# ---- cc_unit ----
Figure 1. Pin placement (cc_unit).
Pins as bars across the die edge, other pins in grey.
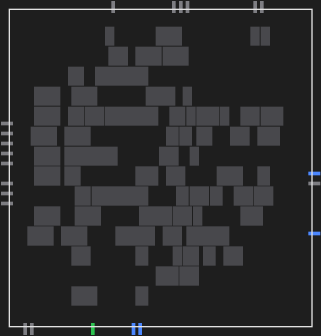
Figure 2. PDN straps and rails (cc_unit).
Pins as bars on the die edge.
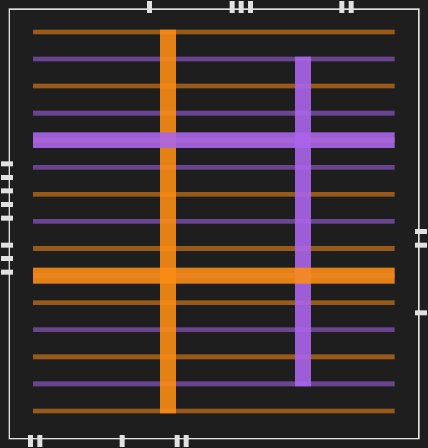
Figure 3. M1 wires (cc_unit).
Supply wires on this layer in grey.
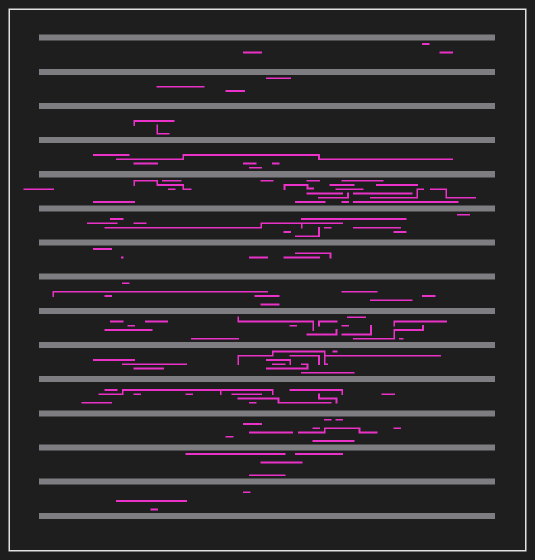
### src/rtl/cc_unit.sv
// cc_unit: condition-code register, branch-condition decoder and optional interrupt flag-save stack.
// Build option: define CC_FLAG_STACK_EN to include the flag stack (default build has no stack).
`default_nettype none

module cc_unit #(
  parameter int DEPTH = 4
) (
  input  logic       clk,
  input  logic       rst_n,
  input  logic       flag_we,
  input  logic       z_in,
  input  logic       v_in,
  input  logic       c_in,
  input  logic       n_in,
  input  logic [3:0] cond,
  input  logic       push,
  input  logic       pop,
  output logic       z,
  output logic       v,
  output logic       c,
  output logic       n,
  output logic       pre_c,
  output logic       take,
  output logic       stack_full,
  output logic       stack_empty,
  output logic       stack_err
);

  logic [3:0] flags_q;
  logic [3:0] flags_in;
  logic [3:0] restore_val;
  logic       restore;
  logic       freeze;

  assign flags_q  = {z, v, c, n};
  assign flags_in = {z_in, v_in, c_in, n_in};
  assign pre_c    = c;

`ifdef CC_FLAG_STACK_EN
  localparam int SPW = $clog2(DEPTH) + 1;
  localparam logic [SPW-1:0] SP_FULL = SPW'(DEPTH);

  logic [SPW-1:0] sp;
  logic [SPW-1:0] sp_top;
  logic [3:0]     stack_mem [DEPTH];
  logic           do_push;
  logic           bad_push;
  logic           bad_pop;

  assign stack_full  = (sp == SP_FULL);
  assign stack_empty = (sp == '0);
  assign sp_top      = sp - 1'b1;

  assign do_push  = push & ~pop & ~stack_full;
  assign bad_push = push & ~pop & stack_full;
  assign restore  = pop & ~push & ~stack_empty;
  assign bad_pop  = pop & ~push & stack_empty;
  assign freeze   = push & pop;

  assign restore_val = stack_mem[sp_top[SPW-2:0]];

  always_ff @(posedge clk) begin
    if (!rst_n) begin
      sp        <= '0;
      stack_err <= 1'b0;
    end else begin
      if (do_push) begin
        sp <= sp + 1'b1;
      end else if (restore) begin
        sp <= sp_top;
      end
      if (bad_push || bad_pop) begin
        stack_err <= 1'b1;
      end
    end
  end

  // Entries are only read while occupied, so the storage carries no reset.
  always_ff @(posedge clk) begin
    if (rst_n && do_push) begin
      stack_mem[sp[SPW-2:0]] <= flags_q;
    end
  end
`else
  logic unused_stack_ctl;

  assign unused_stack_ctl = push | pop;
  assign restore_val      = 4'b0000;
  assign restore          = 1'b0;
  assign freeze           = 1'b0;
  assign stack_full       = 1'b0;
  assign stack_empty      = 1'b1;
  assign stack_err        = 1'b0;
`endif

  // A successful restore wins over a flag write; push+pop together freezes everything.
  always_ff @(posedge clk) begin
    if (!rst_n) begin
      {z, v, c, n} <= 4'b0000;
    end else if (freeze) begin
      {z, v, c, n} <= flags_q;
    end else if (restore) begin
      {z, v, c, n} <= restore_val;
    end else if (flag_we) begin
      {z, v, c, n} <= flags_in;
    end
  end

  always_comb begin
    take = 1'b0;
    case (cond)
      4'd0:    take = z;
      4'd1:    take = ~z;
      4'd2:    take = c;
      4'd3:    take = ~c;
      4'd4:    take = n;
      4'd5:    take = ~n;
      4'd6:    take = v;
      4'd7:    take = ~v;
      4'd8:    take = c & ~z;
      4'd9:    take = ~c | z;
      4'd10:   take = ~(n ^ v);
      4'd11:   take = n ^ v;
      4'd12:   take = ~z & ~(n ^ v);
      4'd13:   take = z | (n ^ v);
      4'd14:   take = 1'b1;
      default: take = 1'b0;
    endcase
  end

endmodule

`default_nettype wire

### config.mk
export PLATFORM = sky130hd
export DESIGN_NAME = cc_unit
export DESIGN_NICKNAME = d
export VERILOG_FILES = /design/src/rtl/cc_unit.sv
export SDC_FILE = /design/constraint.sdc
export NUM_CORES = 1
export LEC_CHECK = 0
export CAP_MARGIN = 25
export CORE_AREA = 2 2 39 41
export DETAILED_ROUTE_END_ITERATION = 10
export DIE_AREA = 0 0 41 43
export REMOVE_ABC_BUFFERS = 1
export SKIP_LAST_GASP = 1
export SYNTH_ARGS = -nofsm -noshare
export SYNTH_HDL_FRONTEND = slang
export SYNTH_SLANG_ARGS = --single-unit
### constraint.sdc
create_clock -name clk -period 2.3 [get_ports clk]
set_input_delay 0.46 -clock clk [delete_from_list [all_inputs] [get_ports clk]]
set_output_delay 0.46 -clock clk [all_outputs]
set_load 0.01 [all_outputs]
==> qor.log <==
INFO  worst_setup_path worst_path_largest_cell_delay=0.28ns
INFO  floorplanning  die_h=43µm
INFO  min_path       timing.hold.worst.start=n
INFO  floorplanning  core_region_area=1380µm²
INFO  routing        wl_met2=432µm
INFO  worst_setup_path ff2ff_path_depth=2
INFO  synth          flip_flops_with_a_built_in_enable=0
INFO  global_route   groute.usage.overall=11.4%
INFO  finish         most_frequently_placed_logic_cells_in_the_final_layout=11 x clkdlybuf4s50_1, 7 x buf_4, 5 x mux2i_1
INFO  global_route   antenna_found_initial=0
INFO  timing         min_period_over_period=94.0%
INFO  cts            max-clock-path-buffers=2
INFO  min_path       timing.hold.worst_path_depth=2
INFO  routing        wl_met1=344µm
INFO  timing         grt_setup_unrepaired=false
INFO  cts            clk_pin_slew_worst_paths=0.04ns
INFO  floorplanning  fp-utilization=28.1%
INFO  synth          synth_compound_gate_area_share=22.5%
INFO  synth          synth.avg_cell_area=8.28µm²
INFO  power          leakage=0.000256µW
INFO  run            warnings=27
INFO  power          vdd.ir_drop.worst=0.000215V
INFO  routing        top_signal_layer_used=met4
INFO  finish         layout-area-overhead-vs-synth=52.1%
INFO  global_route   grt_max_degree=8
INFO  synth          yosys-stat-area=389µm²
INFO  finish         drive_above_1_share=27.9%
INFO  worst_setup_path timing.critical_path.required=1.84ns
INFO  worst_setup_path critical_path.n_buffers_inverters=2
INFO  synth          syn-instance-count=47
INFO  timing         finalSetupTns=0ns
INFO  routing        avgViaCountPerCell=4.68
INFO  routing        drt_antenna_net_count=0
INFO  cts            cts_post_setup_buffers_inserted=0
INFO  floorplanning  chipWidth=41µm
INFO  worst_setup_path setup.worst_path.end=take
INFO  worst_setup_path family_of_cells_with_the_greatest_summed_delay_on_the_critical_path=AND-OR/OR-AND gates
INFO  floorplanning  overall_chip_area=1760µm²
INFO  synth          synthDominantAreaCellType=dfxtp_1
INFO  synth          ys_seq_share=20.6%
INFO  synth          synthTopCellsByArea=dfxtp_1 21%, mux2i_1 13%, buf_4 7.7%
INFO  synth          netlist.top_cell.by_instances=mux2i_1
INFO  floorplanning  io_pins=22
INFO  worst_setup_path cp_max_fo=4
INFO  global_route   grt_first_pass_wirelength=1340µm
INFO  place          gp_congestion=0.688
INFO  worst_setup_path worst_setup_path_end_kind=output port
INFO  cts            clkLatencyLatePin=0.23ns
INFO  synth          synth_largest_type_area_fraction=20.6%
INFO  timing         hold_slack=0.571ns
INFO  routing        route.met3.wl=55µm
INFO  min_path       hold_end=n
INFO  routing        iter_0_drt_violations=4
INFO  synth          ys.flops=4
INFO  cts            clock_sink_count=4
INFO  place          hpwlAfterDp=654µm
INFO  run_status     status=finished clean
INFO  cts            cts_tree=done
INFO  synth          yosysWarningCount=0
INFO  global_route   globalRoute.totalOverflow=0
Notes on Figure 1 above:
- `n`: green (pins 1; direction output; edge bottom)
- `cond`: blue (pins 4; direction input; edge 2 right, 2 bottom)
- all pins by edge: 8 left, 6 top, 5 bottom, 3 right

Notes on Figure 2 above:
- VDD: purple
- VSS: orange
- met5 straps: 2
- rows: 14

Notes on Figure 3 above:
- wire length on this layer: 345 µm
- longest straight run: 17.0 µm
- main direction: horizontal
- nets with wire on the layer: 63
routed wire length: 849 µm
met1 global-route usage: 13.2%
vias post-DR: 393

[layer usage]
layer,vias up,global-route usage (%)
met5,-,0
met3,2,3.14
li1,207,-
met2,13,16.3
met1,171,13.2
met4,0,10.0
[worst min-delay path, cell delays in order, from the launching register on]
cell and delay (ns):
dfxtp_2 0.35, mux2i_1 0.13, nor2b_1 0.05
[report_power, final]
part | total, µW | switching (µW) | internal [µW]
clock network | 86.6 | 28.3 | 58.3
logic | 83.3 | 34.2 | 49.2
registers | 81.0 | 6.77 | 74.2
[metrics by stage]
stage	cell area [µm²]	setup slack, ns	util (%)
final	592	0.138	42.8
after global routing	592	0.0463	42.8
after CTS	598	0.0955	43.2
after detailed placement	581	-0.546	42.0
after global placement	581	-0.522	42.0
after floorplan	348	0.468	-
[state kept, by name, indices dropped and copies added (netlist names)]
register / flops
v: 1
c: 1
z: 1
n: 1
[cell type report]
class                           instances  area (µm²)  area share [%]
Clock buffer                            3        22.5            3.81
Inverter                                2        7.51            1.27
Multi-Input combinational cell         36         265            44.8
Sequential cell                         4        81.3            13.7
Tap cell                               16        20.0            3.38
Timing Repair Buffer                   23         195            33.0
[timing repair]
item	CTS	global route
setup endpoints to repair	1	1
gates resized	9	5
pin swaps	0	1

# ---- uart_word_tx ----
Figure 4. Sequential cells grouped by signal name (uart_word_tx).
Other sequential cells in the stronger grey, the rest of the logic in the fainter grey.
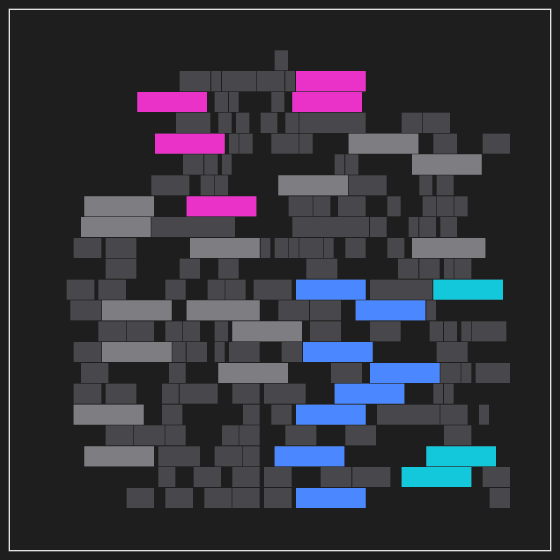
$ cat src/rtl/uart_pkg.sv
// Shared UART definitions: frame FSM states, byte slot, and baud divider math.
package uart_pkg;

    typedef enum logic [2:0] {
        IDLE   = 3'd0,
        START  = 3'd1,
        DATA   = 3'd2,
        PARITY = 3'd3,
        STOP   = 3'd4
    } uart_state_t;

    typedef enum logic {
        HI = 1'b0,
        LO = 1'b1
    } byte_idx_t;

    localparam int DATA_BITS = 8;
    localparam int STOP_BITS = 1;

    function automatic int calc_cycles(input int clk_fre, input int baud_rate);
        return (clk_fre * 1_000_000) / baud_rate;
    endfunction

endpackage

$ cat src/rtl/uart_frame_ser.sv
// One-byte UART frame serializer; back-to-back frames when start is held at the stop end.
// UART_WORD_TX_PARITY_EN adds an even parity bit (8E1), otherwise 8N1.
module uart_frame_ser
    import uart_pkg::*;
#(
    parameter int CYCLES = 25
) (
    input  logic       clk,
    input  logic       rst_n,
    input  logic       start,
    input  logic [7:0] data,
    output logic       tx,
    output logic       last
);

    localparam int CW = (CYCLES > 1) ? $clog2(CYCLES) : 1;
    localparam logic [CW-1:0] CNT_MAX = CW'(CYCLES - 1);

    uart_state_t   state;
    logic [CW-1:0] cnt;
    logic [2:0]    bit_idx;
    logic [7:0]    shreg;
    logic          tick;

    assign tick = (cnt == CNT_MAX);
    // Final clock of the stop bit: the parent may chain the next frame here.
    assign last = (state == STOP) && tick;

    always_ff @(posedge clk or negedge rst_n) begin
        if (!rst_n) begin
            state   <= IDLE;
            cnt     <= '0;
            bit_idx <= '0;
            shreg   <= '0;
            tx      <= 1'b1;
        end else begin
            if (state != IDLE)
                cnt <= tick ? '0 : cnt + 1'b1;
            case (state)
                IDLE: if (start) begin
                    state <= START;
                    shreg <= data;
                    tx    <= 1'b0;
                end
                START: if (tick) begin
                    state   <= DATA;
                    bit_idx <= '0;
                    tx      <= shreg[0];
                end
                DATA: if (tick) begin
                    if (bit_idx == 3'(DATA_BITS - 1)) begin
`ifdef UART_WORD_TX_PARITY_EN
                        state <= PARITY;
                        tx    <= ^shreg;
`else
                        state <= STOP;
                        tx    <= 1'b1;
`endif
                    end else begin
                        bit_idx <= bit_idx + 3'd1;
                        tx      <= shreg[bit_idx + 3'd1];
                    end
                end
`ifdef UART_WORD_TX_PARITY_EN
                PARITY: if (tick) begin
                    state <= STOP;
                    tx    <= 1'b1;
                end
`endif
                STOP: if (tick) begin
                    if (start) begin
                        state <= START;
                        shreg <= data;
                        tx    <= 1'b0;
                    end else begin
                        state <= IDLE;
                        tx    <= 1'b1;
                    end
                end
                default: begin
                    state <= IDLE;
                    tx    <= 1'b1;
                end
            endcase
        end
    end

endmodule

$ cat src/rtl/uart_word_tx.sv
// 16-bit word to two UART frames (high byte first) with valid/ready backpressure.
// Define UART_WORD_TX_PARITY_EN for 8E1 frames; default is 8N1.
module uart_word_tx
    import uart_pkg::*;
#(
    parameter int CLK_FRE   = 50,
    parameter int BAUD_RATE = 2_000_000
) (
    input  logic        clk,
    input  logic        rst_n,
    input  logic [15:0] tx_data,
    input  logic        tx_data_valid,
    output logic        tx_data_ready,
    output logic        uart_tx,
    output logic        tx_busy
);

    localparam int CYCLES = calc_cycles(CLK_FRE, BAUD_RATE);

    logic [15:0] word_q;
    logic [15:0] word_src;
    byte_idx_t   byte_idx;
    logic        accept;
    logic        frame_start;
    logic        frame_last;
    logic [7:0]  frame_byte;

    assign accept   = tx_data_valid && tx_data_ready;
    assign tx_busy  = !tx_data_ready;
    // High byte launches straight from the input on acceptance; low byte from the capture.
    assign word_src    = accept ? tx_data : word_q;
    assign frame_byte  = accept ? word_src[15:8] : word_src[7:0];
    assign frame_start = accept || (frame_last && byte_idx == HI);

    always_ff @(posedge clk or negedge rst_n) begin
        if (!rst_n) begin
            tx_data_ready <= 1'b1;
            word_q        <= '0;
            byte_idx      <= HI;
        end else if (accept) begin
            tx_data_ready <= 1'b0;
            word_q        <= tx_data;
            byte_idx      <= HI;
        end else if (frame_last) begin
            if (byte_idx == HI)
                byte_idx <= LO;
            else
                tx_data_ready <= 1'b1;
        end
    end

    uart_frame_ser #(.CYCLES(CYCLES)) u_ser (
        .clk   (clk),
        .rst_n (rst_n),
        .start (frame_start),
        .data  (frame_byte),
        .tx    (uart_tx),
        .last  (frame_last)
    );

endmodule

$ cat config.mk
export PLATFORM = sky130hd
export DESIGN_NAME = uart_word_tx
export DESIGN_NICKNAME = d
export VERILOG_FILES = /design/src/rtl/uart_pkg.sv /design/src/rtl/uart_frame_ser.sv /design/src/rtl/uart_word_tx.sv
export SDC_FILE = /design/constraint.sdc
export NUM_CORES = 1
export LEC_CHECK = 0
export CAP_MARGIN = 5
export CORE_MARGIN = 5
export CORE_UTILIZATION = 45
export CTS_BUF_LIST = sky130_fd_sc_hd__clkbuf_2 sky130_fd_sc_hd__clkbuf_4 sky130_fd_sc_hd__clkbuf_8
export DETAILED_ROUTE_END_ITERATION = 12
export MAX_ROUTING_LAYER = met4
export PLACE_DENSITY_LB_ADDON = 0.25
export SKIP_LAST_GASP = 1
export SLEW_MARGIN = 0
export SYNTH_ARGS = -nofsm -noshare
export SYNTH_HDL_FRONTEND = slang
export SYNTH_HIERARCHICAL = 1
export SYNTH_SLANG_ARGS = --single-unit
$ cat constraint.sdc
create_clock -name clk -period 4.4 [get_ports clk]
set_input_delay 0.88 -clock clk [delete_from_list [all_inputs] [get_ports clk]]
set_output_delay 0.88 -clock clk [all_outputs]
set_load 0.02 [all_outputs]
==> qor.log <==
INFO  worst_setup_path worst_setup_path_end_kind=register
INFO  synth          synth_area_in_simple_gates=17.2%
INFO  routing        dr.pass1.iters=4
INFO  synth          synth.distinct_cells=41
INFO  synth          number_of_nets_produced_by_synthesis=168
INFO  worst_setup_path worst_path_arrival_time=3.23ns
INFO  finish         layout-area-overhead-vs-synth=20.8%
INFO  routing        iter_0_drt_violations=30
INFO  synth          synth_compound_gate_area_share=12.2%
INFO  cts            cts_post_setup_buffers_inserted=0
INFO  synth          yosysWarningCount=6
INFO  global_route   groute.usage.overall=15.3%
INFO  synth          yosys-stat-area=1650µm²
INFO  floorplanning  fp-utilization=45.7%
INFO  finish         layout_cells_excl_fill=215
INFO  synth          async_s_r_ff_share_synth=100%
INFO  cts            post_cts.resized_instances=0
INFO  synth          synthDominantAreaCellType=dfrtp_1
INFO  power          dominant_power_group=sequential cells
INFO  synth          yosys_cells=145
INFO  worst_setup_path crit_reg_reg_endpoint=u_ser/shreg[0]
INFO  routing        final_routed_drc_violation_total=0
INFO  global_route   grt_max_degree=31
INFO  floorplanning  io_pins=22
INFO  worst_setup_path r2r_slack=1.34ns
INFO  run            warnings=27
INFO  floorplanning  fp-row-count=22
INFO  timing         min_period_over_period=69.5%
INFO  power          clock_power_share=44.8%
INFO  timing         final-setup-viol-count=0
INFO  cts            cts_hold_buf=0
INFO  power          power_combinational=41.1µW
INFO  routing        avgViaCountPerCell=5.36
INFO  power          p_seq_share=48.3%
INFO  timing         finalSetupTns=0ns
INFO  run_status     status=finished clean
INFO  timing         worst_slew_pin_slew=0.861ns
INFO  timing         timing.clock.skew=0.00646ns
INFO  finish         mostFrequentLayoutCell=dfrtp_1
INFO  timing         clock.fmax=327MHz
INFO  finish         most_frequently_placed_logic_cells_in_the_final_layout=28 x dfrtp_1, 21 x clkdlybuf4s50_1, 16 x mux2_2
INFO  synth          ys.flops=30
INFO  min_path       timing.hold.worst.class=reg -> reg
INFO  global_route   globalRoute.totalOverflow=0
INFO  timing         max_slew_margin=42.2%
INFO  floorplanning  core_region_area=3610µm²
INFO  cts            clk_pin_slew_worst_paths=0.06ns
INFO  worst_setup_path setup.worst_path.start=u_ser/cnt[0]
INFO  synth          post_synth_fa_ha_maj_area_fraction=3.04%
INFO  place          io_buffer_count=21
INFO  finish         final_net_count=189
INFO  synth          netlist_area=1650µm²
INFO  routing        routed_wire_length_per_instance=15.2µm
INFO  synth          synthTopCellsByArea=dfrtp_1 43%, mux2_2 11%, a21o_1 4.1%
INFO  worst_setup_path launching_element_type_of_the_critical_path=register
INFO  place          hpwlAfterDp=2360µm
INFO  cts            clock_root_buffer=clkbuf_8
INFO  global_route   antenna_found_initial=0
INFO  timing         hold_slack=0.502ns
INFO  worst_setup_path setup.worst_path.end=u_ser/shreg[0]
INFO  power          cellInternalPower=478µW
INFO  synth          dominantRegCellSynth=dfrtp_1
INFO  timing         postLayoutSetupSlackWorst=1.34ns
INFO  cts            clock_sink_count=30
About Figure 4:
- `u_ser/bit_idx`: cyan (placed flops 3)
- `u_ser/shreg`: blue (placed flops 8)
- `u_ser/cnt`: magenta (placed flops 5)

worst min path at each step:
stage                   startpoint        endpoint  depth (start not counted)
detailed placement        byte_idx        byte_idx                          1
global placement    u_ser/shreg[1]  u_ser/shreg[1]                          1
floorplan                 byte_idx        byte_idx                          1
global route        u_ser/shreg[1]  u_ser/shreg[1]                          1
finish                    byte_idx        byte_idx                          1
CTS                       byte_idx        byte_idx                          1
critical path: stages (launching register included):
cell and delay [ns]:
dfrtp_1 0.42, inv_1 0.07, ha_1 0.23, nand4b_4 0.18
nor4b_1 0.51, inv_1 0.07, o21ai_0 0.28, inv_1 0.11
a2111oi_4 0.66, mux2_2 0.41
cell type report:
type,instances,area (µm²)
Fill cell,313,1620
Clock buffer,5,68.8
Clock inverter,3,40.0
Inverter,8,30.0
Timing Repair Buffer,22,218
Sequential cell,30,753
Tap cell,48,60.1
Multi-Input combinational cell,99,820
layer usage:
| metal | GRT usage (%) | share of wire (%) | vias up |
|---|---|---|---|
| met5 | - | 0 | - |
| met4 | 6.38 | 2.1 | 0 |
| met3 | 4.89 | 3.1 | 8 |
| met2 | 22.1 | 47 | 19 |
| met1 | 19.6 | 48 | 555 |
| li1 | - | - | 571 |

# ---- r_pow_coef_mac_t ----
Figure 5. Clock routing (r_pow_coef_mac_t).
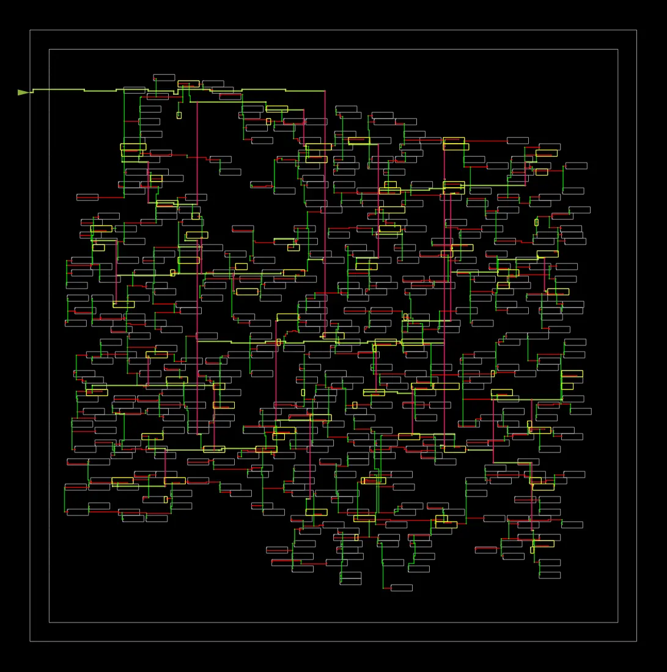
Figure 6. Sequential cells grouped by signal name (r_pow_coef_mac_t).
Other sequential cells in the stronger grey, the rest of the logic in the fainter grey.
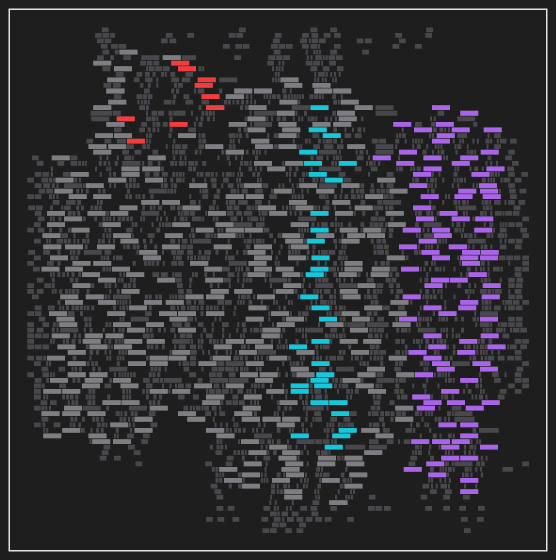
File: config.mk
export PLATFORM = sky130hd
export DESIGN_NAME = r_pow_coef_mac_t
export DESIGN_NICKNAME = d
export VERILOG_FILES = /design/src/rtl/r_pow_coef_mac_t.sv
export SDC_FILE = /design/constraint.sdc
export NUM_CORES = 1
export LEC_CHECK = 0
export CAP_MARGIN = 0
export CORE_AREA = 8 8 254 256
export CTS_CLUSTER_SIZE = 12
export DETAILED_ROUTE_END_ITERATION = 8
export DIE_AREA = 0 0 262 264
export GPL_TIMING_DRIVEN = 0
export PLACE_DENSITY = 0.6
export SLEW_MARGIN = 15
export SYNTH_ARGS = -nofsm -noshare
export SYNTH_HDL_FRONTEND = slang
export SYNTH_SLANG_ARGS = --single-unit
export TNS_END_PERCENT = 50
File: constraint.sdc
create_clock -name i_clk -period 4.3 [get_ports i_clk]
set_input_delay 0.43 -clock i_clk [delete_from_list [all_inputs] [get_ports i_clk]]
set_output_delay 0.43 -clock i_clk [all_outputs]
set_load 0.01 [all_outputs]
File: src/rtl/r_pow_coef_mac_t.sv
// Polynomial-segment MAC: acc[t] = SUM_k c_k * r[t]^(i+k) over T lanes, one shared bytewise multiplier.
// Optional build macro RPOW_MAC_SKIP_ZERO_EN skips the coefficient multiply when c_k == 0.
module r_pow_coef_mac_t #(
  parameter string       FIELD         = "GF256",
  parameter string       PARAMETER_SET = "L1",
  parameter int unsigned M = (PARAMETER_SET == "L5") ? 480 : (PARAMETER_SET == "L3") ? 352 : 230,
  parameter int unsigned T = (PARAMETER_SET == "L5") ? 4 : 3
) (
  input  logic                 i_clk,
  input  logic                 i_rst_n,
  input  logic                 i_start,
  input  logic [32*T-1:0]      i_r,
  input  logic [32*T-1:0]      i_r_pow,
  input  logic [$clog2(M):0]   i_n_terms,
  input  logic [31:0]          i_coef,
  input  logic                 i_coef_valid,
  output logic                 o_coef_ready,
  output logic [32*T-1:0]      o_acc,
  output logic                 o_busy,
  output logic                 o_done
);

  localparam int unsigned W  = 32 * T;
  localparam int unsigned NW = $clog2(M) + 1;
  localparam int unsigned LW = (T > 1) ? $clog2(T) : 1;
  localparam bit IsP251 = (FIELD == "P251");

  localparam logic [2:0] StIdle     = 3'd0;
  localparam logic [2:0] StWaitCoef = 3'd1;
  localparam logic [2:0] StMulC     = 3'd2;
  localparam logic [2:0] StWaitC    = 3'd3;
  localparam logic [2:0] StMulR     = 3'd4;
  localparam logic [2:0] StWaitR    = 3'd5;
  localparam logic [2:0] StDone     = 3'd6;

  // One MSB-first Horner step per byte: p <- 2p + b*a in the selected field.
  function automatic logic [7:0] mul_step(input logic [7:0] p, input logic [7:0] a,
                                          input logic b);
    logic [8:0] s;
    logic [7:0] d;
    s = 9'd0;
    d = 8'd0;
    if (IsP251) begin
      s = {p, 1'b0};
      if (s >= 9'd251) s = s - 9'd251;
      s = s + {1'b0, (b ? a : 8'd0)};
      if (s >= 9'd251) s = s - 9'd251;
      d = s[7:0];
    end else begin
      d = {p[6:0], 1'b0} ^ (p[7] ? 8'h1b : 8'h00) ^ (b ? a : 8'h00);
    end
    return d;
  endfunction

  function automatic logic [31:0] fadd32(input logic [31:0] a, input logic [31:0] b);
    logic [31:0] r;
    logic [8:0]  s;
    r = '0;
    s = 9'd0;
    for (int i = 0; i < 4; i++) begin
      if (IsP251) begin
        s = {1'b0, a[8*i +: 8]} + {1'b0, b[8*i +: 8]};
        if (s >= 9'd251) s = s - 9'd251;
        r[8*i +: 8] = s[7:0];
      end else begin
        r[8*i +: 8] = a[8*i +: 8] ^ b[8*i +: 8];
      end
    end
    return r;
  endfunction

  function automatic logic [W-1:0] rot_lane(input logic [W-1:0] x);
    return {x[W-33:0], x[W-1 -: 32]};
  endfunction

  logic [2:0]    state_q, state_d;
  logic [W-1:0]  r_q, r_d, cur_q, cur_d, acc_q, acc_d;
  logic [31:0]   coef_q, coef_d;
  logic [NW-1:0] n_q, n_d, term_cnt_q, term_cnt_d, term_inc;
  logic [LW-1:0] lane_cnt_q, lane_cnt_d;
  logic          done_q;
  logic [2:0]    entry_new, entry_cur;

  logic          mul_start, mul_busy_q, mul_done;
  logic [31:0]   mul_x, mul_y, mul_a_q, mul_b_q, mul_p_q, mul_p_nxt;
  logic [3:0]    mul_cnt_q;

  // Multiplier: 8 iterations; product is presented combinationally on the final one.
  always_comb begin
    mul_p_nxt = '0;
    for (int i = 0; i < 4; i++) begin
      mul_p_nxt[8*i +: 8] = mul_step(mul_p_q[8*i +: 8], mul_a_q[8*i +: 8], mul_b_q[8*i+7]);
    end
  end

  assign mul_done = mul_busy_q && (mul_cnt_q == 4'd1);

  always_ff @(posedge i_clk or negedge i_rst_n) begin
    if (!i_rst_n) begin
      mul_busy_q <= 1'b0;
      mul_cnt_q  <= 4'd0;
      mul_a_q    <= '0;
      mul_b_q    <= '0;
      mul_p_q    <= '0;
    end else if (mul_start) begin
      mul_busy_q <= 1'b1;
      mul_cnt_q  <= 4'd8;
      mul_a_q    <= mul_x;
      mul_b_q    <= mul_y;
      mul_p_q    <= '0;
    end else if (mul_busy_q) begin
      mul_p_q   <= mul_p_nxt;
      mul_b_q   <= mul_b_q << 1;
      mul_cnt_q <= mul_cnt_q - 4'd1;
      if (mul_cnt_q == 4'd1) mul_busy_q <= 1'b0;
    end
  end

  always_comb begin
`ifdef RPOW_MAC_SKIP_ZERO_EN
    entry_new = (i_coef == 32'd0) ? StMulR : StMulC;
    entry_cur = (coef_q == 32'd0) ? StMulR : StMulC;
`else
    entry_new = StMulC;
    entry_cur = StMulC;
`endif
  end

  assign term_inc = term_cnt_q + NW'(1);

  always_comb begin
    state_d    = state_q;
    r_d        = r_q;
    cur_d      = cur_q;
    acc_d      = acc_q;
    coef_d     = coef_q;
    n_d        = n_q;
    lane_cnt_d = lane_cnt_q;
    term_cnt_d = term_cnt_q;
    mul_start  = 1'b0;
    mul_x      = coef_q;
    mul_y      = cur_q[W-1 -: 32];
    unique case (state_q)
      StIdle: begin
        if (i_start) begin
          r_d        = i_r;
          cur_d      = i_r_pow;
          n_d        = i_n_terms;
          acc_d      = '0;
          coef_d     = '0;
          lane_cnt_d = '0;
          term_cnt_d = '0;
          state_d    = (i_n_terms == '0) ? StDone : StWaitCoef;
        end
      end
      StWaitCoef: begin
        if (i_coef_valid) begin
          coef_d     = i_coef;
          lane_cnt_d = '0;
          state_d    = entry_new;
        end
      end
      StMulC: begin
        mul_start = 1'b1;
        state_d   = StWaitC;
      end
      StWaitC: begin
        if (mul_done) begin
          acc_d[W-1 -: 32] = fadd32(acc_q[W-1 -: 32], mul_p_nxt);
          state_d          = StMulR;
        end
      end
      StMulR: begin
        mul_start = 1'b1;
        mul_x     = cur_q[W-1 -: 32];
        mul_y     = r_q[W-1 -: 32];
        state_d   = StWaitR;
      end
      StWaitR: begin
        if (mul_done) begin
          // Top lane done; rotate so the next lane is on top. T rotations restore order.
          cur_d = rot_lane({mul_p_nxt, cur_q[W-33:0]});
          r_d   = rot_lane(r_q);
          acc_d = rot_lane(acc_q);
          if (lane_cnt_q == LW'(T - 1)) begin
            lane_cnt_d = '0;
            term_cnt_d = term_inc;
            state_d    = (term_inc == n_q) ? StDone : StWaitCoef;
          end else begin
            lane_cnt_d = lane_cnt_q + LW'(1);
            state_d    = entry_cur;
          end
        end
      end
      StDone:  state_d = StIdle;
      default: state_d = StIdle;
    endcase
  end

  always_ff @(posedge i_clk or negedge i_rst_n) begin
    if (!i_rst_n) begin
      state_q    <= StIdle;
      r_q        <= '0;
      cur_q      <= '0;
      acc_q      <= '0;
      coef_q     <= '0;
      n_q        <= '0;
      lane_cnt_q <= '0;
      term_cnt_q <= '0;
      done_q     <= 1'b0;
    end else begin
      state_q    <= state_d;
      r_q        <= r_d;
      cur_q      <= cur_d;
      acc_q      <= acc_d;
      coef_q     <= coef_d;
      n_q        <= n_d;
      lane_cnt_q <= lane_cnt_d;
      term_cnt_q <= term_cnt_d;
      done_q     <= (state_q == StDone);
    end
  end

  assign o_coef_ready = (state_q == StWaitCoef);
  assign o_busy       = (state_q != StIdle);
  assign o_done       = done_q;
  assign o_acc        = acc_q;

endmodule
==> qor.log <==
INFO  run            maxCapViolations=0
INFO  synth          ys_seq_share=53.4%
INFO  synth          netlist.top_cell.by_instances=nand2_1
INFO  worst_setup_path family_of_cells_with_the_greatest_summed_delay_on_the_critical_path=buffers and inverters
INFO  synth          async_s_r_ff_share_synth=100%
INFO  routing        dr_total_vias=19100
INFO  finish         mostFrequentLayoutCell=nand2_1
INFO  timing         period_needed=3.13ns
INFO  power          clock_power_share=22.8%
INFO  run_status     status=finished clean
INFO  synth          synth_largest_type_area_fraction=53.4%
INFO  power          pwr_per_cell_area=720nW/µm²
INFO  finish         layout_cells_excl_fill=3596
INFO  finish         final_net_count=3010
INFO  synth          number_of_nets_produced_by_synthesis=2618
INFO  min_path       timing.hold.worst.class=in -> reg
INFO  cts            clk_pin_slew_worst_paths=0.06ns
INFO  synth          ys_top_cells_by_count=559 x nand2_1, 445 x dfrtp_1, 295 x nor2_1, 162 x a21oi_1, 162 x a31oi_1
INFO  synth          synth.distinct_cells=56
INFO  synth          synthTopCellsByArea=dfrtp_1 53%, nand2_1 10%, nor2_1 5.3%
INFO  worst_setup_path setup.worst_path.end=cur_q[94]
INFO  worst_setup_path worst_path_arrival_time=3.55ns
INFO  finish         finish.utilization=44.4%
INFO  worst_setup_path worst-path-stages=9
INFO  min_path       timing.hold.worst_path_depth=3
INFO  power          leakage=0.0113µW
INFO  timing         timing.final.max_slew_violations=0
INFO  synth          syn-instance-count=2378
INFO  cts            cts_tree=done
INFO  worst_setup_path worst_setup_path_end_kind=register
INFO  timing         final-setup-viol-count=0
INFO  cts            cts_hold_buf=1
INFO  power          switchingPower=7720µW
INFO  worst_setup_path rr_startpoint=mul_cnt_q[1]
INFO  finish         drive_above_1_share=4.85%
INFO  min_path       timing.hold.worst.start=i_coef[20]
INFO  place          placedInstanceArea=25300µm²
Notes on Figure 5 above:
total clock network power: 4440 µW
Seq cells: 445
CTS Buf Count: 50

Notes on Figure 6 above:
- `r_q`: purple (placed flops 96)
- `term_cnt_q`: red (placed flops 9)
- `coef_q`: cyan (placed flops 32)
- not coloured: 308

[state kept, by name (all words and copies together), names as in the netlist, 3 cells and up]
name	count
mul_cnt_q	4
mul_b_q	32
coef_q	32
r_q	96
cur_q	96
mul_a_q	32
state_q	3
mul_p_q	32
o_acc	96
term_cnt_q	9
n_q	9
[cell families (layout without fill, tap and decap cells)]
logic type      count (synthesis)  after routing  synth area share (%)
other cells                     0              3                     0
simple gates                 1020           1020                  19.9
compound gates                538            538                  15.0
mux                            89             89                  4.35
xor+xnor                       68             68                  2.86
fa+ha+maj                       3              3                 0.180
buf+inv                       215            640                  4.24
flops                         445            445                  53.4
[tightest hold or removal path, stage by stage]
cell	delay, ns
clkdlybuf4s50_1	0.40
nand2_1	0.05
o21ai_0	0.06
[per-layer routing]
layer / track usage, % / routed length, µm
met4: 7.47 / 2560
met2: 37.3 / 37900
met3: 6.16 / 6940
met1: 30.1 / 34200
met5: 0 / 143
[cell type report]
class,count,area (µm²)
clock inverter,11,184
multi-input combinational,1718,8820
timing repair buffer,340,3480
sequential,445,11100
tap,790,988
inverter,24,90.1
antenna,3,7.51
clock buffer,74,1490
fill,6009,33800
buffer,191,795

# ---- lcd_refresh_ctrl ----
Figure 7. M1 wires (lcd_refresh_ctrl).
Supply wires on this layer in grey.
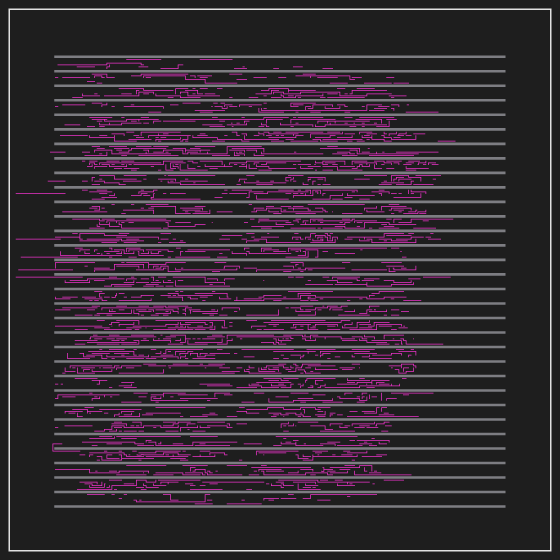
Figure 8. PDN straps and rails (lcd_refresh_ctrl).
Pins as bars on the die edge.
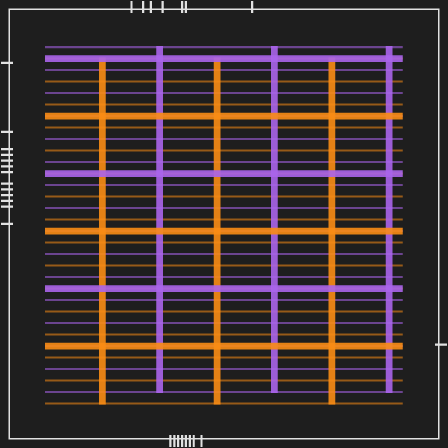
Figure 9. Logic cells by family (lcd_refresh_ctrl).
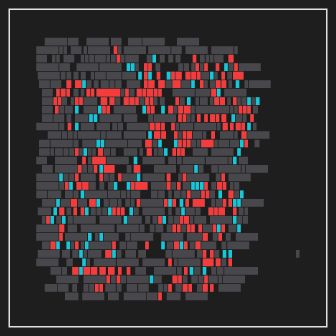
### src/rtl/lcd_defs.sv
// Shared definitions for the HD44780-style LCD refresh controller:
// FSM encodings, command bytes and small constant helpers.
package lcd_defs;

    typedef enum logic [2:0] {
        ST_PWRUP,
        ST_INIT,
        ST_IDLE,
        ST_SETADDR,
        ST_FETCH,
        ST_WRITE,
        ST_DONE
    } ctrl_state_t;

    typedef enum logic [1:0] {
        PHY_IDLE,
        PHY_SETUP,
        PHY_PULSE,
        PHY_WAIT
    } phy_state_t;

    localparam logic [7:0] CMD_FUNC_SET = 8'h38;
    localparam logic [7:0] CMD_DISP_ON  = 8'h0C;
    localparam logic [7:0] CMD_ENTRY    = 8'h06;
    localparam logic [7:0] CMD_CLEAR    = 8'h01;
    localparam logic [7:0] CMD_LINE1    = 8'h80;
    localparam logic [7:0] CMD_LINE2    = 8'hC0;

    // Write slots within a refresh: 0 = line-1 address, 17 = line-2 address.
    localparam logic [5:0] LINE2_WR = 6'd17;
    localparam logic [5:0] LAST_WR  = 6'd33;
    localparam logic [2:0] N_INIT   = 3'd4;

    function automatic logic [7:0] init_cmd(input logic [1:0] idx);
        case (idx)
            2'd0:    return CMD_FUNC_SET;
            2'd1:    return CMD_DISP_ON;
            2'd2:    return CMD_ENTRY;
            default: return CMD_CLEAR;
        endcase
    endfunction

    function automatic int max2(input int a, input int b);
        return (a > b) ? a : b;
    endfunction

endpackage

### src/rtl/lcd_wr_phy.sv
// Single LCD bus write: setup with E low, E pulse, then a post-write wait.
// Accepts a request only while o_ready is high; RS/DB hold until the next write.
module lcd_wr_phy
    import lcd_defs::*;
#(
    parameter int T_AS   = 4,
    parameter int T_PW   = 12,
    parameter int T_WAIT = 2000,
    parameter int T_CLR  = 82000
) (
    input  logic       i_clk,
    input  logic       i_rst_n,
    input  logic       i_req,
    input  logic       i_rs,
    input  logic [7:0] i_data,
    input  logic       i_long_wait,
    output logic       o_ready,
    output logic       o_lcd_rs,
    output logic       o_lcd_e,
    output logic [7:0] o_lcd_db
);

    localparam int CW = $clog2(max2(max2(T_AS, T_PW), max2(T_WAIT, T_CLR)) + 1);
    localparam logic [CW-1:0] AS_LAST   = CW'(T_AS - 1);
    localparam logic [CW-1:0] PW_LAST   = CW'(T_PW - 1);
    localparam logic [CW-1:0] WAIT_LAST = CW'(T_WAIT - 1);
    localparam logic [CW-1:0] CLR_LAST  = CW'(T_CLR - 1);

    phy_state_t    r_state;
    logic [CW-1:0] r_cnt;
    logic          r_long;
    logic          r_ready;
    logic          r_rs;
    logic          r_e;
    logic [7:0]    r_db;
    logic [CW-1:0] w_wait_last;

    assign w_wait_last = r_long ? CLR_LAST : WAIT_LAST;

    always_ff @(posedge i_clk) begin
        if (!i_rst_n) begin
            r_state <= PHY_IDLE;
            r_cnt   <= '0;
            r_long  <= 1'b0;
            r_ready <= 1'b1;
            r_rs    <= 1'b0;
            r_e     <= 1'b0;
            r_db    <= 8'h00;
        end else begin
            unique case (r_state)
                PHY_IDLE: begin
                    if (i_req && r_ready) begin
                        r_rs    <= i_rs;
                        r_db    <= i_data;
                        r_long  <= i_long_wait;
                        r_cnt   <= '0;
                        r_ready <= 1'b0;
                        r_state <= PHY_SETUP;
                    end
                end
                PHY_SETUP: begin
                    if (r_cnt == AS_LAST) begin
                        r_cnt   <= '0;
                        r_e     <= 1'b1;
                        r_state <= PHY_PULSE;
                    end else begin
                        r_cnt <= r_cnt + CW'(1);
                    end
                end
                PHY_PULSE: begin
                    if (r_cnt == PW_LAST) begin
                        r_cnt   <= '0;
                        r_e     <= 1'b0;
                        r_state <= PHY_WAIT;
                    end else begin
                        r_cnt <= r_cnt + CW'(1);
                    end
                end
                PHY_WAIT: begin
                    if (r_cnt == w_wait_last) begin
                        r_cnt   <= '0;
                        r_ready <= 1'b1;
                        r_state <= PHY_IDLE;
                    end else begin
                        r_cnt <= r_cnt + CW'(1);
                    end
                end
                default: r_state <= PHY_IDLE;
            endcase
        end
    end

    assign o_ready  = r_ready;
    assign o_lcd_rs = r_rs;
    assign o_lcd_e  = r_e;
    assign o_lcd_db = r_db;

endmodule

### src/rtl/lcd_refresh_ctrl.sv
// LCD refresh controller: power-up wait, 4-command init, then on request
// rewrites both 16-char lines from an external 32-byte string memory.
module lcd_refresh_ctrl
    import lcd_defs::*;
#(
    parameter int T_PWRUP = 750000,
    parameter int T_AS    = 4,
    parameter int T_PW    = 12,
    parameter int T_WAIT  = 2000,
    parameter int T_CLR   = 82000
) (
    input  logic       i_clk,
    input  logic       i_rst_n,
    input  logic       i_start,
    output logic [4:0] o_char_addr,
    input  logic [7:0] i_char_data,
    output logic       o_lcd_rs,
    output logic       o_lcd_rw,
    output logic       o_lcd_e,
    output logic [7:0] o_lcd_db,
    output logic       o_busy,
    output logic       o_done
);

    localparam int CW = $clog2(max2(T_PWRUP, T_CLR) + 1);
    localparam logic [CW-1:0] PWRUP_LAST = CW'(T_PWRUP - 1);

    ctrl_state_t   r_state;
    logic [CW-1:0] r_cnt;
    logic [2:0]    r_init_idx;
    logic [5:0]    r_wr_idx;
    logic [4:0]    r_char_idx;
    logic [4:0]    r_char_addr;
    logic          r_pending;
    logic          r_busy;
    logic          r_done;
    logic          r_rw;

    logic          w_ready;
    logic          w_req;
    logic          w_rs;
    logic [7:0]    w_data;
    logic          w_long;
    logic          w_cmd_slot;

    assign w_cmd_slot = (r_wr_idx == 6'd0) || (r_wr_idx == LINE2_WR);

    // Request is combinational so the PHY latches char_data at the end of FETCH.
    always_comb begin
        w_req  = 1'b0;
        w_rs   = 1'b0;
        w_data = 8'h00;
        case (r_state)
            ST_INIT: begin
                if (w_ready && r_init_idx != N_INIT) begin
                    w_req  = 1'b1;
                    w_data = init_cmd(r_init_idx[1:0]);
                end
            end
            ST_SETADDR: begin
                if (w_ready && w_cmd_slot) begin
                    w_req  = 1'b1;
                    w_data = (r_wr_idx == 6'd0) ? CMD_LINE1 : CMD_LINE2;
                end
            end
            ST_FETCH: begin
                w_req  = w_ready;
                w_rs   = 1'b1;
                w_data = i_char_data;
            end
            default: ;
        endcase
        w_long = !w_rs && (w_data == CMD_CLEAR);
    end

    always_ff @(posedge i_clk) begin
        if (!i_rst_n) begin
            r_state     <= ST_PWRUP;
            r_cnt       <= '0;
            r_init_idx  <= '0;
            r_wr_idx    <= '0;
            r_char_idx  <= '0;
            r_char_addr <= '0;
            r_pending   <= 1'b0;
            r_busy      <= 1'b1;
            r_done      <= 1'b0;
            r_rw        <= 1'b0;
        end else begin
            r_done <= 1'b0;
            r_rw   <= 1'b0;
            if (i_start && r_state != ST_IDLE && r_state != ST_DONE) begin
                r_pending <= 1'b1;
            end
            case (r_state)
                ST_PWRUP: begin
                    if (r_cnt == PWRUP_LAST) begin
                        r_cnt   <= '0;
                        r_state <= ST_INIT;
                    end else begin
                        r_cnt <= r_cnt + CW'(1);
                    end
                end
                ST_INIT: begin
                    if (w_ready) begin
                        if (r_init_idx == N_INIT) begin
                            r_state <= ST_IDLE;
                            r_busy  <= r_pending || i_start;
                        end else begin
                            r_init_idx <= r_init_idx + 3'd1;
                        end
                    end
                end
                ST_IDLE: begin
                    if (i_start || r_pending) begin
                        r_pending  <= 1'b0;
                        r_busy     <= 1'b1;
                        r_wr_idx   <= '0;
                        r_char_idx <= '0;
                        r_state    <= ST_SETADDR;
                    end else begin
                        r_busy <= 1'b0;
                    end
                end
                ST_SETADDR: begin
                    if (w_ready) begin
                        if (w_cmd_slot) begin
                            r_state <= ST_WRITE;
                        end else begin
                            r_char_addr <= r_char_idx;
                            r_state     <= ST_FETCH;
                        end
                    end
                end
                ST_FETCH: begin
                    r_char_addr <= '0;
                    if (r_char_idx != 5'd31) begin
                        r_char_idx <= r_char_idx + 5'd1;
                    end
                    r_state <= ST_WRITE;
                end
                ST_WRITE: begin
                    if (w_ready) begin
                        if (r_wr_idx == LAST_WR) begin
                            r_done  <= 1'b1;
                            r_state <= ST_DONE;
                        end else begin
                            r_wr_idx <= r_wr_idx + 6'd1;
                            r_state  <= ST_SETADDR;
                        end
                    end
                end
                ST_DONE: begin
                    if (r_pending || i_start) begin
                        r_pending  <= 1'b0;
                        r_wr_idx   <= '0;
                        r_char_idx <= '0;
                        r_state    <= ST_SETADDR;
                    end else begin
                        r_busy  <= 1'b0;
                        r_state <= ST_IDLE;
                    end
                end
                default: r_state <= ST_PWRUP;
            endcase
        end
    end

    lcd_wr_phy #(
        .T_AS   (T_AS),
        .T_PW   (T_PW),
        .T_WAIT (T_WAIT),
        .T_CLR  (T_CLR)
    ) u_phy (
        .i_clk       (i_clk),
        .i_rst_n     (i_rst_n),
        .i_req       (w_req),
        .i_rs        (w_rs),
        .i_data      (w_data),
        .i_long_wait (w_long),
        .o_ready     (w_ready),
        .o_lcd_rs    (o_lcd_rs),
        .o_lcd_e     (o_lcd_e),
        .o_lcd_db    (o_lcd_db)
    );

    assign o_char_addr = r_char_addr;
    assign o_lcd_rw    = r_rw;
    assign o_busy      = r_busy;
    assign o_done      = r_done;

endmodule

### config.mk
export PLATFORM = sky130hd
export DESIGN_NAME = lcd_refresh_ctrl
export DESIGN_NICKNAME = d
export VERILOG_FILES = /design/src/rtl/lcd_defs.sv /design/src/rtl/lcd_wr_phy.sv /design/src/rtl/lcd_refresh_ctrl.sv
export SDC_FILE = /design/constraint.sdc
export NUM_CORES = 1
export LEC_CHECK = 0
export ABC_AREA = 1
export CORE_MARGIN = 8
export CORE_UTILIZATION = 60
export CTS_BUF_LIST = sky130_fd_sc_hd__clkbuf_4 sky130_fd_sc_hd__clkbuf_8
export DETAILED_ROUTE_END_ITERATION = 8
export PLACE_DENSITY = 0.92
export SLEW_MARGIN = 10
export SYNTH_ARGS = -nofsm -noshare
export SYNTH_HDL_FRONTEND = slang
export SYNTH_SLANG_ARGS = --single-unit
### constraint.sdc
create_clock -name i_clk -period 3.4 [get_ports i_clk]
set_input_delay 0.68 -clock i_clk [delete_from_list [all_inputs] [get_ports i_clk]]
set_output_delay 0.68 -clock i_clk [all_outputs]
set_load 0.03 [all_outputs]
==> qor.log <==
INFO  min_path       timing.hold.worst.start=u_phy.o_lcd_e
INFO  global_route   antenna_found_initial=0
INFO  worst_setup_path family_of_cells_with_the_greatest_summed_delay_on_the_critical_path=simple AND/OR/NAND/NOR gates
INFO  routing        route.met3.wl=679µm
INFO  routing        iter_0_drt_violations=289
INFO  global_route   groute.usage.overall=21.0%
INFO  place          gp_congestion=0.884
INFO  power          clock_power_share=25.2%
INFO  cts            clk_pin_slew_worst_paths=0.08ns
INFO  routing        avgViaCountPerCell=5.71
INFO  cts            post_cts.resized_instances=0
INFO  routing        top_signal_layer_used=met4
INFO  worst_setup_path cp_max_fo=26
INFO  synth          netlist_area=4360µm²
INFO  place          placed_cells_incl_taps=744
INFO  timing         grt_setup_unrepaired=false
INFO  floorplanning  overall_chip_area=10300µm²
INFO  global_route   grt_max_degree=32
INFO  global_route   grtUsageMet2=36.4%
INFO  cts            cts_buffers=9
INFO  power          pwr_per_cell_area=677nW/µm²
INFO  global_route   global_route.peak_usage_layer=met2
INFO  worst_setup_path timing.critical_path.required=3.65ns
INFO  run_status     status=finished clean
INFO  global_route   globalRoute.totalOverflow=0
INFO  cts            clkLatencyLatePin=0.35ns
INFO  synth          ys_seq_share=34.9%
INFO  cts            cts_post_setup_buffers_inserted=0
INFO  timing         period_needed=2.47ns
INFO  run            maxCapViolations=0
INFO  routing        drt_antenna_net_count=0
INFO  place          preCtsSetupSlack=1.05ns
INFO  finish         drive_above_1_share=8.93%
INFO  cts            cts_hold_buf=0
INFO  worst_setup_path launching_element_type_of_the_critical_path=register
INFO  synth          number_of_nets_produced_by_synthesis=664
INFO  timing         finalSetupTns=0ns
INFO  power          proportion_of_total_power_due_to_net_switching=41.7%
INFO  worst_setup_path worst_path_arrival_time=2.72ns
INFO  synth          flip_flops_with_a_built_in_enable=0
INFO  synth          ys_top_cells_by_count=127 x nand2_1, 76 x dfxtp_1, 74 x nor2_1, 71 x inv_1, 45 x a21oi_1
INFO  synth          dominantRegCellSynth=dfxtp_1
INFO  floorplanning  fp-row-count=31
INFO  timing         postLayoutSetupSlackWorst=0.928ns
INFO  finish         largest-register=r_cnt
INFO  place          placedInstanceArea=4690µm²
INFO  min_path       timing.hold.worst_path_depth=2
INFO  routing        dr.pass1.iters=5
INFO  cts            cts_tree=done
INFO  power          switchingPower=1390µW
INFO  worst_setup_path worstPathCellList=inv_1 -> ha_1 -> nand2_1 -> inv_2 -> nand2_1 -> nand4_4 -> inv_1 -> o21ai_0 -> o21ai_0 -> nor2_1
INFO  routing        dr_total_vias=4337
INFO  timing         final-setup-viol-count=0
INFO  cts            max-clock-path-buffers=2
INFO  synth          yosys-stat-area=4360µm²
INFO  finish         antenna-diode-count=0
INFO  power          leakage=0.00196µW
INFO  synth          synthDominantAreaCellType=dfxtp_1
INFO  worst_setup_path critical_path.n_buffers_inverters=3
INFO  synth          netlist.top_cell.by_instances=nand2_1
INFO  power          power_frac_comb=40.1%
INFO  synth          synth.avg_cell_area=6.91µm²
INFO  finish         number_of_flip_flops_under_the_largest_register_name=20
INFO  finish         final_net_count=689
INFO  synth          ys.flops=76
INFO  min_path       timing.hold.worst.class=reg -> reg
INFO  finish         layout-area-overhead-vs-synth=13.1%
INFO  place          hpwlAfterDp=7280µm
INFO  timing         timing.clock.skew=0.00712ns
About Figure 7:
- nets with wire on the layer: 643
- share of all routed wire: 42%
- wire length on this layer: 4290 µm
- main direction: horizontal
met1 global-route usage: 23.9%
routed wire length: 10300 µm

About Figure 8:
- VSS: orange
- VDD: purple
- met1 rails: 32
- met5 straps: 6
- rows: 31
width of the die: 101 µm
floorplan die height: 101 µm
Floorplan Core Area: 7140 µm²

About Figure 9:
- inverters: cyan (cells 82)
- NAND gates: red (cells 198)

worst max-delay path by stage:
stage                           from             end  cells after the start
after detailed placement     i_rst_n   r_char_idx[2]                      8
after global routing      r_state[0]  u_phy.r_cnt[5]                     10
after floorplan           r_state[0]   r_char_idx[3]                     11
final                     r_state[0]  u_phy.r_cnt[5]                     10
after CTS                 r_state[0]  u_phy.r_cnt[5]                     10
after global placement    r_state[0]  u_phy.r_cnt[5]                     10
cell families (layout without fill, tap and decap cells):
family	after synthesis	count (layout)	share of synthesized area, %
flops	76	76	34.9
buf+inv	97	127	8.92
simple gates	308	308	32.7
mux	1	1	0.229
other cells	1	1	0.0860
fa+ha+maj	22	22	6.31
xor+xnor	8	8	1.61
compound gates	118	118	15.2
final cells by class:
type | instances | area (µm²)
fillers | 546 | 2200
repair buffers | 29 | 285
inverters | 82 | 308
flip-flops and latches | 76 | 1520
multi-input cells | 458 | 2450
clock inverters | 6 | 113
clock buffers | 10 | 131
well taps | 99 | 124
power groups by stage:
stage          logic (µW)  registers, µW  clock network, µW
3_5_place_dp         1300           1170                  0
6_report             1340           1160                842
4_1_cts              1320           1150                842
3_3_place_gp         1260           1160                  0
2_1_floorplan         972           1210                  0
5_1_grt              1480           1170                888

# ---- io_mmio_ctrl ----
Figure 10. Logic cells by family (io_mmio_ctrl).
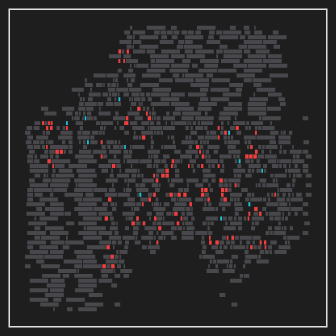
Figure 11. Sequential cells grouped by signal name (io_mmio_ctrl).
Other sequential cells in the stronger grey, the rest of the logic in the fainter grey.
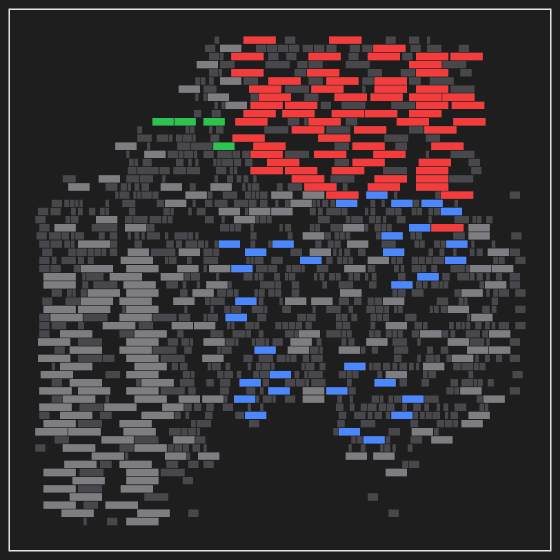
[src/rtl/io_mmio_ctrl_pkg.sv]
// rtl/io_mmio_ctrl_pkg.sv - register offsets for the MMIO controller
// Offsets are matched against addr[7:0]; everything else in the window is unmapped.
package io_mmio_ctrl_pkg;
    localparam logic [7:0] OFF_STATUS   = 8'h00;
    localparam logic [7:0] OFF_RX_DATA  = 8'h04;
    localparam logic [7:0] OFF_TX_DATA  = 8'h08;
    localparam logic [7:0] OFF_CYC_CNT  = 8'h10;
    localparam logic [7:0] OFF_INST_CNT = 8'h14;
    localparam logic [7:0] OFF_CNT_RST  = 8'h18;
endpackage

[src/rtl/io_fifo.sv]
// rtl/io_fifo.sv - first-word fall-through FIFO with count-based full/empty
// Ports: clk, rst (sync, active-high), push/din, pop/dout, full, empty.
// A push while full and a pop while empty are ignored; the full check uses the
// state before the edge, so a push on a full FIFO is dropped even if it also pops.
module io_fifo #(
    parameter int WIDTH = 8,
    parameter int DEPTH = 8
) (
    input  logic             clk,
    input  logic             rst,
    input  logic             push,
    input  logic [WIDTH-1:0] din,
    input  logic             pop,
    output logic [WIDTH-1:0] dout,
    output logic             full,
    output logic             empty
);
    localparam int AW = $clog2(DEPTH);
    localparam logic [AW-1:0] PTR_ONE  = AW'(1);
    localparam logic [AW:0]   CNT_ONE  = (AW + 1)'(1);
    localparam logic [AW:0]   CNT_FULL = (AW + 1)'(DEPTH);

    logic [WIDTH-1:0] mem [DEPTH];
    logic [AW-1:0]    wr_ptr;
    logic [AW-1:0]    rd_ptr;
    logic [AW:0]      count;
    logic             do_push;
    logic             do_pop;

    assign full    = (count == CNT_FULL);
    assign empty   = (count == '0);
    assign do_push = push && !full;
    assign do_pop  = pop && !empty;
    assign dout    = mem[rd_ptr];

    always_ff @(posedge clk) begin
        if (do_push) begin
            mem[wr_ptr] <= din;
        end
    end

    // DEPTH is a power of two, so the pointers wrap naturally.
    always_ff @(posedge clk) begin
        if (rst) begin
            wr_ptr <= '0;
            rd_ptr <= '0;
            count  <= '0;
        end else begin
            if (do_push) begin
                wr_ptr <= wr_ptr + PTR_ONE;
            end
            if (do_pop) begin
                rd_ptr <= rd_ptr + PTR_ONE;
            end
            if (do_push && !do_pop) begin
                count <= count + CNT_ONE;
            end else if (do_pop && !do_push) begin
                count <= count - CNT_ONE;
            end
        end
    end
endmodule

[src/rtl/io_mmio_ctrl.sv]
// rtl/io_mmio_ctrl.sv - MMIO bridge between CPU load/store and the UART, plus counters
// Ports: clk, rst (sync, active-high); addr/wdata/we/re/rdata CPU side (rdata one
// cycle after re); inst_retired pulse; uart_rx_data_out* from the receiver;
// uart_tx_data_in* to the transmitter.
module io_mmio_ctrl
    import io_mmio_ctrl_pkg::*;
#(
    parameter int FIFO_DEPTH = 8
) (
    input  logic        clk,
    input  logic        rst,
    input  logic [31:0] addr,
    input  logic [31:0] wdata,
    input  logic        we,
    input  logic        re,
    output logic [31:0] rdata,
    input  logic        inst_retired,
    input  logic [7:0]  uart_rx_data_out,
    input  logic        uart_rx_data_out_valid,
    output logic        uart_rx_data_out_ready,
    output logic [7:0]  uart_tx_data_in,
    output logic        uart_tx_data_in_valid,
    input  logic        uart_tx_data_in_ready
);
    logic [7:0]  off;
    logic [7:0]  rx_dout;
    logic        rx_full;
    logic        rx_empty;
    logic        tx_full;
    logic        tx_empty;
    logic [31:0] cyc_cnt;
    logic [31:0] inst_cnt;
    logic [31:0] rd_next;
    logic        cnt_clr;
    logic        unused_bits;

    assign off         = addr[7:0];
    assign cnt_clr     = we && (off == OFF_CNT_RST);
    assign unused_bits = ^{addr[31:8], wdata[31:8]};

    // Push/pop strobes are qualified by full/empty inside the FIFO.
    io_fifo #(.WIDTH(8), .DEPTH(FIFO_DEPTH)) u_rx_fifo (
        .clk   (clk),
        .rst   (rst),
        .push  (uart_rx_data_out_valid),
        .din   (uart_rx_data_out),
        .pop   (re && (off == OFF_RX_DATA)),
        .dout  (rx_dout),
        .full  (rx_full),
        .empty (rx_empty)
    );

    io_fifo #(.WIDTH(8), .DEPTH(FIFO_DEPTH)) u_tx_fifo (
        .clk   (clk),
        .rst   (rst),
        .push  (we && (off == OFF_TX_DATA)),
        .din   (wdata[7:0]),
        .pop   (uart_tx_data_in_ready),
        .dout  (uart_tx_data_in),
        .full  (tx_full),
        .empty (tx_empty)
    );

    assign uart_rx_data_out_ready = !rx_full;
    assign uart_tx_data_in_valid  = !tx_empty;

    always_comb begin
        rd_next = '0;
        case (off)
            OFF_STATUS:   rd_next = {30'b0, !rx_empty, !tx_full};
            OFF_RX_DATA:  rd_next = rx_empty ? 32'h0 : {24'b0, rx_dout};
            OFF_CYC_CNT:  rd_next = cyc_cnt;
            OFF_INST_CNT: rd_next = inst_cnt;
            default:      rd_next = '0;
        endcase
    end

    always_ff @(posedge clk) begin
        if (rst) begin
            rdata <= '0;
        end else if (re) begin
            rdata <= rd_next;
        end
    end

    always_ff @(posedge clk) begin
        if (rst || cnt_clr) begin
            cyc_cnt  <= '0;
            inst_cnt <= '0;
        end else begin
            cyc_cnt <= cyc_cnt + 32'd1;
            if (inst_retired) begin
                inst_cnt <= inst_cnt + 32'd1;
            end
        end
    end
endmodule

[config.mk]
export PLATFORM = sky130hd
export DESIGN_NAME = io_mmio_ctrl
export DESIGN_NICKNAME = d
export VERILOG_FILES = /design/src/rtl/io_mmio_ctrl_pkg.sv /design/src/rtl/io_fifo.sv /design/src/rtl/io_mmio_ctrl.sv
export SDC_FILE = /design/constraint.sdc
export NUM_CORES = 1
export LEC_CHECK = 0
export CORE_MARGIN = 8
export CORE_UTILIZATION = 40
export CTS_BUF_LIST = sky130_fd_sc_hd__clkbuf_8
export DETAILED_ROUTE_END_ITERATION = 8
export PLACE_DENSITY = 0.62
export SETUP_SLACK_MARGIN = 0.4
export SLEW_MARGIN = 40
export SYNTH_ARGS = -nofsm -noshare
export SYNTH_HDL_FRONTEND = slang
export SYNTH_SLANG_ARGS = --single-unit
export TNS_END_PERCENT = 100
[constraint.sdc]
create_clock -name clk -period 4.3 [get_ports clk]
set_input_delay 0.43 -clock clk [delete_from_list [all_inputs] [get_ports clk]]
set_output_delay 0.43 -clock clk [all_outputs]
set_load 0.02 [all_outputs]
==> qor.log <==
INFO  finish         comb_share=33.6%
INFO  routing        dr.pass1.iters=4
INFO  synth          ys.flops=250
INFO  finish         non_clock_buffer_count=91
INFO  cts            cts_buffers=43
INFO  cts            max-clock-path-buffers=3
INFO  floorplanning  fp-row-count=60
INFO  power          pwr_per_cell_area=419nW/µm²
INFO  synth          synthTopCellsByArea=edfxtp_1 36%, dfxtp_1 23%, mux4_2 6.7%
INFO  finish         bufAreaShareNonClock=6.69%
INFO  floorplanning  overall_chip_area=32400µm²
INFO  cts            clkLatencyLatePin=0.55ns
INFO  worst_setup_path worst_setup_path_end_kind=register
INFO  timing         postLayoutSetupSlackWorst=0.959ns
INFO  timing         worst_slew_pin_slew=0.824ns
INFO  finish         non_clock_inverter_count=11
INFO  routing        final_routed_drc_violation_total=0
INFO  finish         flops=250
INFO  synth          yosys_cells=892
INFO  cts            cts_post_setup_buffers_inserted=0
INFO  run            warnings=74
INFO  timing         timing.clock.skew=0.0288ns
INFO  run_status     status=finished clean
INFO  finish         mostFrequentLayoutCell=edfxtp_1
INFO  timing         final-setup-viol-count=0
INFO  worst_setup_path r2r_slack=1.32ns
INFO  cts            clock_root_buffer=clkbuf_8
INFO  cts            cts_hold_buf=0
INFO  finish         n_fill_cell=2471
INFO  worst_setup_path critical_path.n_buffers_inverters=2
INFO  timing         timing.final.hold_violations=0
INFO  synth          synthDominantAreaCellType=edfxtp_1
## Picture notes: Figure 10
- inverters: cyan (cells 11)
- NAND gates: red (cells 93)

## Picture notes: Figure 11
- `u_tx_fifo.count`: green (placed flops 4)
- `cyc_cnt`: blue (placed flops 32)
- `u_tx_fifo.mem`: red (placed flops 64)
- not coloured: 150
post-layout util: 47.4%
sequential cell power: 2660 µW
sequential cell area in the final layout: 6290 µm²
share of cell area taken by flip-flops and latches: 49.6%

[power groups by stage]
stage / Clock (µW) / Sequential (µW) / Combinational (µW)
detailed placement: 0 / 2710 / 670
global route: 2150 / 2670 / 734
CTS: 2050 / 2660 / 674
global placement: 0 / 2700 / 660
finish: 1990 / 2660 / 661
floorplan: 0 / 2680 / 474
[final timing paths]
path / from / endpoint / depth (start not counted)
setup reg to reg: u_tx_fifo.count[0] / u_tx_fifo.count[3] / 10
hold reg to reg: rdata[4] / rdata[4] / 2
setup / recovery: addr[1] / u_rx_fifo.count[3] / 11
hold / removal: addr[2] / u_rx_fifo.rd_ptr[0] / 4
[per-stage QoR]
step,area (µm²),power (µW),hold WS (ns),utilization (%),instances
final,12700,5300,0.438,47.4,1350
after global routing,12700,5550,0.452,47.4,1350
after CTS,12700,5380,0.403,47.4,1350
after detailed placement,11900,3380,0.471,44.3,1270
after global placement,11800,3360,0.457,44.3,1270
after floorplan,10800,3150,0.438,-,892

# ---- eth_tx_arbiter_flat ----
Figure 12. Sequential cells grouped by signal name (eth_tx_arbiter_flat).
Other sequential cells in the stronger grey, the rest of the logic in the fainter grey.
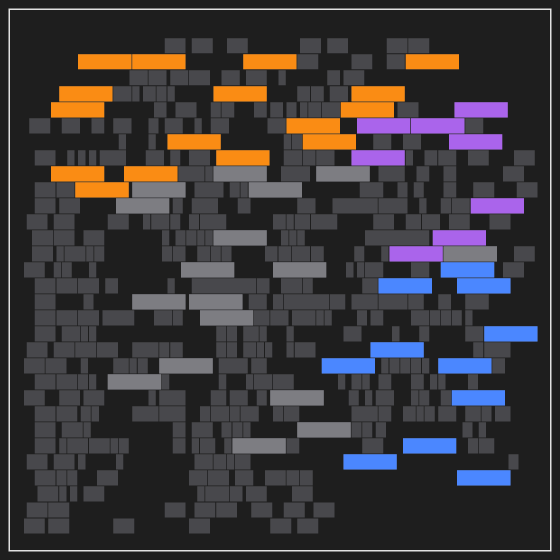
Figure 13. PDN straps and rails (eth_tx_arbiter_flat).
Pins as bars on the die edge.
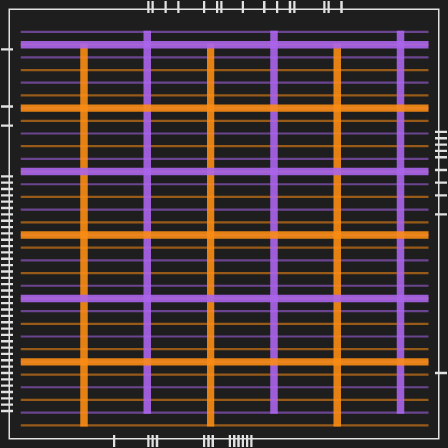
===== config.mk =====
export PLATFORM = sky130hd
export DESIGN_NAME = eth_tx_arbiter_flat
export DESIGN_NICKNAME = d
export VERILOG_FILES = /design/src/rtl/eth_tx_arbiter_if.sv /design/src/rtl/eth_tx_arbiter.sv /design/src/flat_wrapper.sv
export SDC_FILE = /design/constraint.sdc
export NUM_CORES = 1
export LEC_CHECK = 0
export CORE_MARGIN = 2
export CORE_UTILIZATION = 40
export CTS_BUF_LIST = sky130_fd_sc_hd__clkbuf_8
export DETAILED_ROUTE_END_ITERATION = 10
export PLACE_DENSITY_LB_ADDON = 0.15
export SYNTH_ARGS = -nofsm -noshare
export SYNTH_HDL_FRONTEND = slang
export SYNTH_SLANG_ARGS = --single-unit

===== constraint.sdc =====
create_clock -name clk50 -period 4.35 [get_ports clk50]
set_clock_uncertainty 0.1 [all_clocks]
set_input_delay 1.305 -clock clk50 [delete_from_list [all_inputs] [get_ports clk50]]
set_output_delay 1.305 -clock clk50 [all_outputs]
set_load 0.005 [all_outputs]

===== src/rtl/eth_tx_arbiter_if.sv =====
// Bundle of signals between the three frame sources, the TX arbiter and
// the rmii_tx byte-stream MAC.
//   src_req/src_data/src_valid/src_last : source side, into the arbiter
//   src_ready/src_gnt                   : source side, out of the arbiter
//   mac_start/mac_data/mac_valid/mac_last : arbiter to MAC
//   mac_ready/mac_busy                  : MAC back to arbiter
// The master modport belongs to the arbiter. The slave modport is the
// environment side, meaning the sources plus the MAC.
interface eth_tx_arbiter_if;
  logic [2:0]  src_req;
  logic [23:0] src_data;
  logic [2:0]  src_valid;
  logic [2:0]  src_last;
  logic [2:0]  src_ready;
  logic [2:0]  src_gnt;
  logic        mac_start;
  logic [7:0]  mac_data;
  logic        mac_valid;
  logic        mac_last;
  logic        mac_ready;
  logic        mac_busy;

  modport master (
    input  src_req, src_data, src_valid, src_last, mac_ready, mac_busy,
    output src_ready, src_gnt, mac_start, mac_data, mac_valid, mac_last
  );

  modport slave (
    output src_req, src_data, src_valid, src_last, mac_ready, mac_busy,
    input  src_ready, src_gnt, mac_start, mac_data, mac_valid, mac_last
  );
endinterface


===== src/rtl/eth_tx_arbiter.sv =====
// Round-robin TX arbiter. It shares one rmii_tx MAC between three frame
// sources: ARP reply (0), UDP echo (1) and hello/telemetry (2).
// It grants one source per frame and pulses mac_start. It then passes the
// granted byte stream through, waits for the MAC to go idle, and enforces
// the inter-frame gap before the next grant. A watchdog aborts a frame
// whose source stops supplying bytes.
// Ports:
//   clk50, rst_n : clock, asynchronous active-low reset
//   bus          : source/MAC handshake bundle (master modport)
//   frames_sent  : frames completed normally (wraps)
//   abort_count  : watchdog aborts (saturates at 255)
//   err_timeout  : one-cycle pulse, the cycle after an abort byte is accepted
module eth_tx_arbiter #(
  parameter int IFG_CYCLES     = 48,
  parameter int TIMEOUT_CYCLES = 1024
) (
  input  logic             clk50,
  input  logic             rst_n,
  eth_tx_arbiter_if.master bus,
  output logic [15:0]      frames_sent,
  output logic [7:0]       abort_count,
  output logic             err_timeout
);
  localparam int WD_W  = $clog2(TIMEOUT_CYCLES + 1);
  localparam int IFG_W = $clog2(IFG_CYCLES + 1);
  localparam logic [WD_W-1:0]  WD_LIMIT = WD_W'(TIMEOUT_CYCLES - 1);
  localparam logic [IFG_W-1:0] IFG_LOAD = IFG_W'(IFG_CYCLES - 1);

  typedef enum logic [2:0] {IDLE, START, XFER, DRAIN, IFG} state_t;

  state_t           state_reg, state_next;
  logic [1:0]       rr_reg, rr_next;
  logic [1:0]       idx_reg, idx_next;
  logic [2:0]       gnt_reg, gnt_next;
  logic [WD_W-1:0]  wd_reg, wd_next;
  logic [IFG_W-1:0] ifg_reg, ifg_next;
  logic [15:0]      frames_reg, frames_next;
  logic [7:0]       abort_reg, abort_next;
  logic             err_reg, err_next;

  logic [7:0] src_byte [3];
  logic [1:0] cand [3];
  logic       pick_found;
  logic [1:0] pick_idx;
  logic       in_xfer;
  logic       abort_now;
  logic       xfer_fire;

  assign in_xfer   = (state_reg == XFER);
  // Once the watchdog reaches its limit, the arbiter owns the byte lane
  // until the MAC accepts the abort byte.
  assign abort_now = in_xfer && (wd_reg == WD_LIMIT);

  // cand[k] is the k-th index in scan order, starting at rr_reg and wrapping 2->0.
  genvar gi;
  generate
    for (gi = 0; gi < 3; gi++) begin : g_src
      logic [2:0] sum;
      assign src_byte[gi]      = bus.src_data[8*gi +: 8];
      assign sum               = {1'b0, rr_reg} + 3'(gi);
      assign cand[gi]          = (sum >= 3'd3) ? 2'(sum - 3'd3) : sum[1:0];
      assign bus.src_ready[gi] = in_xfer && !abort_now && gnt_reg[gi] && bus.mac_ready;
    end
  endgenerate

  always_comb begin
    pick_found = 1'b0;
    pick_idx   = 2'd0;
    for (int k = 0; k < 3; k++) begin
      if (!pick_found && bus.src_req[cand[k]]) begin
        pick_found = 1'b1;
        pick_idx   = cand[k];
      end
    end
  end

  // MAC-side outputs: pass-through in XFER, forced abort byte, zero elsewhere.
  always_comb begin
    bus.mac_start = (state_reg == START);
    bus.mac_data  = 8'h00;
    bus.mac_valid = 1'b0;
    bus.mac_last  = 1'b0;
    if (abort_now) begin
      bus.mac_valid = 1'b1;
      bus.mac_last  = 1'b1;
    end else if (in_xfer) begin
      bus.mac_data  = src_byte[idx_reg];
      bus.mac_valid = bus.src_valid[idx_reg];
      bus.mac_last  = bus.src_last[idx_reg];
    end
  end

  assign xfer_fire   = bus.mac_valid && bus.mac_ready;
  assign bus.src_gnt = gnt_reg;
  assign frames_sent = frames_reg;
  assign abort_count = abort_reg;
  assign err_timeout = err_reg;

  always_comb begin
    state_next  = state_reg;
    rr_next     = rr_reg;
    idx_next    = idx_reg;
    gnt_next    = gnt_reg;
    wd_next     = wd_reg;
    ifg_next    = ifg_reg;
    frames_next = frames_reg;
    abort_next  = abort_reg;
    err_next    = 1'b0;
    case (state_reg)
      IDLE: begin
        if (pick_found && !bus.mac_busy) begin
          idx_next   = pick_idx;
          gnt_next   = 3'b001 << pick_idx;
          state_next = START;
        end
      end
      START: begin
        wd_next    = '0;
        state_next = XFER;
      end
      XFER: begin
        if (abort_now) begin
          if (bus.mac_ready) begin
            err_next   = 1'b1;
            abort_next = (abort_reg == 8'hFF) ? abort_reg : abort_reg + 8'd1;
            state_next = DRAIN;
          end
        end else if (xfer_fire) begin
          wd_next = '0;
          if (bus.mac_last) begin
            frames_next = frames_reg + 16'd1;
            state_next  = DRAIN;
          end
        end else begin
          wd_next = wd_reg + 1'b1;
        end
      end
      DRAIN: begin
        if (!bus.mac_busy) begin
          gnt_next   = 3'b000;
          rr_next    = (idx_reg == 2'd2) ? 2'd0 : idx_reg + 2'd1;
          ifg_next   = IFG_LOAD;
          state_next = IFG;
        end
      end
      IFG: begin
        if (ifg_reg == '0) state_next = IDLE;
        else               ifg_next   = ifg_reg - 1'b1;
      end
      default: state_next = IDLE;
    endcase
  end

  always_ff @(posedge clk50 or negedge rst_n) begin
    if (!rst_n) begin
      state_reg  <= IDLE;
      rr_reg     <= 2'd0;
      idx_reg    <= 2'd0;
      gnt_reg    <= 3'b000;
      wd_reg     <= '0;
      ifg_reg    <= '0;
      frames_reg <= 16'd0;
      abort_reg  <= 8'd0;
      err_reg    <= 1'b0;
    end else begin
      state_reg  <= state_next;
      rr_reg     <= rr_next;
      idx_reg    <= idx_next;
      gnt_reg    <= gnt_next;
      wd_reg     <= wd_next;
      ifg_reg    <= ifg_next;
      frames_reg <= frames_next;
      abort_reg  <= abort_next;
      err_reg    <= err_next;
    end
  end
endmodule


===== src/flat_wrapper.sv =====
// flat-port wrapper written by rule: the top's interface ports become plain ports
module eth_tx_arbiter_flat 
#(
  parameter int IFG_CYCLES     = 48,
  parameter int TIMEOUT_CYCLES = 1024
)
  (clk50, rst_n, frames_sent, abort_count, err_timeout, bus_src_req, bus_src_data, bus_src_valid, bus_src_last, bus_mac_ready, bus_mac_busy, bus_src_ready, bus_src_gnt, bus_mac_start, bus_mac_data, bus_mac_valid, bus_mac_last);
  eth_tx_arbiter_if bus_i ();
  input  logic clk50;
  input  logic rst_n;
  output logic [15:0] frames_sent;
  output logic [7:0] abort_count;
  output logic err_timeout;
  input wire logic [$bits(bus_i.src_req)-1:0] bus_src_req;
  input wire logic [$bits(bus_i.src_data)-1:0] bus_src_data;
  input wire logic [$bits(bus_i.src_valid)-1:0] bus_src_valid;
  input wire logic [$bits(bus_i.src_last)-1:0] bus_src_last;
  input wire logic [$bits(bus_i.mac_ready)-1:0] bus_mac_ready;
  input wire logic [$bits(bus_i.mac_busy)-1:0] bus_mac_busy;
  output wire logic [$bits(bus_i.src_ready)-1:0] bus_src_ready;
  output wire logic [$bits(bus_i.src_gnt)-1:0] bus_src_gnt;
  output wire logic [$bits(bus_i.mac_start)-1:0] bus_mac_start;
  output wire logic [$bits(bus_i.mac_data)-1:0] bus_mac_data;
  output wire logic [$bits(bus_i.mac_valid)-1:0] bus_mac_valid;
  output wire logic [$bits(bus_i.mac_last)-1:0] bus_mac_last;
  assign bus_i.src_req = bus_src_req;
  assign bus_i.src_data = bus_src_data;
  assign bus_i.src_valid = bus_src_valid;
  assign bus_i.src_last = bus_src_last;
  assign bus_i.mac_ready = bus_mac_ready;
  assign bus_i.mac_busy = bus_mac_busy;
  assign bus_src_ready = bus_i.src_ready;
  assign bus_src_gnt = bus_i.src_gnt;
  assign bus_mac_start = bus_i.mac_start;
  assign bus_mac_data = bus_i.mac_data;
  assign bus_mac_valid = bus_i.mac_valid;
  assign bus_mac_last = bus_i.mac_last;
  eth_tx_arbiter #(.IFG_CYCLES(IFG_CYCLES), .TIMEOUT_CYCLES(TIMEOUT_CYCLES)) u_core (.clk50(clk50), .rst_n(rst_n), .bus(bus_i), .frames_sent(frames_sent), .abort_count(abort_count), .err_timeout(err_timeout));
endmodule

==> qor.log <==
INFO  place          preCtsSetupSlack=0.119ns
INFO  place          gp_congestion=0.808
INFO  routing        dr.pass1.iters=4
INFO  worst_setup_path cp_max_fo=2
INFO  worst_setup_path crit_slowest_cell=clkdlybuf4s50_1
INFO  floorplanning  overall_chip_area=8420µm²
INFO  power          pwr_per_cell_area=504nW/µm²
INFO  min_path       hold_end=u_core.frames_sent[15]
INFO  worst_setup_path setup.worst_path.start=bus_src_last[2]
INFO  global_route   grt_max_degree=36
INFO  cts            clkLatencyLatePin=0.31ns
INFO  synth          synth.avg_cell_area=9.39µm²
INFO  worst_setup_path rr_startpoint=u_core.wd_reg[0]
INFO  timing         period_needed=4.23ns
INFO  floorplanning  chipWidth=91.8µm
INFO  finish         share_of_cell_area_taken_by_flip_flops_and_latches=31.7%
INFO  place          io_buffer_count=78
INFO  timing         final-setup-viol-count=0
INFO  finish         n_fill_cell=667
INFO  global_route   global_route.peak_usage_layer=met2
INFO  timing         worst_slew_pin_slew=0.753ns
INFO  routing        wl_met2=3420µm
INFO  place          placedInstanceArea=3980µm²
INFO  timing         timing.final.hold_violations=0
INFO  global_route   grtUsageMet2=29.4%
INFO  routing        iter_0_drt_violations=105
INFO  finish         flop_area=1300µm²
INFO  timing         grt_setup_unrepaired=false
INFO  finish         layout.area.comb=1700µm²
INFO  timing         hold_slack=0.370ns
INFO  routing        dr_total_vias=2750
INFO  cts            clock_sink_count=52
INFO  run_status     status=finished clean
INFO  finish         bufAreaShareNonClock=20.0%
INFO  routing        wl=7160µm
INFO  run            maxCapViolations=0
INFO  finish         final_net_count=455
INFO  min_path       timing.hold.worst.start=u_core.frames_sent[15]
INFO  worst_setup_path timing.critical_path.required=2.94ns
INFO  timing         max_slew_margin=49.8%
INFO  synth          ys_seq_share=42.2%
INFO  floorplanning  fp-row-count=31
INFO  worst_setup_path critical_path.n_buffers_inverters=2
INFO  timing         timing.final.max_slew_violations=0
INFO  power          total_power=2070µW
INFO  global_route   first_global_vias=2668
INFO  global_route   antenna_found_initial=0
INFO  finish         non_clock_inverter_count=9
INFO  worst_setup_path worst_setup_path_end_kind=output port
INFO  cts            cts_buffers=5
INFO  routing        route.met3.wl=440µm
INFO  routing        wl_met1=3240µm
INFO  synth          syn-instance-count=328
INFO  synth          yosys_cells=328
INFO  worst_setup_path family_of_cells_with_the_greatest_summed_delay_on_the_critical_path=buffers and inverters
INFO  min_path       timing.hold.worst_path_depth=1
INFO  finish         layout.cell_area.non_filler=4110µm²
INFO  finish         clockBufferCount=5
INFO  cts            count_of_h_tree_levels_built_during_cts=2
INFO  cts            clk_pin_slew_worst_paths=0.09ns
INFO  cts            clock_root_buffer=clkbuf_8
Notes on Figure 12 above:
- `u_core.abort_count`: purple (placed flops 8; where top right)
- `u_core.wd_reg`: blue (placed flops 11)
- `u_core.frames_sent`: orange (placed flops 16)
- not coloured: 17

Notes on Figure 13 above:
- VSS: orange
- VDD: purple
- signal pins: 79
- rows: 31
- met1 rails: 32

==> cells in the mapped netlist, types with 2 or more instances <==
library cell / instances / area share, %
nand4b_1: 2 / 0.57
a21o_1: 2 / 0.49
nand2_1: 24 / 2.9
nor4_1: 5 / 1.0
clkbuf_1: 3 / 0.37
dfrtp_1: 52 / 42
nand3b_1: 3 / 0.73
ha_1: 9 / 3.7
and4_1: 4 / 1.1
nor2_1: 39 / 4.8
inv_1: 9 / 1.1
nor2b_1: 4 / 0.81
a21oi_2: 2 / 0.57
nor3_1: 7 / 1.1
and3_1: 8 / 1.6
buf_2: 4 / 0.65
or3_1: 2 / 0.41
xnor2_1: 10 / 2.8
nand3_1: 16 / 2.6
a22o_1: 2 / 0.57
a21oi_1: 24 / 3.9
nand4_1: 12 / 2.4
xor2_1: 14 / 4.0
nand2b_1: 2 / 0.41
mux2_2: 3 / 1.1
a31oi_1: 3 / 0.61
o211ai_1: 2 / 0.49
or2_2: 3 / 0.61
o21ai_0: 16 / 2.6
o221ai_1: 2 / 0.57
mux2i_1: 14 / 4.5
==> power by group <==
| group | switching, µW | internal [µW] |
|---|---|---|
| logic | 497 | 474 |
| registers | 137 | 573 |
| clock network | 162 | 227 |

# ---- shift_seq_ctrl ----
Figure 14. Logic cells by family (shift_seq_ctrl).
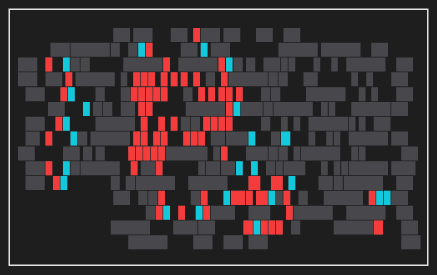
==> src/rtl/shift_seq_pkg.sv <==
// Shared types and constants for the shift-register sequencer.
package shift_seq_pkg;

    localparam int SHIFT_N_DEFAULT = 10;

    typedef enum logic [1:0] {
        S_IDLE,
        S_SHIFT,
        S_DONE
    } state_t;

endpackage

==> src/rtl/shift_seq_ctrl_shift_reg.sv <==
// N-bit bidirectional shift register with parallel load and serial-out mux.
module shift_reg_n
    import shift_seq_pkg::*;
#(
    parameter int N = SHIFT_N_DEFAULT
) (
    input  logic         Clock,
    input  logic         Resetn,
    input  logic         load,
    input  logic         shift_en,
    input  logic         dir,
    input  logic         sin,
    input  logic [N-1:0] din,
    output logic [N-1:0] q,
    output logic [N-1:0] shifted,
    output logic         sout
);

    // A single-bit register simply takes the serial input on a shift.
    generate
        if (N == 1) begin : g_one
            assign shifted = sin;
        end else begin : g_wide
            assign shifted = dir ? {sin, q[N-1:1]} : {q[N-2:0], sin};
        end
    endgenerate

    always_ff @(posedge Clock) begin
        if (!Resetn) begin
            q <= '0;
        end else if (load) begin
            q <= din;
        end else if (shift_en) begin
            q <= shifted;
        end
    end

    assign sout = dir ? q[0] : q[N-1];

endmodule

==> src/rtl/shift_seq_ctrl.sv <==
// Sequencer: load on Start, N shifts, snapshot and one-cycle Done pulse.
module shift_seq_ctrl
    import shift_seq_pkg::*;
#(
    parameter int N  = SHIFT_N_DEFAULT,
    parameter int CW = $clog2(N)
) (
    input  logic         Clock,
    input  logic         Resetn,
    input  logic         Start,
    input  logic         Dir,
    input  logic [N-1:0] Din,
    input  logic         Sin,
    output logic [N-1:0] Q,
    output logic         Sout,
    output logic [N-1:0] Snap,
    output logic         Busy,
    output logic         Done,
    output state_t       DbgState
);

    // Start is a request taken only while Busy is low; there is no backpressure,
    // so a request raised while Busy is high is dropped rather than queued.

    // CW collapses to 0 when N == 1, so the counter keeps at least one bit.
    localparam int              CNT_W = (CW < 1) ? 1 : CW;
    localparam logic [CNT_W-1:0] LAST = CNT_W'(N - 1);

    state_t           state, state_next;
    logic [CNT_W-1:0] count;
    logic             dir_q;
    logic             load, shift_en, last_shift;
    logic [N-1:0]     shifted;

    always_comb begin
        state_next = state;
        load       = 1'b0;
        shift_en   = 1'b0;
        case (state)
            S_IDLE: begin
                if (Start) begin
                    load       = 1'b1;
                    state_next = S_SHIFT;
                end
            end
            S_SHIFT: begin
                shift_en = 1'b1;
                if (count == LAST) state_next = S_DONE;
            end
            S_DONE:  state_next = S_IDLE;
            default: state_next = S_IDLE;
        endcase
    end

    assign last_shift = shift_en && (count == LAST);

    always_ff @(posedge Clock) begin
        if (!Resetn) begin
            state <= S_IDLE;
            count <= '0;
            dir_q <= 1'b0;
            Snap  <= '0;
            Busy  <= 1'b0;
            Done  <= 1'b0;
        end else begin
            state <= state_next;
            Busy  <= (state_next != S_IDLE);
            Done  <= (state_next == S_DONE);
            if (load) begin
                dir_q <= Dir;
                count <= '0;
            end else if (shift_en && !last_shift) begin
                count <= count + 1'b1;
            end
            if (last_shift) Snap <= shifted;
        end
    end

    shift_reg_n #(.N(N)) u_reg (
        .Clock    (Clock),
        .Resetn   (Resetn),
        .load     (load),
        .shift_en (shift_en),
        .dir      (dir_q),
        .sin      (Sin),
        .din      (Din),
        .q        (Q),
        .shifted  (shifted),
        .sout     (Sout)
    );

    assign DbgState = state;

endmodule

==> config.mk <==
export PLATFORM = sky130hd
export DESIGN_NAME = shift_seq_ctrl
export DESIGN_NICKNAME = d
export VERILOG_FILES = /design/src/rtl/shift_seq_pkg.sv /design/src/rtl/shift_seq_ctrl_shift_reg.sv /design/src/rtl/shift_seq_ctrl.sv
export SDC_FILE = /design/constraint.sdc
export NUM_CORES = 1
export LEC_CHECK = 0
export ABC_AREA = 1
export CAP_MARGIN = 20
export CORE_ASPECT_RATIO = 0.6
export CORE_UTILIZATION = 40
export CTS_BUF_LIST = sky130_fd_sc_hd__clkbuf_4
export DETAILED_ROUTE_END_ITERATION = 12
export GPL_TIMING_DRIVEN = 0
export PLACE_DENSITY = 0.81
export SLEW_MARGIN = 20
export SYNTH_ARGS = -nofsm -noshare
export SYNTH_HDL_FRONTEND = slang
export SYNTH_HIERARCHICAL = 1
export SYNTH_SLANG_ARGS = --single-unit
==> constraint.sdc <==
create_clock -name Clock -period 1.7 [get_ports Clock]
set_clock_uncertainty 0.05 [all_clocks]
set_input_delay 0.425 -clock Clock [delete_from_list [all_inputs] [get_ports Clock]]
set_output_delay 0.425 -clock Clock [all_outputs]
set_load 0.02 [all_outputs]
==> qor.log <==
INFO  routing        avgViaCountPerCell=4.57
INFO  global_route   groute.usage.overall=20.0%
INFO  worst_setup_path cp_max_fo=10
INFO  cts            clock_root_buffer=clkbuf_4
INFO  worst_setup_path worst_path_largest_cell_delay=0.37ns
INFO  synth          ys_top_cells_by_count=66 x nand2_1, 29 x dfxtp_1, 26 x a21oi_1, 25 x nor2_1, 20 x inv_1
INFO  power          total_power=1360µW
INFO  routing        iter_0_drt_violations=65
INFO  min_path       timing.hold.worst.start=Snap[6]
INFO  routing        dr.pass1.iters=4
INFO  global_route   first_global_vias=1134
INFO  global_route   antenna_found_initial=0
INFO  synth          xor_share=0.657%
INFO  power          pwr_per_cell_area=750nW/µm²
INFO  timing         clock.fmax=612MHz
INFO  finish         flops=29
INFO  global_route   grt_first_pass_wirelength=5240µm
INFO  finish         clockBufferCount=5
INFO  synth          synth.distinct_cells=22
INFO  global_route   grt_max_degree=11
INFO  timing         finalSetupTns=0ns
INFO  synth          netlist_area=1330µm²
INFO  worst_setup_path r2r_slack=0.26ns
INFO  synth          synth.avg_cell_area=6.77µm²
INFO  run_status     status=finished clean
INFO  cts            cts_tree=done
INFO  place          gp_congestion=0.866
INFO  finish         clock_cell_share=2.77%
INFO  finish         drive_above_1_share=9.02%
INFO  finish         layout.cell_area.non_filler=1810µm²
INFO  floorplanning  floorplan.tapcells=42
INFO  synth          post_synth_fa_ha_maj_area_fraction=1.88%
Notes on Figure 14 above:
- NAND gates: red (cells 72)
- inverters: cyan (cells 23)
most frequent logic cell in the layout: nand2_1
fraction of area in multi-input gates: 35.1%
Layout Cells excl Fill: 286

[flip-flops by register name, summed over array words and instances (netlist names)]
signal,count
count,4
Done,1
DbgState,2
Busy,1
Snap,10
u_reg/q,10
dir_q,1
[routing by layer]
| metal | vias up | routed length (µm) | track usage (%) |
|---|---|---|---|
| li1 | 705 | - | - |
| met1 | 555 | 1700 | 27.8 |
| met2 | 45 | 1240 | 28.8 |
| met3 | 2 | 214 | 7.18 |
| met4 | 0 | 12 | 6.92 |
| met5 | - | 0 | 0 |
[cell families (layout without fill, tap and decap cells)]
logic type | after synthesis | after routing
XOR/XNOR | 1 | 1
adder cells (fa/ha/maj) | 2 | 2
flip-flops | 29 | 29
buffers and inverters | 28 | 75
AND-OR/OR-AND | 37 | 37
AND/OR/NAND/NOR | 100 | 100
[worst max-delay path, delay by kind of cell, from the launching register on]
family,cells,cell delay [ns]
buffers and inverters,2,0.32
flip-flops,1,0.37
AND/OR/NAND/NOR,2,0.16
[power by group]
part | leakage, µW | internal, µW | switching (µW)
logic | 0.000668 | 101 | 150
registers | 0.000236 | 704 | 24.3
clock network | 0.0000300 | 149 | 229
total | 0.000934 | 954 | 404

# ---- axi_inf_write_state_core ----
Figure 15. Clock routing (axi_inf_write_state_core).
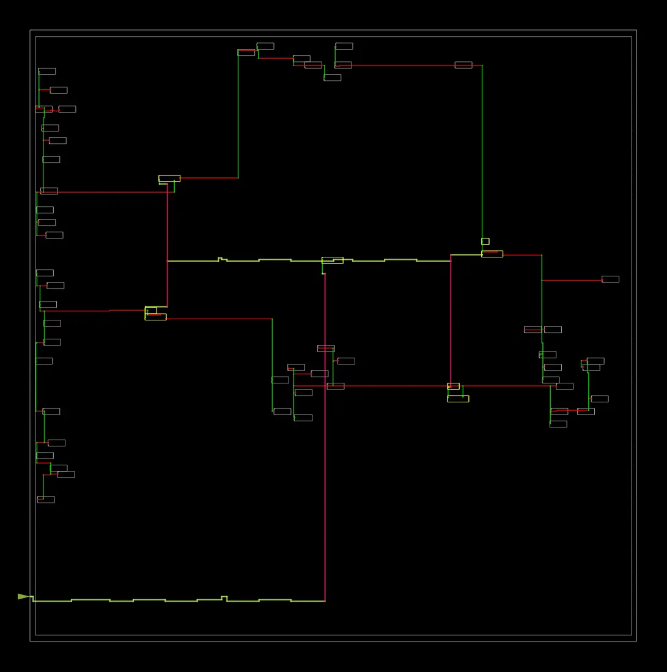
Figure 16. PDN straps and rails (axi_inf_write_state_core).
Pins as bars on the die edge.
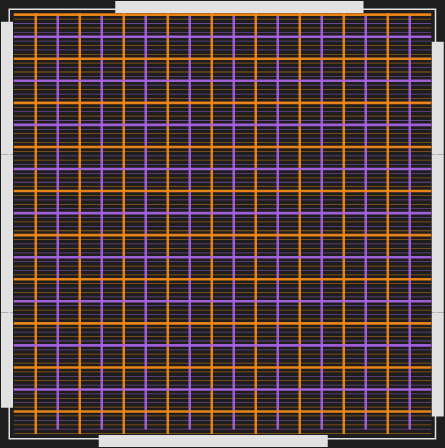
$ cat src/rtl/axi_inf_write_state_core.sv
// AXI4 write-burst engine: takes a burst request, issues one AW, streams the
// requested number of beats from a first-word-fall-through FIFO onto W, then
// collects the B response and reports it back to the requester.
module axi_inf_write_state_core #(
  parameter int IDSIZE    = 4,
  parameter int ID        = 0,
  parameter int ASIZE     = 29,
  parameter int LSIZE     = 9,
  parameter int AXI_DSIZE = 256
) (
  input  logic                     axi_aclk,
  input  logic                     rst,
  // Request side
  input  logic                     write_req,
  input  logic [LSIZE-1:0]         req_len,
  input  logic [ASIZE-1:0]         req_addr,
  output logic                     req_resp,
  output logic                     req_done,
  output logic                     resp_err,
  input  logic                     pend_in,
  output logic                     pend_out,
  // FWFT FIFO
  input  logic [AXI_DSIZE-1:0]     fifo_data,
  input  logic                     fifo_empty,
  output logic                     fifo_rd_en,
  // AW channel
  output logic [IDSIZE-1:0]        axi_awid,
  output logic [ASIZE-1:0]         axi_awaddr,
  output logic [LSIZE-1:0]         axi_awlen,
  output logic [2:0]               axi_awsize,
  output logic [1:0]               axi_awburst,
  output logic                     axi_awlock,
  output logic [3:0]               axi_awcache,
  output logic [2:0]               axi_awprot,
  output logic [3:0]               axi_awqos,
  output logic                     axi_awvalid,
  input  logic                     axi_awready,
  // W channel
  output logic [AXI_DSIZE-1:0]     axi_wdata,
  output logic [AXI_DSIZE/8-1:0]   axi_wstrb,
  output logic                     axi_wlast,
  output logic                     axi_wvalid,
  input  logic                     axi_wready,
  // B channel
  input  logic [IDSIZE-1:0]        axi_bid,
  input  logic [1:0]               axi_bresp,
  input  logic                     axi_bvalid,
  output logic                     axi_bready
);

  localparam logic [2:0]        AW_SIZE = 3'($clog2(AXI_DSIZE / 8));
  localparam logic [IDSIZE-1:0] ID_VAL  = IDSIZE'(ID);

  typedef enum logic [1:0] {
    S_IDLE,
    S_ADDR,
    S_DATA,
    S_RESP
  } state_t;

  state_t           state_q, state_d;
  logic [ASIZE-1:0] awaddr_q, awaddr_d;
  logic [LSIZE-1:0] awlen_q, awlen_d;
  logic [LSIZE-1:0] cnt_q, cnt_d;
  logic             awvalid_q, awvalid_d;
  logic             req_resp_q, req_resp_d;
  logic             req_done_q, req_done_d;
  logic             resp_err_q, resp_err_d;
  logic             w_hs;

  // Fixed AW attributes: full-width INCR bursts, modifiable/bufferable cache.
  assign axi_awid    = ID_VAL;
  assign axi_awsize  = AW_SIZE;
  assign axi_awburst = 2'b01;
  assign axi_awlock  = 1'b0;
  assign axi_awcache = 4'b0011;
  assign axi_awprot  = 3'b000;
  assign axi_awqos   = 4'b0000;
  assign axi_awaddr  = awaddr_q;
  assign axi_awlen   = awlen_q;
  assign axi_awvalid = awvalid_q;

  // W follows the FIFO head directly; the FWFT FIFO keeps valid stable until popped.
  assign axi_wdata  = fifo_data;
  assign axi_wstrb  = '1;
  assign axi_wvalid = (state_q == S_DATA) && !fifo_empty;
  assign axi_wlast  = axi_wvalid && (cnt_q == awlen_q);
  assign w_hs       = axi_wvalid && axi_wready;
  assign fifo_rd_en = w_hs;

  assign axi_bready = (state_q == S_RESP);
  assign pend_out   = (state_q != S_IDLE);
  assign req_resp   = req_resp_q;
  assign req_done   = req_done_q;
  assign resp_err   = resp_err_q;

  // Next-state and next-output computation for the burst sequencer.
  always_comb begin
    state_d    = state_q;
    awaddr_d   = awaddr_q;
    awlen_d    = awlen_q;
    cnt_d      = cnt_q;
    awvalid_d  = awvalid_q;
    req_resp_d = 1'b0;
    req_done_d = 1'b0;
    resp_err_d = 1'b0;
    unique case (state_q)
      S_IDLE: begin
        if (write_req && !pend_in && (req_len != '0)) begin
          awaddr_d   = req_addr;
          awlen_d    = req_len - LSIZE'(1);
          awvalid_d  = 1'b1;
          req_resp_d = 1'b1;
          state_d    = S_ADDR;
        end
      end
      S_ADDR: begin
        if (awvalid_q && axi_awready) begin
          awvalid_d = 1'b0;
          cnt_d     = '0;
          state_d   = S_DATA;
        end
      end
      S_DATA: begin
        if (w_hs) begin
          cnt_d = cnt_q + LSIZE'(1);
          if (axi_wlast) begin
            state_d = S_RESP;
          end
        end
      end
      S_RESP: begin
        if (axi_bvalid) begin
          req_done_d = 1'b1;
          resp_err_d = (axi_bresp != 2'b00) || (axi_bid != ID_VAL);
          state_d    = S_IDLE;
        end
      end
      default: state_d = S_IDLE;
    endcase
  end

  // State and registered outputs; reset aborts any burst straight back to idle.
  always_ff @(posedge axi_aclk) begin
    if (rst) begin
      state_q    <= S_IDLE;
      awaddr_q   <= '0;
      awlen_q    <= '0;
      cnt_q      <= '0;
      awvalid_q  <= 1'b0;
      req_resp_q <= 1'b0;
      req_done_q <= 1'b0;
      resp_err_q <= 1'b0;
    end else begin
      state_q    <= state_d;
      awaddr_q   <= awaddr_d;
      awlen_q    <= awlen_d;
      cnt_q      <= cnt_d;
      awvalid_q  <= awvalid_d;
      req_resp_q <= req_resp_d;
      req_done_q <= req_done_d;
      resp_err_q <= resp_err_d;
    end
  end

endmodule

$ cat config.mk
export PLATFORM = sky130hd
export DESIGN_NAME = axi_inf_write_state_core
export DESIGN_NICKNAME = d
export VERILOG_FILES = /design/src/rtl/axi_inf_write_state_core.sv
export SDC_FILE = /design/constraint.sdc
export NUM_CORES = 1
export LEC_CHECK = 0
export CORE_AREA = 2 2 260 262
export CTS_CLUSTER_DIAMETER = 120
export CTS_CLUSTER_SIZE = 8
export DETAILED_ROUTE_END_ITERATION = 10
export DIE_AREA = 0 0 262 264
export SLEW_MARGIN = 20
export SYNTH_ARGS = -nofsm -noshare
export SYNTH_HDL_FRONTEND = slang
export SYNTH_SLANG_ARGS = --single-unit
$ cat constraint.sdc
create_clock -name axi_aclk -period 2.1 [get_ports axi_aclk]
set_input_delay 0.315 -clock axi_aclk [delete_from_list [all_inputs] [get_ports axi_aclk]]
set_output_delay 0.315 -clock axi_aclk [all_outputs]
set_load 0.02 [all_outputs]
==> qor.log <==
INFO  finish         non_clock_buffer_count=125
INFO  worst_setup_path timing.critical_path.required=1.78ns
INFO  routing        wl_met1=6870µm
INFO  synth          flip_flops_with_a_built_in_enable=0
INFO  finish         layout_cells_excl_fill=1323
INFO  worst_setup_path crit_reg_reg_endpoint=state_q[1]
INFO  run_status     status=finished clean
INFO  synth          dominantRegCellSynth=dfxtp_1
INFO  timing         finalSetupTns=0ns
INFO  cts            cts_post_setup_buffers_inserted=0
INFO  power          leakage=0.00165µW
INFO  worst_setup_path cp_max_fo=3
INFO  finish         final_net_count=763
INFO  finish         number_of_flip_flops_under_the_largest_register_name=29
INFO  synth          yosysWarningCount=0
INFO  place          hpwlAfterDp=16500µm
INFO  run            maxCapViolations=0
INFO  routing        wl_met2=6540µm
INFO  cts            cts_tree=done
INFO  synth          netlist_area=4740µm²
INFO  min_path       timing.hold.worst.class=reg -> reg
INFO  synth          synth_area_in_simple_gates=12.0%
INFO  synth          synth.avg_cell_area=8.06µm²
INFO  routing        top_signal_layer_used=met4
INFO  global_route   antenna_found_initial=1
INFO  worst_setup_path worst_setup_path_end_kind=output port
INFO  synth          synth.distinct_cells=44
INFO  synth          ys.flops=53
INFO  finish         layout.cell_area.non_filler=5020µm²
INFO  synth          yosys-stat-area=4740µm²
INFO  timing         period_needed=1.97ns
INFO  routing        route.met3.wl=3450µm
INFO  floorplanning  overall_chip_area=69200µm²
INFO  synth          synthDominantAreaCellType=buf_4
INFO  global_route   grtUsageMet2=6.20%
INFO  routing        wl=20300µm
INFO  finish         non_clock_inverter_count=7
INFO  worst_setup_path launching_element_type_of_the_critical_path=register
INFO  finish         clock_cell_share=3.21%
INFO  timing         clock.fmax=508MHz
INFO  floorplanning  fp-utilization=7.12%
INFO  place          gp_congestion=0.682
INFO  worst_setup_path setup.worst_path.start=axi_awlen[8]
INFO  cts            clock_sink_count=53
INFO  synth          synth.area.mux_share=0%
INFO  routing        iter_0_drt_violations=89
INFO  worst_setup_path worst_path_largest_cell_delay=0.51ns
INFO  worst_setup_path path_class=reg -> out
INFO  run            warnings=30
INFO  finish         largest_class=multi-input combinational cells
INFO  timing         timing.final.hold_violations=0
INFO  synth          post_synth_fa_ha_maj_area_fraction=1.85%
INFO  global_route   global_route.peak_usage_layer=met4
INFO  worst_setup_path crit_slowest_cell=dfxtp_1
INFO  finish         antenna-diode-count=1
INFO  synth          synth_compound_gate_area_share=7.68%
INFO  cts            clk_pin_slew_worst_paths=0.08ns
INFO  global_route   grt_max_degree=24
INFO  floorplanning  chipWidth=262µm
INFO  power          pwr_per_cell_area=722nW/µm²
INFO  timing         min_period_over_period=93.8%
INFO  timing         final-setup-viol-count=0
INFO  finish         mostFrequentLayoutCell=clkdlybuf4s50_1
INFO  floorplanning  die_h=264µm
INFO  finish         finish.utilization=7.54%
INFO  global_route   globalRoute.totalOverflow=0
INFO  worst_setup_path r2r_slack=0.22ns
INFO  timing         grt_setup_unrepaired=false
About Figure 15:
clkbuf count: 7
CTS Buf Count: 5
clock skew: 0.00861 ns
Seq cells: 53
clock insertion delay at the later pin of the skew report: 0.33 ns

About Figure 16:
- VSS: orange
- VDD: purple
- met5 straps: 19
- signal pins: 664

## what timing repair did
item	4_1_cts	5_1_grt
gates resized	2	5
pin swaps	0	0
endpoints found under the setup margin	2	3
## worst max-delay path, delay by kind of cell (launching register included)
| kind | cells | cell delay (ns) |
|---|---|---|
| AND/OR/NAND/NOR | 2 | 0.54 |
| buffers and inverters | 1 | 0.11 |
| XOR/XNOR | 1 | 0.16 |
| flip-flops | 1 | 0.51 |
## cells in the mapped netlist (all sizes together) (2+ instances only)
| cell | number |
|---|---|
| a211oi | 10 |
| a21oi | 33 |
| a31oi | 2 |
| and2 | 5 |
| and3 | 2 |
| buf | 315 |
| clkbuf | 7 |
| conb | 2 |
| dfxtp | 53 |
| ha | 7 |
| inv | 7 |
| nand2 | 67 |
| nand2b | 3 |
| nand3 | 2 |
| nand4 | 5 |
| nor2 | 24 |
| nor3 | 2 |
| nor4 | 3 |
| o21ai | 2 |
| xnor2 | 4 |
| xor2 | 20 |
## power by group
group / internal (µW) / leakage [µW] / switching, µW
sequential: 1130 / 0.000433 / 135
combinational: 594 / 0.00114 / 765
clock: 516 / 0.0000805 / 491
total: 2240 / 0.00165 / 1390

# ---- fetch_issue ----
===== src/rtl/cpu_pkg.sv =====
// Shared definitions for the mini CPU front end: opcode values, instruction
// field positions and the fetch/issue state encoding.
package cpu_pkg;

  localparam logic [3:0] OP_LOAD = 4'b0000;
  localparam logic [3:0] OP_JMP  = 4'b0111;
  localparam logic [3:0] OP_HALT = 4'b1111;

  localparam int OPC_MSB = 15;
  localparam int OPC_LSB = 12;
  localparam int RS1_MSB = 7;
  localparam int RS1_LSB = 4;
  localparam int RS2_MSB = 3;
  localparam int RS2_LSB = 0;

  typedef enum logic [2:0] {
    ST_IDLE,
    ST_FETCH,
    ST_REGRD,
    ST_ISSUE,
    ST_HALTED
  } fi_state_t;

  function automatic logic [3:0] opc_of(input logic [15:0] instr);
    return instr[OPC_MSB:OPC_LSB];
  endfunction

endpackage


===== src/rtl/fetch_issue_pc_reg.sv =====
// Program counter: reset load, wrapping increment, JMP load and redirect load,
// with priority redirect > JMP > increment.
module pc_reg #(
  parameter int              ADDR_W   = 12,
  parameter logic [ADDR_W-1:0] RESET_PC = '0
) (
  input  logic              clk,
  input  logic              rst_n,
  input  logic              inc,
  input  logic              jmp_load,
  input  logic [ADDR_W-1:0] jmp_target,
  input  logic              redirect_load,
  input  logic [ADDR_W-1:0] redirect_target,
  output logic [ADDR_W-1:0] pc
);

  localparam logic [ADDR_W-1:0] ONE = {{(ADDR_W-1){1'b0}}, 1'b1};

  always_ff @(posedge clk or negedge rst_n) begin
    if (!rst_n) begin
      pc <= RESET_PC;
    end else if (redirect_load) begin
      pc <= redirect_target;
    end else if (jmp_load) begin
      pc <= jmp_target;
    end else if (inc) begin
      pc <= pc + ONE;
    end
  end

endmodule


===== src/rtl/fetch_issue.sv =====
// Fetch/decode/register-read front end: fetches one instruction at a time,
// reads its two sources and hands the bundle to execute.
module fetch_issue
  import cpu_pkg::*;
#(
  parameter int                ADDR_W   = 12,
  parameter int                DATA_W   = 16,
  parameter logic [ADDR_W-1:0] RESET_PC = '0
) (
  input  logic              clk,
  input  logic              rst_n,
  output logic              imem_req,
  output logic [ADDR_W-1:0] imem_addr,
  input  logic              imem_ack,
  input  logic [DATA_W-1:0] imem_rdata,
  output logic [3:0]        rf_raddr1,
  output logic [3:0]        rf_raddr2,
  input  logic [DATA_W-1:0] rf_rdata1,
  input  logic [DATA_W-1:0] rf_rdata2,
  output logic              issue_valid,
  input  logic              issue_ready,
  output logic [3:0]        opcode,
  output logic [ADDR_W-1:0] operand,
  output logic [DATA_W-1:0] read_data1,
  output logic [DATA_W-1:0] read_data2,
  output logic [ADDR_W-1:0] issue_pc,
  input  logic              redirect_valid,
  input  logic [ADDR_W-1:0] redirect_pc,
  output logic              halted
);

  // Handshake: the bundle transfers on a cycle where issue_valid && issue_ready;
  // while issue_valid is high without ready, every bundle field holds stable.

  fi_state_t         state;
  logic [DATA_W-1:0] instr;
  logic              redirect_pending;
  logic [ADDR_W-1:0] pending_pc;
  logic [ADDR_W-1:0] pc;

  logic              handshake;
  logic              halt_xfer;
  logic              drop_fetch;
  logic              pc_redirect;
  logic [ADDR_W-1:0] pc_target;
  logic              pc_inc;
  logic              pc_jmp;

  assign handshake  = issue_valid && issue_ready;
  assign halt_xfer  = (state == ST_ISSUE) && handshake && (opcode == OP_HALT);
  assign drop_fetch = (state == ST_FETCH) && imem_ack && (redirect_valid || redirect_pending);
  assign pc_inc     = (state == ST_REGRD);
  assign pc_jmp     = (state == ST_REGRD) && (opc_of(instr) == OP_JMP);
  assign imem_addr  = pc;

  always_comb begin
    pc_redirect = 1'b0;
    pc_target   = redirect_pc;
    case (state)
      ST_FETCH: begin
        pc_redirect = drop_fetch;
        pc_target   = redirect_valid ? redirect_pc : pending_pc;
      end
      ST_REGRD: pc_redirect = redirect_valid;
      ST_ISSUE: pc_redirect = redirect_valid && !halt_xfer;
      default:  pc_redirect = 1'b0;
    endcase
  end

  pc_reg #(
    .ADDR_W  (ADDR_W),
    .RESET_PC(RESET_PC)
  ) u_pc_reg (
    .clk            (clk),
    .rst_n          (rst_n),
    .inc            (pc_inc),
    .jmp_load       (pc_jmp),
    .jmp_target     (instr[ADDR_W-1:0]),
    .redirect_load  (pc_redirect),
    .redirect_target(pc_target),
    .pc             (pc)
  );

  always_ff @(posedge clk or negedge rst_n) begin
    if (!rst_n) begin
      state            <= ST_IDLE;
      imem_req         <= 1'b0;
      instr            <= '0;
      rf_raddr1        <= '0;
      rf_raddr2        <= '0;
      issue_valid      <= 1'b0;
      opcode           <= '0;
      operand          <= '0;
      read_data1       <= '0;
      read_data2       <= '0;
      issue_pc         <= '0;
      halted           <= 1'b0;
      redirect_pending <= 1'b0;
      pending_pc       <= '0;
    end else begin
      case (state)
        ST_IDLE: begin
          state    <= ST_FETCH;
          imem_req <= 1'b1;
        end
        ST_FETCH: begin
          if (imem_ack) begin
            redirect_pending <= 1'b0;
            // A redirected fetch is never withdrawn; its data is dropped and
            // the request re-issues at the new pc with imem_req still high.
            if (!drop_fetch) begin
              instr     <= imem_rdata;
              rf_raddr1 <= imem_rdata[RS1_MSB:RS1_LSB];
              rf_raddr2 <= imem_rdata[RS2_MSB:RS2_LSB];
              imem_req  <= 1'b0;
              state     <= ST_REGRD;
            end
          end else if (redirect_valid) begin
            redirect_pending <= 1'b1;
            pending_pc       <= redirect_pc;
          end
        end
        ST_REGRD: begin
          if (redirect_valid) begin
            state    <= ST_FETCH;
            imem_req <= 1'b1;
          end else begin
            read_data1  <= rf_rdata1;
            read_data2  <= rf_rdata2;
            opcode      <= opc_of(instr);
            operand     <= instr[ADDR_W-1:0];
            issue_pc    <= pc;
            issue_valid <= 1'b1;
            state       <= ST_ISSUE;
          end
        end
        ST_ISSUE: begin
          if (handshake) begin
            issue_valid <= 1'b0;
            if (opcode == OP_HALT) begin
              state  <= ST_HALTED;
              halted <= 1'b1;
            end else begin
              state    <= ST_FETCH;
              imem_req <= 1'b1;
            end
          end else if (redirect_valid) begin
            issue_valid <= 1'b0;
            state       <= ST_FETCH;
            imem_req    <= 1'b1;
          end
        end
        ST_HALTED: begin
          halted <= 1'b1;
        end
        default: state <= ST_IDLE;
      endcase
    end
  end

endmodule


===== config.mk =====
export PLATFORM = sky130hd
export DESIGN_NAME = fetch_issue
export DESIGN_NICKNAME = d
export VERILOG_FILES = /design/src/rtl/cpu_pkg.sv /design/src/rtl/fetch_issue_pc_reg.sv /design/src/rtl/fetch_issue.sv
export SDC_FILE = /design/constraint.sdc
export NUM_CORES = 1
export LEC_CHECK = 0
export CORE_MARGIN = 4
export CORE_UTILIZATION = 52
export CTS_BUF_LIST = sky130_fd_sc_hd__clkbuf_4
export DETAILED_ROUTE_END_ITERATION = 8
export GPL_ROUTABILITY_DRIVEN = 0
export GPL_TIMING_DRIVEN = 0
export PLACE_DENSITY = 0.88
export SLEW_MARGIN = 25
export SYNTH_ARGS = -nofsm -noshare
export SYNTH_HDL_FRONTEND = slang
export SYNTH_HIERARCHICAL = 1
export SYNTH_SLANG_ARGS = --single-unit

===== constraint.sdc =====
create_clock -name clk -period 3 [get_ports clk]
set_input_delay 0.3 -clock clk [delete_from_list [all_inputs] [get_ports clk]]
set_output_delay 0.3 -clock clk [all_outputs]
set_load 0.1 [all_outputs]

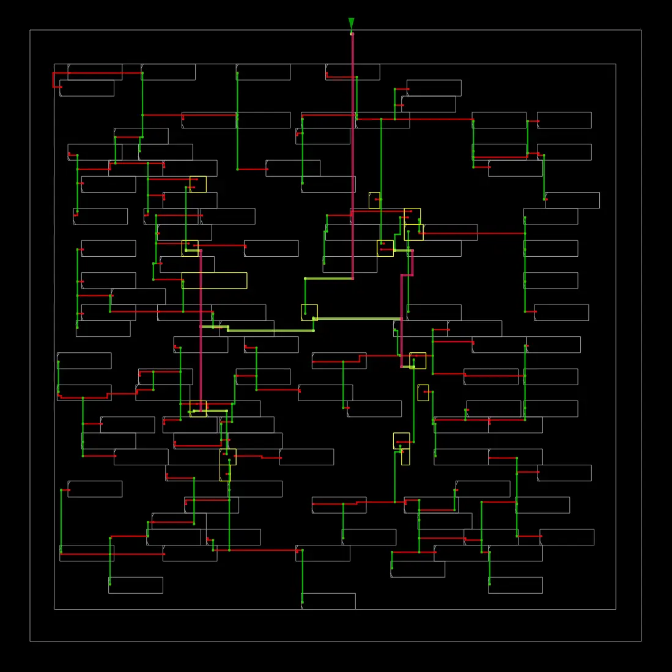
Figure 17: fetch_issue, clock routing.
clkbuf count: 9
CTS Buf Count: 9

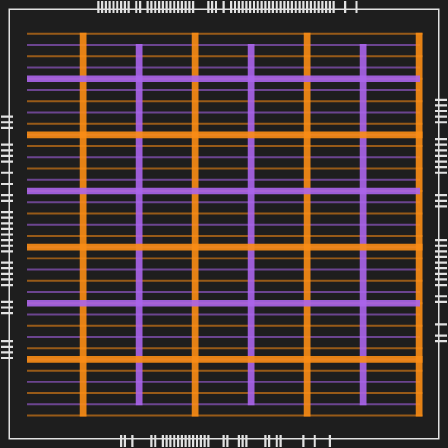
Figure 18: fetch_issue, PDN straps and rails.
Pins as bars on the die edge.
- VDD: purple
- VSS: orange
- met5 straps: 6
- met4 straps: 7
- signal pins: 148
- rows: 34

==> qor.log <==
INFO  run_status     status=finished clean
INFO  worst_setup_path critical_path.n_buffers_inverters=1
INFO  worst_setup_path worst_path_largest_cell_delay=1.22ns
INFO  synth          number_of_nets_produced_by_synthesis=417
INFO  synth          flip_flops_with_a_built_in_enable=0
INFO  routing        routed_wire_length_per_instance=18.4µm
INFO  finish         layout-area-overhead-vs-synth=37.0%
INFO  finish         non_clock_buffer_count=174
INFO  routing        final_routed_drc_violation_total=0
INFO  worst_setup_path ff2ff_path_depth=6
INFO  cts            clock_root_buffer=clkbuf_4
INFO  finish         layout_top_registers=read_data1: 16 flops, read_data2: 16 flops
INFO  synth          dominantRegCellSynth=dfrtp_1
INFO  cts            clkLatencyLatePin=0.43ns
INFO  routing        wl_met1=4550µm
INFO  floorplanning  fp-utilization=54.1%
metrics by stage:
stage,utilization [%],instance area [µm²]
after floorplan,-,4760
after global placement,72.2,6360
after detailed placement,72.5,6390
after CTS,74.1,6520
after global routing,74.1,6520
final,74.1,6520
cell families after synthesis:
| group | synth area share, % |
|---|---|
| DFF | 56.2 |
| muxes | 24.7 |
| and+or+nand+nor | 8.38 |
| AOI/OAI and AO/OA | 4.49 |
| buffers and inverters | 4.28 |
| xor gates and xnor gates | 1.66 |
| adders and majority gates | 0.263 |
cell usage after synthesis (all sizes together) (3+ instances only):
master,n
dfrtp,107
mux2,100
buf,22
nand2,20
a21oi,11
o21ai,10
nor2,9
nand4,6
nor3b,6
mux2i,5
nand2b,5
o221ai,5
xor2,5
clkbuf,4
xnor2,4
inv,3
nand3,3

# ---- dct_in_arb ----
Figure 19. Pin placement (dct_in_arb).
Pins as bars across the die edge, other pins in grey.
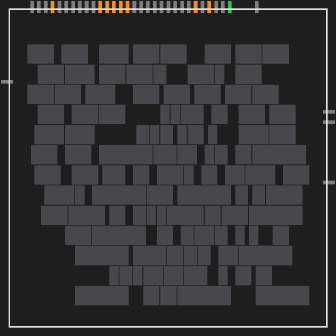
Figure 20. M1 wires (dct_in_arb).
Supply wires on this layer in grey.
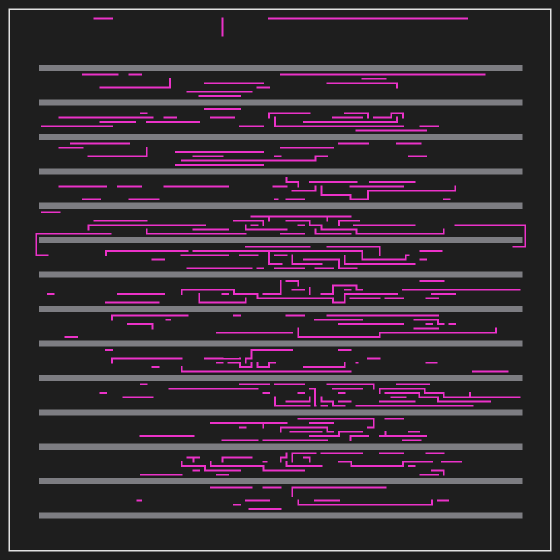
$ cat config.mk
export PLATFORM = sky130hd
export DESIGN_NAME = dct_in_arb
export DESIGN_NICKNAME = d
export VERILOG_FILES = /design/src/rtl/dct_in_arb.sv
export SDC_FILE = /design/constraint.sdc
export NUM_CORES = 1
export LEC_CHECK = 0
export CORE_MARGIN = 2
export CORE_UTILIZATION = 42
export CTS_BUF_LIST = sky130_fd_sc_hd__clkbuf_8
export DETAILED_ROUTE_END_ITERATION = 8
export PLACE_DENSITY = 0.86
export SETUP_SLACK_MARGIN = 0.3
export SKIP_LAST_GASP = 1
export SYNTH_ARGS = -nofsm -noshare
export SYNTH_HDL_FRONTEND = slang
export SYNTH_SLANG_ARGS = --single-unit
$ cat constraint.sdc
create_clock -name CLK -period 4.3 [get_ports CLK]
set_input_delay 0.43 -clock CLK [delete_from_list [all_inputs] [get_ports CLK]]
set_output_delay 0.43 -clock CLK [all_outputs]
set_load 0.05 [all_outputs]
$ cat src/rtl/dct_in_arb.sv
// Two-source round-robin arbiter feeding the DCT row collector.
// A grant covers a whole BURST-byte block, so rows and blocks are never interleaved between sources.
module dct_in_arb #(
  parameter int BURST = 64,
  parameter int CNTW  = 7
) (
  input  logic       CLK,
  input  logic       RST,
  input  logic       STB0,
  input  logic [7:0] DAT0,
  output logic       ACK0,
  input  logic       STB1,
  input  logic [7:0] DAT1,
  output logic       ACK1,
  output logic       STBo,
  output logic [7:0] DATo,
  input  logic       ACKo,
  output logic       SRC,
  output logic       BUSY,
  output logic       BLK_DONE
);

  // state | meaning
  // IDLE  | no grant; arbitrate between requesting sources
  // GRANT | SRC owns the collector port until BURST bytes have transferred
  localparam logic [0:0] IDLE  = 1'b0;
  localparam logic [0:0] GRANT = 1'b1;

  localparam logic [CNTW-1:0] CNT_LAST = CNTW'(BURST - 1);

  logic [0:0]      state;
  logic            last;
  logic [CNTW-1:0] cnt;
  logic            busy;
  logic            own_stb;
  logic            win;
  logic            xfer;
  logic            last_byte;

  // On a tie the source not served most recently wins.
  always_comb begin
    busy    = (state == GRANT);
    own_stb = SRC ? STB1 : STB0;
    win     = (STB0 & STB1) ? ~last : STB1;
  end

  // DATo follows the registered SRC even in IDLE so it never carries X.
  assign STBo      = busy & own_stb;
  assign DATo      = SRC ? DAT1 : DAT0;
  assign ACK0      = busy & ~SRC & ACKo;
  assign ACK1      = busy & SRC & ACKo;
  assign BUSY      = busy;
  assign xfer      = STBo & ACKo;
  assign last_byte = (cnt == CNT_LAST);

  always_ff @(posedge CLK) begin
    if (RST) begin
      state    <= IDLE;
      cnt      <= '0;
      SRC      <= 1'b0;
      last     <= 1'b1;
      BLK_DONE <= 1'b0;
    end else begin
      BLK_DONE <= 1'b0;
      case (state)
        IDLE: begin
          if (STB0 | STB1) begin
            state <= GRANT;
            SRC   <= win;
            cnt   <= '0;
          end
        end
        GRANT: begin
          // The grant is held through owner gaps; only a completed burst releases it.
          if (xfer) begin
            if (last_byte) begin
              state    <= IDLE;
              cnt      <= '0;
              last     <= SRC;
              BLK_DONE <= 1'b1;
            end else begin
              cnt <= cnt + CNTW'(1);
            end
          end
        end
        default: state <= IDLE;
      endcase
    end
  end

endmodule

==> qor.log <==
INFO  synth          number_of_nets_produced_by_synthesis=97
INFO  power          power_frac_comb=30.1%
INFO  global_route   grt_first_pass_wirelength=3200µm
INFO  synth          netlist_area=628µm²
INFO  global_route   global_route.peak_usage_layer=met2
INFO  synth          synth.distinct_cells=27
INFO  finish         comb_share=37.4%
INFO  timing         timing.final.hold_violations=0
INFO  routing        wl_met1=735µm
INFO  floorplanning  floorplan.tapcells=15
INFO  cts            clk_pin_slew_worst_paths=0.05ns
INFO  power          leakage=0.000377µW
INFO  global_route   grt.met3_usage=6.81%
INFO  place          placedInstanceArea=976µm²
INFO  timing         worst_slew_pin_slew=0.578ns
INFO  routing        wl_met2=1050µm
INFO  min_path       timing.hold.worst.class=reg -> reg
INFO  timing         grt_setup_unrepaired=false
INFO  routing        dr.pass1.iters=5
INFO  finish         non_clock_inverter_count=4
INFO  finish         flops=11
INFO  power          clock_power=97.9µW
INFO  floorplanning  chipWidth=42.7µm
INFO  worst_setup_path worst_path_arrival_time=2.15ns
INFO  synth          post_synth_fa_ha_maj_area_fraction=1.99%
INFO  routing        final_routed_drc_violation_total=0
INFO  worst_setup_path worst_path_largest_cell_delay=0.71ns
INFO  timing         hold_slack=0.461ns
INFO  finish         drive_above_1_share=10.0%
INFO  finish         non_clock_buffer_count=34
INFO  power          proportion_of_total_power_due_to_net_switching=30.3%
INFO  timing         min_period_over_period=60.1%
INFO  synth          synthTopCellsByArea=dfxtp_1 35%, mux2_2 14%, a21oi_1 4.0%
INFO  finish         layout_cells_excl_fill=125
INFO  cts            max-clock-path-buffers=2
INFO  global_route   grtUsageMet2=40.6%
INFO  routing        wl=1950µm
INFO  synth          ys_top_cells_by_count=11 x dfxtp_1, 8 x mux2_2, 6 x nor2_1, 5 x a21oi_1, 5 x nand2_1
INFO  power          dominant_power_group=sequential cells
INFO  synth          synth.avg_cell_area=8.37µm²
INFO  routing        top_signal_layer_used=met4
INFO  synth          synth_largest_type_area_fraction=35.1%
INFO  run_status     status=finished clean
INFO  power          cellInternalPower=206µW
INFO  timing         final-setup-viol-count=0
INFO  synth          yosysWarningCount=0
INFO  global_route   gr-usage-met1=26.2%
INFO  worst_setup_path path_class=reg -> out
INFO  floorplanning  die_h=42.7µm
INFO  timing         timing.final.max_slew_violations=0
INFO  power          total_power=296µW
INFO  timing         postLayoutSetupSlackWorst=1.72ns
INFO  power          clock_power_share=33.1%
INFO  global_route   antenna_found_initial=0
INFO  global_route   globalRoute.totalOverflow=0
INFO  power          p_seq_share=36.8%
INFO  worst_setup_path timing.critical_path.required=3.87ns
INFO  synth          yosys_cells=75
About Figure 19:
- `ACK1`: green (pins 1; direction output; edge top)
- `DAT1`: orange (pins 8; direction input; edge top)

About Figure 20:
- nets with wire on the layer: 116
- wire length on this layer: 736 µm

==> cells by family after synthesis <==
logic type | count (synthesis)
simple gates | 28
compound gates | 19
flops | 11
mux | 9
buf+inv | 7
fa+ha+maj | 1
==> placed cells by master, fill, tap and decap left out <==
cell type,count
a211o_1,1
a211oi_1,1
a21oi_1,5
a22oi_1,1
a311oi_1,1
a31oi_1,2
and3_1,2
clkbuf_8,3
clkdlybuf4s50_1,34
dfxtp_1,11
ha_1,1
inv_1,5
mux2_2,8
mux2i_1,1
nand2_1,5
nand2b_1,3
nand3_1,3
nand3b_1,1
nand4_1,2
nor2_1,6
nor2b_1,3
nor4_1,1
o21a_1,1
o21ai_0,4
o22a_1,1
o22ai_1,1
o41ai_1,1
or4_1,2
==> registers in the layout, summed over array words and instances (netlist names) <==
name and flops:
SRC 1, last 1, BLK_DONE 1, cnt 7, BUSY 1
==> worst paths after layout <==
path               start  slack [ns]     end  depth (start not counted)
setup reg to reg     SRC        2.30    last                          4
hold reg to reg   cnt[6]        0.46  cnt[6]                          2
setup / recovery     SRC        1.72    STBo                          3
hold / removal    cnt[6]        0.46  cnt[6]                          2

# ---- prio_chan_arbiter ----
Figure 21. PDN straps and rails (prio_chan_arbiter).
Pins as bars on the die edge.
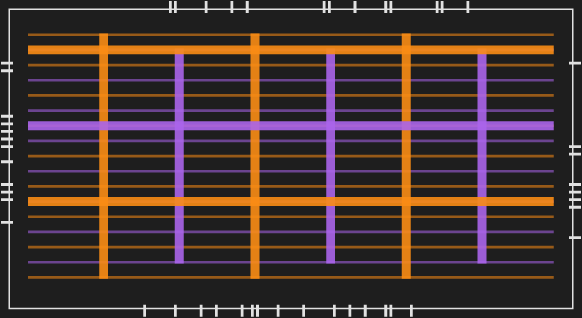
Figure 22. Clock routing (prio_chan_arbiter).
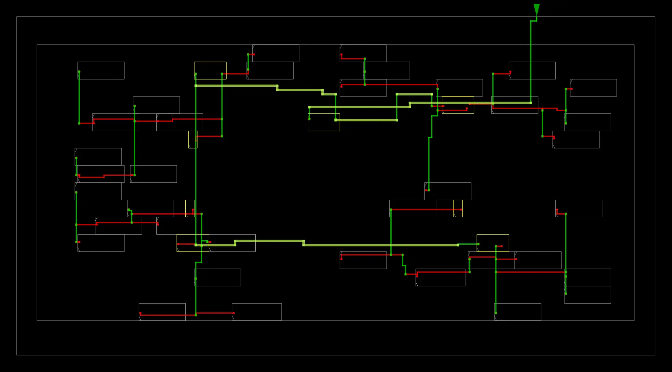
`src/rtl/prio_chan_arbiter.sv`:
```
// rtl/prio_chan_arbiter.sv - registered multi-bus priority channel arbiter with valid/ack handshake
module prio_chan_arbiter #(
    parameter int NUM_BUS = 3,
    parameter int CHAN    = 9,
    parameter int STICKY  = 1,
    parameter int RR      = 0,
    localparam int CW     = $clog2(CHAN)
) (
    input  logic                    clk,
    input  logic                    rst,
    input  logic [NUM_BUS*CHAN-1:0] req,
    input  logic [CHAN-1:0]         en,
    output logic                    out_valid,
    input  logic                    out_ack,
    output logic [NUM_BUS-1:0]      bus_grant,
    output logic [CW-1:0]           chan_out,
    output logic                    any_pend
);

    typedef enum logic {IDLE, GRANT} state_t;

    state_t                    state_q, state_d;
    logic [NUM_BUS*CHAN-1:0]   pend_q, pend_d;
    logic [NUM_BUS*CHAN-1:0]   elig;
    logic [NUM_BUS*CHAN-1:0]   clr;
    logic [CW-1:0]             rr_q [NUM_BUS];
    logic [CW-1:0]             rr_d [NUM_BUS];
    logic                      valid_q, valid_d;
    logic [NUM_BUS-1:0]        grant_q, grant_d;
    logic [CW-1:0]             chan_q, chan_d;
    logic                      any_pend_q;

    logic [CW-1:0]             cidx [NUM_BUS];
    logic [NUM_BUS-1:0]        win_grant;
    logic [CW-1:0]             win_chan;

    assign elig = pend_q & {NUM_BUS{en}};

    // Per-bus channel pick: search starts at rr pointer (RR) or 0, wrapping.
    always_comb begin
        int   start;
        int   idx;
        logic found;
        for (int b = 0; b < NUM_BUS; b++) begin
            start   = (RR != 0) ? int'(rr_q[b]) : 0;
            found   = 1'b0;
            cidx[b] = '0;
            for (int i = 0; i < CHAN; i++) begin
                idx = start + i;
                if (idx >= CHAN) idx = idx - CHAN;
                if (!found && elig[b*CHAN + idx]) begin
                    found   = 1'b1;
                    cidx[b] = CW'(idx);
                end
            end
        end
    end

    // Lowest-numbered bus with any eligible bit wins.
    always_comb begin
        win_grant = '0;
        win_chan  = '0;
        for (int b = NUM_BUS - 1; b >= 0; b--) begin
            if (|elig[b*CHAN +: CHAN]) begin
                win_grant    = '0;
                win_grant[b] = 1'b1;
                win_chan     = cidx[b];
            end
        end
    end

    always_comb begin
        state_d = state_q;
        valid_d = valid_q;
        grant_d = grant_q;
        chan_d  = chan_q;
        clr     = '0;
        rr_d    = rr_q;
        case (state_q)
            IDLE: begin
                if (|elig) begin
                    state_d = GRANT;
                    valid_d = 1'b1;
                    grant_d = win_grant;
                    chan_d  = win_chan;
                end
            end
            GRANT: begin
                if (out_ack) begin
                    state_d = IDLE;
                    valid_d = 1'b0;
                    grant_d = '0;
                    chan_d  = '0;
                    for (int b = 0; b < NUM_BUS; b++) begin
                        if (grant_q[b]) begin
                            clr[b*CHAN +: CHAN] = CHAN'(1) << chan_q;
                            if (RR != 0)
                                rr_d[b] = (chan_q == CW'(CHAN - 1)) ? '0 : chan_q + CW'(1);
                        end
                    end
                end
            end
            default: state_d = IDLE;
        endcase
    end

    // A request arriving in the ack cycle outranks the clear.
    assign pend_d = (STICKY != 0) ? ((pend_q & ~clr) | req) : req;

    always_ff @(posedge clk) begin
        if (rst) begin
            state_q    <= IDLE;
            pend_q     <= '0;
            valid_q    <= 1'b0;
            grant_q    <= '0;
            chan_q     <= '0;
            any_pend_q <= 1'b0;
            for (int b = 0; b < NUM_BUS; b++) rr_q[b] <= '0;
        end else begin
            state_q    <= state_d;
            pend_q     <= pend_d;
            valid_q    <= valid_d;
            grant_q    <= grant_d;
            chan_q     <= chan_d;
            any_pend_q <= |elig;
            for (int b = 0; b < NUM_BUS; b++) rr_q[b] <= rr_d[b];
        end
    end

    assign out_valid = valid_q;
    assign bus_grant = grant_q;
    assign chan_out  = chan_q;
    assign any_pend  = any_pend_q;

endmodule

```
`config.mk`:
```
export PLATFORM = sky130hd
export DESIGN_NAME = prio_chan_arbiter
export DESIGN_NICKNAME = d
export VERILOG_FILES = /design/src/rtl/prio_chan_arbiter.sv
export SDC_FILE = /design/constraint.sdc
export NUM_CORES = 1
export LEC_CHECK = 0
export CORE_ASPECT_RATIO = 0.5
export CORE_MARGIN = 3
export CORE_UTILIZATION = 42
export DETAILED_ROUTE_END_ITERATION = 8
export PLACE_DENSITY = 0.7
export SLEW_MARGIN = 20
export SYNTH_ARGS = -nofsm -noshare
export SYNTH_HDL_FRONTEND = slang
export SYNTH_SLANG_ARGS = --single-unit
export TNS_END_PERCENT = 1
```
`constraint.sdc`:
```
create_clock -name clk -period 1.8 [get_ports clk]
set_input_delay 0.27 -clock clk [delete_from_list [all_inputs] [get_ports clk]]
set_output_delay 0.27 -clock clk [all_outputs]
set_load 0.01 [all_outputs]
```
==> qor.log <==
INFO  run_status     status=finished clean
INFO  timing         timing.final.max_slew_violations=0
INFO  worst_setup_path worst_path_largest_cell_delay=0.41ns
INFO  synth          synthTopCellsByArea=dfxtp_1 39%, a21oi_1 8.2%, o21ai_0 8.2%
INFO  cts            clock_sink_count=37
INFO  worst_setup_path cp_max_fo=5
INFO  routing        dr_total_vias=2022
INFO  timing         min_period_over_period=97.1%
INFO  routing        dr.pass1.iters=5
INFO  routing        iter_0_drt_violations=137
INFO  worst_setup_path worst_setup_path_end_kind=register
INFO  synth          syn-instance-count=228
INFO  power          pwr_per_cell_area=730nW/µm²
INFO  timing         clock.fmax=572MHz
INFO  cts            count_of_h_tree_levels_built_during_cts=2
INFO  routing        wl=5610µm
INFO  timing         postLayoutSetupSlackWorst=0.0518ns
INFO  timing         timing.clock.skew=0.00504ns
INFO  cts            max-clock-path-buffers=2
INFO  synth          xor_share=0%
INFO  synth          number_of_nets_produced_by_synthesis=267
INFO  finish         mostFrequentLayoutCell=clkdlybuf4s50_1
INFO  timing         hold_slack=0.490ns
INFO  routing        final_routed_drc_violation_total=0
INFO  place          gp_congestion=0.895
INFO  floorplanning  io_pins=48
INFO  synth          synth_largest_type_area_fraction=39.3%
INFO  worst_setup_path worstPathCellList=a22oi_1 -> nand4_2 -> nor4_2 -> a21oi_2 -> nor2_4 -> a22o_1
INFO  global_route   grt_max_degree=22
INFO  finish         n_fill_cell=353
INFO  cts            cts_buffers=5
INFO  finish         layout.area.comb=1030µm²
INFO  finish         layout-area-overhead-vs-synth=46.0%
INFO  place          placedInstanceArea=2650µm²
INFO  finish         most_frequently_placed_logic_cells_in_the_final_layout=39 x clkdlybuf4s50_1, 35 x dfxtp_1, 33 x buf_4
INFO  power          p_seq_share=46.7%
INFO  power          cellInternalPower=1430µW
INFO  finish         final_net_count=350
INFO  synth          ys_top_cells_by_count=37 x dfxtp_1, 31 x a21oi_1, 31 x o21ai_0, 28 x inv_1, 18 x nand2_1
INFO  min_path       timing.hold.worst.class=reg -> reg
INFO  cts            cts_post_setup_buffers_inserted=1
INFO  timing         finalSetupTns=0ns
INFO  worst_setup_path r2r_slack=0.05ns
INFO  cts            clock_root_buffer=clkbuf_8
INFO  worst_setup_path worst_path_arrival_time=1.99ns
INFO  routing        drt_antenna_net_count=0
INFO  timing         grt_setup_unrepaired=true
INFO  power          leakage=0.00115µW
INFO  worst_setup_path path_class=reg -> reg
INFO  synth          synth.avg_cell_area=8.28µm²
INFO  power          clock_power_share=28.2%
INFO  synth          netlist_area=1890µm²
INFO  cts            clkLatencyLatePin=0.30ns
INFO  synth          yosys_cells=228
INFO  synth          comb_area_leader=AND-OR/OR-AND gates
INFO  power          switchingPower=584µW
INFO  floorplanning  fp-row-count=16
INFO  power          proportion_of_total_power_due_to_net_switching=29.0%
INFO  power          dominant_power_group=sequential cells
Notes on Figure 21 above:
- VSS: orange
- VDD: purple
- signal pins: 48
- rows: 16
- met1 rails: 17
- met4 straps: 6
floorplan die height: 53.4 µm
Floorplan Core Area: 4100 µm²
width of the die: 101 µm
maximum ir drop on the vdd rail: 0.000432 V

Notes on Figure 22 above:
clkbuf count: 8
Seq cells: 37

## metal layers
| metal | up-vias | track usage (%) | wire length (µm) |
|---|---|---|---|
| li1 | 994 | - | - |
| met1 | 936 | 31.0 | 2580 |
| met2 | 92 | 35.3 | 2500 |
| met3 | 0 | 6.71 | 519 |
| met4 | 0 | 4.70 | 0 |
| met5 | - | 0 | 0 |
## worst paths after layout
check	startpoint	endpoint	cells after the start
hold reg to reg	bus_grant[1]	bus_grant[1]	2
setup / recovery	pend_q[6]	chan_out[2]	6
hold / removal	bus_grant[1]	bus_grant[1]	2
setup reg to reg	pend_q[6]	chan_out[2]	6
## state kept, by name (all words and copies together) (netlist names)
name / flops
any_pend: 1
bus_grant: 3
state_q: 1
pend_q: 27
chan_out: 4
out_valid: 1
## per-stage QoR
stage          util (%)  instances
2_1_floorplan         -        228
3_3_place_gp       64.6        356
3_5_place_dp       64.6        356
4_1_cts            66.5        365
5_1_grt            67.1        366
6_report           67.1        366
## layout make-up
class,count,area share (%)
timing repair buffer,81,26.4
sequential,37,27.0
clock buffer,8,2.91
multi-input combinational,158,37.4
inverter,28,3.81
tap,54,2.45

# ---- div_rr_sched_flat ----
Figure 23. M1 wires (div_rr_sched_flat).
Supply wires on this layer in grey.
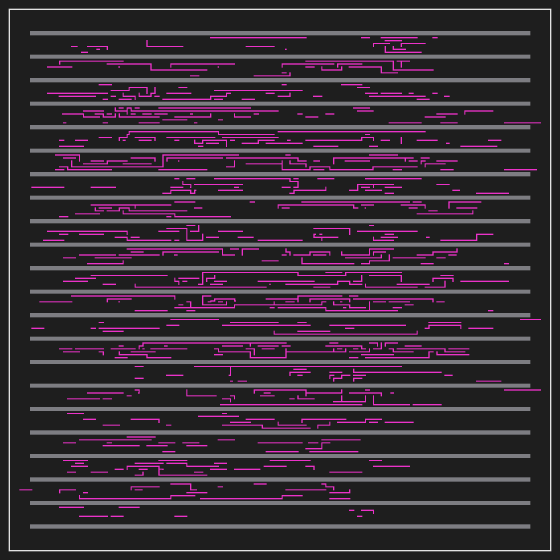
Figure 24. Clock routing (div_rr_sched_flat).
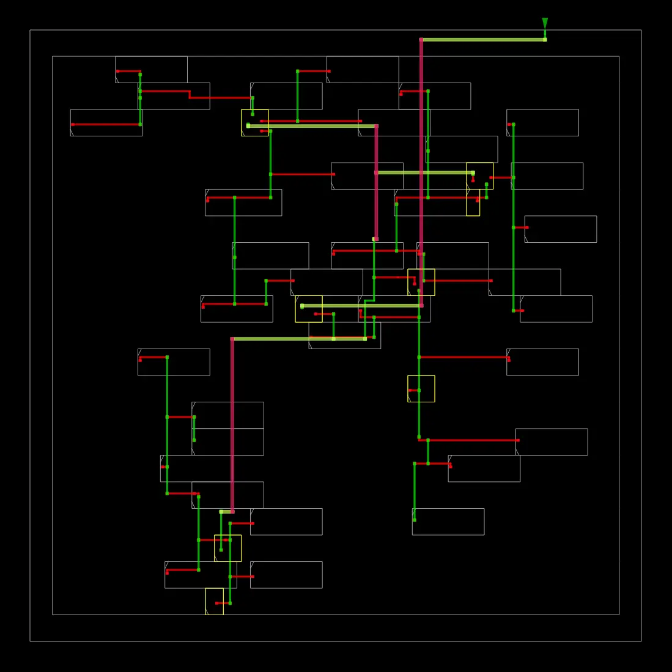
Figure 25. PDN straps and rails (div_rr_sched_flat).
Pins as bars on the die edge.
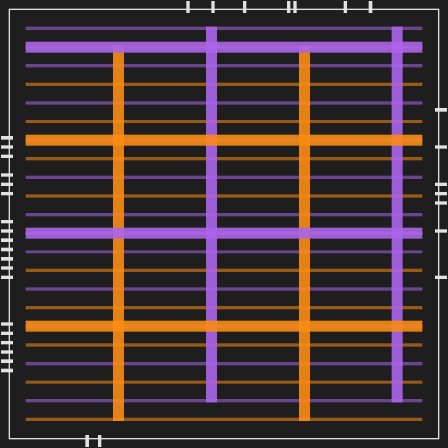
### config.mk
export PLATFORM = sky130hd
export DESIGN_NAME = div_rr_sched_flat
export DESIGN_NICKNAME = d
export VERILOG_FILES = /design/src/rtl/div_pkg.sv /design/src/rtl/div_rr_sched_if.sv /design/src/rtl/div_step.sv /design/src/rtl/div_rr_sched.sv /design/src/flat_wrapper.sv
export SDC_FILE = /design/constraint.sdc
export NUM_CORES = 1
export LEC_CHECK = 0
export CAP_MARGIN = 0
export CORE_MARGIN = 2
export CORE_UTILIZATION = 50
export DETAILED_ROUTE_END_ITERATION = 16
export HOLD_SLACK_MARGIN = 0.05
export PLACE_DENSITY = 0.78
export SLEW_MARGIN = 20
export SYNTH_ARGS = -nofsm -noshare
export SYNTH_HDL_FRONTEND = slang
export SYNTH_HIERARCHICAL = 1
export SYNTH_SLANG_ARGS = --single-unit
### constraint.sdc
create_clock -name clk -period 1.8 [get_ports clk]
set_input_delay 0.36 -clock clk [delete_from_list [all_inputs] [get_ports clk]]
set_output_delay 0.36 -clock clk [all_outputs]
set_load 0.01 [all_outputs]
### src/rtl/div_pkg.sv
// Shared types and constants for the round-robin shared divider.
package div_pkg;

  localparam int DIV_WIDTH_DEF = 4;

  typedef enum logic [1:0] {
    IDLE = 2'd0,
    ITER = 2'd1,
    DONE = 2'd2
  } div_state_e;

  function automatic int id_w(input int n_req);
    return (n_req > 2) ? $clog2(n_req) : 1;
  endfunction

endpackage

### src/rtl/div_rr_sched_if.sv
// Request/response bundle between the client datapaths and the shared divider.
interface div_rr_sched_if #(
  parameter int WIDTH = 4,
  parameter int N_REQ = 2
);
  import div_pkg::*;

  localparam int ID_W = id_w(N_REQ);

  logic [N_REQ-1:0]       req_valid;
  logic [N_REQ-1:0]       req_ready;
  logic [N_REQ*WIDTH-1:0] req_x;
  logic [N_REQ*WIDTH-1:0] req_y;
  logic                   rsp_valid;
  logic                   rsp_ready;
  logic [ID_W-1:0]        rsp_id;
  logic [WIDTH-1:0]       rsp_q;
  logic [WIDTH-1:0]       rsp_r;
  logic                   rsp_dbz;
  logic                   busy;

  modport master (
    output req_valid, req_x, req_y, rsp_ready,
    input  req_ready, rsp_valid, rsp_id, rsp_q, rsp_r, rsp_dbz, busy
  );

  modport slave (
    input  req_valid, req_x, req_y, rsp_ready,
    output req_ready, rsp_valid, rsp_id, rsp_q, rsp_r, rsp_dbz, busy
  );

endinterface

### src/rtl/div_step.sv
// One restoring-division iteration: shift in the next dividend bit, subtract if possible.
module div_step
  import div_pkg::*;
#(
  parameter int WIDTH = DIV_WIDTH_DEF
) (
  input  logic [WIDTH-1:0] i_p,
  input  logic             i_bit,
  input  logic [WIDTH-1:0] i_y,
  output logic [WIDTH-1:0] o_p,
  output logic             o_q
);

  logic [WIDTH:0] w_t;

  // The partial remainder is always below y, so only its low WIDTH bits are carried.
  always_comb begin
    w_t = {i_p, i_bit};
    if (w_t >= {1'b0, i_y}) begin
      o_q = 1'b1;
      o_p = WIDTH'(w_t - {1'b0, i_y});
    end else begin
      o_q = 1'b0;
      o_p = w_t[WIDTH-1:0];
    end
  end

endmodule

### src/rtl/div_rr_sched.sv
// Round-robin scheduler sharing one bit-serial unsigned divider among N_REQ requesters.
module div_rr_sched
  import div_pkg::*;
#(
  parameter int WIDTH = DIV_WIDTH_DEF,
  parameter int N_REQ = 2
) (
  input logic           clk,
  input logic           rst,
  div_rr_sched_if.slave bus
);

  localparam int ID_W  = id_w(N_REQ);
  localparam int CNT_W = $clog2(WIDTH);

  div_state_e       r_state;
  div_state_e       w_state_nxt;
  logic [ID_W-1:0]  r_rr_ptr;
  logic [ID_W-1:0]  r_id;
  logic [WIDTH-1:0] r_x;
  logic [WIDTH-1:0] r_y;
  logic [WIDTH-1:0] r_q;
  logic [WIDTH-1:0] r_p;
  logic [CNT_W-1:0] r_cnt;
  logic             r_dbz;
  logic             r_busy;
  logic             r_rsp_valid;
  logic [ID_W-1:0]  r_rsp_id;
  logic [WIDTH-1:0] r_rsp_q;
  logic [WIDTH-1:0] r_rsp_r;
  logic             r_rsp_dbz;

  logic             w_gnt_vld;
  logic [ID_W-1:0]  w_gnt_idx;
  logic [WIDTH-1:0] w_gnt_x;
  logic [WIDTH-1:0] w_gnt_y;
  logic [N_REQ-1:0] w_req_ready;
  logic             w_accept;
  logic [WIDTH-1:0] w_step_p;
  logic             w_step_q;

  function automatic logic [ID_W-1:0] wrap_idx(input logic [ID_W-1:0] base, input int off);
    int s;
    s = int'(base) + off;
    if (s >= N_REQ) begin
      s = s - N_REQ;
    end else begin
      s = s;
    end
    return ID_W'(s);
  endfunction

  // Search for the first valid requester starting at the round-robin pointer.
  always_comb begin
    logic            hit;
    logic [ID_W-1:0] cand;
    w_gnt_vld = 1'b0;
    w_gnt_idx = '0;
    for (int k = 0; k < N_REQ; k++) begin
      cand      = wrap_idx(r_rr_ptr, k);
      hit       = !w_gnt_vld && bus.req_valid[cand];
      w_gnt_idx = hit ? cand : w_gnt_idx;
      w_gnt_vld = w_gnt_vld | hit;
    end
  end

  assign w_gnt_x = bus.req_x[int'(w_gnt_idx)*WIDTH +: WIDTH];
  assign w_gnt_y = bus.req_y[int'(w_gnt_idx)*WIDTH +: WIDTH];

  div_step #(.WIDTH(WIDTH)) u_step (
    .i_p   (r_p),
    .i_bit (r_x[WIDTH-1]),
    .i_y   (r_y),
    .o_p   (w_step_p),
    .o_q   (w_step_q)
  );

  // State register.
  always_ff @(posedge clk) begin
    if (rst) begin
      r_state <= IDLE;
    end else begin
      r_state <= w_state_nxt;
    end
  end

  // Next state and grant decode; grants are only offered while idle.
  always_comb begin
    w_state_nxt = r_state;
    w_req_ready = '0;
    w_accept    = 1'b0;
    case (r_state)
      IDLE: begin
        if (w_gnt_vld) begin
          w_req_ready = {{(N_REQ-1){1'b0}}, 1'b1} << w_gnt_idx;
          w_accept    = 1'b1;
          w_state_nxt = (w_gnt_y == {WIDTH{1'b0}}) ? DONE : ITER;
        end else begin
          w_state_nxt = IDLE;
        end
      end
      ITER: begin
        if (r_cnt == {CNT_W{1'b0}}) begin
          w_state_nxt = DONE;
        end else begin
          w_state_nxt = ITER;
        end
      end
      DONE: begin
        if (r_rsp_valid && bus.rsp_ready) begin
          w_state_nxt = IDLE;
        end else begin
          w_state_nxt = DONE;
        end
      end
      default: begin
        w_state_nxt = IDLE;
      end
    endcase
  end

  // Operand capture, bit-serial iteration and response registers.
  always_ff @(posedge clk) begin
    if (rst) begin
      r_rr_ptr    <= '0;
      r_id        <= '0;
      r_x         <= '0;
      r_y         <= '0;
      r_q         <= '0;
      r_p         <= '0;
      r_cnt       <= '0;
      r_dbz       <= 1'b0;
      r_busy      <= 1'b0;
      r_rsp_valid <= 1'b0;
      r_rsp_id    <= '0;
      r_rsp_q     <= '0;
      r_rsp_r     <= '0;
      r_rsp_dbz   <= 1'b0;
    end else begin
      r_busy <= (w_state_nxt != IDLE);
      case (r_state)
        IDLE: begin
          if (w_accept) begin
            r_x      <= w_gnt_x;
            r_y      <= w_gnt_y;
            r_id     <= w_gnt_idx;
            r_rr_ptr <= wrap_idx(w_gnt_idx, 1);
            r_p      <= '0;
            r_q      <= '0;
            r_cnt    <= CNT_W'(WIDTH - 1);
            r_dbz    <= (w_gnt_y == {WIDTH{1'b0}});
          end
        end
        ITER: begin
          r_p   <= w_step_p;
          r_q   <= {r_q[WIDTH-2:0], w_step_q};
          r_x   <= {r_x[WIDTH-2:0], 1'b0};
          r_cnt <= r_cnt - {{(CNT_W-1){1'b0}}, 1'b1};
        end
        DONE: begin
          // First DONE cycle publishes the result; a divide-by-zero never shifted x.
          if (!r_rsp_valid) begin
            r_rsp_valid <= 1'b1;
            r_rsp_id    <= r_id;
            r_rsp_dbz   <= r_dbz;
            r_rsp_q     <= r_dbz ? {WIDTH{1'b1}} : r_q;
            r_rsp_r     <= r_dbz ? r_x : r_p;
          end else if (bus.rsp_ready) begin
            r_rsp_valid <= 1'b0;
          end
        end
        default: begin
          r_rsp_valid <= 1'b0;
        end
      endcase
    end
  end

  assign bus.req_ready = w_req_ready;
  assign bus.rsp_valid = r_rsp_valid;
  assign bus.rsp_id    = r_rsp_id;
  assign bus.rsp_q     = r_rsp_q;
  assign bus.rsp_r     = r_rsp_r;
  assign bus.rsp_dbz   = r_rsp_dbz;
  assign bus.busy      = r_busy;

endmodule

### src/flat_wrapper.sv
// flat-port wrapper written by rule: the top's interface ports become plain ports
module div_rr_sched_flat import div_pkg::*;
#(
  parameter int WIDTH = DIV_WIDTH_DEF,
  parameter int N_REQ = 2
)
  (clk, rst, bus_req_valid, bus_req_x, bus_req_y, bus_rsp_ready, bus_req_ready, bus_rsp_valid, bus_rsp_id, bus_rsp_q, bus_rsp_r, bus_rsp_dbz, bus_busy);
  div_rr_sched_if #(.WIDTH(WIDTH), .N_REQ(N_REQ)) bus_i ();
  input logic clk;
  input logic rst;
  input wire logic [$bits(bus_i.req_valid)-1:0] bus_req_valid;
  input wire logic [$bits(bus_i.req_x)-1:0] bus_req_x;
  input wire logic [$bits(bus_i.req_y)-1:0] bus_req_y;
  input wire logic [$bits(bus_i.rsp_ready)-1:0] bus_rsp_ready;
  output wire logic [$bits(bus_i.req_ready)-1:0] bus_req_ready;
  output wire logic [$bits(bus_i.rsp_valid)-1:0] bus_rsp_valid;
  output wire logic [$bits(bus_i.rsp_id)-1:0] bus_rsp_id;
  output wire logic [$bits(bus_i.rsp_q)-1:0] bus_rsp_q;
  output wire logic [$bits(bus_i.rsp_r)-1:0] bus_rsp_r;
  output wire logic [$bits(bus_i.rsp_dbz)-1:0] bus_rsp_dbz;
  output wire logic [$bits(bus_i.busy)-1:0] bus_busy;
  assign bus_i.req_valid = bus_req_valid;
  assign bus_i.req_x = bus_req_x;
  assign bus_i.req_y = bus_req_y;
  assign bus_i.rsp_ready = bus_rsp_ready;
  assign bus_req_ready = bus_i.req_ready;
  assign bus_rsp_valid = bus_i.rsp_valid;
  assign bus_rsp_id = bus_i.rsp_id;
  assign bus_rsp_q = bus_i.rsp_q;
  assign bus_rsp_r = bus_i.rsp_r;
  assign bus_rsp_dbz = bus_i.rsp_dbz;
  assign bus_busy = bus_i.busy;
  div_rr_sched #(.WIDTH(WIDTH), .N_REQ(N_REQ)) u_core (.clk(clk), .rst(rst), .bus(bus_i));
endmodule
==> qor.log <==
INFO  power          sequentialPower=1030µW
INFO  synth          synthTopCellsByArea=dfxtp_1 41%, mux2i_1 11%, nor2_1 5.9%
INFO  place          placed_cells_incl_taps=275
INFO  cts            count_of_h_tree_levels_built_during_cts=2
INFO  synth          post_synth_fa_ha_maj_area_fraction=4.82%
INFO  synth          ys_seq_share=40.9%
INFO  routing        drt_antenna_net_count=0
INFO  floorplanning  chipWidth=62.5µm
INFO  worst_setup_path cp_max_fo=5
INFO  timing         timing.final.max_slew_violations=0
INFO  synth          ys.flops=35
INFO  place          io_buffer_count=34
INFO  timing         timing.clock.skew=0.0122ns
INFO  finish         share_of_cell_area_taken_by_flip_flops_and_latches=31.2%
INFO  worst_setup_path ff2ff_path_depth=7
INFO  cts            clk_pin_slew_worst_paths=0.11ns
INFO  power          proportion_of_total_power_due_to_net_switching=37.4%
INFO  power          cellInternalPower=1690µW
INFO  routing        avgViaCountPerCell=5.23
INFO  routing        dr_total_vias=1507
INFO  worst_setup_path crit_reg_reg_endpoint=u_core/r_p[2]
INFO  min_path       hold_end=u_core/r_id
INFO  run_status     status=finished clean
INFO  cts            cts_buffers=5
INFO  finish         bufAreaShareNonClock=20.9%
INFO  timing         clock.fmax=579MHz
INFO  synth          synth_largest_type_area_fraction=40.9%
INFO  worst_setup_path worstPathCellList=clkdlybuf4s50_1
INFO  worst_setup_path worst-path-stages=1
INFO  routing        routed_wire_length_per_instance=12.2µm
INFO  routing        final_routed_drc_violation_total=0
INFO  power          power_frac_comb=46.2%
INFO  synth          syn-instance-count=193
INFO  finish         non_clock_inverter_count=12
INFO  worst_setup_path worst_path_arrival_time=1.37ns
INFO  synth          yosys_cells=193
INFO  worst_setup_path timing.critical_path.required=1.44ns
INFO  worst_setup_path crit_slowest_cell=clkdlybuf4s50_1
INFO  worst_setup_path launching_element_type_of_the_critical_path=register
## Picture notes: Figure 23
- wire length on this layer: 1590 µm
- nets with wire on the layer: 242
- main direction: horizontal

## Picture notes: Figure 24
clkbuf count: 6
Num Clock Sinks: 35

## Picture notes: Figure 25
- VSS: orange
- VDD: purple
- signal pins: 35
- rows: 21
- met4 straps: 4
- met1 rails: 22
- met5 straps: 4

[cells in the final DEF, fill, tap and decap left out, types with 2 or more instances in the layout]
master,netlist,final
dfxtp_1,35,33
clkdlybuf4s50_1,0,30
nor2_1,27,26
mux2i_1,18,18
buf_4,2,17
a21oi_1,16,16
a211oi_1,12,12
nand2_1,12,12
inv_1,11,11
nand3_1,8,8
clkbuf_4,0,5
ha_1,5,5
a22oi_1,3,3
o22ai_1,3,3
nor3_1,3,3
dlygate4sd2_1,0,2
o21ai_2,1,2
nor2_4,1,2
nor4_1,2,2
a211oi_2,2,2
o21ai_0,3,2
dfxtp_2,0,2
[through the flow]
step           setup WS (ns)  hold slack (ns)  utilization (%)
2_1_floorplan          0.241            0.436                -
3_3_place_gp          -0.319            0.449             64.9
3_5_place_dp          -0.336            0.457             64.9
4_1_cts               0.0473            0.473             67.4
5_1_grt               0.0116            0.511             68.2
6_report              0.0741            0.471             68.2
[layer usage]
metal	global-route usage [%]	up-vias	wire length, µm
li1	-	780	-
met1	23.0	678	1590
met2	34.0	42	1720
met3	4.86	7	159
met4	8.33	0	56
met5	0	-	0

# ---- mem_arbiter ----
--- src/rtl/mem_arbiter.sv ---
// Two-port arbiter/sequencer sharing one memory between the CPU (port 0) and a secondary master.
// Serialises accesses with a fixed memory latency and returns a one-cycle ready pulse.
module mem_arbiter #(
  parameter int unsigned MEM_LAT     = 1,
  parameter bit          ROUND_ROBIN = 1'b1
) (
  input  logic        clk,
  input  logic        rst,
  input  logic        req0,
  input  logic        req1,
  input  logic        we0,
  input  logic        we1,
  input  logic [31:0] addr0,
  input  logic [31:0] addr1,
  input  logic [31:0] wdata0,
  input  logic [31:0] wdata1,
  input  logic [3:0]  be0,
  input  logic [3:0]  be1,
  input  logic        sign0,
  input  logic        sign1,
  output logic        ready0,
  output logic        ready1,
  output logic [31:0] rdata0,
  output logic [31:0] rdata1,
  output logic [31:0] mem_addr,
  output logic [31:0] mem_din,
  output logic        mem_we,
  output logic [3:0]  mem_be,
  output logic        mem_sign,
  input  logic [31:0] mem_dout,
  output logic        busy,
  output logic        grant_id
);

  typedef enum logic [1:0] {StIdle, StBusy, StResp} state_e;

  localparam logic [3:0] CntInit = 4'(MEM_LAT - 1);

  state_e      state_q, state_d;
  logic [3:0]  cnt_q;
  logic        cmd_we_q;
  logic [31:0] cmd_addr_q;
  logic [31:0] cmd_wdata_q;
  logic [3:0]  cmd_be_q;
  logic        cmd_sign_q;
  logic        grant_q;
  logic        last_grant_q;
  logic [31:0] rdata0_q, rdata1_q;
  logic        any_req;
  logic        grant_sel;

  // A lone request wins; on a tie, round-robin favours the port not granted last.
  always_comb begin
    any_req   = req0 | req1;
    grant_sel = ~req0;
    if (req0 && req1) begin
      grant_sel = ROUND_ROBIN ? ~last_grant_q : 1'b0;
    end
  end

  always_ff @(posedge clk) begin
    if (rst) begin
      state_q <= StIdle;
    end else begin
      state_q <= state_d;
    end
  end

  always_comb begin
    state_d = state_q;
    unique case (state_q)
      StIdle:  if (any_req) state_d = StBusy;
      StBusy:  if (cnt_q == 4'd0) state_d = StResp;
      StResp:  state_d = StIdle;
      default: state_d = StIdle;
    endcase
  end

  always_ff @(posedge clk) begin
    if (rst) begin
      cnt_q        <= 4'd0;
      cmd_we_q     <= 1'b0;
      cmd_addr_q   <= 32'd0;
      cmd_wdata_q  <= 32'd0;
      cmd_be_q     <= 4'd0;
      cmd_sign_q   <= 1'b0;
      grant_q      <= 1'b0;
      last_grant_q <= 1'b1;
      rdata0_q     <= 32'd0;
      rdata1_q     <= 32'd0;
    end else begin
      case (state_q)
        StIdle: begin
          if (any_req) begin
            cnt_q        <= CntInit;
            grant_q      <= grant_sel;
            last_grant_q <= grant_sel;
            cmd_we_q     <= grant_sel ? we1    : we0;
            cmd_addr_q   <= grant_sel ? addr1  : addr0;
            cmd_wdata_q  <= grant_sel ? wdata1 : wdata0;
            cmd_be_q     <= grant_sel ? be1    : be0;
            cmd_sign_q   <= grant_sel ? sign1  : sign0;
          end
        end
        StBusy: begin
          if (cnt_q == 4'd0) begin
            if (!cmd_we_q) begin
              if (grant_q) rdata1_q <= mem_dout;
              else         rdata0_q <= mem_dout;
            end
          end else begin
            cnt_q <= cnt_q - 4'd1;
          end
        end
        default: ;
      endcase
    end
  end

  // Write strobe only in the first BUSY cycle, identified by the untouched counter.
  always_comb begin
    busy     = (state_q != StIdle);
    ready0   = (state_q == StResp) && !grant_q;
    ready1   = (state_q == StResp) && grant_q;
    mem_we   = (state_q == StBusy) && cmd_we_q && (cnt_q == CntInit);
    mem_addr = cmd_addr_q;
    mem_din  = cmd_wdata_q;
    mem_be   = cmd_be_q;
    mem_sign = cmd_sign_q;
    grant_id = grant_q;
    rdata0   = rdata0_q;
    rdata1   = rdata1_q;
  end

endmodule

--- config.mk ---
export PLATFORM = sky130hd
export DESIGN_NAME = mem_arbiter
export DESIGN_NICKNAME = d
export VERILOG_FILES = /design/src/rtl/mem_arbiter.sv
export SDC_FILE = /design/constraint.sdc
export NUM_CORES = 1
export LEC_CHECK = 0
export CAP_MARGIN = 10
export CORE_AREA = 2 2 123 125
export DETAILED_ROUTE_END_ITERATION = 6
export DIE_AREA = 0 0 125 127
export GPL_ROUTABILITY_DRIVEN = 0
export GPL_TIMING_DRIVEN = 0
export HOLD_SLACK_MARGIN = 0.03
export PLACE_DENSITY_LB_ADDON = 0.3
export SETUP_SLACK_MARGIN = 0.1
export SYNTH_ARGS = -nofsm -noshare
export SYNTH_HDL_FRONTEND = slang
export SYNTH_SLANG_ARGS = --single-unit
--- constraint.sdc ---
create_clock -name clk -period 3 [get_ports clk]
set_input_delay 0.45 -clock clk [delete_from_list [all_inputs] [get_ports clk]]
set_output_delay 0.45 -clock clk [all_outputs]
set_load 0.005 [all_outputs]
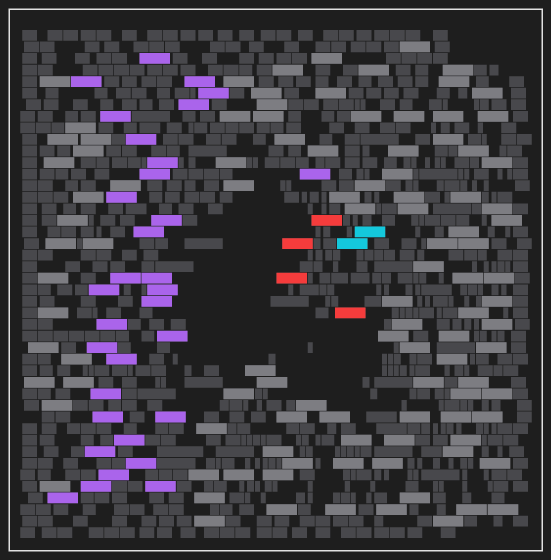
Figure 26: mem_arbiter, sequential cells grouped by signal name.
Other sequential cells in the stronger grey, the rest of the logic in the fainter grey.
- `state_q`: cyan (placed flops 2)
- `cnt_q`: red (placed flops 4; where middle)
- `mem_din`: purple (placed flops 32; where a column on the left)
- not coloured: 104

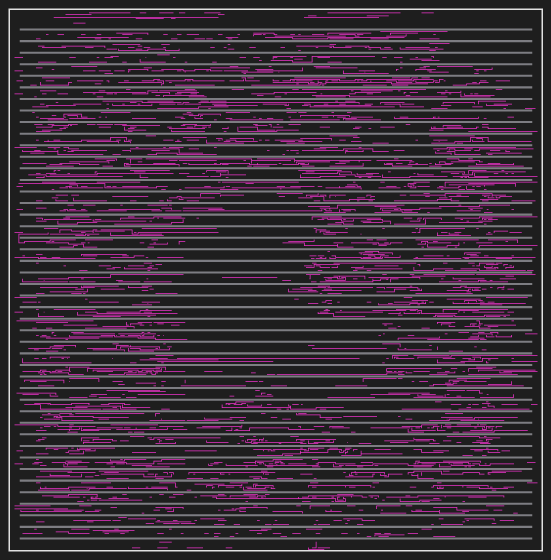
Figure 27: mem_arbiter, M1 wires.
Supply wires on this layer in grey.
- nets with wire on the layer: 958
- longest straight run: 42.8 µm

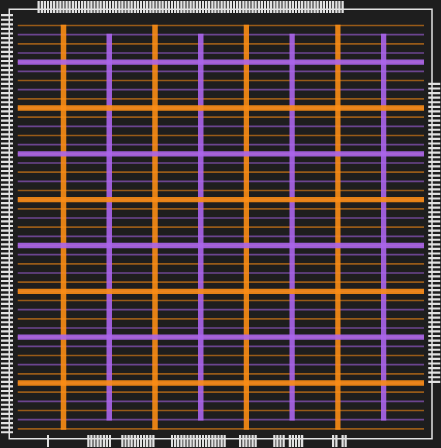
Figure 28: mem_arbiter, PDN straps and rails.
Pins as bars on the die edge.
- VDD: purple
- VSS: orange
- met1 rails: 45
- met4 straps: 8
- signal pins: 314
- met5 straps: 8
floorplan die height: 127 µm
width of the die: 125 µm
Floorplan Core Area: 14400 µm²
maximum ir drop on the vdd rail: 0.000391 V

==> qor.log <==
INFO  run_status     status=finished clean
INFO  global_route   antenna_found_initial=0
INFO  power          cellInternalPower=3840µW
INFO  worst_setup_path launching_element_type_of_the_critical_path=register
INFO  power          leakage=0.00352µW
INFO  routing        iter_0_drt_violations=172
INFO  run            warnings=26
INFO  synth          synth_area_in_simple_gates=13.3%
INFO  floorplanning  io_pins=314
INFO  timing         timing.final.max_slew_violations=0
INFO  worst_setup_path worst_path_largest_cell_delay=0.53ns
INFO  min_path       timing.hold.worst_path_depth=2
INFO  synth          netlist_area=5630µm²
INFO  worst_setup_path worst-path-stages=5
INFO  global_route   grt.met3_usage=7.66%
INFO  finish         antenna-diode-count=0
INFO  timing         max_slew_margin=45.7%
INFO  cts            clk_pin_slew_worst_paths=0.06ns
INFO  cts            max-clock-path-buffers=2
INFO  power          power_combinational=1010µW
INFO  synth          synthDominantAreaCellType=dfxtp_1
INFO  worst_setup_path ff2ff_path_depth=8
INFO  min_path       timing.hold.worst.start=rdata1[18]
INFO  timing         timing.clock.skew=0.00871ns
INFO  synth          xor_share=0.311%
INFO  synth          synthTopCellsByArea=dfxtp_1 50%, mux2i_1 12%, o2bb2ai_1 11%
INFO  finish         comb_share=26.6%
INFO  synth          comb_area_leader=AND-OR/OR-AND gates
INFO  finish         non_clock_inverter_count=3
INFO  global_route   grtUsageMet2=39.5%
INFO  routing        drt_antenna_net_count=0
INFO  synth          yosysWarningCount=0
INFO  cts            clkLatencyLatePin=0.41ns
INFO  worst_setup_path crit_slowest_cell=clkdlybuf4s50_1
INFO  worst_setup_path worst_setup_path_end_kind=output port
INFO  power          dominant_power_group=sequential cells
INFO  finish         clock_cell_share=5.72%
INFO  worst_setup_path r2r_slack=0.98ns
INFO  synth          synth_largest_type_area_fraction=50.5%
INFO  synth          yosys-stat-area=5630µm²
INFO  cts            cts_hold_buf=0
INFO  synth          syn-instance-count=563
INFO  place          io_buffer_count=313
INFO  power          pwr_per_cell_area=535nW/µm²
INFO  timing         min_period_over_period=85.9%
INFO  worst_setup_path setup.worst_path.start=cnt_q[0]
INFO  cts            cts_post_setup_buffers_inserted=0
INFO  finish         flop_area=2840µm²
INFO  worst_setup_path crit_reg_reg_endpoint=rdata0[15]
INFO  finish         mostFrequentLayoutCell=clkdlybuf4s50_1
INFO  worst_setup_path worst_path_arrival_time=2.13ns
INFO  cts            cts_buffers=17
INFO  power          clock_power=1970µW
INFO  worst_setup_path path_class=reg -> out
kinds of logic after synthesis:
family	count (synthesis)
compound gates	139
xor+xnor	2
fa+ha+maj	1
flops	142
mux	70
buf+inv	48
simple gates	161
stage by stage:
stage | cells | setup slack, ns | total power [µW] | area, µm² | hold WS (ns)
finish | 1091 | 0.423 | 5110 | 9540 | 0.453
global route | 1091 | 0.245 | 5330 | 9540 | 0.473
CTS | 1091 | 0.429 | 5150 | 9540 | 0.453
detailed placement | 1060 | 0.412 | 3180 | 9000 | 0.445
global placement | 1060 | 0.416 | 3170 | 9000 | 0.441
floorplan | 563 | 1.10 | 2530 | 5630 | 0.453
cells in the mapped netlist, drive strengths merged:
library cell,number
a21oi,66
a31oi,1
and2,1
and3,1
and3b,1
buf,15
clkbuf,30
dfxtp,142
ha,1
inv,3
mux2i,70
nand2,131
nand2b,1
nand3,2
nand4b,1
nor2,7
nor2b,1
nor3,6
nor3b,2
nor4,1
nor4bb,1
o21ai,1
o21bai,1
o2bb2ai,70
or2,2
or3,1
or3b,1
or4,1
xnor2,1
xor2,1
routing by layer:
layer  up-vias  wire, µm
met3        25      1330
met4         0       292
met1      2517      7650
li1       2640         -
met5         -         0
met2       202      9330

# ---- sw_handshake_ctrl_flat ----
Figure 29. Logic cells by family (sw_handshake_ctrl_flat).
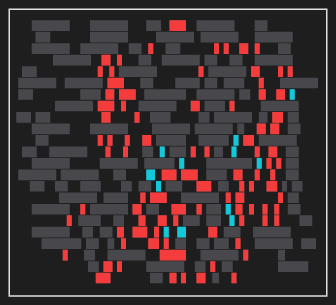
Figure 30. M1 wires (sw_handshake_ctrl_flat).
Supply wires on this layer in grey.
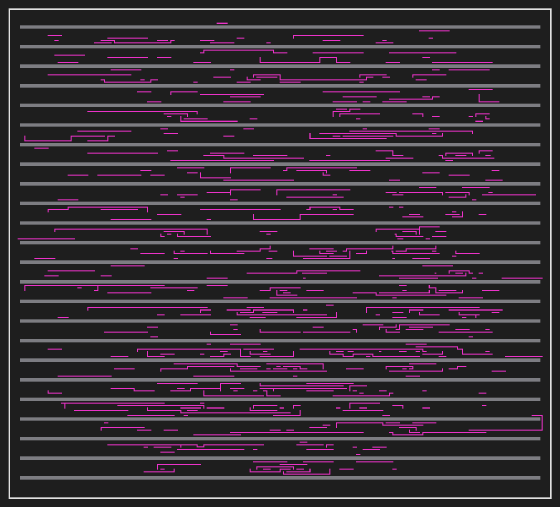
## src/rtl/sw_handshake_ctrl_if.sv

```systemverilog
// ---------------------------------------------------------------------------
// sw_handshake_ctrl_if
// Bundle of the signals between the operator switches, the decoder, the PC
// block and the handshake controller.
//   btn_raw      raw SW8 handshake button (asynchronous to clk)
//   sw_raw       raw SW[n-1:0] data switches
//   wait_press   decoder: instruction waits for the button to be pressed
//   wait_release decoder: instruction waits for the button to be released
//   pc_hold      freeze the program counter (1 = hold)
//   sw_data      switch word latched at the last accepted press
//   data_valid   one-cycle pulse when sw_data is updated
//   btn_level    debounced button level
//   press_count  accepted presses, wraps 255 -> 0
// The slave modport is the controller's view; master is the surrounding
// system (switch pins, decoder and pc block).
// ---------------------------------------------------------------------------
interface sw_handshake_ctrl_if #(
  parameter int n = 8
);
  logic         btn_raw;
  logic [n-1:0] sw_raw;
  logic         wait_press;
  logic         wait_release;
  logic         pc_hold;
  logic [n-1:0] sw_data;
  logic         data_valid;
  logic         btn_level;
  logic [7:0]   press_count;

  modport slave (
    input  btn_raw, sw_raw, wait_press, wait_release,
    output pc_hold, sw_data, data_valid, btn_level, press_count
  );

  modport master (
    output btn_raw, sw_raw, wait_press, wait_release,
    input  pc_hold, sw_data, data_valid, btn_level, press_count
  );
endinterface

```

## src/rtl/sw_handshake_ctrl.sv

```systemverilog
// ---------------------------------------------------------------------------
// sw_handshake_ctrl
// Sequencing controller between the operator switches and the picoMIPS
// program counter. Synchronises and debounces the SW8 handshake button,
// latches the switch word on each qualified press and holds the PC while the
// decoder waits for a press or a release.
// Ports:
//   clk     system clock
//   nReset  asynchronous active-low reset
//   hs      handshake bundle (slave view), see sw_handshake_ctrl_if
// Parameters:
//   n           width of the captured switch word
//   DEB_CYCLES  consecutive stable cycles needed to accept a level change
//   CW          debounce counter width, 2**CW > DEB_CYCLES
// ---------------------------------------------------------------------------
module sw_handshake_ctrl #(
  parameter int n          = 8,
  parameter int DEB_CYCLES = 16,
  parameter int CW         = 5
) (
  input logic                 clk,
  input logic                 nReset,
  sw_handshake_ctrl_if.slave  hs
);

  localparam logic [1:0] LO     = 2'd0;
  localparam logic [1:0] CHK_HI = 2'd1;
  localparam logic [1:0] HI     = 2'd2;
  localparam logic [1:0] CHK_LO = 2'd3;

  localparam logic [CW-1:0] CNT_LAST = CW'(DEB_CYCLES - 1);

  logic         btn_meta;
  logic         btn_s;
  logic [n-1:0] sw_meta;
  logic [n-1:0] sw_s;

  logic [1:0]    state;
  logic [1:0]    state_next;
  logic [CW-1:0] cnt;
  logic [CW-1:0] cnt_next;
  logic          accept;

  logic [n-1:0] sw_data_r;
  logic         data_valid_r;
  logic [7:0]   press_count_r;
  logic         level;

  // Two-flop synchronisers; the switch word is only sampled on an accepted
  // press, long after it has settled, so it is not debounced.
  always_ff @(posedge clk or negedge nReset) begin
    if (!nReset) begin
      btn_meta <= 1'b0;
      btn_s    <= 1'b0;
      sw_meta  <= '0;
      sw_s     <= '0;
    end else begin
      btn_meta <= hs.btn_raw;
      btn_s    <= btn_meta;
      sw_meta  <= hs.sw_raw;
      sw_s     <= sw_meta;
    end
  end

  // Debounce FSM. The counter is cleared on every state change, so a bounce
  // back to the stable state always restarts the qualification from zero.
  always_comb begin
    state_next = state;
    cnt_next   = cnt;
    accept     = 1'b0;
    case (state)
      LO: begin
        if (btn_s) begin
          state_next = CHK_HI;
          cnt_next   = '0;
        end
      end
      CHK_HI: begin
        if (!btn_s) begin
          state_next = LO;
          cnt_next   = '0;
        end else if (cnt == CNT_LAST) begin
          state_next = HI;
          cnt_next   = '0;
          accept     = 1'b1;
        end else begin
          cnt_next = cnt + 1'b1;
        end
      end
      HI: begin
        if (!btn_s) begin
          state_next = CHK_LO;
          cnt_next   = '0;
        end
      end
      CHK_LO: begin
        if (btn_s) begin
          state_next = HI;
          cnt_next   = '0;
        end else if (cnt == CNT_LAST) begin
          state_next = LO;
          cnt_next   = '0;
        end else begin
          cnt_next = cnt + 1'b1;
        end
      end
      default: begin
        state_next = LO;
        cnt_next   = '0;
      end
    endcase
  end

  always_ff @(posedge clk or negedge nReset) begin
    if (!nReset) begin
      state <= LO;
      cnt   <= '0;
    end else begin
      state <= state_next;
      cnt   <= cnt_next;
    end
  end

  // Press side effects share the CHK_HI -> HI edge, so data_valid and
  // btn_level rise together; releases have no data side effects.
  always_ff @(posedge clk or negedge nReset) begin
    if (!nReset) begin
      sw_data_r     <= '0;
      data_valid_r  <= 1'b0;
      press_count_r <= '0;
    end else begin
      data_valid_r <= accept;
      if (accept) begin
        sw_data_r     <= sw_s;
        press_count_r <= press_count_r + 8'd1;
      end
    end
  end

  // The level is still high while a release is being qualified.
  assign level = (state == HI) || (state == CHK_LO);

  // Combinational so the stall starts in the cycle the decoder asks for it.
  // With both waits asserted one term is always true, so an illegal decode
  // never lets the PC run.
  assign hs.pc_hold     = (hs.wait_press & ~level) | (hs.wait_release & level);
  assign hs.btn_level   = level;
  assign hs.sw_data     = sw_data_r;
  assign hs.data_valid  = data_valid_r;
  assign hs.press_count = press_count_r;

endmodule
```

## src/flat_wrapper.sv

```systemverilog
// flat-port wrapper written by rule: the top's interface ports become plain ports
module sw_handshake_ctrl_flat 
#(
  parameter int n          = 8,
  parameter int DEB_CYCLES = 16,
  parameter int CW         = 5
)
  (clk, nReset, hs_btn_raw, hs_sw_raw, hs_wait_press, hs_wait_release, hs_pc_hold, hs_sw_data, hs_data_valid, hs_btn_level, hs_press_count);
  sw_handshake_ctrl_if #(.n(n)) hs_i ();
  input logic clk;
  input logic nReset;
  input wire logic [$bits(hs_i.btn_raw)-1:0] hs_btn_raw;
  input wire logic [$bits(hs_i.sw_raw)-1:0] hs_sw_raw;
  input wire logic [$bits(hs_i.wait_press)-1:0] hs_wait_press;
  input wire logic [$bits(hs_i.wait_release)-1:0] hs_wait_release;
  output wire logic [$bits(hs_i.pc_hold)-1:0] hs_pc_hold;
  output wire logic [$bits(hs_i.sw_data)-1:0] hs_sw_data;
  output wire logic [$bits(hs_i.data_valid)-1:0] hs_data_valid;
  output wire logic [$bits(hs_i.btn_level)-1:0] hs_btn_level;
  output wire logic [$bits(hs_i.press_count)-1:0] hs_press_count;
  assign hs_i.btn_raw = hs_btn_raw;
  assign hs_i.sw_raw = hs_sw_raw;
  assign hs_i.wait_press = hs_wait_press;
  assign hs_i.wait_release = hs_wait_release;
  assign hs_pc_hold = hs_i.pc_hold;
  assign hs_sw_data = hs_i.sw_data;
  assign hs_data_valid = hs_i.data_valid;
  assign hs_btn_level = hs_i.btn_level;
  assign hs_press_count = hs_i.press_count;
  sw_handshake_ctrl #(.n(n), .DEB_CYCLES(DEB_CYCLES), .CW(CW)) u_core (.clk(clk), .nReset(nReset), .hs(hs_i));
endmodule
```

## config.mk

```make
export PLATFORM = sky130hd
export DESIGN_NAME = sw_handshake_ctrl_flat
export DESIGN_NICKNAME = d
export VERILOG_FILES = /design/src/rtl/sw_handshake_ctrl_if.sv /design/src/rtl/sw_handshake_ctrl.sv /design/src/flat_wrapper.sv
export SDC_FILE = /design/constraint.sdc
export NUM_CORES = 1
export LEC_CHECK = 0
export ABC_AREA = 1
export CAP_MARGIN = 40
export CELL_PAD_IN_SITES_DETAIL_PLACEMENT = 1
export CELL_PAD_IN_SITES_GLOBAL_PLACEMENT = 1
export CORE_ASPECT_RATIO = 0.9
export CORE_UTILIZATION = 34
export DETAILED_ROUTE_END_ITERATION = 10
export PLACE_DENSITY_LB_ADDON = 0.15
export SYNTH_ARGS = -nofsm -noshare
export SYNTH_HDL_FRONTEND = slang
export SYNTH_SLANG_ARGS = --single-unit
```

## constraint.sdc

```tcl
create_clock -name clk -period 1.2 [get_ports clk]
set_input_delay 0.12 -clock clk [delete_from_list [all_inputs] [get_ports clk]]
set_output_delay 0.12 -clock clk [all_outputs]
set_load 0.01 [all_outputs]
```

==> qor.log <==
INFO  timing         final-setup-viol-count=17
INFO  worst_setup_path cp_max_fo=5
INFO  cts            clkLatencyLatePin=0.28ns
INFO  global_route   first_global_vias=1391
INFO  routing        iter_0_drt_violations=53
INFO  power          vdd.ir_drop.worst=0.000760V
INFO  run_status     status=complete, but fails checks
INFO  power          switchingPower=1030µW
INFO  finish         layout-area-overhead-vs-synth=53.1%
INFO  place          preCtsSetupSlack=-0.134ns
INFO  finish         layout.cell_area.non_filler=2490µm²
INFO  worst_setup_path setup.worst_path.end=u_core.hs.sw_data[3]
INFO  timing         hold_slack=0.268ns
INFO  synth          post_synth_fa_ha_maj_area_fraction=1.54%
INFO  synth          netlist_area=1630µm²
INFO  timing         postLayoutSetupSlackWorst=-0.166ns
INFO  run_status     failed_checks=setup timing
About Figure 29:
- inverters: cyan (cells 12)
- NAND gates: red (cells 90)
Layout Cells excl Fill: 284
most frequent logic cell in the layout: nand2_1
fraction of area in multi-input gates: 27.3%

About Figure 30:
- wire length on this layer: 1750 µm
- share of all routed wire: 41%
- longest straight run: 21.2 µm
- nets with wire on the layer: 209

layout by cell type (no fill, tap or decap), types with 2 or more instances in the layout:
master / Yosys / final
a21oi_2: 0 / 3
buf_12: 0 / 4
buf_2: 0 / 2
buf_4: 0 / 15
clkbuf_8: 0 / 6
clkdlybuf4s50_1: 0 / 11
dfrtp_1: 42 / 41
dlygate4sd2_1: 0 / 17
inv_1: 11 / 8
inv_2: 1 / 2
inv_4: 0 / 2
nand2_1: 71 / 51
nand2_2: 2 / 16
nand2_4: 0 / 6
nand3_1: 10 / 5
nand3_2: 1 / 5
nand3b_1: 4 / 4
nand4_1: 2 / 2
nor2_2: 0 / 2
nor2_4: 1 / 3
o21ai_2: 0 / 2
layout make-up:
type	count	area, µm²	share of cell area, %
Tap cell	62	77.6	3.11
Inverter	12	50.0	2.01
Clock inverter	1	30.0	1.20
Timing Repair Buffer	53	520	20.9
Clock buffer	6	82.6	3.31
Multi-Input combinational cell	108	679	27.3
Sequential cell	42	1050	42.2
routing by layer:
layer	global-route usage [%]	routed length, µm	vias up
li1	-	-	628
met2	31.5	2330	22
met5	0	0	-
met1	21.2	1750	681
met3	3.88	122	4
met4	5.42	21	0

# ---- uart_tx_engine ----
<file path="src/rtl/uart_pkg.sv">
// Shared encodings for the UART transmitter: FSM states, tick counts and word-length codes.
package uart_pkg;

    localparam logic [2:0] ST_IDLE   = 3'd0;
    localparam logic [2:0] ST_START  = 3'd1;
    localparam logic [2:0] ST_DATA   = 3'd2;
    localparam logic [2:0] ST_PARITY = 3'd3;
    localparam logic [2:0] ST_STOP   = 3'd4;

    localparam int TICKS_PER_BIT  = 16;
    localparam int TICKS_STOP_1P5 = 24;
    localparam int TICKS_STOP_2   = 32;

    localparam logic [1:0] WL_5 = 2'd0;
    localparam logic [1:0] WL_6 = 2'd1;
    localparam logic [1:0] WL_7 = 2'd2;
    localparam logic [1:0] WL_8 = 2'd3;

    function automatic logic [2:0] lastDataBit(input logic [1:0] wordLength);
        return 3'd4 + {1'b0, wordLength};
    endfunction

    // Index of the final tick in the stop phase; 1.5 stop bits only exist for 5-bit words.
    function automatic logic [4:0] stopTickLast(input logic stopBits, input logic [1:0] wordLength);
        if (!stopBits)
            return 5'(TICKS_PER_BIT - 1);
        else if (wordLength == WL_5)
            return 5'(TICKS_STOP_1P5 - 1);
        return 5'(TICKS_STOP_2 - 1);
    endfunction

endpackage

</file>
<file path="src/rtl/uart_baud_gen.sv">
// 16x oversampling prescaler: one tick16 pulse every baudDivisor clocks, frozen while the divisor is 0.
module uart_baud_gen (
    input  logic        clock,
    input  logic        reset,
    input  logic        clear,
    input  logic [15:0] baudDivisor,
    output logic        tick16
);

    logic [15:0] count;

    // >= rather than == so a divisor lowered below the running count still reloads promptly.
    assign tick16 = (baudDivisor != 16'd0) && (count >= baudDivisor - 16'd1);

    always_ff @(posedge clock) begin
        if (!reset)
            count <= '0;
        else if (clear)
            count <= '0;
        else if (baudDivisor == 16'd0)
            count <= count;
        else if (tick16)
            count <= '0;
        else
            count <= count + 16'd1;
    end

endmodule

</file>
<file path="src/rtl/uart_tx_engine.sv">
// UART transmit serialiser: pops the TX FIFO and drives TXD with start/data/parity/stop framing.
// Parity generation is built only when UART_TX_PARITY_EN is defined.
//   IDLE   | line high, waiting for a byte and a nonzero divisor
//   START  | start bit (low)
//   DATA   | 5..8 data bits, LSB first
//   PARITY | parity bit (UART_TX_PARITY_EN builds only)
//   STOP   | 1, 1.5 or 2 stop bits (high)
module uart_tx_engine
    import uart_pkg::*;
(
    input  logic        clock,
    input  logic        reset,
    input  logic        fifoEmpty,
    input  logic [7:0]  fifoData,
    output logic        fifoRe,
    input  logic [15:0] baudDivisor,
    input  logic [1:0]  wordLength,
    input  logic        stopBits,
    input  logic        parityEnable,
    input  logic        parityEven,
    input  logic        stickParity,
    input  logic        breakCtrl,
    output logic        txd,
    output logic        busy,
    output logic        txEmpty
);

    logic [2:0] state, stateNext;
    logic [7:0] shiftReg, shiftNext;
    logic [2:0] bitCnt, bitCntNext;
    logic [4:0] tickCnt, tickCntNext;
    logic [4:0] tickLast;
    logic       tick16, bitEnd, popNow, txdNext;

`ifdef UART_TX_PARITY_EN
    logic parityAcc, parityNext, parityBit;
`else
    logic unusedParityIns;
    assign unusedParityIns = parityEnable ^ parityEven ^ stickParity;
`endif

    uart_baud_gen baudGen (
        .clock       (clock),
        .reset       (reset),
        .clear       (popNow),
        .baudDivisor (baudDivisor),
        .tick16      (tick16)
    );

    assign tickLast = (state == ST_STOP) ? stopTickLast(stopBits, wordLength) : 5'(TICKS_PER_BIT - 1);
    assign bitEnd   = tick16 && (tickCnt == tickLast);
    assign fifoRe   = popNow && reset;
    assign txEmpty  = fifoEmpty && !busy && !fifoRe;

    always_comb begin
        stateNext   = state;
        shiftNext   = shiftReg;
        bitCntNext  = bitCnt;
        tickCntNext = tickCnt;
        popNow      = 1'b0;
`ifdef UART_TX_PARITY_EN
        parityNext  = parityAcc;
`endif
        if (tick16 && state != ST_IDLE)
            tickCntNext = tickCnt + 5'd1;
        case (state)
            ST_IDLE:
                if (!fifoEmpty && baudDivisor != 16'd0)
                    popNow = 1'b1;
            ST_START:
                if (bitEnd) begin
                    stateNext   = ST_DATA;
                    tickCntNext = '0;
                end
            ST_DATA:
                if (bitEnd) begin
                    tickCntNext = '0;
                    shiftNext   = shiftReg >> 1;
                    bitCntNext  = bitCnt + 3'd1;
`ifdef UART_TX_PARITY_EN
                    parityNext  = parityAcc ^ shiftReg[0];
                    if (bitCnt == lastDataBit(wordLength))
                        stateNext = parityEnable ? ST_PARITY : ST_STOP;
`else
                    if (bitCnt == lastDataBit(wordLength))
                        stateNext = ST_STOP;
`endif
                end
`ifdef UART_TX_PARITY_EN
            ST_PARITY:
                if (bitEnd) begin
                    stateNext   = ST_STOP;
                    tickCntNext = '0;
                end
`endif
            ST_STOP:
                if (bitEnd) begin
                    tickCntNext = '0;
                    if (!fifoEmpty)
                        popNow = 1'b1;
                    else
                        stateNext = ST_IDLE;
                end
            default:
                stateNext = ST_IDLE;
        endcase
        // A pop from IDLE or from the last stop cycle starts a fresh frame.
        if (popNow) begin
            stateNext   = ST_START;
            shiftNext   = fifoData;
            bitCntNext  = '0;
            tickCntNext = '0;
`ifdef UART_TX_PARITY_EN
            parityNext  = 1'b0;
`endif
        end
    end

`ifdef UART_TX_PARITY_EN
    assign parityBit = stickParity ? !parityEven : (parityEven ? parityNext : !parityNext);
`endif

    always_comb begin
        txdNext = 1'b1;
        case (stateNext)
            ST_START:  txdNext = 1'b0;
            ST_DATA:   txdNext = shiftNext[0];
`ifdef UART_TX_PARITY_EN
            ST_PARITY: txdNext = parityBit;
`endif
            default:   txdNext = 1'b1;
        endcase
        if (breakCtrl)
            txdNext = 1'b0;
    end

    always_ff @(posedge clock) begin
        if (!reset) begin
            state    <= ST_IDLE;
            shiftReg <= '0;
            bitCnt   <= '0;
            tickCnt  <= '0;
            txd      <= 1'b1;
            busy     <= 1'b0;
        end else begin
            state    <= stateNext;
            shiftReg <= shiftNext;
            bitCnt   <= bitCntNext;
            tickCnt  <= tickCntNext;
            txd      <= txdNext;
            busy     <= (stateNext != ST_IDLE);
        end
    end

`ifdef UART_TX_PARITY_EN
    always_ff @(posedge clock) begin
        if (!reset)
            parityAcc <= 1'b0;
        else
            parityAcc <= parityNext;
    end
`endif

endmodule

</file>
<file path="config.mk">
export PLATFORM = sky130hd
export DESIGN_NAME = uart_tx_engine
export DESIGN_NICKNAME = d
export VERILOG_FILES = /design/src/rtl/uart_pkg.sv /design/src/rtl/uart_baud_gen.sv /design/src/rtl/uart_tx_engine.sv
export SDC_FILE = /design/constraint.sdc
export NUM_CORES = 1
export LEC_CHECK = 0
export ABC_AREA = 0
export CAP_MARGIN = 20
export CORE_MARGIN = 1
export CORE_UTILIZATION = 40
export CTS_CLUSTER_DIAMETER = 40
export DETAILED_ROUTE_END_ITERATION = 8
export SKIP_LAST_GASP = 1
export SLEW_MARGIN = 20
export SYNTH_ARGS = -nofsm -noshare
export SYNTH_HDL_FRONTEND = slang
export SYNTH_SLANG_ARGS = --single-unit
</file>
<file path="constraint.sdc">
create_clock -name clock -period 4.1 [get_ports clock]
set_input_delay 0.615 -clock clock [delete_from_list [all_inputs] [get_ports clock]]
set_output_delay 0.615 -clock clock [all_outputs]
set_load 0.03 [all_outputs]
</file>
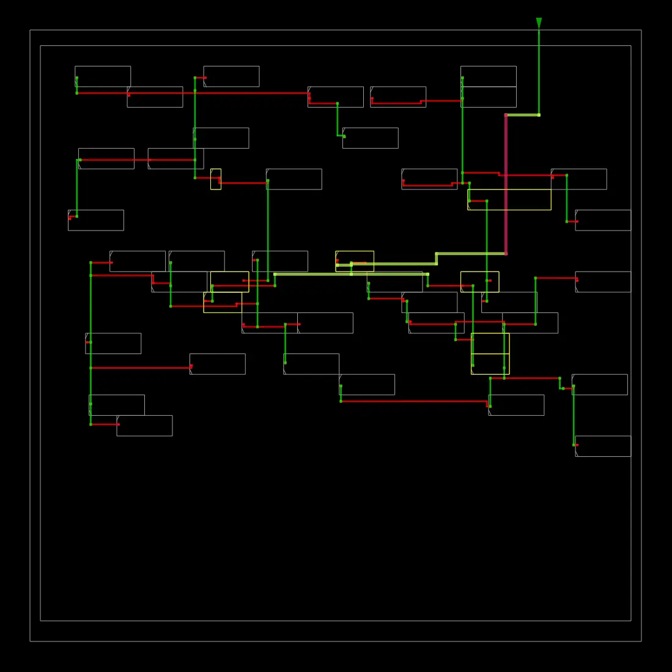
Figure 31: uart_tx_engine, clock routing.
clock skew: 0.00468 ns
Num Clock Sinks: 37
CTS Buf Count: 5
total clock network power: 327 µW
clock insertion delay at the later pin of the skew report: 0.28 ns

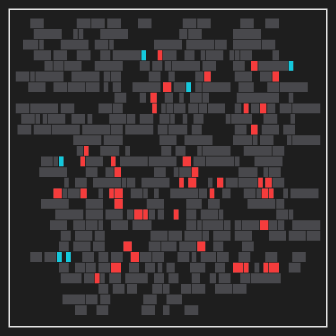
Figure 32: uart_tx_engine, logic cells by family.
- NAND gates: red (cells 42)
- inverters: cyan (cells 6)

==> qor.log <==
INFO  min_path       timing.hold.worst.class=reg -> reg
INFO  finish         flop_area=741µm²
INFO  timing         final-setup-viol-count=0
INFO  finish         clock_cell_share=3.57%
INFO  timing         timing.final.hold_violations=0
INFO  global_route   global_route.peak_usage_layer=met2
INFO  floorplanning  fp-utilization=41.9%
INFO  worst_setup_path cp_max_fo=3
INFO  run_status     status=finished clean
INFO  power          dominant_power_group=sequential cells
INFO  synth          yosysWarningCount=0
INFO  timing         worst_slew_pin_slew=0.512ns
INFO  cts            post_cts.resized_instances=25
INFO  timing         period_needed=4.00ns
INFO  worst_setup_path worst_setup_path_end_kind=output port
INFO  floorplanning  io_pins=38
INFO  routing        dr_total_vias=2189
INFO  synth          dominantRegCellSynth=dfxtp_1
INFO  synth          synth.distinct_cells=57
INFO  synth          ys_seq_share=29.7%
INFO  synth          netlist_area=2490µm²
INFO  synth          netlist.top_cell.by_instances=nor2_1
INFO  finish         clockBufferCount=7
INFO  routing        route.met3.wl=144µm
INFO  power          total_power=847µW
INFO  routing        avgViaCountPerCell=5.22
INFO  power          power_frac_comb=16.8%
INFO  global_route   grt.met3_usage=3.03%
INFO  routing        final_routed_drc_violation_total=0
INFO  routing        dr.pass1.iters=4
INFO  floorplanning  fp-row-count=28
INFO  power          pwr_per_cell_area=260nW/µm²
INFO  routing        drt_antenna_net_count=0
INFO  finish         share_of_cell_area_taken_by_flip_flops_and_latches=22.7%
INFO  power          clock_power_share=38.6%
INFO  cts            cts_hold_buf=0
INFO  power          power_combinational=143µW
INFO  finish         non_clock_buffer_count=62
INFO  cts            max-clock-path-buffers=2
INFO  finish         n_fill_cell=578
INFO  synth          synth_largest_type_area_fraction=29.7%
INFO  power          sequentialPower=377µW
INFO  worst_setup_path worst_path_arrival_time=3.39ns
INFO  finish         bufAreaShareNonClock=16.9%
INFO  routing        wl_met2=2460µm
INFO  finish         largest_class=multi-input combinational cells
INFO  timing         hold_slack=0.501ns
INFO  routing        routed_wire_length_per_instance=12.8µm
INFO  place          io_buffer_count=34
INFO  timing         timing.final.max_slew_violations=0
INFO  synth          async_s_r_ff_share_synth=0%
INFO  place          preCtsSetupSlack=-0.299ns
INFO  synth          yosys_cells=282
INFO  finish         layout.cell_area.non_filler=3260µm²
INFO  worst_setup_path path_class=in -> out
INFO  synth          ys.flops=37
INFO  finish         antenna-diode-count=0
INFO  place          placedInstanceArea=3050µm²
INFO  routing        wl_met1=2750µm
INFO  run            maxCapViolations=0
INFO  run            warnings=30
INFO  finish         flops=37
INFO  finish         final_net_count=398
INFO  timing         clock.fmax=250MHz
INFO  routing        wl=5370µm
INFO  floorplanning  chipWidth=81.0µm
INFO  cts            count_of_h_tree_levels_built_during_cts=2
INFO  global_route   groute.usage.overall=17.4%
INFO  finish         finish.utilization=54.7%
==> kinds of logic after synthesis <==
logic type / after synthesis / synth area share (%)
adders and majority gates: 21 / 10.5
muxes: 9 / 3.61
DFF: 37 / 29.7
AOI/OAI and AO/OA: 38 / 13.0
xor gates and xnor gates: 36 / 12.6
buffers and inverters: 14 / 3.31
and+or+nand+nor: 127 / 27.2
==> worst max-delay path, stage by stage <==
cell,delay (ns)
clkdlybuf4s15_1,0.18
or4_4,0.53
nor2_4,0.13
nand3b_1,0.09
xor2_1,0.15
ha_1,0.30
nand4_1,0.19
nor2_2,0.19
or4b_4,0.48
nand4_1,0.16
a21oi_2,0.11
nor2_2,0.12
buf_6,0.14
==> worst paths after layout <==
kind                      endpoint  slack [ns]             start  cells past startpoint
setup / recovery            fifoRe         0.1    baudDivisor[6]                     13
hold / removal    baudGen.count[1]        0.50  baudGen.count[1]                      2
setup reg to reg               txd        1.35  baudGen.count[0]                     10
hold reg to reg   baudGen.count[1]        0.50  baudGen.count[1]                      2
==> sequential cells by signal, indices dropped and copies added, names as in the netlist <==
signal and cells:
baudGen.count 16, shiftReg 8, tickCnt 5, bitCnt 3, state 3, busy 1
txd 1

# ---- branch_resolve_unit ----
Figure 33. Sequential cells grouped by signal name (branch_resolve_unit).
Other sequential cells in the stronger grey, the rest of the logic in the fainter grey.
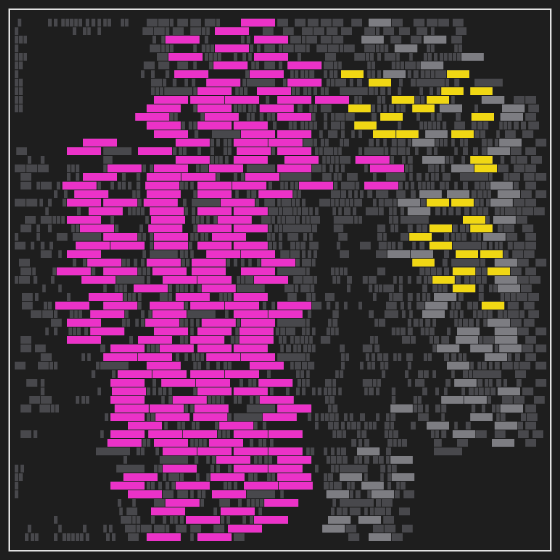
--- config.mk ---
export PLATFORM = sky130hd
export DESIGN_NAME = branch_resolve_unit
export DESIGN_NICKNAME = d
export VERILOG_FILES = /design/src/rtl/branch_pkg.sv /design/src/rtl/pred_shadow_pipe.sv /design/src/rtl/branch_resolve_unit.sv
export SDC_FILE = /design/constraint.sdc
export NUM_CORES = 1
export LEC_CHECK = 0
export ABC_AREA = 1
export ABC_CLOCK_PERIOD_IN_PS = 9000
export CAP_MARGIN = 10
export CORE_UTILIZATION = 47
export DETAILED_ROUTE_END_ITERATION = 6
export PLACE_DENSITY = 0.82
export SKIP_LAST_GASP = 1
export SYNTH_ARGS = -nofsm -noshare
export SYNTH_HDL_FRONTEND = slang
export SYNTH_SLANG_ARGS = --single-unit
export TNS_END_PERCENT = 50
--- constraint.sdc ---
create_clock -name clk -period 9 [get_ports clk]
set_input_delay 0.9 -clock clk [delete_from_list [all_inputs] [get_ports clk]]
set_output_delay 0.9 -clock clk [all_outputs]
set_load 0.03 [all_outputs]
--- src/rtl/branch_pkg.sv ---
// Shared types and constants for the branch resolve slice: shadow-pipe entry layout and PC step.
package branch_pkg;

  localparam int          PIPE_DEPTH_DEFAULT = 3;
  localparam logic [31:0] PC_STEP            = 32'd4;

  typedef struct packed {
    logic        valid;
    logic [31:0] pc;
    logic        pred_taken;
    logic [31:0] pred_target;
  } pred_entry_t;

endpackage

--- src/rtl/pred_shadow_pipe.sv ---
// Delay line of fetch predictions, one entry per stage up to MEM; latency DEPTH unstalled edges.
// i_stall freezes every stage; i_clear or i_reset empties the whole line on the next edge.
module pred_shadow_pipe
  import branch_pkg::*;
#(
  parameter int DEPTH = PIPE_DEPTH_DEFAULT
) (
  input  logic        i_clk,
  input  logic        i_reset,
  input  logic        i_stall,
  input  logic        i_clear,
  input  pred_entry_t i_entry,
  output pred_entry_t o_mem_entry
);

  pred_entry_t r_stage [DEPTH];

  always_ff @(posedge i_clk) begin
    if (i_reset || i_clear) begin
      for (int i = 0; i < DEPTH; i++) r_stage[i] <= '0;
    end else if (!i_stall) begin
      r_stage[0] <= i_entry;
      for (int i = 1; i < DEPTH; i++) r_stage[i] <= r_stage[i-1];
    end
  end

  assign o_mem_entry = r_stage[DEPTH-1];

endmodule

--- src/rtl/branch_resolve_unit.sv ---
// Closes the prediction loop: shadows fetch predictions to MEM, compares with the resolved branch and
// drives a registered redirect / BTB update one edge later; stall freezes resolution. Counters: BRANCH_STATS_EN.
module branch_resolve_unit
  import branch_pkg::*;
#(
  parameter int PIPE_DEPTH = PIPE_DEPTH_DEFAULT
) (
  input  logic        clk,
  input  logic        reset,
  input  logic        f_valid,
  input  logic [31:0] f_pc,
  input  logic        f_pred_taken,
  input  logic [31:0] f_pred_target,
  input  logic        stall,
  input  logic        m_is_branch,
  input  logic        m_taken,
  input  logic [31:0] m_target,
  output logic        redirect,
  output logic [31:0] redirect_pc,
  output logic        update_en,
  output logic [31:0] update_pc,
  output logic [31:0] update_target,
  output logic [31:0] stat_branches,
  output logic [31:0] stat_mispredicts
);

  pred_entry_t w_f_entry;
  pred_entry_t w_m;
  logic        w_resolve;
  logic        w_actual_taken;
  logic        w_mispredict;
  logic        w_update;
  logic        w_flush;
  logic [31:0] w_next_pc;

  logic        r_redirect;
  logic [31:0] r_redirect_pc;
  logic        r_update_en;
  logic [31:0] r_update_pc;
  logic [31:0] r_update_target;

  // The slot fetched while redirect is high is on the wrong path.
  assign w_f_entry = '{valid:       f_valid & ~r_redirect,
                       pc:          f_pc,
                       pred_taken:  f_pred_taken,
                       pred_target: f_pred_target};

  pred_shadow_pipe #(
    .DEPTH(PIPE_DEPTH)
  ) u_shadow (
    .i_clk      (clk),
    .i_reset    (reset),
    .i_stall    (stall),
    .i_clear    (w_flush),
    .i_entry    (w_f_entry),
    .o_mem_entry(w_m)
  );

  assign w_resolve      = w_m.valid & ~stall;
  assign w_actual_taken = m_is_branch & m_taken;
  assign w_next_pc      = m_taken ? m_target : w_m.pc + PC_STEP;
  assign w_mispredict   = (w_m.pred_taken != w_actual_taken)
                        | (w_m.pred_taken & w_actual_taken & (w_m.pred_target != m_target))
                        | (~m_is_branch & w_m.pred_taken);
  assign w_update       = (w_actual_taken & w_mispredict) | (w_m.pred_taken & ~w_actual_taken);
  assign w_flush        = w_resolve & w_mispredict;

  always_ff @(posedge clk) begin
    if (reset) begin
      r_redirect      <= 1'b0;
      r_redirect_pc   <= '0;
      r_update_en     <= 1'b0;
      r_update_pc     <= '0;
      r_update_target <= '0;
    end else begin
      r_redirect  <= w_flush;
      r_update_en <= w_resolve & w_update;
      if (w_flush) r_redirect_pc <= w_next_pc;
      if (w_resolve && w_update) begin
        r_update_pc     <= w_m.pc;
        r_update_target <= w_next_pc;
      end
    end
  end

  assign redirect      = r_redirect;
  assign redirect_pc   = r_redirect_pc;
  assign update_en     = r_update_en;
  assign update_pc     = r_update_pc;
  assign update_target = r_update_target;

`ifdef BRANCH_STATS_EN
  logic [31:0] r_stat_branches;
  logic [31:0] r_stat_mispredicts;

  always_ff @(posedge clk) begin
    if (reset) begin
      r_stat_branches    <= '0;
      r_stat_mispredicts <= '0;
    end else begin
      if (w_resolve && m_is_branch && (r_stat_branches != '1))
        r_stat_branches <= r_stat_branches + 32'd1;
      if (w_flush && (r_stat_mispredicts != '1))
        r_stat_mispredicts <= r_stat_mispredicts + 32'd1;
    end
  end

  assign stat_branches    = r_stat_branches;
  assign stat_mispredicts = r_stat_mispredicts;
`else
  assign stat_branches    = '0;
  assign stat_mispredicts = '0;
`endif

endmodule

==> qor.log <==
INFO  run_status     status=finished clean
INFO  synth          ys_seq_share=58.7%
INFO  worst_setup_path setup.worst_path.start=m_taken
INFO  synth          async_s_r_ff_share_synth=0%
INFO  place          gp_congestion=0.919
INFO  finish         final_net_count=1807
INFO  global_route   grt_max_degree=108
INFO  worst_setup_path worst_path_largest_cell_delay=1.09ns
INFO  timing         min_period_over_period=56.6%
INFO  worst_setup_path r2r_slack=4.97ns
INFO  timing         period_needed=5.09ns
INFO  worst_setup_path timing.critical_path.required=9.15ns
INFO  synth          ys.flops=296
INFO  synth          yosys-stat-area=13500µm²
INFO  place          placedInstanceArea=15400µm²
INFO  run            maxCapViolations=0
Notes on Figure 33 above:
- `u_shadow.r_stage`: magenta (placed flops 198)
- `redirect_pc`: yellow (placed flops 32)
- not coloured: 66
post-layout util: 58.5%
share of cell area taken by flip-flops and latches: 48.3%
sequential cell power: 1580 µW
sequential cell area in the final layout: 7910 µm²

-- power by group --
part / internal (µW) / total (µW) / switching, µW / leakage [µW]
logic: 118 / 339 / 221 / 0.00345
clock network: 686 / 1180 / 495 / 0.000449
registers: 1540 / 1580 / 39.8 / 0.00299
-- worst max path at each step --
stage                                          end  slack [ns]  cells past startpoint
after floorplan             u_shadow.r_stage[0][0]        0.53                      9
after global placement    u_shadow.r_stage[0][118]        3.46                     10
after detailed placement  u_shadow.r_stage[0][124]        3.37                     10
after CTS                 u_shadow.r_stage[0][181]        3.96                     10
after global routing      u_shadow.r_stage[0][186]        3.55                     10
final                      u_shadow.r_stage[0][64]        3.91                     10
-- cell families after synthesis --
| group | synth area share (%) |
|---|---|
| simple gates | 20.7 |
| buf+inv | 13.8 |
| flops | 58.7 |
| compound gates | 3.74 |
| xor+xnor | 2.34 |
| mux | 0.446 |
| fa+ha+maj | 0.186 |
| other cells | 0.0278 |
-- flip-flops by register name (all words and copies together), names as in the netlist --
signal	cells
u_shadow.r_stage	198
redirect	1
update_target	32
update_pc	32
redirect_pc	32
update_en	1
-- worst max-delay path: cells and delay by family --
family	cells	cell delay, ns
fa+ha+maj	1	0.17
buf+inv	4	2.87
simple gates	5	1.18

# ---- guess_entry_ctrl ----
## config.mk

```make
export PLATFORM = sky130hd
export DESIGN_NAME = guess_entry_ctrl
export DESIGN_NICKNAME = d
export VERILOG_FILES = /design/src/rtl/guess_entry_ctrl.sv
export SDC_FILE = /design/constraint.sdc
export NUM_CORES = 1
export LEC_CHECK = 0
export ABC_AREA = 1
export ABC_CLOCK_PERIOD_IN_PS = 4700
export CORE_UTILIZATION = 60
export CTS_BUF_LIST = sky130_fd_sc_hd__clkbuf_8
export DETAILED_ROUTE_END_ITERATION = 6
export HOLD_SLACK_MARGIN = 0.08
export PLACE_DENSITY = 0.89
export SETUP_SLACK_MARGIN = 0.3
export SLEW_MARGIN = 20
export SYNTH_ARGS = -nofsm -noshare
export SYNTH_HDL_FRONTEND = slang
export SYNTH_SLANG_ARGS = --single-unit
```

## constraint.sdc

```tcl
create_clock -name clk -period 4.7 [get_ports clk]
set_input_delay 0.47 -clock clk [delete_from_list [all_inputs] [get_ports clk]]
set_output_delay 0.47 -clock clk [all_outputs]
set_load 0.02 [all_outputs]
```

## src/rtl/guess_entry_ctrl.sv

```systemverilog
// Keypad guess sequencer: debounce one-hot keys, assemble a NUM_DIGITS guess, compare on ENTER, count misses, lock out.
// Latency: key event registered on the debounce threshold cycle and acted on the next cycle; CHECK and RESULT take one cycle each.
// Backpressure: none; key events arriving in CHECK, RESULT or LOCKED are dropped. `GUESS_LOCK_TIMER_EN adds a timed lockout exit.
module guess_entry_ctrl #(
    parameter int NUM_DIGITS      = 4,
    parameter int MAX_TRIES       = 5,
    parameter int DEBOUNCE_CYCLES = 4,
    parameter int LOCK_CYCLES     = 1000
) (
    input  logic                    clk,
    input  logic                    rst_n,
    input  logic [15:0]             onehot,
    input  logic [4*NUM_DIGITS-1:0] secret,
    output logic [4*NUM_DIGITS-1:0] disp_digits,
    output logic [3:0]              digit_cnt,
    output logic [7:0]              tries,
    output logic                    match,
    output logic                    miss,
    output logic                    locked,
    output logic                    busy
);
    localparam int W   = 4 * NUM_DIGITS;
    localparam int DBW = $clog2(DEBOUNCE_CYCLES + 1);
    localparam logic [DBW-1:0] DB_MAX = DBW'(DEBOUNCE_CYCLES);
    localparam logic [3:0] CODE_ENTER = 4'd10;
    localparam logic [3:0] CODE_CLEAR = 4'd11;

    typedef enum logic [1:0] {ENTRY, CHECK, RESULT, LOCKED} state_t;

    state_t         state_q, state_d;
    logic [W-1:0]   disp_q, disp_d;
    logic [3:0]     cnt_q, cnt_d;
    logic [7:0]     tries_q, tries_d, tries_inc;
    logic [15:0]    prev_q, key_q, key_d;
    logic [DBW-1:0] db_cnt_q, db_cnt_d;
    logic           fired_q, fired_d, evt_q, evt_d;
    logic           dec_vld;
    logic [3:0]     dec_code;

    // Map a raw keypad word onto a key code; anything else (including multi-hot) is invalid.
    always_comb begin
        dec_vld  = 1'b1;
        dec_code = 4'd0;
        case (key_q)
            16'h0008: dec_code = 4'd0;
            16'h0080: dec_code = 4'd1;
            16'h0040: dec_code = 4'd2;
            16'h0020: dec_code = 4'd3;
            16'h0800: dec_code = 4'd4;
            16'h0400: dec_code = 4'd5;
            16'h0200: dec_code = 4'd6;
            16'h8000: dec_code = 4'd7;
            16'h4000: dec_code = 4'd8;
            16'h2000: dec_code = 4'd9;
            16'h0001: dec_code = CODE_ENTER;
            16'h0002: dec_code = CODE_CLEAR;
            default:  dec_vld  = 1'b0;
        endcase
    end

    // Count identical non-zero samples; fire one event per press, re-armed only by an all-zero sample.
    always_comb begin
        db_cnt_d = '0;
        fired_d  = fired_q;
        evt_d    = 1'b0;
        key_d    = key_q;
        if (onehot == 16'h0000) begin
            fired_d = 1'b0;
        end else if (onehot == prev_q) begin
            db_cnt_d = (db_cnt_q == DB_MAX) ? DB_MAX : db_cnt_q + 1'b1;
        end else begin
            db_cnt_d = DBW'(1);
        end
        if ((db_cnt_d == DB_MAX) && !fired_q) begin
            evt_d   = 1'b1;
            key_d   = onehot;
            fired_d = 1'b1;
        end
    end

    // Debounce state registers.
    always_ff @(posedge clk or negedge rst_n) begin
        if (!rst_n) begin
            prev_q   <= '0;
            db_cnt_q <= '0;
            fired_q  <= 1'b0;
            evt_q    <= 1'b0;
            key_q    <= '0;
        end else begin
            prev_q   <= onehot;
            db_cnt_q <= db_cnt_d;
            fired_q  <= fired_d;
            evt_q    <= evt_d;
            key_q    <= key_d;
        end
    end

`ifdef GUESS_LOCK_TIMER_EN
    logic [31:0] lock_q, lock_d;
`else
    logic lock_cfg_unused;
    assign lock_cfg_unused = (LOCK_CYCLES > 0);
`endif

    assign tries_inc = (tries_q == 8'hFF) ? 8'hFF : tries_q + 8'd1;

    // Game FSM: next state, datapath updates and the state-decoded pulse/status outputs.
    always_comb begin
        state_d = state_q;
        disp_d  = disp_q;
        cnt_d   = cnt_q;
        tries_d = tries_q;
        match   = 1'b0;
        miss    = 1'b0;
`ifdef GUESS_LOCK_TIMER_EN
        lock_d  = lock_q;
`endif
        case (state_q)
            ENTRY: begin
                if (evt_q && dec_vld) begin
                    if (dec_code < CODE_ENTER) begin
                        if (cnt_q < 4'(NUM_DIGITS)) begin
                            disp_d = (disp_q << 4) | W'(dec_code);
                            cnt_d  = cnt_q + 4'd1;
                        end
                    end else if (dec_code == CODE_ENTER) begin
                        if (cnt_q == 4'(NUM_DIGITS)) state_d = CHECK;
                    end else begin
                        disp_d = '1;
                        cnt_d  = '0;
                    end
                end
            end
            CHECK: begin
                if (disp_q == secret) begin
                    match   = 1'b1;
                    tries_d = '0;
                    state_d = RESULT;
                end else begin
                    miss    = 1'b1;
                    tries_d = tries_inc;
                    if (tries_inc == 8'(MAX_TRIES)) begin
                        state_d = LOCKED;
`ifdef GUESS_LOCK_TIMER_EN
                        lock_d  = 32'(LOCK_CYCLES - 1);
`endif
                    end else begin
                        state_d = RESULT;
                    end
                end
            end
            RESULT: begin
                disp_d  = '1;
                cnt_d   = '0;
                state_d = ENTRY;
            end
            LOCKED: begin
`ifdef GUESS_LOCK_TIMER_EN
                if (lock_q == 32'd0) begin
                    tries_d = '0;
                    disp_d  = '1;
                    cnt_d   = '0;
                    state_d = ENTRY;
                end else begin
                    lock_d  = lock_q - 32'd1;
                end
`endif
            end
            default: state_d = ENTRY;
        endcase
    end

    // Game state registers.
    always_ff @(posedge clk or negedge rst_n) begin
        if (!rst_n) begin
            state_q <= ENTRY;
            disp_q  <= '1;
            cnt_q   <= '0;
            tries_q <= '0;
`ifdef GUESS_LOCK_TIMER_EN
            lock_q  <= '0;
`endif
        end else begin
            state_q <= state_d;
            disp_q  <= disp_d;
            cnt_q   <= cnt_d;
            tries_q <= tries_d;
`ifdef GUESS_LOCK_TIMER_EN
            lock_q  <= lock_d;
`endif
        end
    end

    assign disp_digits = disp_q;
    assign digit_cnt   = cnt_q;
    assign tries       = tries_q;
    assign locked      = (state_q == LOCKED);
    assign busy        = (state_q == CHECK);
endmodule
```

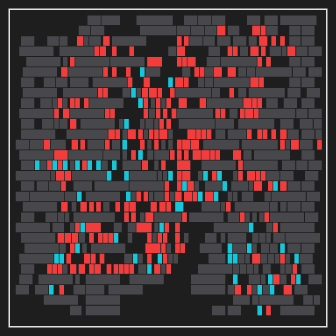
Figure 34: guess_entry_ctrl, logic cells by family.
- inverters: cyan (cells 50)
- NAND gates: red (cells 213; where widely spread)

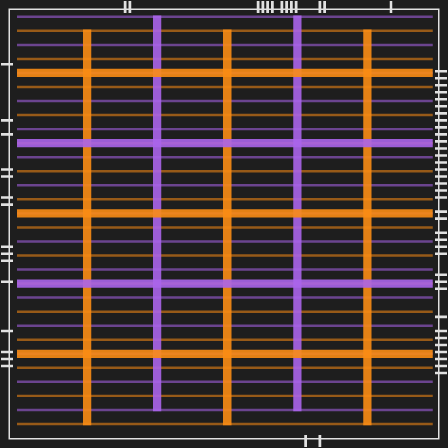
Figure 35: guess_entry_ctrl, PDN straps and rails.
Pins as bars on the die edge.
- VSS: orange
- VDD: purple
- met1 rails: 30
- rows: 29
- signal pins: 66
- met5 straps: 5
Floorplan Core Area: 6350 µm²
maximum ir drop on the vdd rail: 0.000195 V

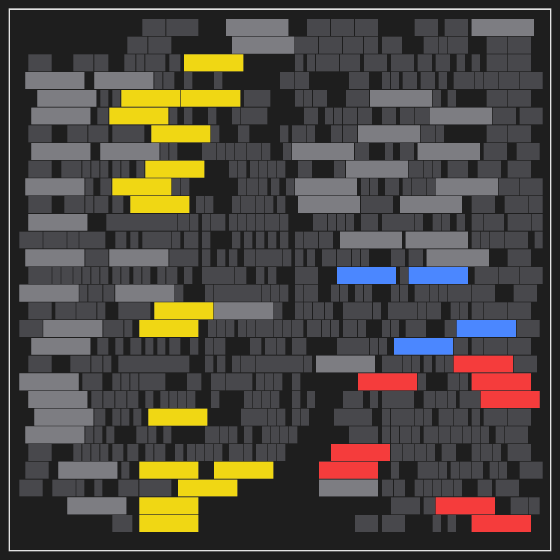
Figure 36: guess_entry_ctrl, sequential cells grouped by signal name.
Other sequential cells in the stronger grey, the rest of the logic in the fainter grey.
- `digit_cnt`: blue (placed flops 4; where right middle)
- `key_q`: yellow (placed flops 16)
- `tries`: red (placed flops 8; where bottom right)
- not coloured: 39
sequential cell power: 587 µW
sequential cell area in the final layout: 1700 µm²
post-layout util: 75.5%

==> qor.log <==
INFO  power          pwr_per_cell_area=245nW/µm²
INFO  synth          synthDominantAreaCellType=dfrtp_1
INFO  finish         non_clock_inverter_count=50
INFO  synth          dominantRegCellSynth=dfrtp_1
INFO  timing         min_period_over_period=61.7%
INFO  finish         final_net_count=606
INFO  worst_setup_path worst_path_largest_cell_delay=0.62ns
INFO  routing        dr_total_vias=3498
INFO  worst_setup_path cp_max_fo=9
INFO  finish         comb_share=40.5%
INFO  timing         period_needed=2.90ns
INFO  routing        wl_met2=4430µm
INFO  synth          syn-instance-count=503
INFO  floorplanning  die_h=82.9µm
INFO  worst_setup_path path_class=reg -> out
INFO  cts            max-clock-path-buffers=2
INFO  synth          synth_largest_type_area_fraction=32.5%
INFO  finish         antenna-diode-count=0
INFO  cts            count_of_h_tree_levels_built_during_cts=3
INFO  synth          yosysWarningCount=0
INFO  synth          netlist.top_cell.by_instances=nand2_1
INFO  run_status     status=finished clean
INFO  synth          async_s_r_ff_share_synth=100%
INFO  run            maxCapViolations=0
INFO  routing        final_routed_drc_violation_total=0
INFO  worst_setup_path setup.worst_path.start=state_q[0]
INFO  worst_setup_path setup.worst_path.end=miss
INFO  timing         clock.fmax=345MHz
INFO  power          power_combinational=69.3µW
INFO  cts            clock_sink_count=67
INFO  power          switchingPower=259µW
INFO  finish         n_fill_cell=466
INFO  cts            clk_pin_slew_worst_paths=0.07ns
INFO  cts            cts_buffers=9
INFO  routing        routed_wire_length_per_instance=13.0µm
INFO  timing         final-setup-viol-count=0
INFO  synth          netlist_area=3930µm²
INFO  floorplanning  io_pins=66
INFO  synth          ys.flops=67
INFO  worst_setup_path worst_path_arrival_time=2.43ns
INFO  synth          yosys-stat-area=3930µm²
INFO  worst_setup_path timing.critical_path.required=4.23ns
INFO  power          power_frac_comb=5.9%
INFO  cts            post_cts.resized_instances=0
INFO  synth          post_synth_fa_ha_maj_area_fraction=1.91%
INFO  finish         clock_cell_share=4.54%
INFO  finish         largest_class=multi-input combinational cells
INFO  power          clock_power_share=44.2%
INFO  synth          yosys_cells=503
INFO  global_route   grt_first_pass_wirelength=14500µm
INFO  timing         worst_slew_pin_slew=0.811ns
## cell usage in the layout (no fill, tap or decap), types with 2 or more instances in the layout
| master | instances |
|---|---|
| a21oi_1 | 5 |
| clkinv_4 | 2 |
| nand3_1 | 33 |
| inv_2 | 2 |
| nor2_8 | 2 |
| bufinv_16 | 2 |
| inv_1 | 46 |
| clkinv_1 | 2 |
| clkdlybuf4s50_1 | 64 |
| nand2_1 | 141 |
| nand2_2 | 4 |
| ha_1 | 6 |
| clkbuf_8 | 9 |
| o22ai_1 | 3 |
| dfstp_2 | 16 |
| xor2_1 | 17 |
| nor2_2 | 6 |
| nor3_1 | 4 |
| nor2_1 | 63 |
| nor2_4 | 3 |
| a31oi_1 | 2 |
| dfrtp_1 | 51 |
| xnor2_1 | 15 |
| o21ai_0 | 16 |
| nand4_1 | 29 |
| or2_2 | 13 |
| nand3_2 | 2 |
| nand2_4 | 4 |
| nor4_1 | 2 |
## worst reg2reg max path: cells and delay by family, from the launching register on
family	cells	cell delay (ns)
buf+inv	1	0.06
compound gates	1	0.47
flops	1	0.41
simple gates	8	1.68

# ---- dbus_mmio_bridge ----
**src/rtl/dbus_mmio_pkg.sv**
```systemverilog
// Shared register offsets and transaction-source encoding for the data-bus MMIO bridge.
package dbus_mmio_pkg;
  localparam logic [11:0] TX_DATA = 12'h000;
  localparam logic [11:0] TX_STAT = 12'h004;
  localparam logic [11:0] EXIT    = 12'h008;
  localparam logic [11:0] CYC_LO  = 12'h00C;
  localparam logic [11:0] CYC_HI  = 12'h010;

  typedef enum logic {
    SRC_RAM  = 1'b0,
    SRC_MMIO = 1'b1
  } pend_src_e;
endpackage

```
**src/rtl/dbus_mmio_bridge_fifo.sv**
```systemverilog
// Console TX byte FIFO: synchronous, power-of-two depth, push accepted when full only alongside a pop.
module mmio_tx_fifo #(
  parameter int DEPTH = 8,
  parameter int AW    = $clog2(DEPTH)
) (
  input  logic          clk_i,
  input  logic          rst_i,
  input  logic          push_i,
  input  logic [7:0]    data_i,
  input  logic          pop_i,
  output logic [7:0]    data_o,
  output logic          full_o,
  output logic          empty_o,
  output logic [AW:0]   level_o
);
  logic [7:0]    mem_q [DEPTH];
  logic [AW-1:0] wr_q;
  logic [AW-1:0] rd_q;
  logic [AW:0]   level_q;
  logic          do_push;
  logic          do_pop;

  assign full_o  = (level_q == (AW+1)'(DEPTH));
  assign empty_o = (level_q == (AW+1)'(0));
  assign level_o = level_q;
  assign do_pop  = pop_i & ~empty_o;
  assign do_push = push_i & (~full_o | do_pop);
  assign data_o  = empty_o ? 8'h00 : mem_q[rd_q];

  always_ff @(posedge clk_i) begin
    if (do_push) mem_q[wr_q] <= data_i;
  end

  always_ff @(posedge clk_i) begin
    if (rst_i) begin
      wr_q    <= '0;
      rd_q    <= '0;
      level_q <= '0;
    end else begin
      if (do_push) wr_q <= wr_q + AW'(1);
      if (do_pop)  rd_q <= rd_q + AW'(1);
      case ({do_push, do_pop})
        2'b10:   level_q <= level_q + (AW+1)'(1);
        2'b01:   level_q <= level_q - (AW+1)'(1);
        default: level_q <= level_q;
      endcase
    end
  end
endmodule

```
**src/rtl/dbus_mmio_bridge.sv**
```systemverilog
// Core data-port splitter: a 4 KiB MMIO window goes to local console/exit/cycle registers,
// everything else passes through to RAM. One transaction outstanding at a time.
module dbus_mmio_bridge
  import dbus_mmio_pkg::*;
#(
  parameter logic [31:0] MMIO_BASE  = 32'h1000_0000,
  parameter int          FIFO_DEPTH = 8
) (
  input  logic        clk_i,
  input  logic        rst_i,
  input  logic        data_req_i,
  input  logic [31:0] data_addr_i,
  input  logic        data_we_i,
  input  logic [3:0]  data_be_i,
  input  logic [31:0] data_wdata_i,
  output logic        data_gnt_o,
  output logic        data_rvalid_o,
  output logic [31:0] data_rdata_o,
  output logic        mem_req_o,
  output logic [31:0] mem_addr_o,
  output logic        mem_we_o,
  output logic [3:0]  mem_be_o,
  output logic [31:0] mem_wdata_o,
  input  logic        mem_gnt_i,
  input  logic        mem_rvalid_i,
  input  logic [31:0] mem_rdata_i,
  output logic        tx_valid_o,
  output logic [7:0]  tx_data_o,
  input  logic        tx_ready_i,
  output logic        exit_valid_o,
  output logic [31:0] exit_value_o
);
  localparam int LW = $clog2(FIFO_DEPTH) + 1;

  logic            pend_q;
  pend_src_e       src_q;
  logic            mmio_rvalid_q;
  logic [31:0]     mmio_rdata_q;
  logic [31:0]     mmio_rdata_d;
  logic            exit_valid_q;
  logic [31:0]     exit_value_q;
  logic [63:0]     cycle_q;
  logic [31:0]     hi_shadow_q;

  logic            sel_mmio;
  logic [11:0]     offset;
  logic            retire;
  logic            can_issue;
  logic            tx_push_req;
  logic            fifo_full;
  logic            fifo_empty;
  logic [LW-1:0]   fifo_level;
  logic            fifo_pop;
  logic            mmio_gnt;
  logic            ram_req;
  logic            ram_rvalid;

  assign sel_mmio = (data_addr_i[31:12] == MMIO_BASE[31:12]);
  assign offset   = data_addr_i[11:0];

  // An MMIO response always retires the cycle after its grant; RAM retires on mem_rvalid_i.
  assign retire    = pend_q & ((src_q == SRC_MMIO) | mem_rvalid_i);
  assign can_issue = ~pend_q | retire;

  assign tx_push_req = data_req_i & sel_mmio & data_we_i & (offset == TX_DATA) & data_be_i[0];
  assign fifo_pop    = ~fifo_empty & tx_ready_i;
  assign mmio_gnt    = ~rst_i & data_req_i & sel_mmio & can_issue
                     & ~(tx_push_req & fifo_full & ~fifo_pop);
  assign ram_req     = ~rst_i & data_req_i & ~sel_mmio & can_issue;

  assign mem_req_o   = ram_req;
  assign mem_addr_o  = data_addr_i;
  assign mem_we_o    = data_we_i;
  assign mem_be_o    = data_be_i;
  assign mem_wdata_o = data_wdata_i;
  assign data_gnt_o  = mmio_gnt | (ram_req & mem_gnt_i);

  // A stray mem_rvalid_i with nothing pending (e.g. after reset) is dropped here.
  assign ram_rvalid    = ~rst_i & pend_q & (src_q == SRC_RAM) & mem_rvalid_i;
  assign data_rvalid_o = ram_rvalid | (~rst_i & mmio_rvalid_q);
  assign data_rdata_o  = ram_rvalid ? mem_rdata_i
                       : ((~rst_i & mmio_rvalid_q) ? mmio_rdata_q : 32'h0000_0000);

  assign tx_valid_o   = ~fifo_empty;
  assign exit_valid_o = exit_valid_q;
  assign exit_value_o = exit_value_q;

  // MMIO read-data mux, evaluated on the grant cycle.
  always_comb begin
    mmio_rdata_d = 32'h0000_0000;
    if (!data_we_i) begin
      case (offset)
        TX_STAT: mmio_rdata_d = {23'b0, fifo_full, 8'(fifo_level)};
        EXIT:    mmio_rdata_d = exit_value_q;
        CYC_LO:  mmio_rdata_d = cycle_q[31:0];
        CYC_HI:  mmio_rdata_d = hi_shadow_q;
        default: mmio_rdata_d = 32'h0000_0000;
      endcase
    end else begin
      mmio_rdata_d = 32'h0000_0000;
    end
  end

  mmio_tx_fifo #(.DEPTH(FIFO_DEPTH)) u_tx_fifo (
    .clk_i   (clk_i),
    .rst_i   (rst_i),
    .push_i  (mmio_gnt & tx_push_req),
    .data_i  (data_wdata_i[7:0]),
    .pop_i   (fifo_pop),
    .data_o  (tx_data_o),
    .full_o  (fifo_full),
    .empty_o (fifo_empty),
    .level_o (fifo_level)
  );

  always_ff @(posedge clk_i) begin
    if (rst_i) begin
      pend_q        <= 1'b0;
      src_q         <= SRC_RAM;
      mmio_rvalid_q <= 1'b0;
      mmio_rdata_q  <= 32'h0000_0000;
      exit_valid_q  <= 1'b0;
      exit_value_q  <= 32'h0000_0000;
      cycle_q       <= 64'h0;
      hi_shadow_q   <= 32'h0000_0000;
    end else begin
      cycle_q       <= cycle_q + 64'd1;
      mmio_rvalid_q <= mmio_gnt;
      mmio_rdata_q  <= mmio_gnt ? mmio_rdata_d : 32'h0000_0000;
      if (data_gnt_o) begin
        pend_q <= 1'b1;
        src_q  <= mmio_gnt ? SRC_MMIO : SRC_RAM;
      end else if (retire) begin
        pend_q <= 1'b0;
      end
      if (mmio_gnt && data_we_i && (offset == EXIT) && !exit_valid_q) begin
        exit_valid_q <= 1'b1;
        exit_value_q <= data_wdata_i;
      end
      // Reading the low word freezes the high word so a LO/HI pair is coherent.
      if (mmio_gnt && !data_we_i && (offset == CYC_LO)) begin
        hi_shadow_q <= cycle_q[63:32];
      end
    end
  end
endmodule
```
**config.mk**
```make
export PLATFORM = sky130hd
export DESIGN_NAME = dbus_mmio_bridge
export DESIGN_NICKNAME = d
export VERILOG_FILES = /design/src/rtl/dbus_mmio_pkg.sv /design/src/rtl/dbus_mmio_bridge_fifo.sv /design/src/rtl/dbus_mmio_bridge.sv
export SDC_FILE = /design/constraint.sdc
export NUM_CORES = 1
export LEC_CHECK = 0
export CAP_MARGIN = 10
export CELL_PAD_IN_SITES_DETAIL_PLACEMENT = 1
export CELL_PAD_IN_SITES_GLOBAL_PLACEMENT = 1
export CORE_MARGIN = 1
export CORE_UTILIZATION = 40
export DETAILED_ROUTE_END_ITERATION = 8
export PLACE_DENSITY = 0.85
export SLEW_MARGIN = 30
export SYNTH_ARGS = -nofsm -noshare
export SYNTH_HDL_FRONTEND = slang
export SYNTH_SLANG_ARGS = --single-unit
```
**constraint.sdc**
```tcl
create_clock -name clk_i -period 10.1 [get_ports clk_i]
set_input_delay 2.525 -clock clk_i [delete_from_list [all_inputs] [get_ports clk_i]]
set_output_delay 2.525 -clock clk_i [all_outputs]
set_load 0.05 [all_outputs]
```
==> qor.log <==
INFO  run_status     status=finished clean
INFO  timing         min_period_over_period=79.7%
INFO  synth          comb_area_leader=simple AND/OR/NAND/NOR gates
INFO  run            warnings=27
INFO  synth          synthTopCellsByArea=dfxtp_1 32%, edfxtp_1 17%, nand4_1 5.5%
INFO  worst_setup_path worstPathCellList=clkdlybuf4s50_1 -> nor4_1 -> nand3_1 -> nor3_2 -> buf_4 -> nand2_1 -> nand2_1 -> clkdlybuf4s50_1
INFO  place          gp_congestion=0.806
INFO  finish         n_fill_cell=2948
INFO  synth          netlist_area=11100µm²
INFO  synth          flip_flops_with_a_built_in_enable=64
INFO  synth          post_synth_fa_ha_maj_area_fraction=0.674%
INFO  routing        wl_met2=17900µm
INFO  floorplanning  io_pins=253
INFO  routing        drt_antenna_net_count=0
INFO  finish         layout-area-overhead-vs-synth=27.5%
INFO  timing         clock.fmax=124MHz
INFO  timing         hold_slack=0.466ns
INFO  floorplanning  die_h=169µm
INFO  cts            max-clock-path-buffers=3
INFO  synth          dominantRegCellSynth=dfxtp_1
INFO  cts            post_cts.resized_instances=0
INFO  global_route   grt_max_degree=98
INFO  synth          yosys_cells=1128
INFO  timing         finalSetupTns=0ns
INFO  cts            cts_hold_buf=0
INFO  min_path       hold_end=cycle_q[0]
INFO  finish         clock_cell_share=5.72%
INFO  worst_setup_path worst_setup_path_end_kind=output port
==> registers in the layout, summed over array words and instances, names as in the netlist, named ones only <==
signal             count
mmio_rvalid_q          1
exit_valid_o           1
cycle_q               64
u_tx_fifo.mem_q       64
src_q                  1
u_tx_fifo.wr_q         3
mmio_rdata_q          32
exit_value_o          32
pend_q                 1
u_tx_fifo.level_o      4
u_tx_fifo.rd_q         3
hi_shadow_q           32
==> worst register-to-register path: cells and delay by family, from the launching register on <==
family,cells,cell delay (ns)
simple gates,5,2.07
buf+inv,1,0.33
flops,1,0.31
==> per-layer routing <==
metal | track usage [%] | vias up
met5 | 0 | -
met4 | 7.63 | 0
met3 | 3.09 | 57
met2 | 43.1 | 323
met1 | 31.6 | 4788
li1 | - | 4363
==> power groups by stage <==
| stage | clock (µW) | combinational (µW) | sequential (µW) |
|---|---|---|---|
| after global placement | 0 | 163 | 1010 |
| after global routing | 961 | 172 | 992 |
| after floorplan | 0 | 101 | 1010 |
| final | 914 | 166 | 992 |
| after detailed placement | 0 | 165 | 1010 |
| after CTS | 921 | 166 | 992 |
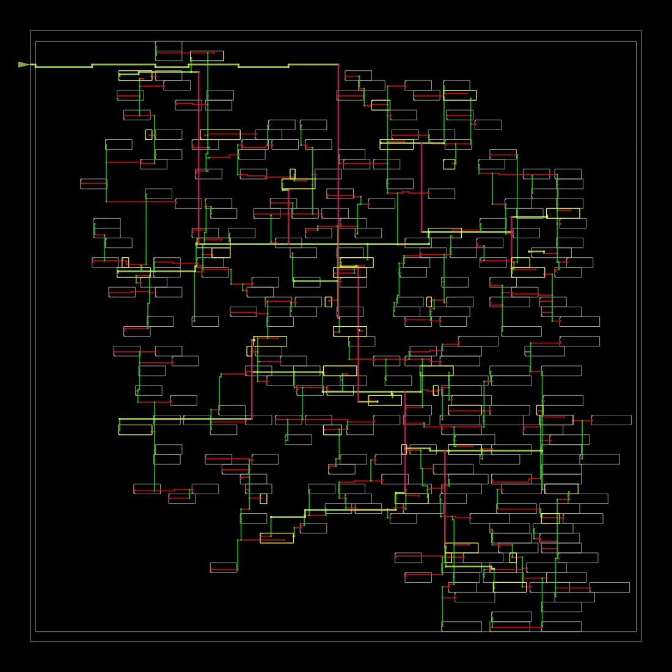
Figure 37: dbus_mmio_bridge, clock routing.
Num Clock Sinks: 241
clock insertion delay at the later pin of the skew report: 0.52 ns
clkbuf count: 38
CTS Buf Count: 25
Seq cells: 241

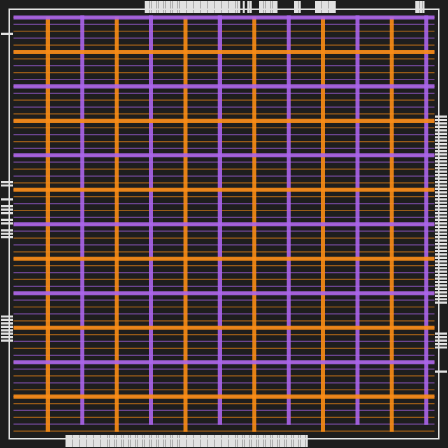
Figure 38: dbus_mmio_bridge, PDN straps and rails.
Pins as bars on the die edge.
- VDD: purple
- VSS: orange
- signal pins: 253
- met4 straps: 12
- met5 straps: 12
- met1 rails: 61
- rows: 60


# ---- fir_ntap_stream ----
Figure 39. PDN straps and rails (fir_ntap_stream).
Pins as bars on the die edge.
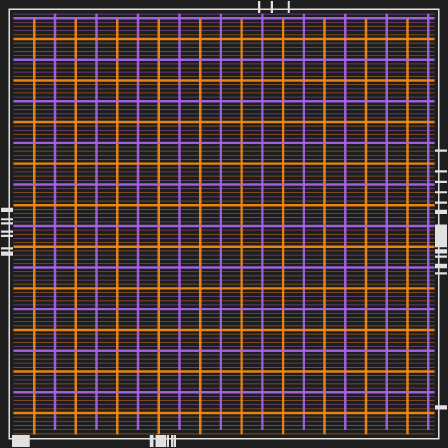
<file path="src/rtl/fir_ntap_pkg.sv">
// Shared types and constants for the N-tap streaming FIR.
// Latency: n/a (declarations only).
// Backpressure: n/a (declarations only).
package fir_ntap_pkg;

    typedef enum logic {
        PRIME = 1'b0,
        RUN   = 1'b1
    } fir_state_e;

    localparam int FIR_DEF_W       = 16;
    localparam int FIR_DEF_CW      = 8;
    localparam int FIR_DEF_TAPS    = 8;
    localparam int FIR_DEF_CSA_BLK = 4;

    // Width of a sum-tree level: level 0 is the product width, each level adds a bit.
    function automatic int fir_lvl_w(input int w, input int cw, input int level);
        return w + cw + level;
    endfunction

endpackage

</file>
<file path="src/rtl/fir_ntap_stream_csa_add.sv">
// Signed carry-select adder, WIDTH-bit operands to a WIDTH+1-bit sum.
// Latency: combinational.
// Backpressure: none (pure logic).
module csa_add
    import fir_ntap_pkg::*;
#(
    parameter int WIDTH = 8,
    parameter int BLK   = 4
) (
    input  logic signed [WIDTH-1:0] a,
    input  logic signed [WIDTH-1:0] b,
    output logic signed [WIDTH:0]   sum
);

    localparam int SW = WIDTH + 1;
    localparam int NB = (SW + BLK - 1) / BLK;

    logic [SW-1:0] ea;
    logic [SW-1:0] eb;
    wire  [SW-1:0] s_dat;
    wire  [NB-1:0] cy;

    // Sign-extend first so the extra result bit is just another block bit.
    assign ea    = {a[WIDTH-1], a};
    assign eb    = {b[WIDTH-1], b};
    assign cy[0] = 1'b0;

    // Each block precomputes both carry-in outcomes; the incoming carry only selects.
    for (genvar gb = 0; gb < NB; gb++) begin : g_blk
        localparam int LO = gb * BLK;
        localparam int BW = (gb == NB - 1) ? (SW - LO) : BLK;
        if (gb == NB - 1) begin : g_top
            logic [BW-1:0] s0;
            logic [BW-1:0] s1;
            assign s0 = ea[LO +: BW] + eb[LO +: BW];
            assign s1 = ea[LO +: BW] + eb[LO +: BW] + BW'(1);
            assign s_dat[LO +: BW] = cy[gb] ? s1 : s0;
        end else begin : g_mid
            logic [BW:0] s0;
            logic [BW:0] s1;
            assign s0 = {1'b0, ea[LO +: BW]} + {1'b0, eb[LO +: BW]};
            assign s1 = {1'b0, ea[LO +: BW]} + {1'b0, eb[LO +: BW]} + (BW + 1)'(1);
            assign s_dat[LO +: BW] = cy[gb] ? s1[BW-1:0] : s0[BW-1:0];
            assign cy[gb + 1]      = cy[gb] ? s1[BW] : s0[BW];
        end
    end

    assign sum = s_dat;

endmodule

</file>
<file path="src/rtl/fir_ntap_stream.sv">
// Streaming N-tap FIR (signed coefs when FIR_COEF_LOAD_EN is defined, else unit-coef moving sum).
// Latency: accept at edge k -> out_valid after edge k+1+log2(TAPS); one sample per cycle.
// Backpressure: a held output (out_valid && !out_ready) freezes every stage and drops in_ready.
module fir_ntap_stream
    import fir_ntap_pkg::*;
#(
    parameter int W       = FIR_DEF_W,
    parameter int CW      = FIR_DEF_CW,
    parameter int TAPS    = FIR_DEF_TAPS,
    parameter int CSA_BLK = FIR_DEF_CSA_BLK
) (
    input  logic                                 clk,
    input  logic                                 reset_n,
    input  logic                                 clear,
    input  logic                                 in_valid,
    output logic                                 in_ready,
    input  logic signed [W-1:0]                  in_data,
    input  logic                                 coef_wr,
    input  logic [$clog2(TAPS)-1:0]              coef_addr,
    input  logic signed [CW-1:0]                 coef_data,
    output logic                                 out_valid,
    input  logic                                 out_ready,
    output logic signed [W+CW+$clog2(TAPS)-1:0]  out_data
);

    localparam int L  = $clog2(TAPS);
    localparam int PW = W + CW;
    localparam int OW = fir_lvl_w(W, CW, L);

    fir_state_e          state;
    logic [L-1:0]        cnt;
    logic                x_vld;
    logic [L:0]          pipe_vld;
    logic signed [W-1:0] x_dat [TAPS];

    // Heap-ordered tree: node j sums nodes 2j and 2j+1; products sit at TAPS..2*TAPS-1, root at 1.
    logic signed [OW-1:0] node_dat [1:2*TAPS-1];
    wire  signed [OW-1:0] sum_dat  [1:TAPS-1];

    logic en;
    logic acc;

    assign en        = !(out_valid && !out_ready);
    assign in_ready  = reset_n && en && !clear;
    assign acc       = in_valid && in_ready;
    assign out_valid = pipe_vld[L];
    assign out_data  = node_dat[1];

`ifdef FIR_COEF_LOAD_EN
    logic signed [CW-1:0] coef [TAPS];

    // Coefficient file: writes land regardless of stalls or flushes.
    always_ff @(posedge clk or negedge reset_n) begin
        if (!reset_n) begin
            for (int i = 0; i < TAPS; i++) coef[i] <= CW'(1);
        end else if (coef_wr) begin
            coef[coef_addr] <= coef_data;
        end
    end
`else
    logic unused_coef;
    assign unused_coef = ^{coef_wr, coef_addr, coef_data};
`endif

    // Window priming: results are tagged valid only once TAPS samples fill the delay line.
    always_ff @(posedge clk or negedge reset_n) begin
        if (!reset_n) begin
            state <= PRIME;
            cnt   <= '0;
            x_vld <= 1'b0;
        end else if (clear) begin
            state <= PRIME;
            cnt   <= '0;
            x_vld <= 1'b0;
        end else if (en) begin
            x_vld <= acc && ((state == RUN) || (cnt == L'(TAPS - 1)));
            if (acc && (state == PRIME)) begin
                cnt <= cnt + 1'b1;
                if (cnt == L'(TAPS - 1)) state <= RUN;
            end
        end
    end

    // Delay line shifts only on an accepted sample; a flush empties it.
    always_ff @(posedge clk or negedge reset_n) begin
        if (!reset_n) begin
            for (int i = 0; i < TAPS; i++) x_dat[i] <= '0;
        end else if (clear) begin
            for (int i = 0; i < TAPS; i++) x_dat[i] <= '0;
        end else if (acc) begin
            x_dat[0] <= in_data;
            for (int i = 1; i < TAPS; i++) x_dat[i] <= x_dat[i-1];
        end
    end

    // Valid bits ride alongside the product and tree stages; a flush drops in-flight results.
    always_ff @(posedge clk or negedge reset_n) begin
        if (!reset_n) begin
            pipe_vld <= '0;
        end else if (clear) begin
            pipe_vld <= '0;
        end else if (en) begin
            pipe_vld <= {pipe_vld[L-1:0], x_vld};
        end
    end

    for (genvar j = 1; j < TAPS; j++) begin : g_node
        localparam int LV = L + 1 - $clog2(j + 1);
        localparam int IW = fir_lvl_w(W, CW, LV - 1);
        logic signed [IW:0] s;
        csa_add #(
            .WIDTH (IW),
            .BLK   (CSA_BLK)
        ) u_add (
            .a   (node_dat[2*j][IW-1:0]),
            .b   (node_dat[2*j+1][IW-1:0]),
            .sum (s)
        );
        assign sum_dat[j] = OW'(s);
    end

    // Product stage and every tree level register together, all gated by the stall enable.
    always_ff @(posedge clk or negedge reset_n) begin
        if (!reset_n) begin
            for (int n = 1; n < 2 * TAPS; n++) node_dat[n] <= '0;
        end else if (en) begin
            for (int i = 0; i < TAPS; i++) begin
`ifdef FIR_COEF_LOAD_EN
                node_dat[TAPS + i] <= OW'(PW'(x_dat[i]) * PW'(coef[i]));
`else
                node_dat[TAPS + i] <= OW'(PW'(x_dat[i]));
`endif
            end
            for (int j = 1; j < TAPS; j++) node_dat[j] <= sum_dat[j];
        end
    end

endmodule

</file>
<file path="config.mk">
export PLATFORM = sky130hd
export DESIGN_NAME = fir_ntap_stream
export DESIGN_NICKNAME = d
export VERILOG_FILES = /design/src/rtl/fir_ntap_pkg.sv /design/src/rtl/fir_ntap_stream_csa_add.sv /design/src/rtl/fir_ntap_stream.sv
export SDC_FILE = /design/constraint.sdc
export NUM_CORES = 1
export LEC_CHECK = 0
export CORE_MARGIN = 2
export CORE_UTILIZATION = 35
export DETAILED_ROUTE_END_ITERATION = 16
export SLEW_MARGIN = 20
export SYNTH_ARGS = -nofsm -noshare
export SYNTH_HDL_FRONTEND = slang
export SYNTH_HIERARCHICAL = 1
export SYNTH_SLANG_ARGS = --single-unit
</file>
<file path="constraint.sdc">
create_clock -name clk -period 3.6 [get_ports clk]
set_clock_uncertainty 0.2 [all_clocks]
set_input_delay 0.54 -clock clk [delete_from_list [all_inputs] [get_ports clk]]
set_output_delay 0.54 -clock clk [all_outputs]
set_load 0.005 [all_outputs]
</file>
==> qor.log <==
INFO  synth          synthTopCellsByArea=dfrtp_1 42%, nand2_1 11%, ha_1 9.9%
INFO  global_route   groute.usage.overall=14.7%
INFO  synth          flip_flops_with_a_built_in_enable=0
INFO  finish         most_frequently_placed_logic_cells_in_the_final_layout=747 x nand2_1, 444 x dfrtp_1, 194 x ha_1
INFO  finish         layout-area-overhead-vs-synth=17.2%
INFO  worst_setup_path worst-path-stages=16
INFO  global_route   first_global_vias=19100
INFO  worst_setup_path path_class=reg -> reg
INFO  finish         drive_above_1_share=14.1%
INFO  cts            clock_root_buffer=clkbuf_16
INFO  finish         share_of_cell_area_taken_by_flip_flops_and_latches=35.6%
INFO  timing         grt_setup_unrepaired=true
INFO  routing        dr.pass1.iters=5
INFO  power          pwr_per_cell_area=353nW/µm²
INFO  finish         clockBufferCount=76
INFO  finish         non_clock_buffer_count=230
INFO  routing        wl=56800µm
INFO  synth          yosys_cells=2841
INFO  timing         timing.final.hold_violations=0
INFO  synth          syn-instance-count=2841
INFO  cts            cts_hold_buf=1
INFO  power          proportion_of_total_power_due_to_net_switching=23.7%
INFO  routing        avgViaCountPerCell=4.86
INFO  synth          synthDominantAreaCellType=dfrtp_1
INFO  routing        routed_wire_length_per_instance=14.3µm
INFO  routing        final_routed_drc_violation_total=0
INFO  cts            cts_tree=done
INFO  finish         final_net_count=3245
INFO  place          gp_congestion=0.775
INFO  synth          yosys-stat-area=26700µm²
INFO  run_status     status=complete, but fails checks
INFO  timing         postLayoutSetupSlackWorst=-0.225ns
INFO  worst_setup_path worst_path_arrival_time=4.11ns
INFO  run            maxCapViolations=0
INFO  timing         clock.fmax=261MHz
INFO  timing         worst_slew_pin_slew=0.925ns
INFO  power          p_seq_share=46.8%
INFO  worst_setup_path rr_startpoint=node_dat[355]
INFO  worst_setup_path setup.worst_path.start=node_dat[355]
INFO  place          placed_cells_incl_taps=3843
INFO  synth          ys.flops=444
INFO  cts            count_of_h_tree_levels_built_during_cts=2
INFO  timing         final-setup-viol-count=21
INFO  power          power_frac_comb=6.2%
INFO  timing         max_slew_margin=38.3%
INFO  finish         flop_area=11100µm²
INFO  finish         finish.utilization=41.3%
INFO  cts            post_cts.resized_instances=67
INFO  worst_setup_path critical_path.n_buffers_inverters=3
INFO  worst_setup_path r2r_slack=-0.22ns
INFO  global_route   grt_max_degree=181
INFO  worst_setup_path worst_setup_path_end_kind=register
INFO  cts            cts_buffers=51
INFO  synth          netlist.top_cell.by_instances=nand2_1
INFO  cts            max-clock-path-buffers=3
INFO  finish         clock_cell_share=5.37%
INFO  worst_setup_path cp_max_fo=2
INFO  synth          netlist_area=26700µm²
INFO  worst_setup_path family_of_cells_with_the_greatest_summed_delay_on_the_critical_path=multiplexers
INFO  worst_setup_path setup.worst_path.end=out_data[25]
INFO  synth          async_s_r_ff_share_synth=100%
INFO  power          switchingPower=2610µW
INFO  cts            clkLatencyLatePin=0.60ns
INFO  cts            clk_pin_slew_worst_paths=0.06ns
INFO  cts            cts_post_setup_buffers_inserted=17
INFO  power          total_power=11000µW
INFO  power          cellInternalPower=8420µW
INFO  place          placedInstanceArea=28700µm²
INFO  min_path       timing.hold.worst.class=in -> async
INFO  run_status     failed_checks=setup timing
Notes on Figure 39 above:
- VDD: purple
- VSS: orange
- met4 straps: 20
- rows: 101
- met5 straps: 20
- met1 rails: 102
maximum ir drop on the vdd rail: 0.000304 V
Floorplan Core Area: 75700 µm²
floorplan die height: 280 µm

==> power groups by stage <==
| stage | clock network (µW) | logic [µW] | registers (µW) |
|---|---|---|---|
| finish | 5190 | 682 | 5160 |
| global route | 5550 | 773 | 5170 |
| CTS | 5380 | 693 | 5160 |
| global placement | 0 | 676 | 5240 |
| floorplan | 0 | 392 | 5230 |
| detailed placement | 0 | 683 | 5250 |
==> logic make-up after synthesis <==
| kind of cell | count (synthesis) | synth area share [%] |
|---|---|---|
| xor gates and xnor gates | 214 | 7.31 |
| buffers and inverters | 356 | 6.34 |
| and+or+nand+nor | 956 | 15.5 |
| AOI/OAI and AO/OA | 538 | 12.8 |
| muxes | 78 | 3.16 |
| DFF | 444 | 41.7 |
| adders and majority gates | 255 | 13.2 |
==> state kept, by name, indices dropped and copies added, names as in the netlist <==
| name | flops |
|---|---|
| pipe_vld | 4 |
| node_dat | 280 |
| out_data | 27 |
| cnt | 3 |
| state | 1 |
| x_vld | 1 |
| x_dat | 128 |
==> metal layers <==
| layer | part of all wire (%) | GRT usage [%] |
|---|---|---|
| met1 | 49 | 20.3 |
| met4 | 2.2 | 4.15 |
| met3 | 3.6 | 2.21 |
| met2 | 45 | 23.9 |
| met5 | 0 | 0 |

# ---- alu_dispatch_ctrl ----
[src/rtl/alu_dispatch_ctrl.sv]
// ALU dispatch controller: accepts one operation, issues it to the selected unit,
// waits for done (or aborts on timeout) and returns the result over a handshake.
module alu_dispatch_ctrl #(
  parameter int WIDTH   = 32,
  parameter int TIMEOUT = 15,
  parameter int CNT_W   = 4
) (
  input  logic             clk,
  input  logic             rst_n,
  input  logic             op_valid,
  output logic             op_ready,
  input  logic [3:0]       op_code,
  input  logic [WIDTH-1:0] op_a,
  input  logic [WIDTH-1:0] op_b,
  output logic [1:0]       unit_sel,
  output logic             unit_en,
  output logic [1:0]       unit_func,
  output logic [WIDTH-1:0] unit_a,
  output logic [WIDTH-1:0] unit_b,
  input  logic             unit_done,
  input  logic [WIDTH-1:0] unit_result,
  output logic             res_valid,
  input  logic             res_ready,
  output logic [WIDTH-1:0] result,
  output logic             res_err,
  output logic             busy
);

  typedef enum logic [1:0] {IDLE, ISSUE, WAIT, RESP} state_t;

  localparam logic [CNT_W-1:0] TO_LAST = CNT_W'(TIMEOUT - 1);

  state_t           state, state_next;
  logic [CNT_W-1:0] cnt;
  logic             accept, capture, abort;

  always_ff @(posedge clk or negedge rst_n) begin
    if (!rst_n) state <= IDLE;
    else        state <= state_next;
  end

  always_comb begin
    state_next = state;
    accept     = 1'b0;
    capture    = 1'b0;
    abort      = 1'b0;
    case (state)
      IDLE: begin
        if (op_valid) begin
          accept     = 1'b1;
          state_next = ISSUE;
        end
      end
      ISSUE: begin
        if (unit_done) begin
          capture    = 1'b1;
          state_next = RESP;
        end else begin
          state_next = WAIT;
        end
      end
      WAIT: begin
        // A done arriving on the last allowed cycle still wins over the abort.
        if (unit_done) begin
          capture    = 1'b1;
          state_next = RESP;
        end else if (cnt == TO_LAST) begin
          abort      = 1'b1;
          state_next = RESP;
        end
      end
      RESP: begin
        if (res_ready) state_next = IDLE;
      end
      default: state_next = IDLE;
    endcase
  end

  always_ff @(posedge clk or negedge rst_n) begin
    if (!rst_n)              cnt <= '0;
    else if (state == ISSUE) cnt <= '0;
    else if (state == WAIT)  cnt <= cnt + 1'b1;
  end

  always_ff @(posedge clk or negedge rst_n) begin
    if (!rst_n) begin
      unit_sel  <= '0;
      unit_func <= '0;
      unit_a    <= '0;
      unit_b    <= '0;
    end else if (accept) begin
      unit_sel  <= op_code[3:2];
      unit_func <= op_code[1:0];
      unit_a    <= op_a;
      unit_b    <= op_b;
    end
  end

  always_ff @(posedge clk or negedge rst_n) begin
    if (!rst_n) begin
      result  <= '0;
      res_err <= 1'b0;
    end else if (capture) begin
      result  <= unit_result;
      res_err <= 1'b0;
    end else if (abort) begin
      result  <= '0;
      res_err <= 1'b1;
    end
  end

  // Handshake and enable outputs are pure decodes of the state register.
  assign op_ready  = (state == IDLE);
  assign unit_en   = (state == ISSUE) || (state == WAIT);
  assign res_valid = (state == RESP);
  assign busy      = (state != IDLE);

endmodule
[config.mk]
export PLATFORM = sky130hd
export DESIGN_NAME = alu_dispatch_ctrl
export DESIGN_NICKNAME = d
export VERILOG_FILES = /design/src/rtl/alu_dispatch_ctrl.sv
export SDC_FILE = /design/constraint.sdc
export NUM_CORES = 1
export LEC_CHECK = 0
export ABC_AREA = 1
export CAP_MARGIN = 20
export CORE_MARGIN = 10
export CORE_UTILIZATION = 30
export DETAILED_ROUTE_END_ITERATION = 16
export GPL_ROUTABILITY_DRIVEN = 1
export GPL_TIMING_DRIVEN = 0
export PLACE_DENSITY = 0.68
export SLEW_MARGIN = 0
export SYNTH_ARGS = -nofsm -noshare
export SYNTH_HDL_FRONTEND = slang
export SYNTH_SLANG_ARGS = --single-unit
[constraint.sdc]
create_clock -name clk -period 2.1 [get_ports clk]
set_input_delay 0.42 -clock clk [delete_from_list [all_inputs] [get_ports clk]]
set_output_delay 0.42 -clock clk [all_outputs]
set_load 0.02 [all_outputs]
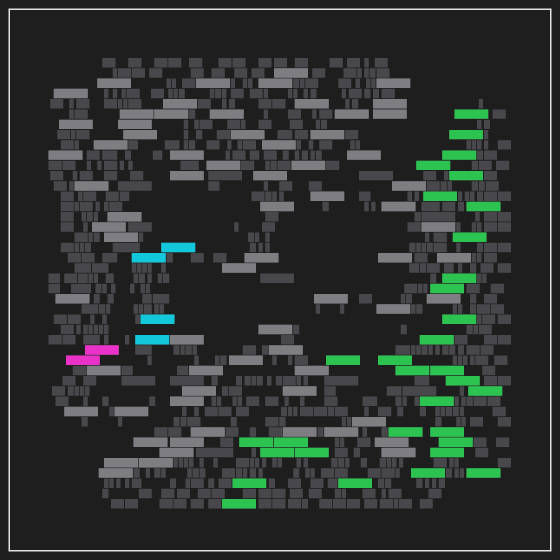
Figure 40: alu_dispatch_ctrl, sequential cells grouped by signal name.
Other sequential cells in the stronger grey, the rest of the logic in the fainter grey.
- `unit_a`: green (placed flops 32)
- `state`: magenta (placed flops 2)
- `cnt`: cyan (placed flops 4; where left middle)
- not coloured: 69

==> qor.log <==
INFO  run_status     status=finished clean
INFO  cts            cts_tree=done
INFO  global_route   first_global_vias=4186
INFO  timing         clock.fmax=489MHz
INFO  global_route   grt_max_degree=64
INFO  finish         layout_cells_excl_fill=906
INFO  place          placed_cells_incl_taps=890
INFO  synth          netlist_area=4550µm²
INFO  finish         drive_above_1_share=9.99%
INFO  worst_setup_path setup.worst_path.end=res_valid
INFO  synth          synth.distinct_cells=18
INFO  synth          yosysWarningCount=0
INFO  routing        dr_total_vias=4203
INFO  cts            count_of_h_tree_levels_built_during_cts=3
INFO  timing         grt_setup_unrepaired=false
INFO  cts            cts_hold_buf=0
INFO  synth          xor_share=0%
INFO  finish         layout.cell_area.non_filler=7180µm²
INFO  timing         min_period_over_period=97.3%
INFO  power          cellInternalPower=6530µW
INFO  floorplanning  die_h=143µm
INFO  finish         n_fill_cell=1372
INFO  routing        avgViaCountPerCell=4.64
INFO  cts            clkLatencyLatePin=0.35ns
INFO  place          gp_congestion=0.828
INFO  timing         max_slew_margin=42.8%
INFO  timing         finalSetupTns=0ns
INFO  synth          ys_seq_share=58.8%
INFO  global_route   globalRoute.totalOverflow=0
INFO  cts            cts_post_setup_buffers_inserted=0
INFO  worst_setup_path worst_setup_path_end_kind=output port
INFO  synth          synth.area.mux_share=0%
INFO  timing         postLayoutSetupSlackWorst=0.0559ns
INFO  synth          async_s_r_ff_share_synth=100%
INFO  power          power_frac_comb=53.1%
INFO  routing        routed_wire_length_per_instance=16.6µm
INFO  timing         timing.final.hold_violations=0
INFO  finish         mostFrequentLayoutCell=nand2_1
INFO  cts            clock_sink_count=107
INFO  power          proportion_of_total_power_due_to_net_switching=41.7%
INFO  worst_setup_path r2r_slack=0.45ns
INFO  place          hpwlAfterDp=11700µm
INFO  cts            clock_root_buffer=clkbuf_16
-- power groups by stage --
stage / Sequential [µW] / Clock, µW / Combinational [µW]
finish: 3620 / 1640 / 5950
global route: 3740 / 1790 / 6470
CTS: 3620 / 1710 / 6070
floorplan: 4700 / 0 / 2050
global placement: 3610 / 0 / 5920
detailed placement: 3650 / 0 / 6050
-- final cells by class --
class                      instances  share of cell area [%]
timing repair buffer             209                    29.2
multi-input combinational        344                    22.2
clock inverter                     6                   0.679
antenna                            1                  0.0348
clock buffer                      10                    3.33
inverter                          13                   0.679
sequential                       107                    37.3
buffer                            32                    3.36
tap                              184                    3.20
-- what timing repair did --
action,CTS,global route
resized,9,1
setup endpoints to repair,3,1
endpoints found under the hold margin,0,0
pin swaps,0,0
cloned,0,0
-- worst max-delay path, stage by stage, from the launching register on --
cell             delay (ns)
dfrtp_1                0.44
ha_1                   0.21
clkdlybuf4s50_1        0.63
-- metal layers --
layer	vias to the layer above	GRT usage, %	part of all wire [%]
met5	-	0	0
met4	0	3.28	1.2
met3	11	5.44	7.6
met2	136	24.5	50
met1	2036	17.0	41
li1	2020	-	-

# ---- mmio_input_port ----
Figure 41. Sequential cells grouped by signal name (mmio_input_port).
Other sequential cells in the stronger grey, the rest of the logic in the fainter grey.
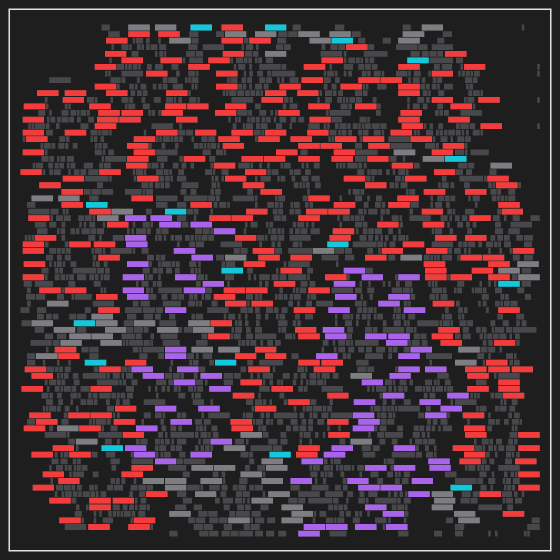
File: src/rtl/mmio_pkg.sv
// Shared constants for the memory-mapped input port.
// Defines the register word offsets, the INFO magic value and the default debounce length.
// Also provides a helper that builds the read-only INFO word.
package mmio_pkg;

    localparam logic [1:0]  MMIO_IN_SW   = 2'd0;
    localparam logic [1:0]  MMIO_IN_BTN  = 2'd1;
    localparam logic [1:0]  MMIO_IN_EDGE = 2'd2;
    localparam logic [1:0]  MMIO_IN_INFO = 2'd3;

    localparam logic [15:0] MMIO_IN_INFO_MAGIC = 16'h1A55;

    // 5 ms at 25 MHz
    localparam int MMIO_IN_DEBOUNCE_DEFAULT = 125000;

    // INFO word: the magic value in the upper half, then the button count, then the switch count.
    function automatic logic [31:0] info_word(input int num_btn, input int num_sw);
        logic [31:0] btn_v;
        logic [31:0] sw_v;
        btn_v = num_btn;
        sw_v  = num_sw;
        return {MMIO_IN_INFO_MAGIC, btn_v[7:0], sw_v[7:0]};
    endfunction

endpackage

File: src/rtl/input_debouncer.sv
// Debouncer for a single asynchronous input bit.
// A 2-flop synchronizer feeds a stable-value register S and a mismatch counter C.
// The output stable_next is the value S takes at the next clock. The parent registers
// stable_next itself, so it sees an accepted change one cycle early and can flag edges
// in the same cycle that the level updates.
module input_debouncer
    import mmio_pkg::*;
#(
    parameter int DEBOUNCE_CYCLES = MMIO_IN_DEBOUNCE_DEFAULT
) (
    input  logic clk,
    input  logic rst_n,
    input  logic raw,
    output logic stable_next
);

    localparam int CW = $clog2(DEBOUNCE_CYCLES);
    localparam logic [CW-1:0] CNT_LAST = CW'(DEBOUNCE_CYCLES - 1);

    logic          sync1_r;
    logic          sync2_r;
    logic          stable_r;
    logic [CW-1:0] cnt_r;
    logic          accept_s;

    // A change is accepted after the synchronized value has differed from S for DEBOUNCE_CYCLES cycles.
    assign accept_s    = (sync2_r != stable_r) && (cnt_r == CNT_LAST);
    assign stable_next = accept_s ? sync2_r : stable_r;

    // Two-flop synchronizer for the asynchronous pin.
    always_ff @(posedge clk or negedge rst_n) begin
        if (!rst_n) begin
            sync1_r <= 1'b0;
            sync2_r <= 1'b0;
        end else begin
            sync1_r <= raw;
            sync2_r <= sync1_r;
        end
    end

    // Mismatch counter: restarts whenever the input returns to S; it updates S after a full stable run.
    always_ff @(posedge clk or negedge rst_n) begin
        if (!rst_n) begin
            stable_r <= 1'b0;
            cnt_r    <= {CW{1'b0}};
        end else if (sync2_r == stable_r) begin
            cnt_r    <= {CW{1'b0}};
        end else if (accept_s) begin
            stable_r <= sync2_r;
            cnt_r    <= {CW{1'b0}};
        end else begin
            cnt_r    <= cnt_r + CW'(1);
        end
    end

endmodule

File: src/rtl/mmio_input_port.sv
// Memory-mapped input port: debounced switches and buttons, with sticky button-edge capture.
// Read data is combinational from registered state, so a single-cycle core can sample it in the same cycle.
// data_out is zero unless this block is selected for a read, which lets peripheral buses be OR-combined.
// Optional build macro MMIO_INPUT_FALL_EDGE_EN adds falling-edge capture in EDGE[31:16].
// With this macro defined, NUM_BTN must be <= 16.
module mmio_input_port
    import mmio_pkg::*;
#(
    parameter int NUM_SW          = 16,
    parameter int NUM_BTN         = 5,
    parameter int DEBOUNCE_CYCLES = MMIO_IN_DEBOUNCE_DEFAULT
) (
    input  logic               clk,
    input  logic               rst_n,
    input  logic               ce,
    input  logic [3:0]         wbe,
    input  logic [1:0]         address,
    input  logic [31:0]        data_in,
    output logic [31:0]        data_out,
    input  logic [NUM_SW-1:0]  sw_raw,
    input  logic [NUM_BTN-1:0] btn_raw
);

    localparam logic [31:0] RISE_MASK = 32'((64'd1 << NUM_BTN) - 64'd1);
`ifdef MMIO_INPUT_FALL_EDGE_EN
    localparam logic [31:0] EDGE_MASK = RISE_MASK | (RISE_MASK << 16);
`else
    localparam logic [31:0] EDGE_MASK = RISE_MASK;
`endif

    logic [NUM_SW-1:0]  sw_next_s;
    logic [NUM_BTN-1:0] btn_next_s;
    logic [NUM_SW-1:0]  sw_stable_r;
    logic [NUM_BTN-1:0] btn_stable_r;
    logic [31:0]        edge_r;
    logic [31:0]        set_word_s;
    logic [31:0]        clr_word_s;
    logic               edge_wr_s;
    logic [31:0]        rd_data_s;

    for (genvar i = 0; i < NUM_SW; i++) begin : g_sw
        input_debouncer #(.DEBOUNCE_CYCLES(DEBOUNCE_CYCLES)) u_deb (
            .clk         (clk),
            .rst_n       (rst_n),
            .raw         (sw_raw[i]),
            .stable_next (sw_next_s[i])
        );
    end

    for (genvar i = 0; i < NUM_BTN; i++) begin : g_btn
        input_debouncer #(.DEBOUNCE_CYCLES(DEBOUNCE_CYCLES)) u_deb (
            .clk         (clk),
            .rst_n       (rst_n),
            .raw         (btn_raw[i]),
            .stable_next (btn_next_s[i])
        );
    end

    // Accepted levels. These duplicate the debouncer S flops so that edges are visible one cycle ahead.
    always_ff @(posedge clk or negedge rst_n) begin
        if (!rst_n) begin
            sw_stable_r  <= {NUM_SW{1'b0}};
            btn_stable_r <= {NUM_BTN{1'b0}};
        end else begin
            sw_stable_r  <= sw_next_s;
            btn_stable_r <= btn_next_s;
        end
    end

    assign edge_wr_s = ce && (wbe != 4'b0000) && (address == MMIO_IN_EDGE);

    // Edge set pulses land on the same clock as the level change; write-one clear mask from the core.
    always_comb begin
        set_word_s = 32'(btn_next_s & ~btn_stable_r);
`ifdef MMIO_INPUT_FALL_EDGE_EN
        set_word_s = set_word_s | (32'(btn_stable_r & ~btn_next_s) << 16);
`endif
        if (edge_wr_s) begin
            clr_word_s = data_in;
        end else begin
            clr_word_s = 32'h0000_0000;
        end
    end

    // Sticky edge flags: the clear is applied first, so a set in the same cycle wins. Unimplemented bits stay 0.
    always_ff @(posedge clk or negedge rst_n) begin
        if (!rst_n) begin
            edge_r <= 32'h0000_0000;
        end else begin
            edge_r <= ((edge_r & ~clr_word_s) | set_word_s) & EDGE_MASK;
        end
    end

    // Read mux: drives data only for a selected read, otherwise 0.
    always_comb begin
        rd_data_s = 32'h0000_0000;
        if (ce && (wbe == 4'b0000)) begin
            case (address)
                MMIO_IN_SW:   rd_data_s = 32'(sw_stable_r);
                MMIO_IN_BTN:  rd_data_s = 32'(btn_stable_r);
                MMIO_IN_EDGE: rd_data_s = edge_r;
                MMIO_IN_INFO: rd_data_s = info_word(NUM_BTN, NUM_SW);
                default:      rd_data_s = 32'h0000_0000;
            endcase
        end else begin
            rd_data_s = 32'h0000_0000;
        end
    end

    assign data_out = rd_data_s;

endmodule

File: config.mk
export PLATFORM = sky130hd
export DESIGN_NAME = mmio_input_port
export DESIGN_NICKNAME = d
export VERILOG_FILES = /design/src/rtl/mmio_pkg.sv /design/src/rtl/input_debouncer.sv /design/src/rtl/mmio_input_port.sv
export SDC_FILE = /design/constraint.sdc
export NUM_CORES = 1
export LEC_CHECK = 0
export CORE_MARGIN = 4
export CORE_UTILIZATION = 46
export CTS_CLUSTER_SIZE = 16
export DETAILED_ROUTE_END_ITERATION = 7
export MAX_ROUTING_LAYER = met4
export PLACE_DENSITY_LB_ADDON = 0.08
export SLEW_MARGIN = 0
export SYNTH_ARGS = -nofsm -noshare
export SYNTH_HDL_FRONTEND = slang
export SYNTH_HIERARCHICAL = 1
export SYNTH_SLANG_ARGS = --single-unit
File: constraint.sdc
create_clock -name clk -period 2.3 [get_ports clk]
set_input_delay 0.69 -clock clk [delete_from_list [all_inputs] [get_ports clk]]
set_output_delay 0.69 -clock clk [all_outputs]
set_load 0.02 [all_outputs]
==> qor.log <==
INFO  run_status     status=complete, but fails checks
INFO  run_status     failed_checks=setup timing
INFO  finish         mostFrequentLayoutCell=dfrtp_1
INFO  synth          synthDominantAreaCellType=dfrtp_1
INFO  synth          post_synth_fa_ha_maj_area_fraction=1.23%
INFO  worst_setup_path cp_max_fo=5
INFO  timing         timing.final.hold_violations=0
INFO  finish         clockBufferCount=75
INFO  cts            cts_tree=done
INFO  place          hpwlAfterDp=28400µm
INFO  finish         drive_above_1_share=18.7%
INFO  finish         largest-register=g_sw.u_deb/cnt_r
INFO  finish         most_frequently_placed_logic_cells_in_the_final_layout=446 x dfrtp_1, 380 x nor2_1, 232 x xnor2_1
INFO  synth          syn-instance-count=2035
INFO  power          power_combinational=713µW
INFO  routing        iter_0_drt_violations=736
INFO  finish         layout.cell_area.non_filler=25700µm²
INFO  place          gp_congestion=0.781
INFO  timing         period_needed=2.57ns
INFO  power          proportion_of_total_power_due_to_net_switching=21.9%
INFO  finish         layout_cells_excl_fill=2927
INFO  global_route   gr-usage-met1=24.0%
INFO  timing         final-setup-viol-count=23
INFO  routing        dr.pass1.iters=7
INFO  floorplanning  io_pins=94
INFO  timing         timing.final.max_slew_violations=0
INFO  floorplanning  floorplan.tapcells=600
INFO  finish         antenna-diode-count=1
INFO  routing        routed_wire_length_per_instance=14.3µm
INFO  power          total_power=16500µW
INFO  worst_setup_path path_class=in -> out
INFO  global_route   groute.usage.overall=17.7%
INFO  synth          synth.distinct_cells=37
INFO  min_path       hold_end=g_sw[4].u_deb/sync2_r
INFO  power          p_seq_share=48.9%
INFO  min_path       timing.hold.worst.start=g_sw[4].u_deb/sync1_r
INFO  worst_setup_path r2r_slack=0.06ns
INFO  timing         timing.clock.skew=0.0182ns
INFO  synth          flip_flops_with_a_built_in_enable=0
INFO  power          clock_power_share=46.8%
INFO  timing         postLayoutSetupSlackWorst=-0.275ns
INFO  finish         flops=446
INFO  cts            clock_root_buffer=clkbuf_16
INFO  synth          synth_compound_gate_area_share=4.10%
Notes on Figure 41 above:
- `g_btn.u_deb/cnt_r`: purple (placed flops 85)
- `g_sw.u_deb/stable_r`: cyan (placed flops 16; where widely spread)
- `g_sw.u_deb/cnt_r`: red (placed flops 272; where widely spread)
sequential cell power: 8080 µW
post-layout util: 56.4%
share of cell area taken by flip-flops and latches: 43.4%
sequential cell area in the final layout: 11200 µm²

## stage by stage
step           setup WS [ns]  setup TNS, ns
6_report              -0.275          -5.49
5_1_grt               -0.354          -7.16
4_1_cts               -0.319          -5.65
3_5_place_dp           -1.11         -24.80
3_3_place_gp           -1.10         -24.53
2_1_floorplan       0.000121              0
## synthesized netlist by cell type, drive strengths merged, types with 2 or more instances
master / number
nand2: 93
xor2: 83
nor2: 382
nand4: 67
o21ai: 22
mux2i: 4
and2: 9
nor3: 84
or3: 41
nor4: 105
ha: 21
mux2: 42
dfrtp: 446
buf: 39
a211oi: 2
nand3: 147
a21oi: 27
nor2b: 2
inv: 69
or4b: 21
xnor2: 232
or2: 24
or4: 43
o41ai: 20
a22o: 4
## timing repair
item | in CTS | in global routing
pin swaps | 18 | 3
cloned | 1 | 1
setup endpoints to repair | 28 | 35
hold buffers | 1 | 0
resized | 182 | 28
endpoints found under the hold margin | 25 | 0
buffers inserted | 4 | 2
## critical path, delay by kind of cell
kind,cells,cell delay [ns]
AND-OR/OR-AND,1,0.13
buffers and inverters,6,0.75
AND/OR/NAND/NOR,2,0.30


## Gallery

Sequential cells grouped by signal name.
Other sequential cells in the stronger grey, the rest of the logic in the fainter grey.
image #1
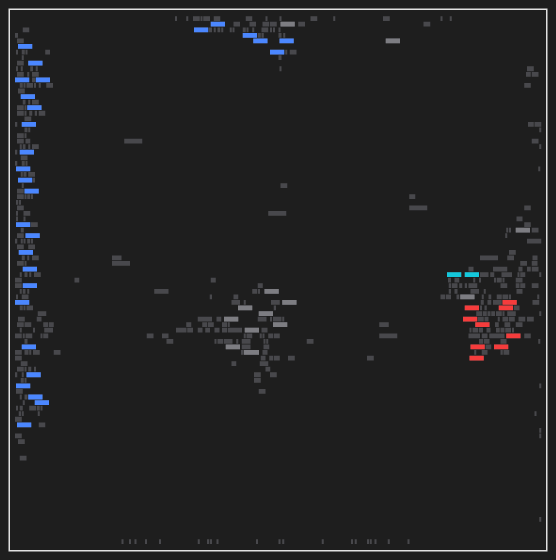
image #2
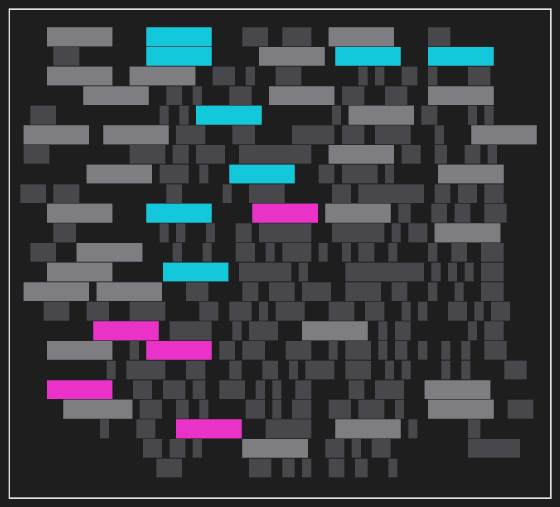
image #3
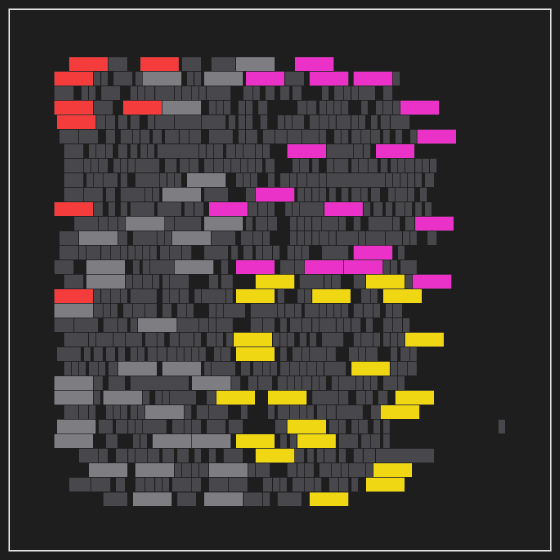
image #4
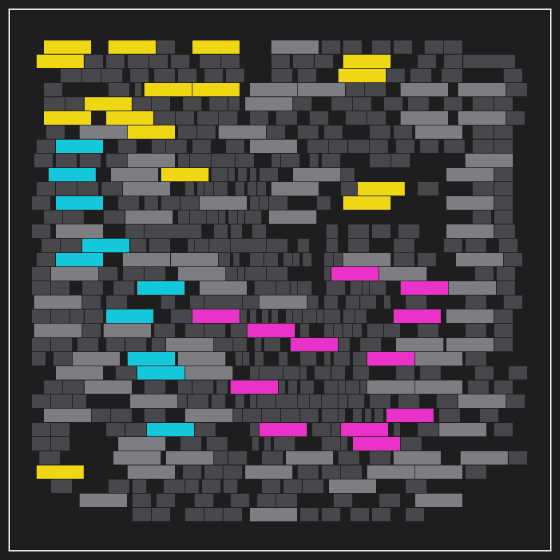
image #5
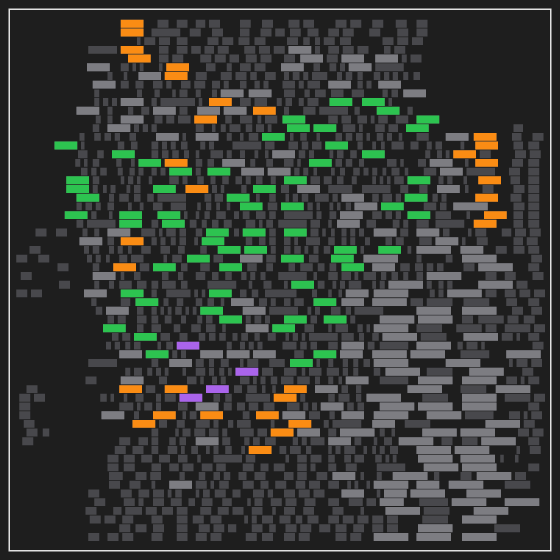
image #6
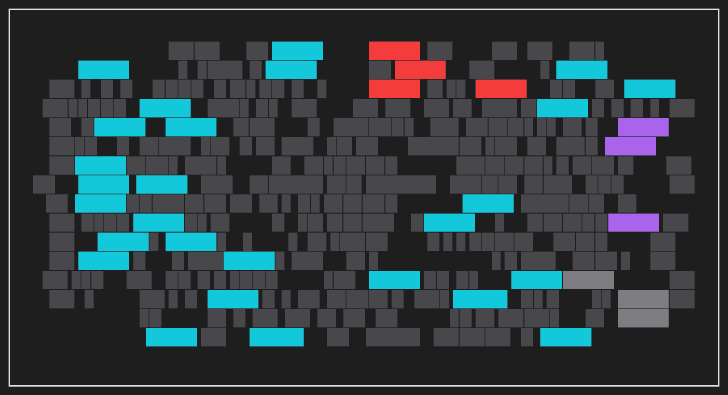
- image #4 = fetch_issue
- image #1 = axi_inf_write_state_core
- image #6 = prio_chan_arbiter
- image #5 = dbus_mmio_bridge
- image #2 = sw_handshake_ctrl_flat
- image #3 = lcd_refresh_ctrl
- most cells: image #5
- fewest cells: image #2


## Gallery

PDN straps and rails.
Pins as bars on the die edge.
(a)
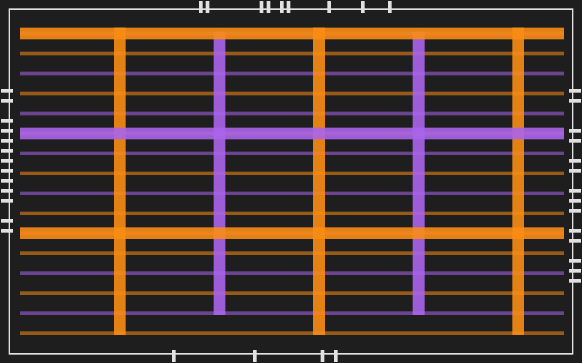
(b)
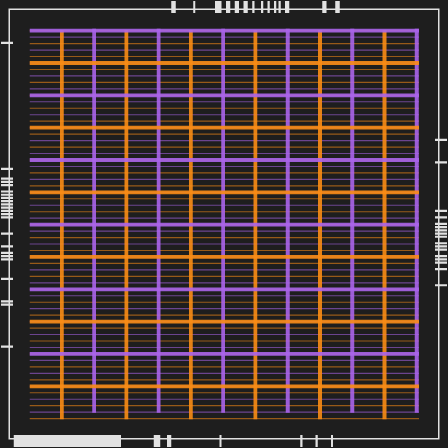
(c)
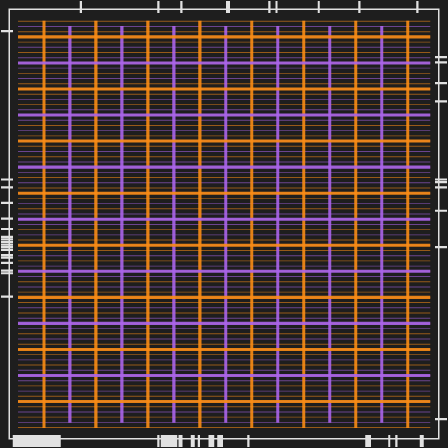
(d)
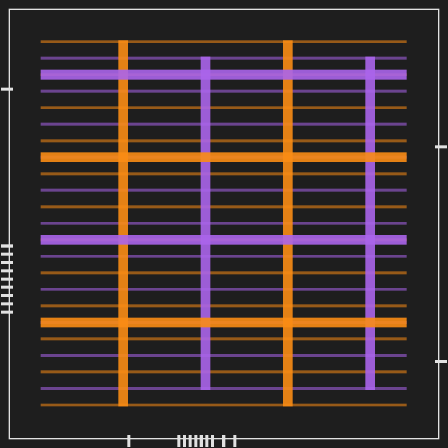
(e)
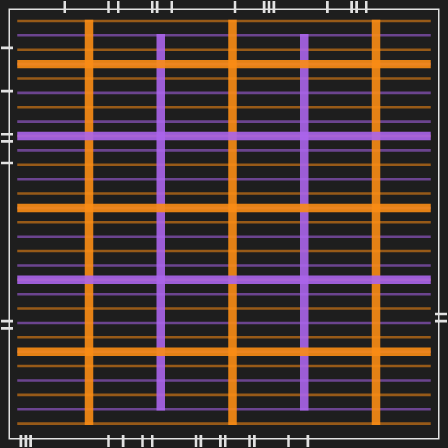
(f)
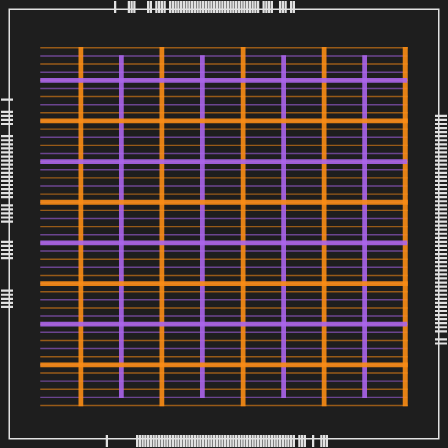
mmio_input_port: (c)
alu_dispatch_ctrl: (f)
shift_seq_ctrl: (a)
io_mmio_ctrl: (b)
uart_tx_engine: (e)
uart_word_tx: (d)
Of these, smallest die: (a)
Of these, largest die: (c)

Power and IR drop assume default switching activity.
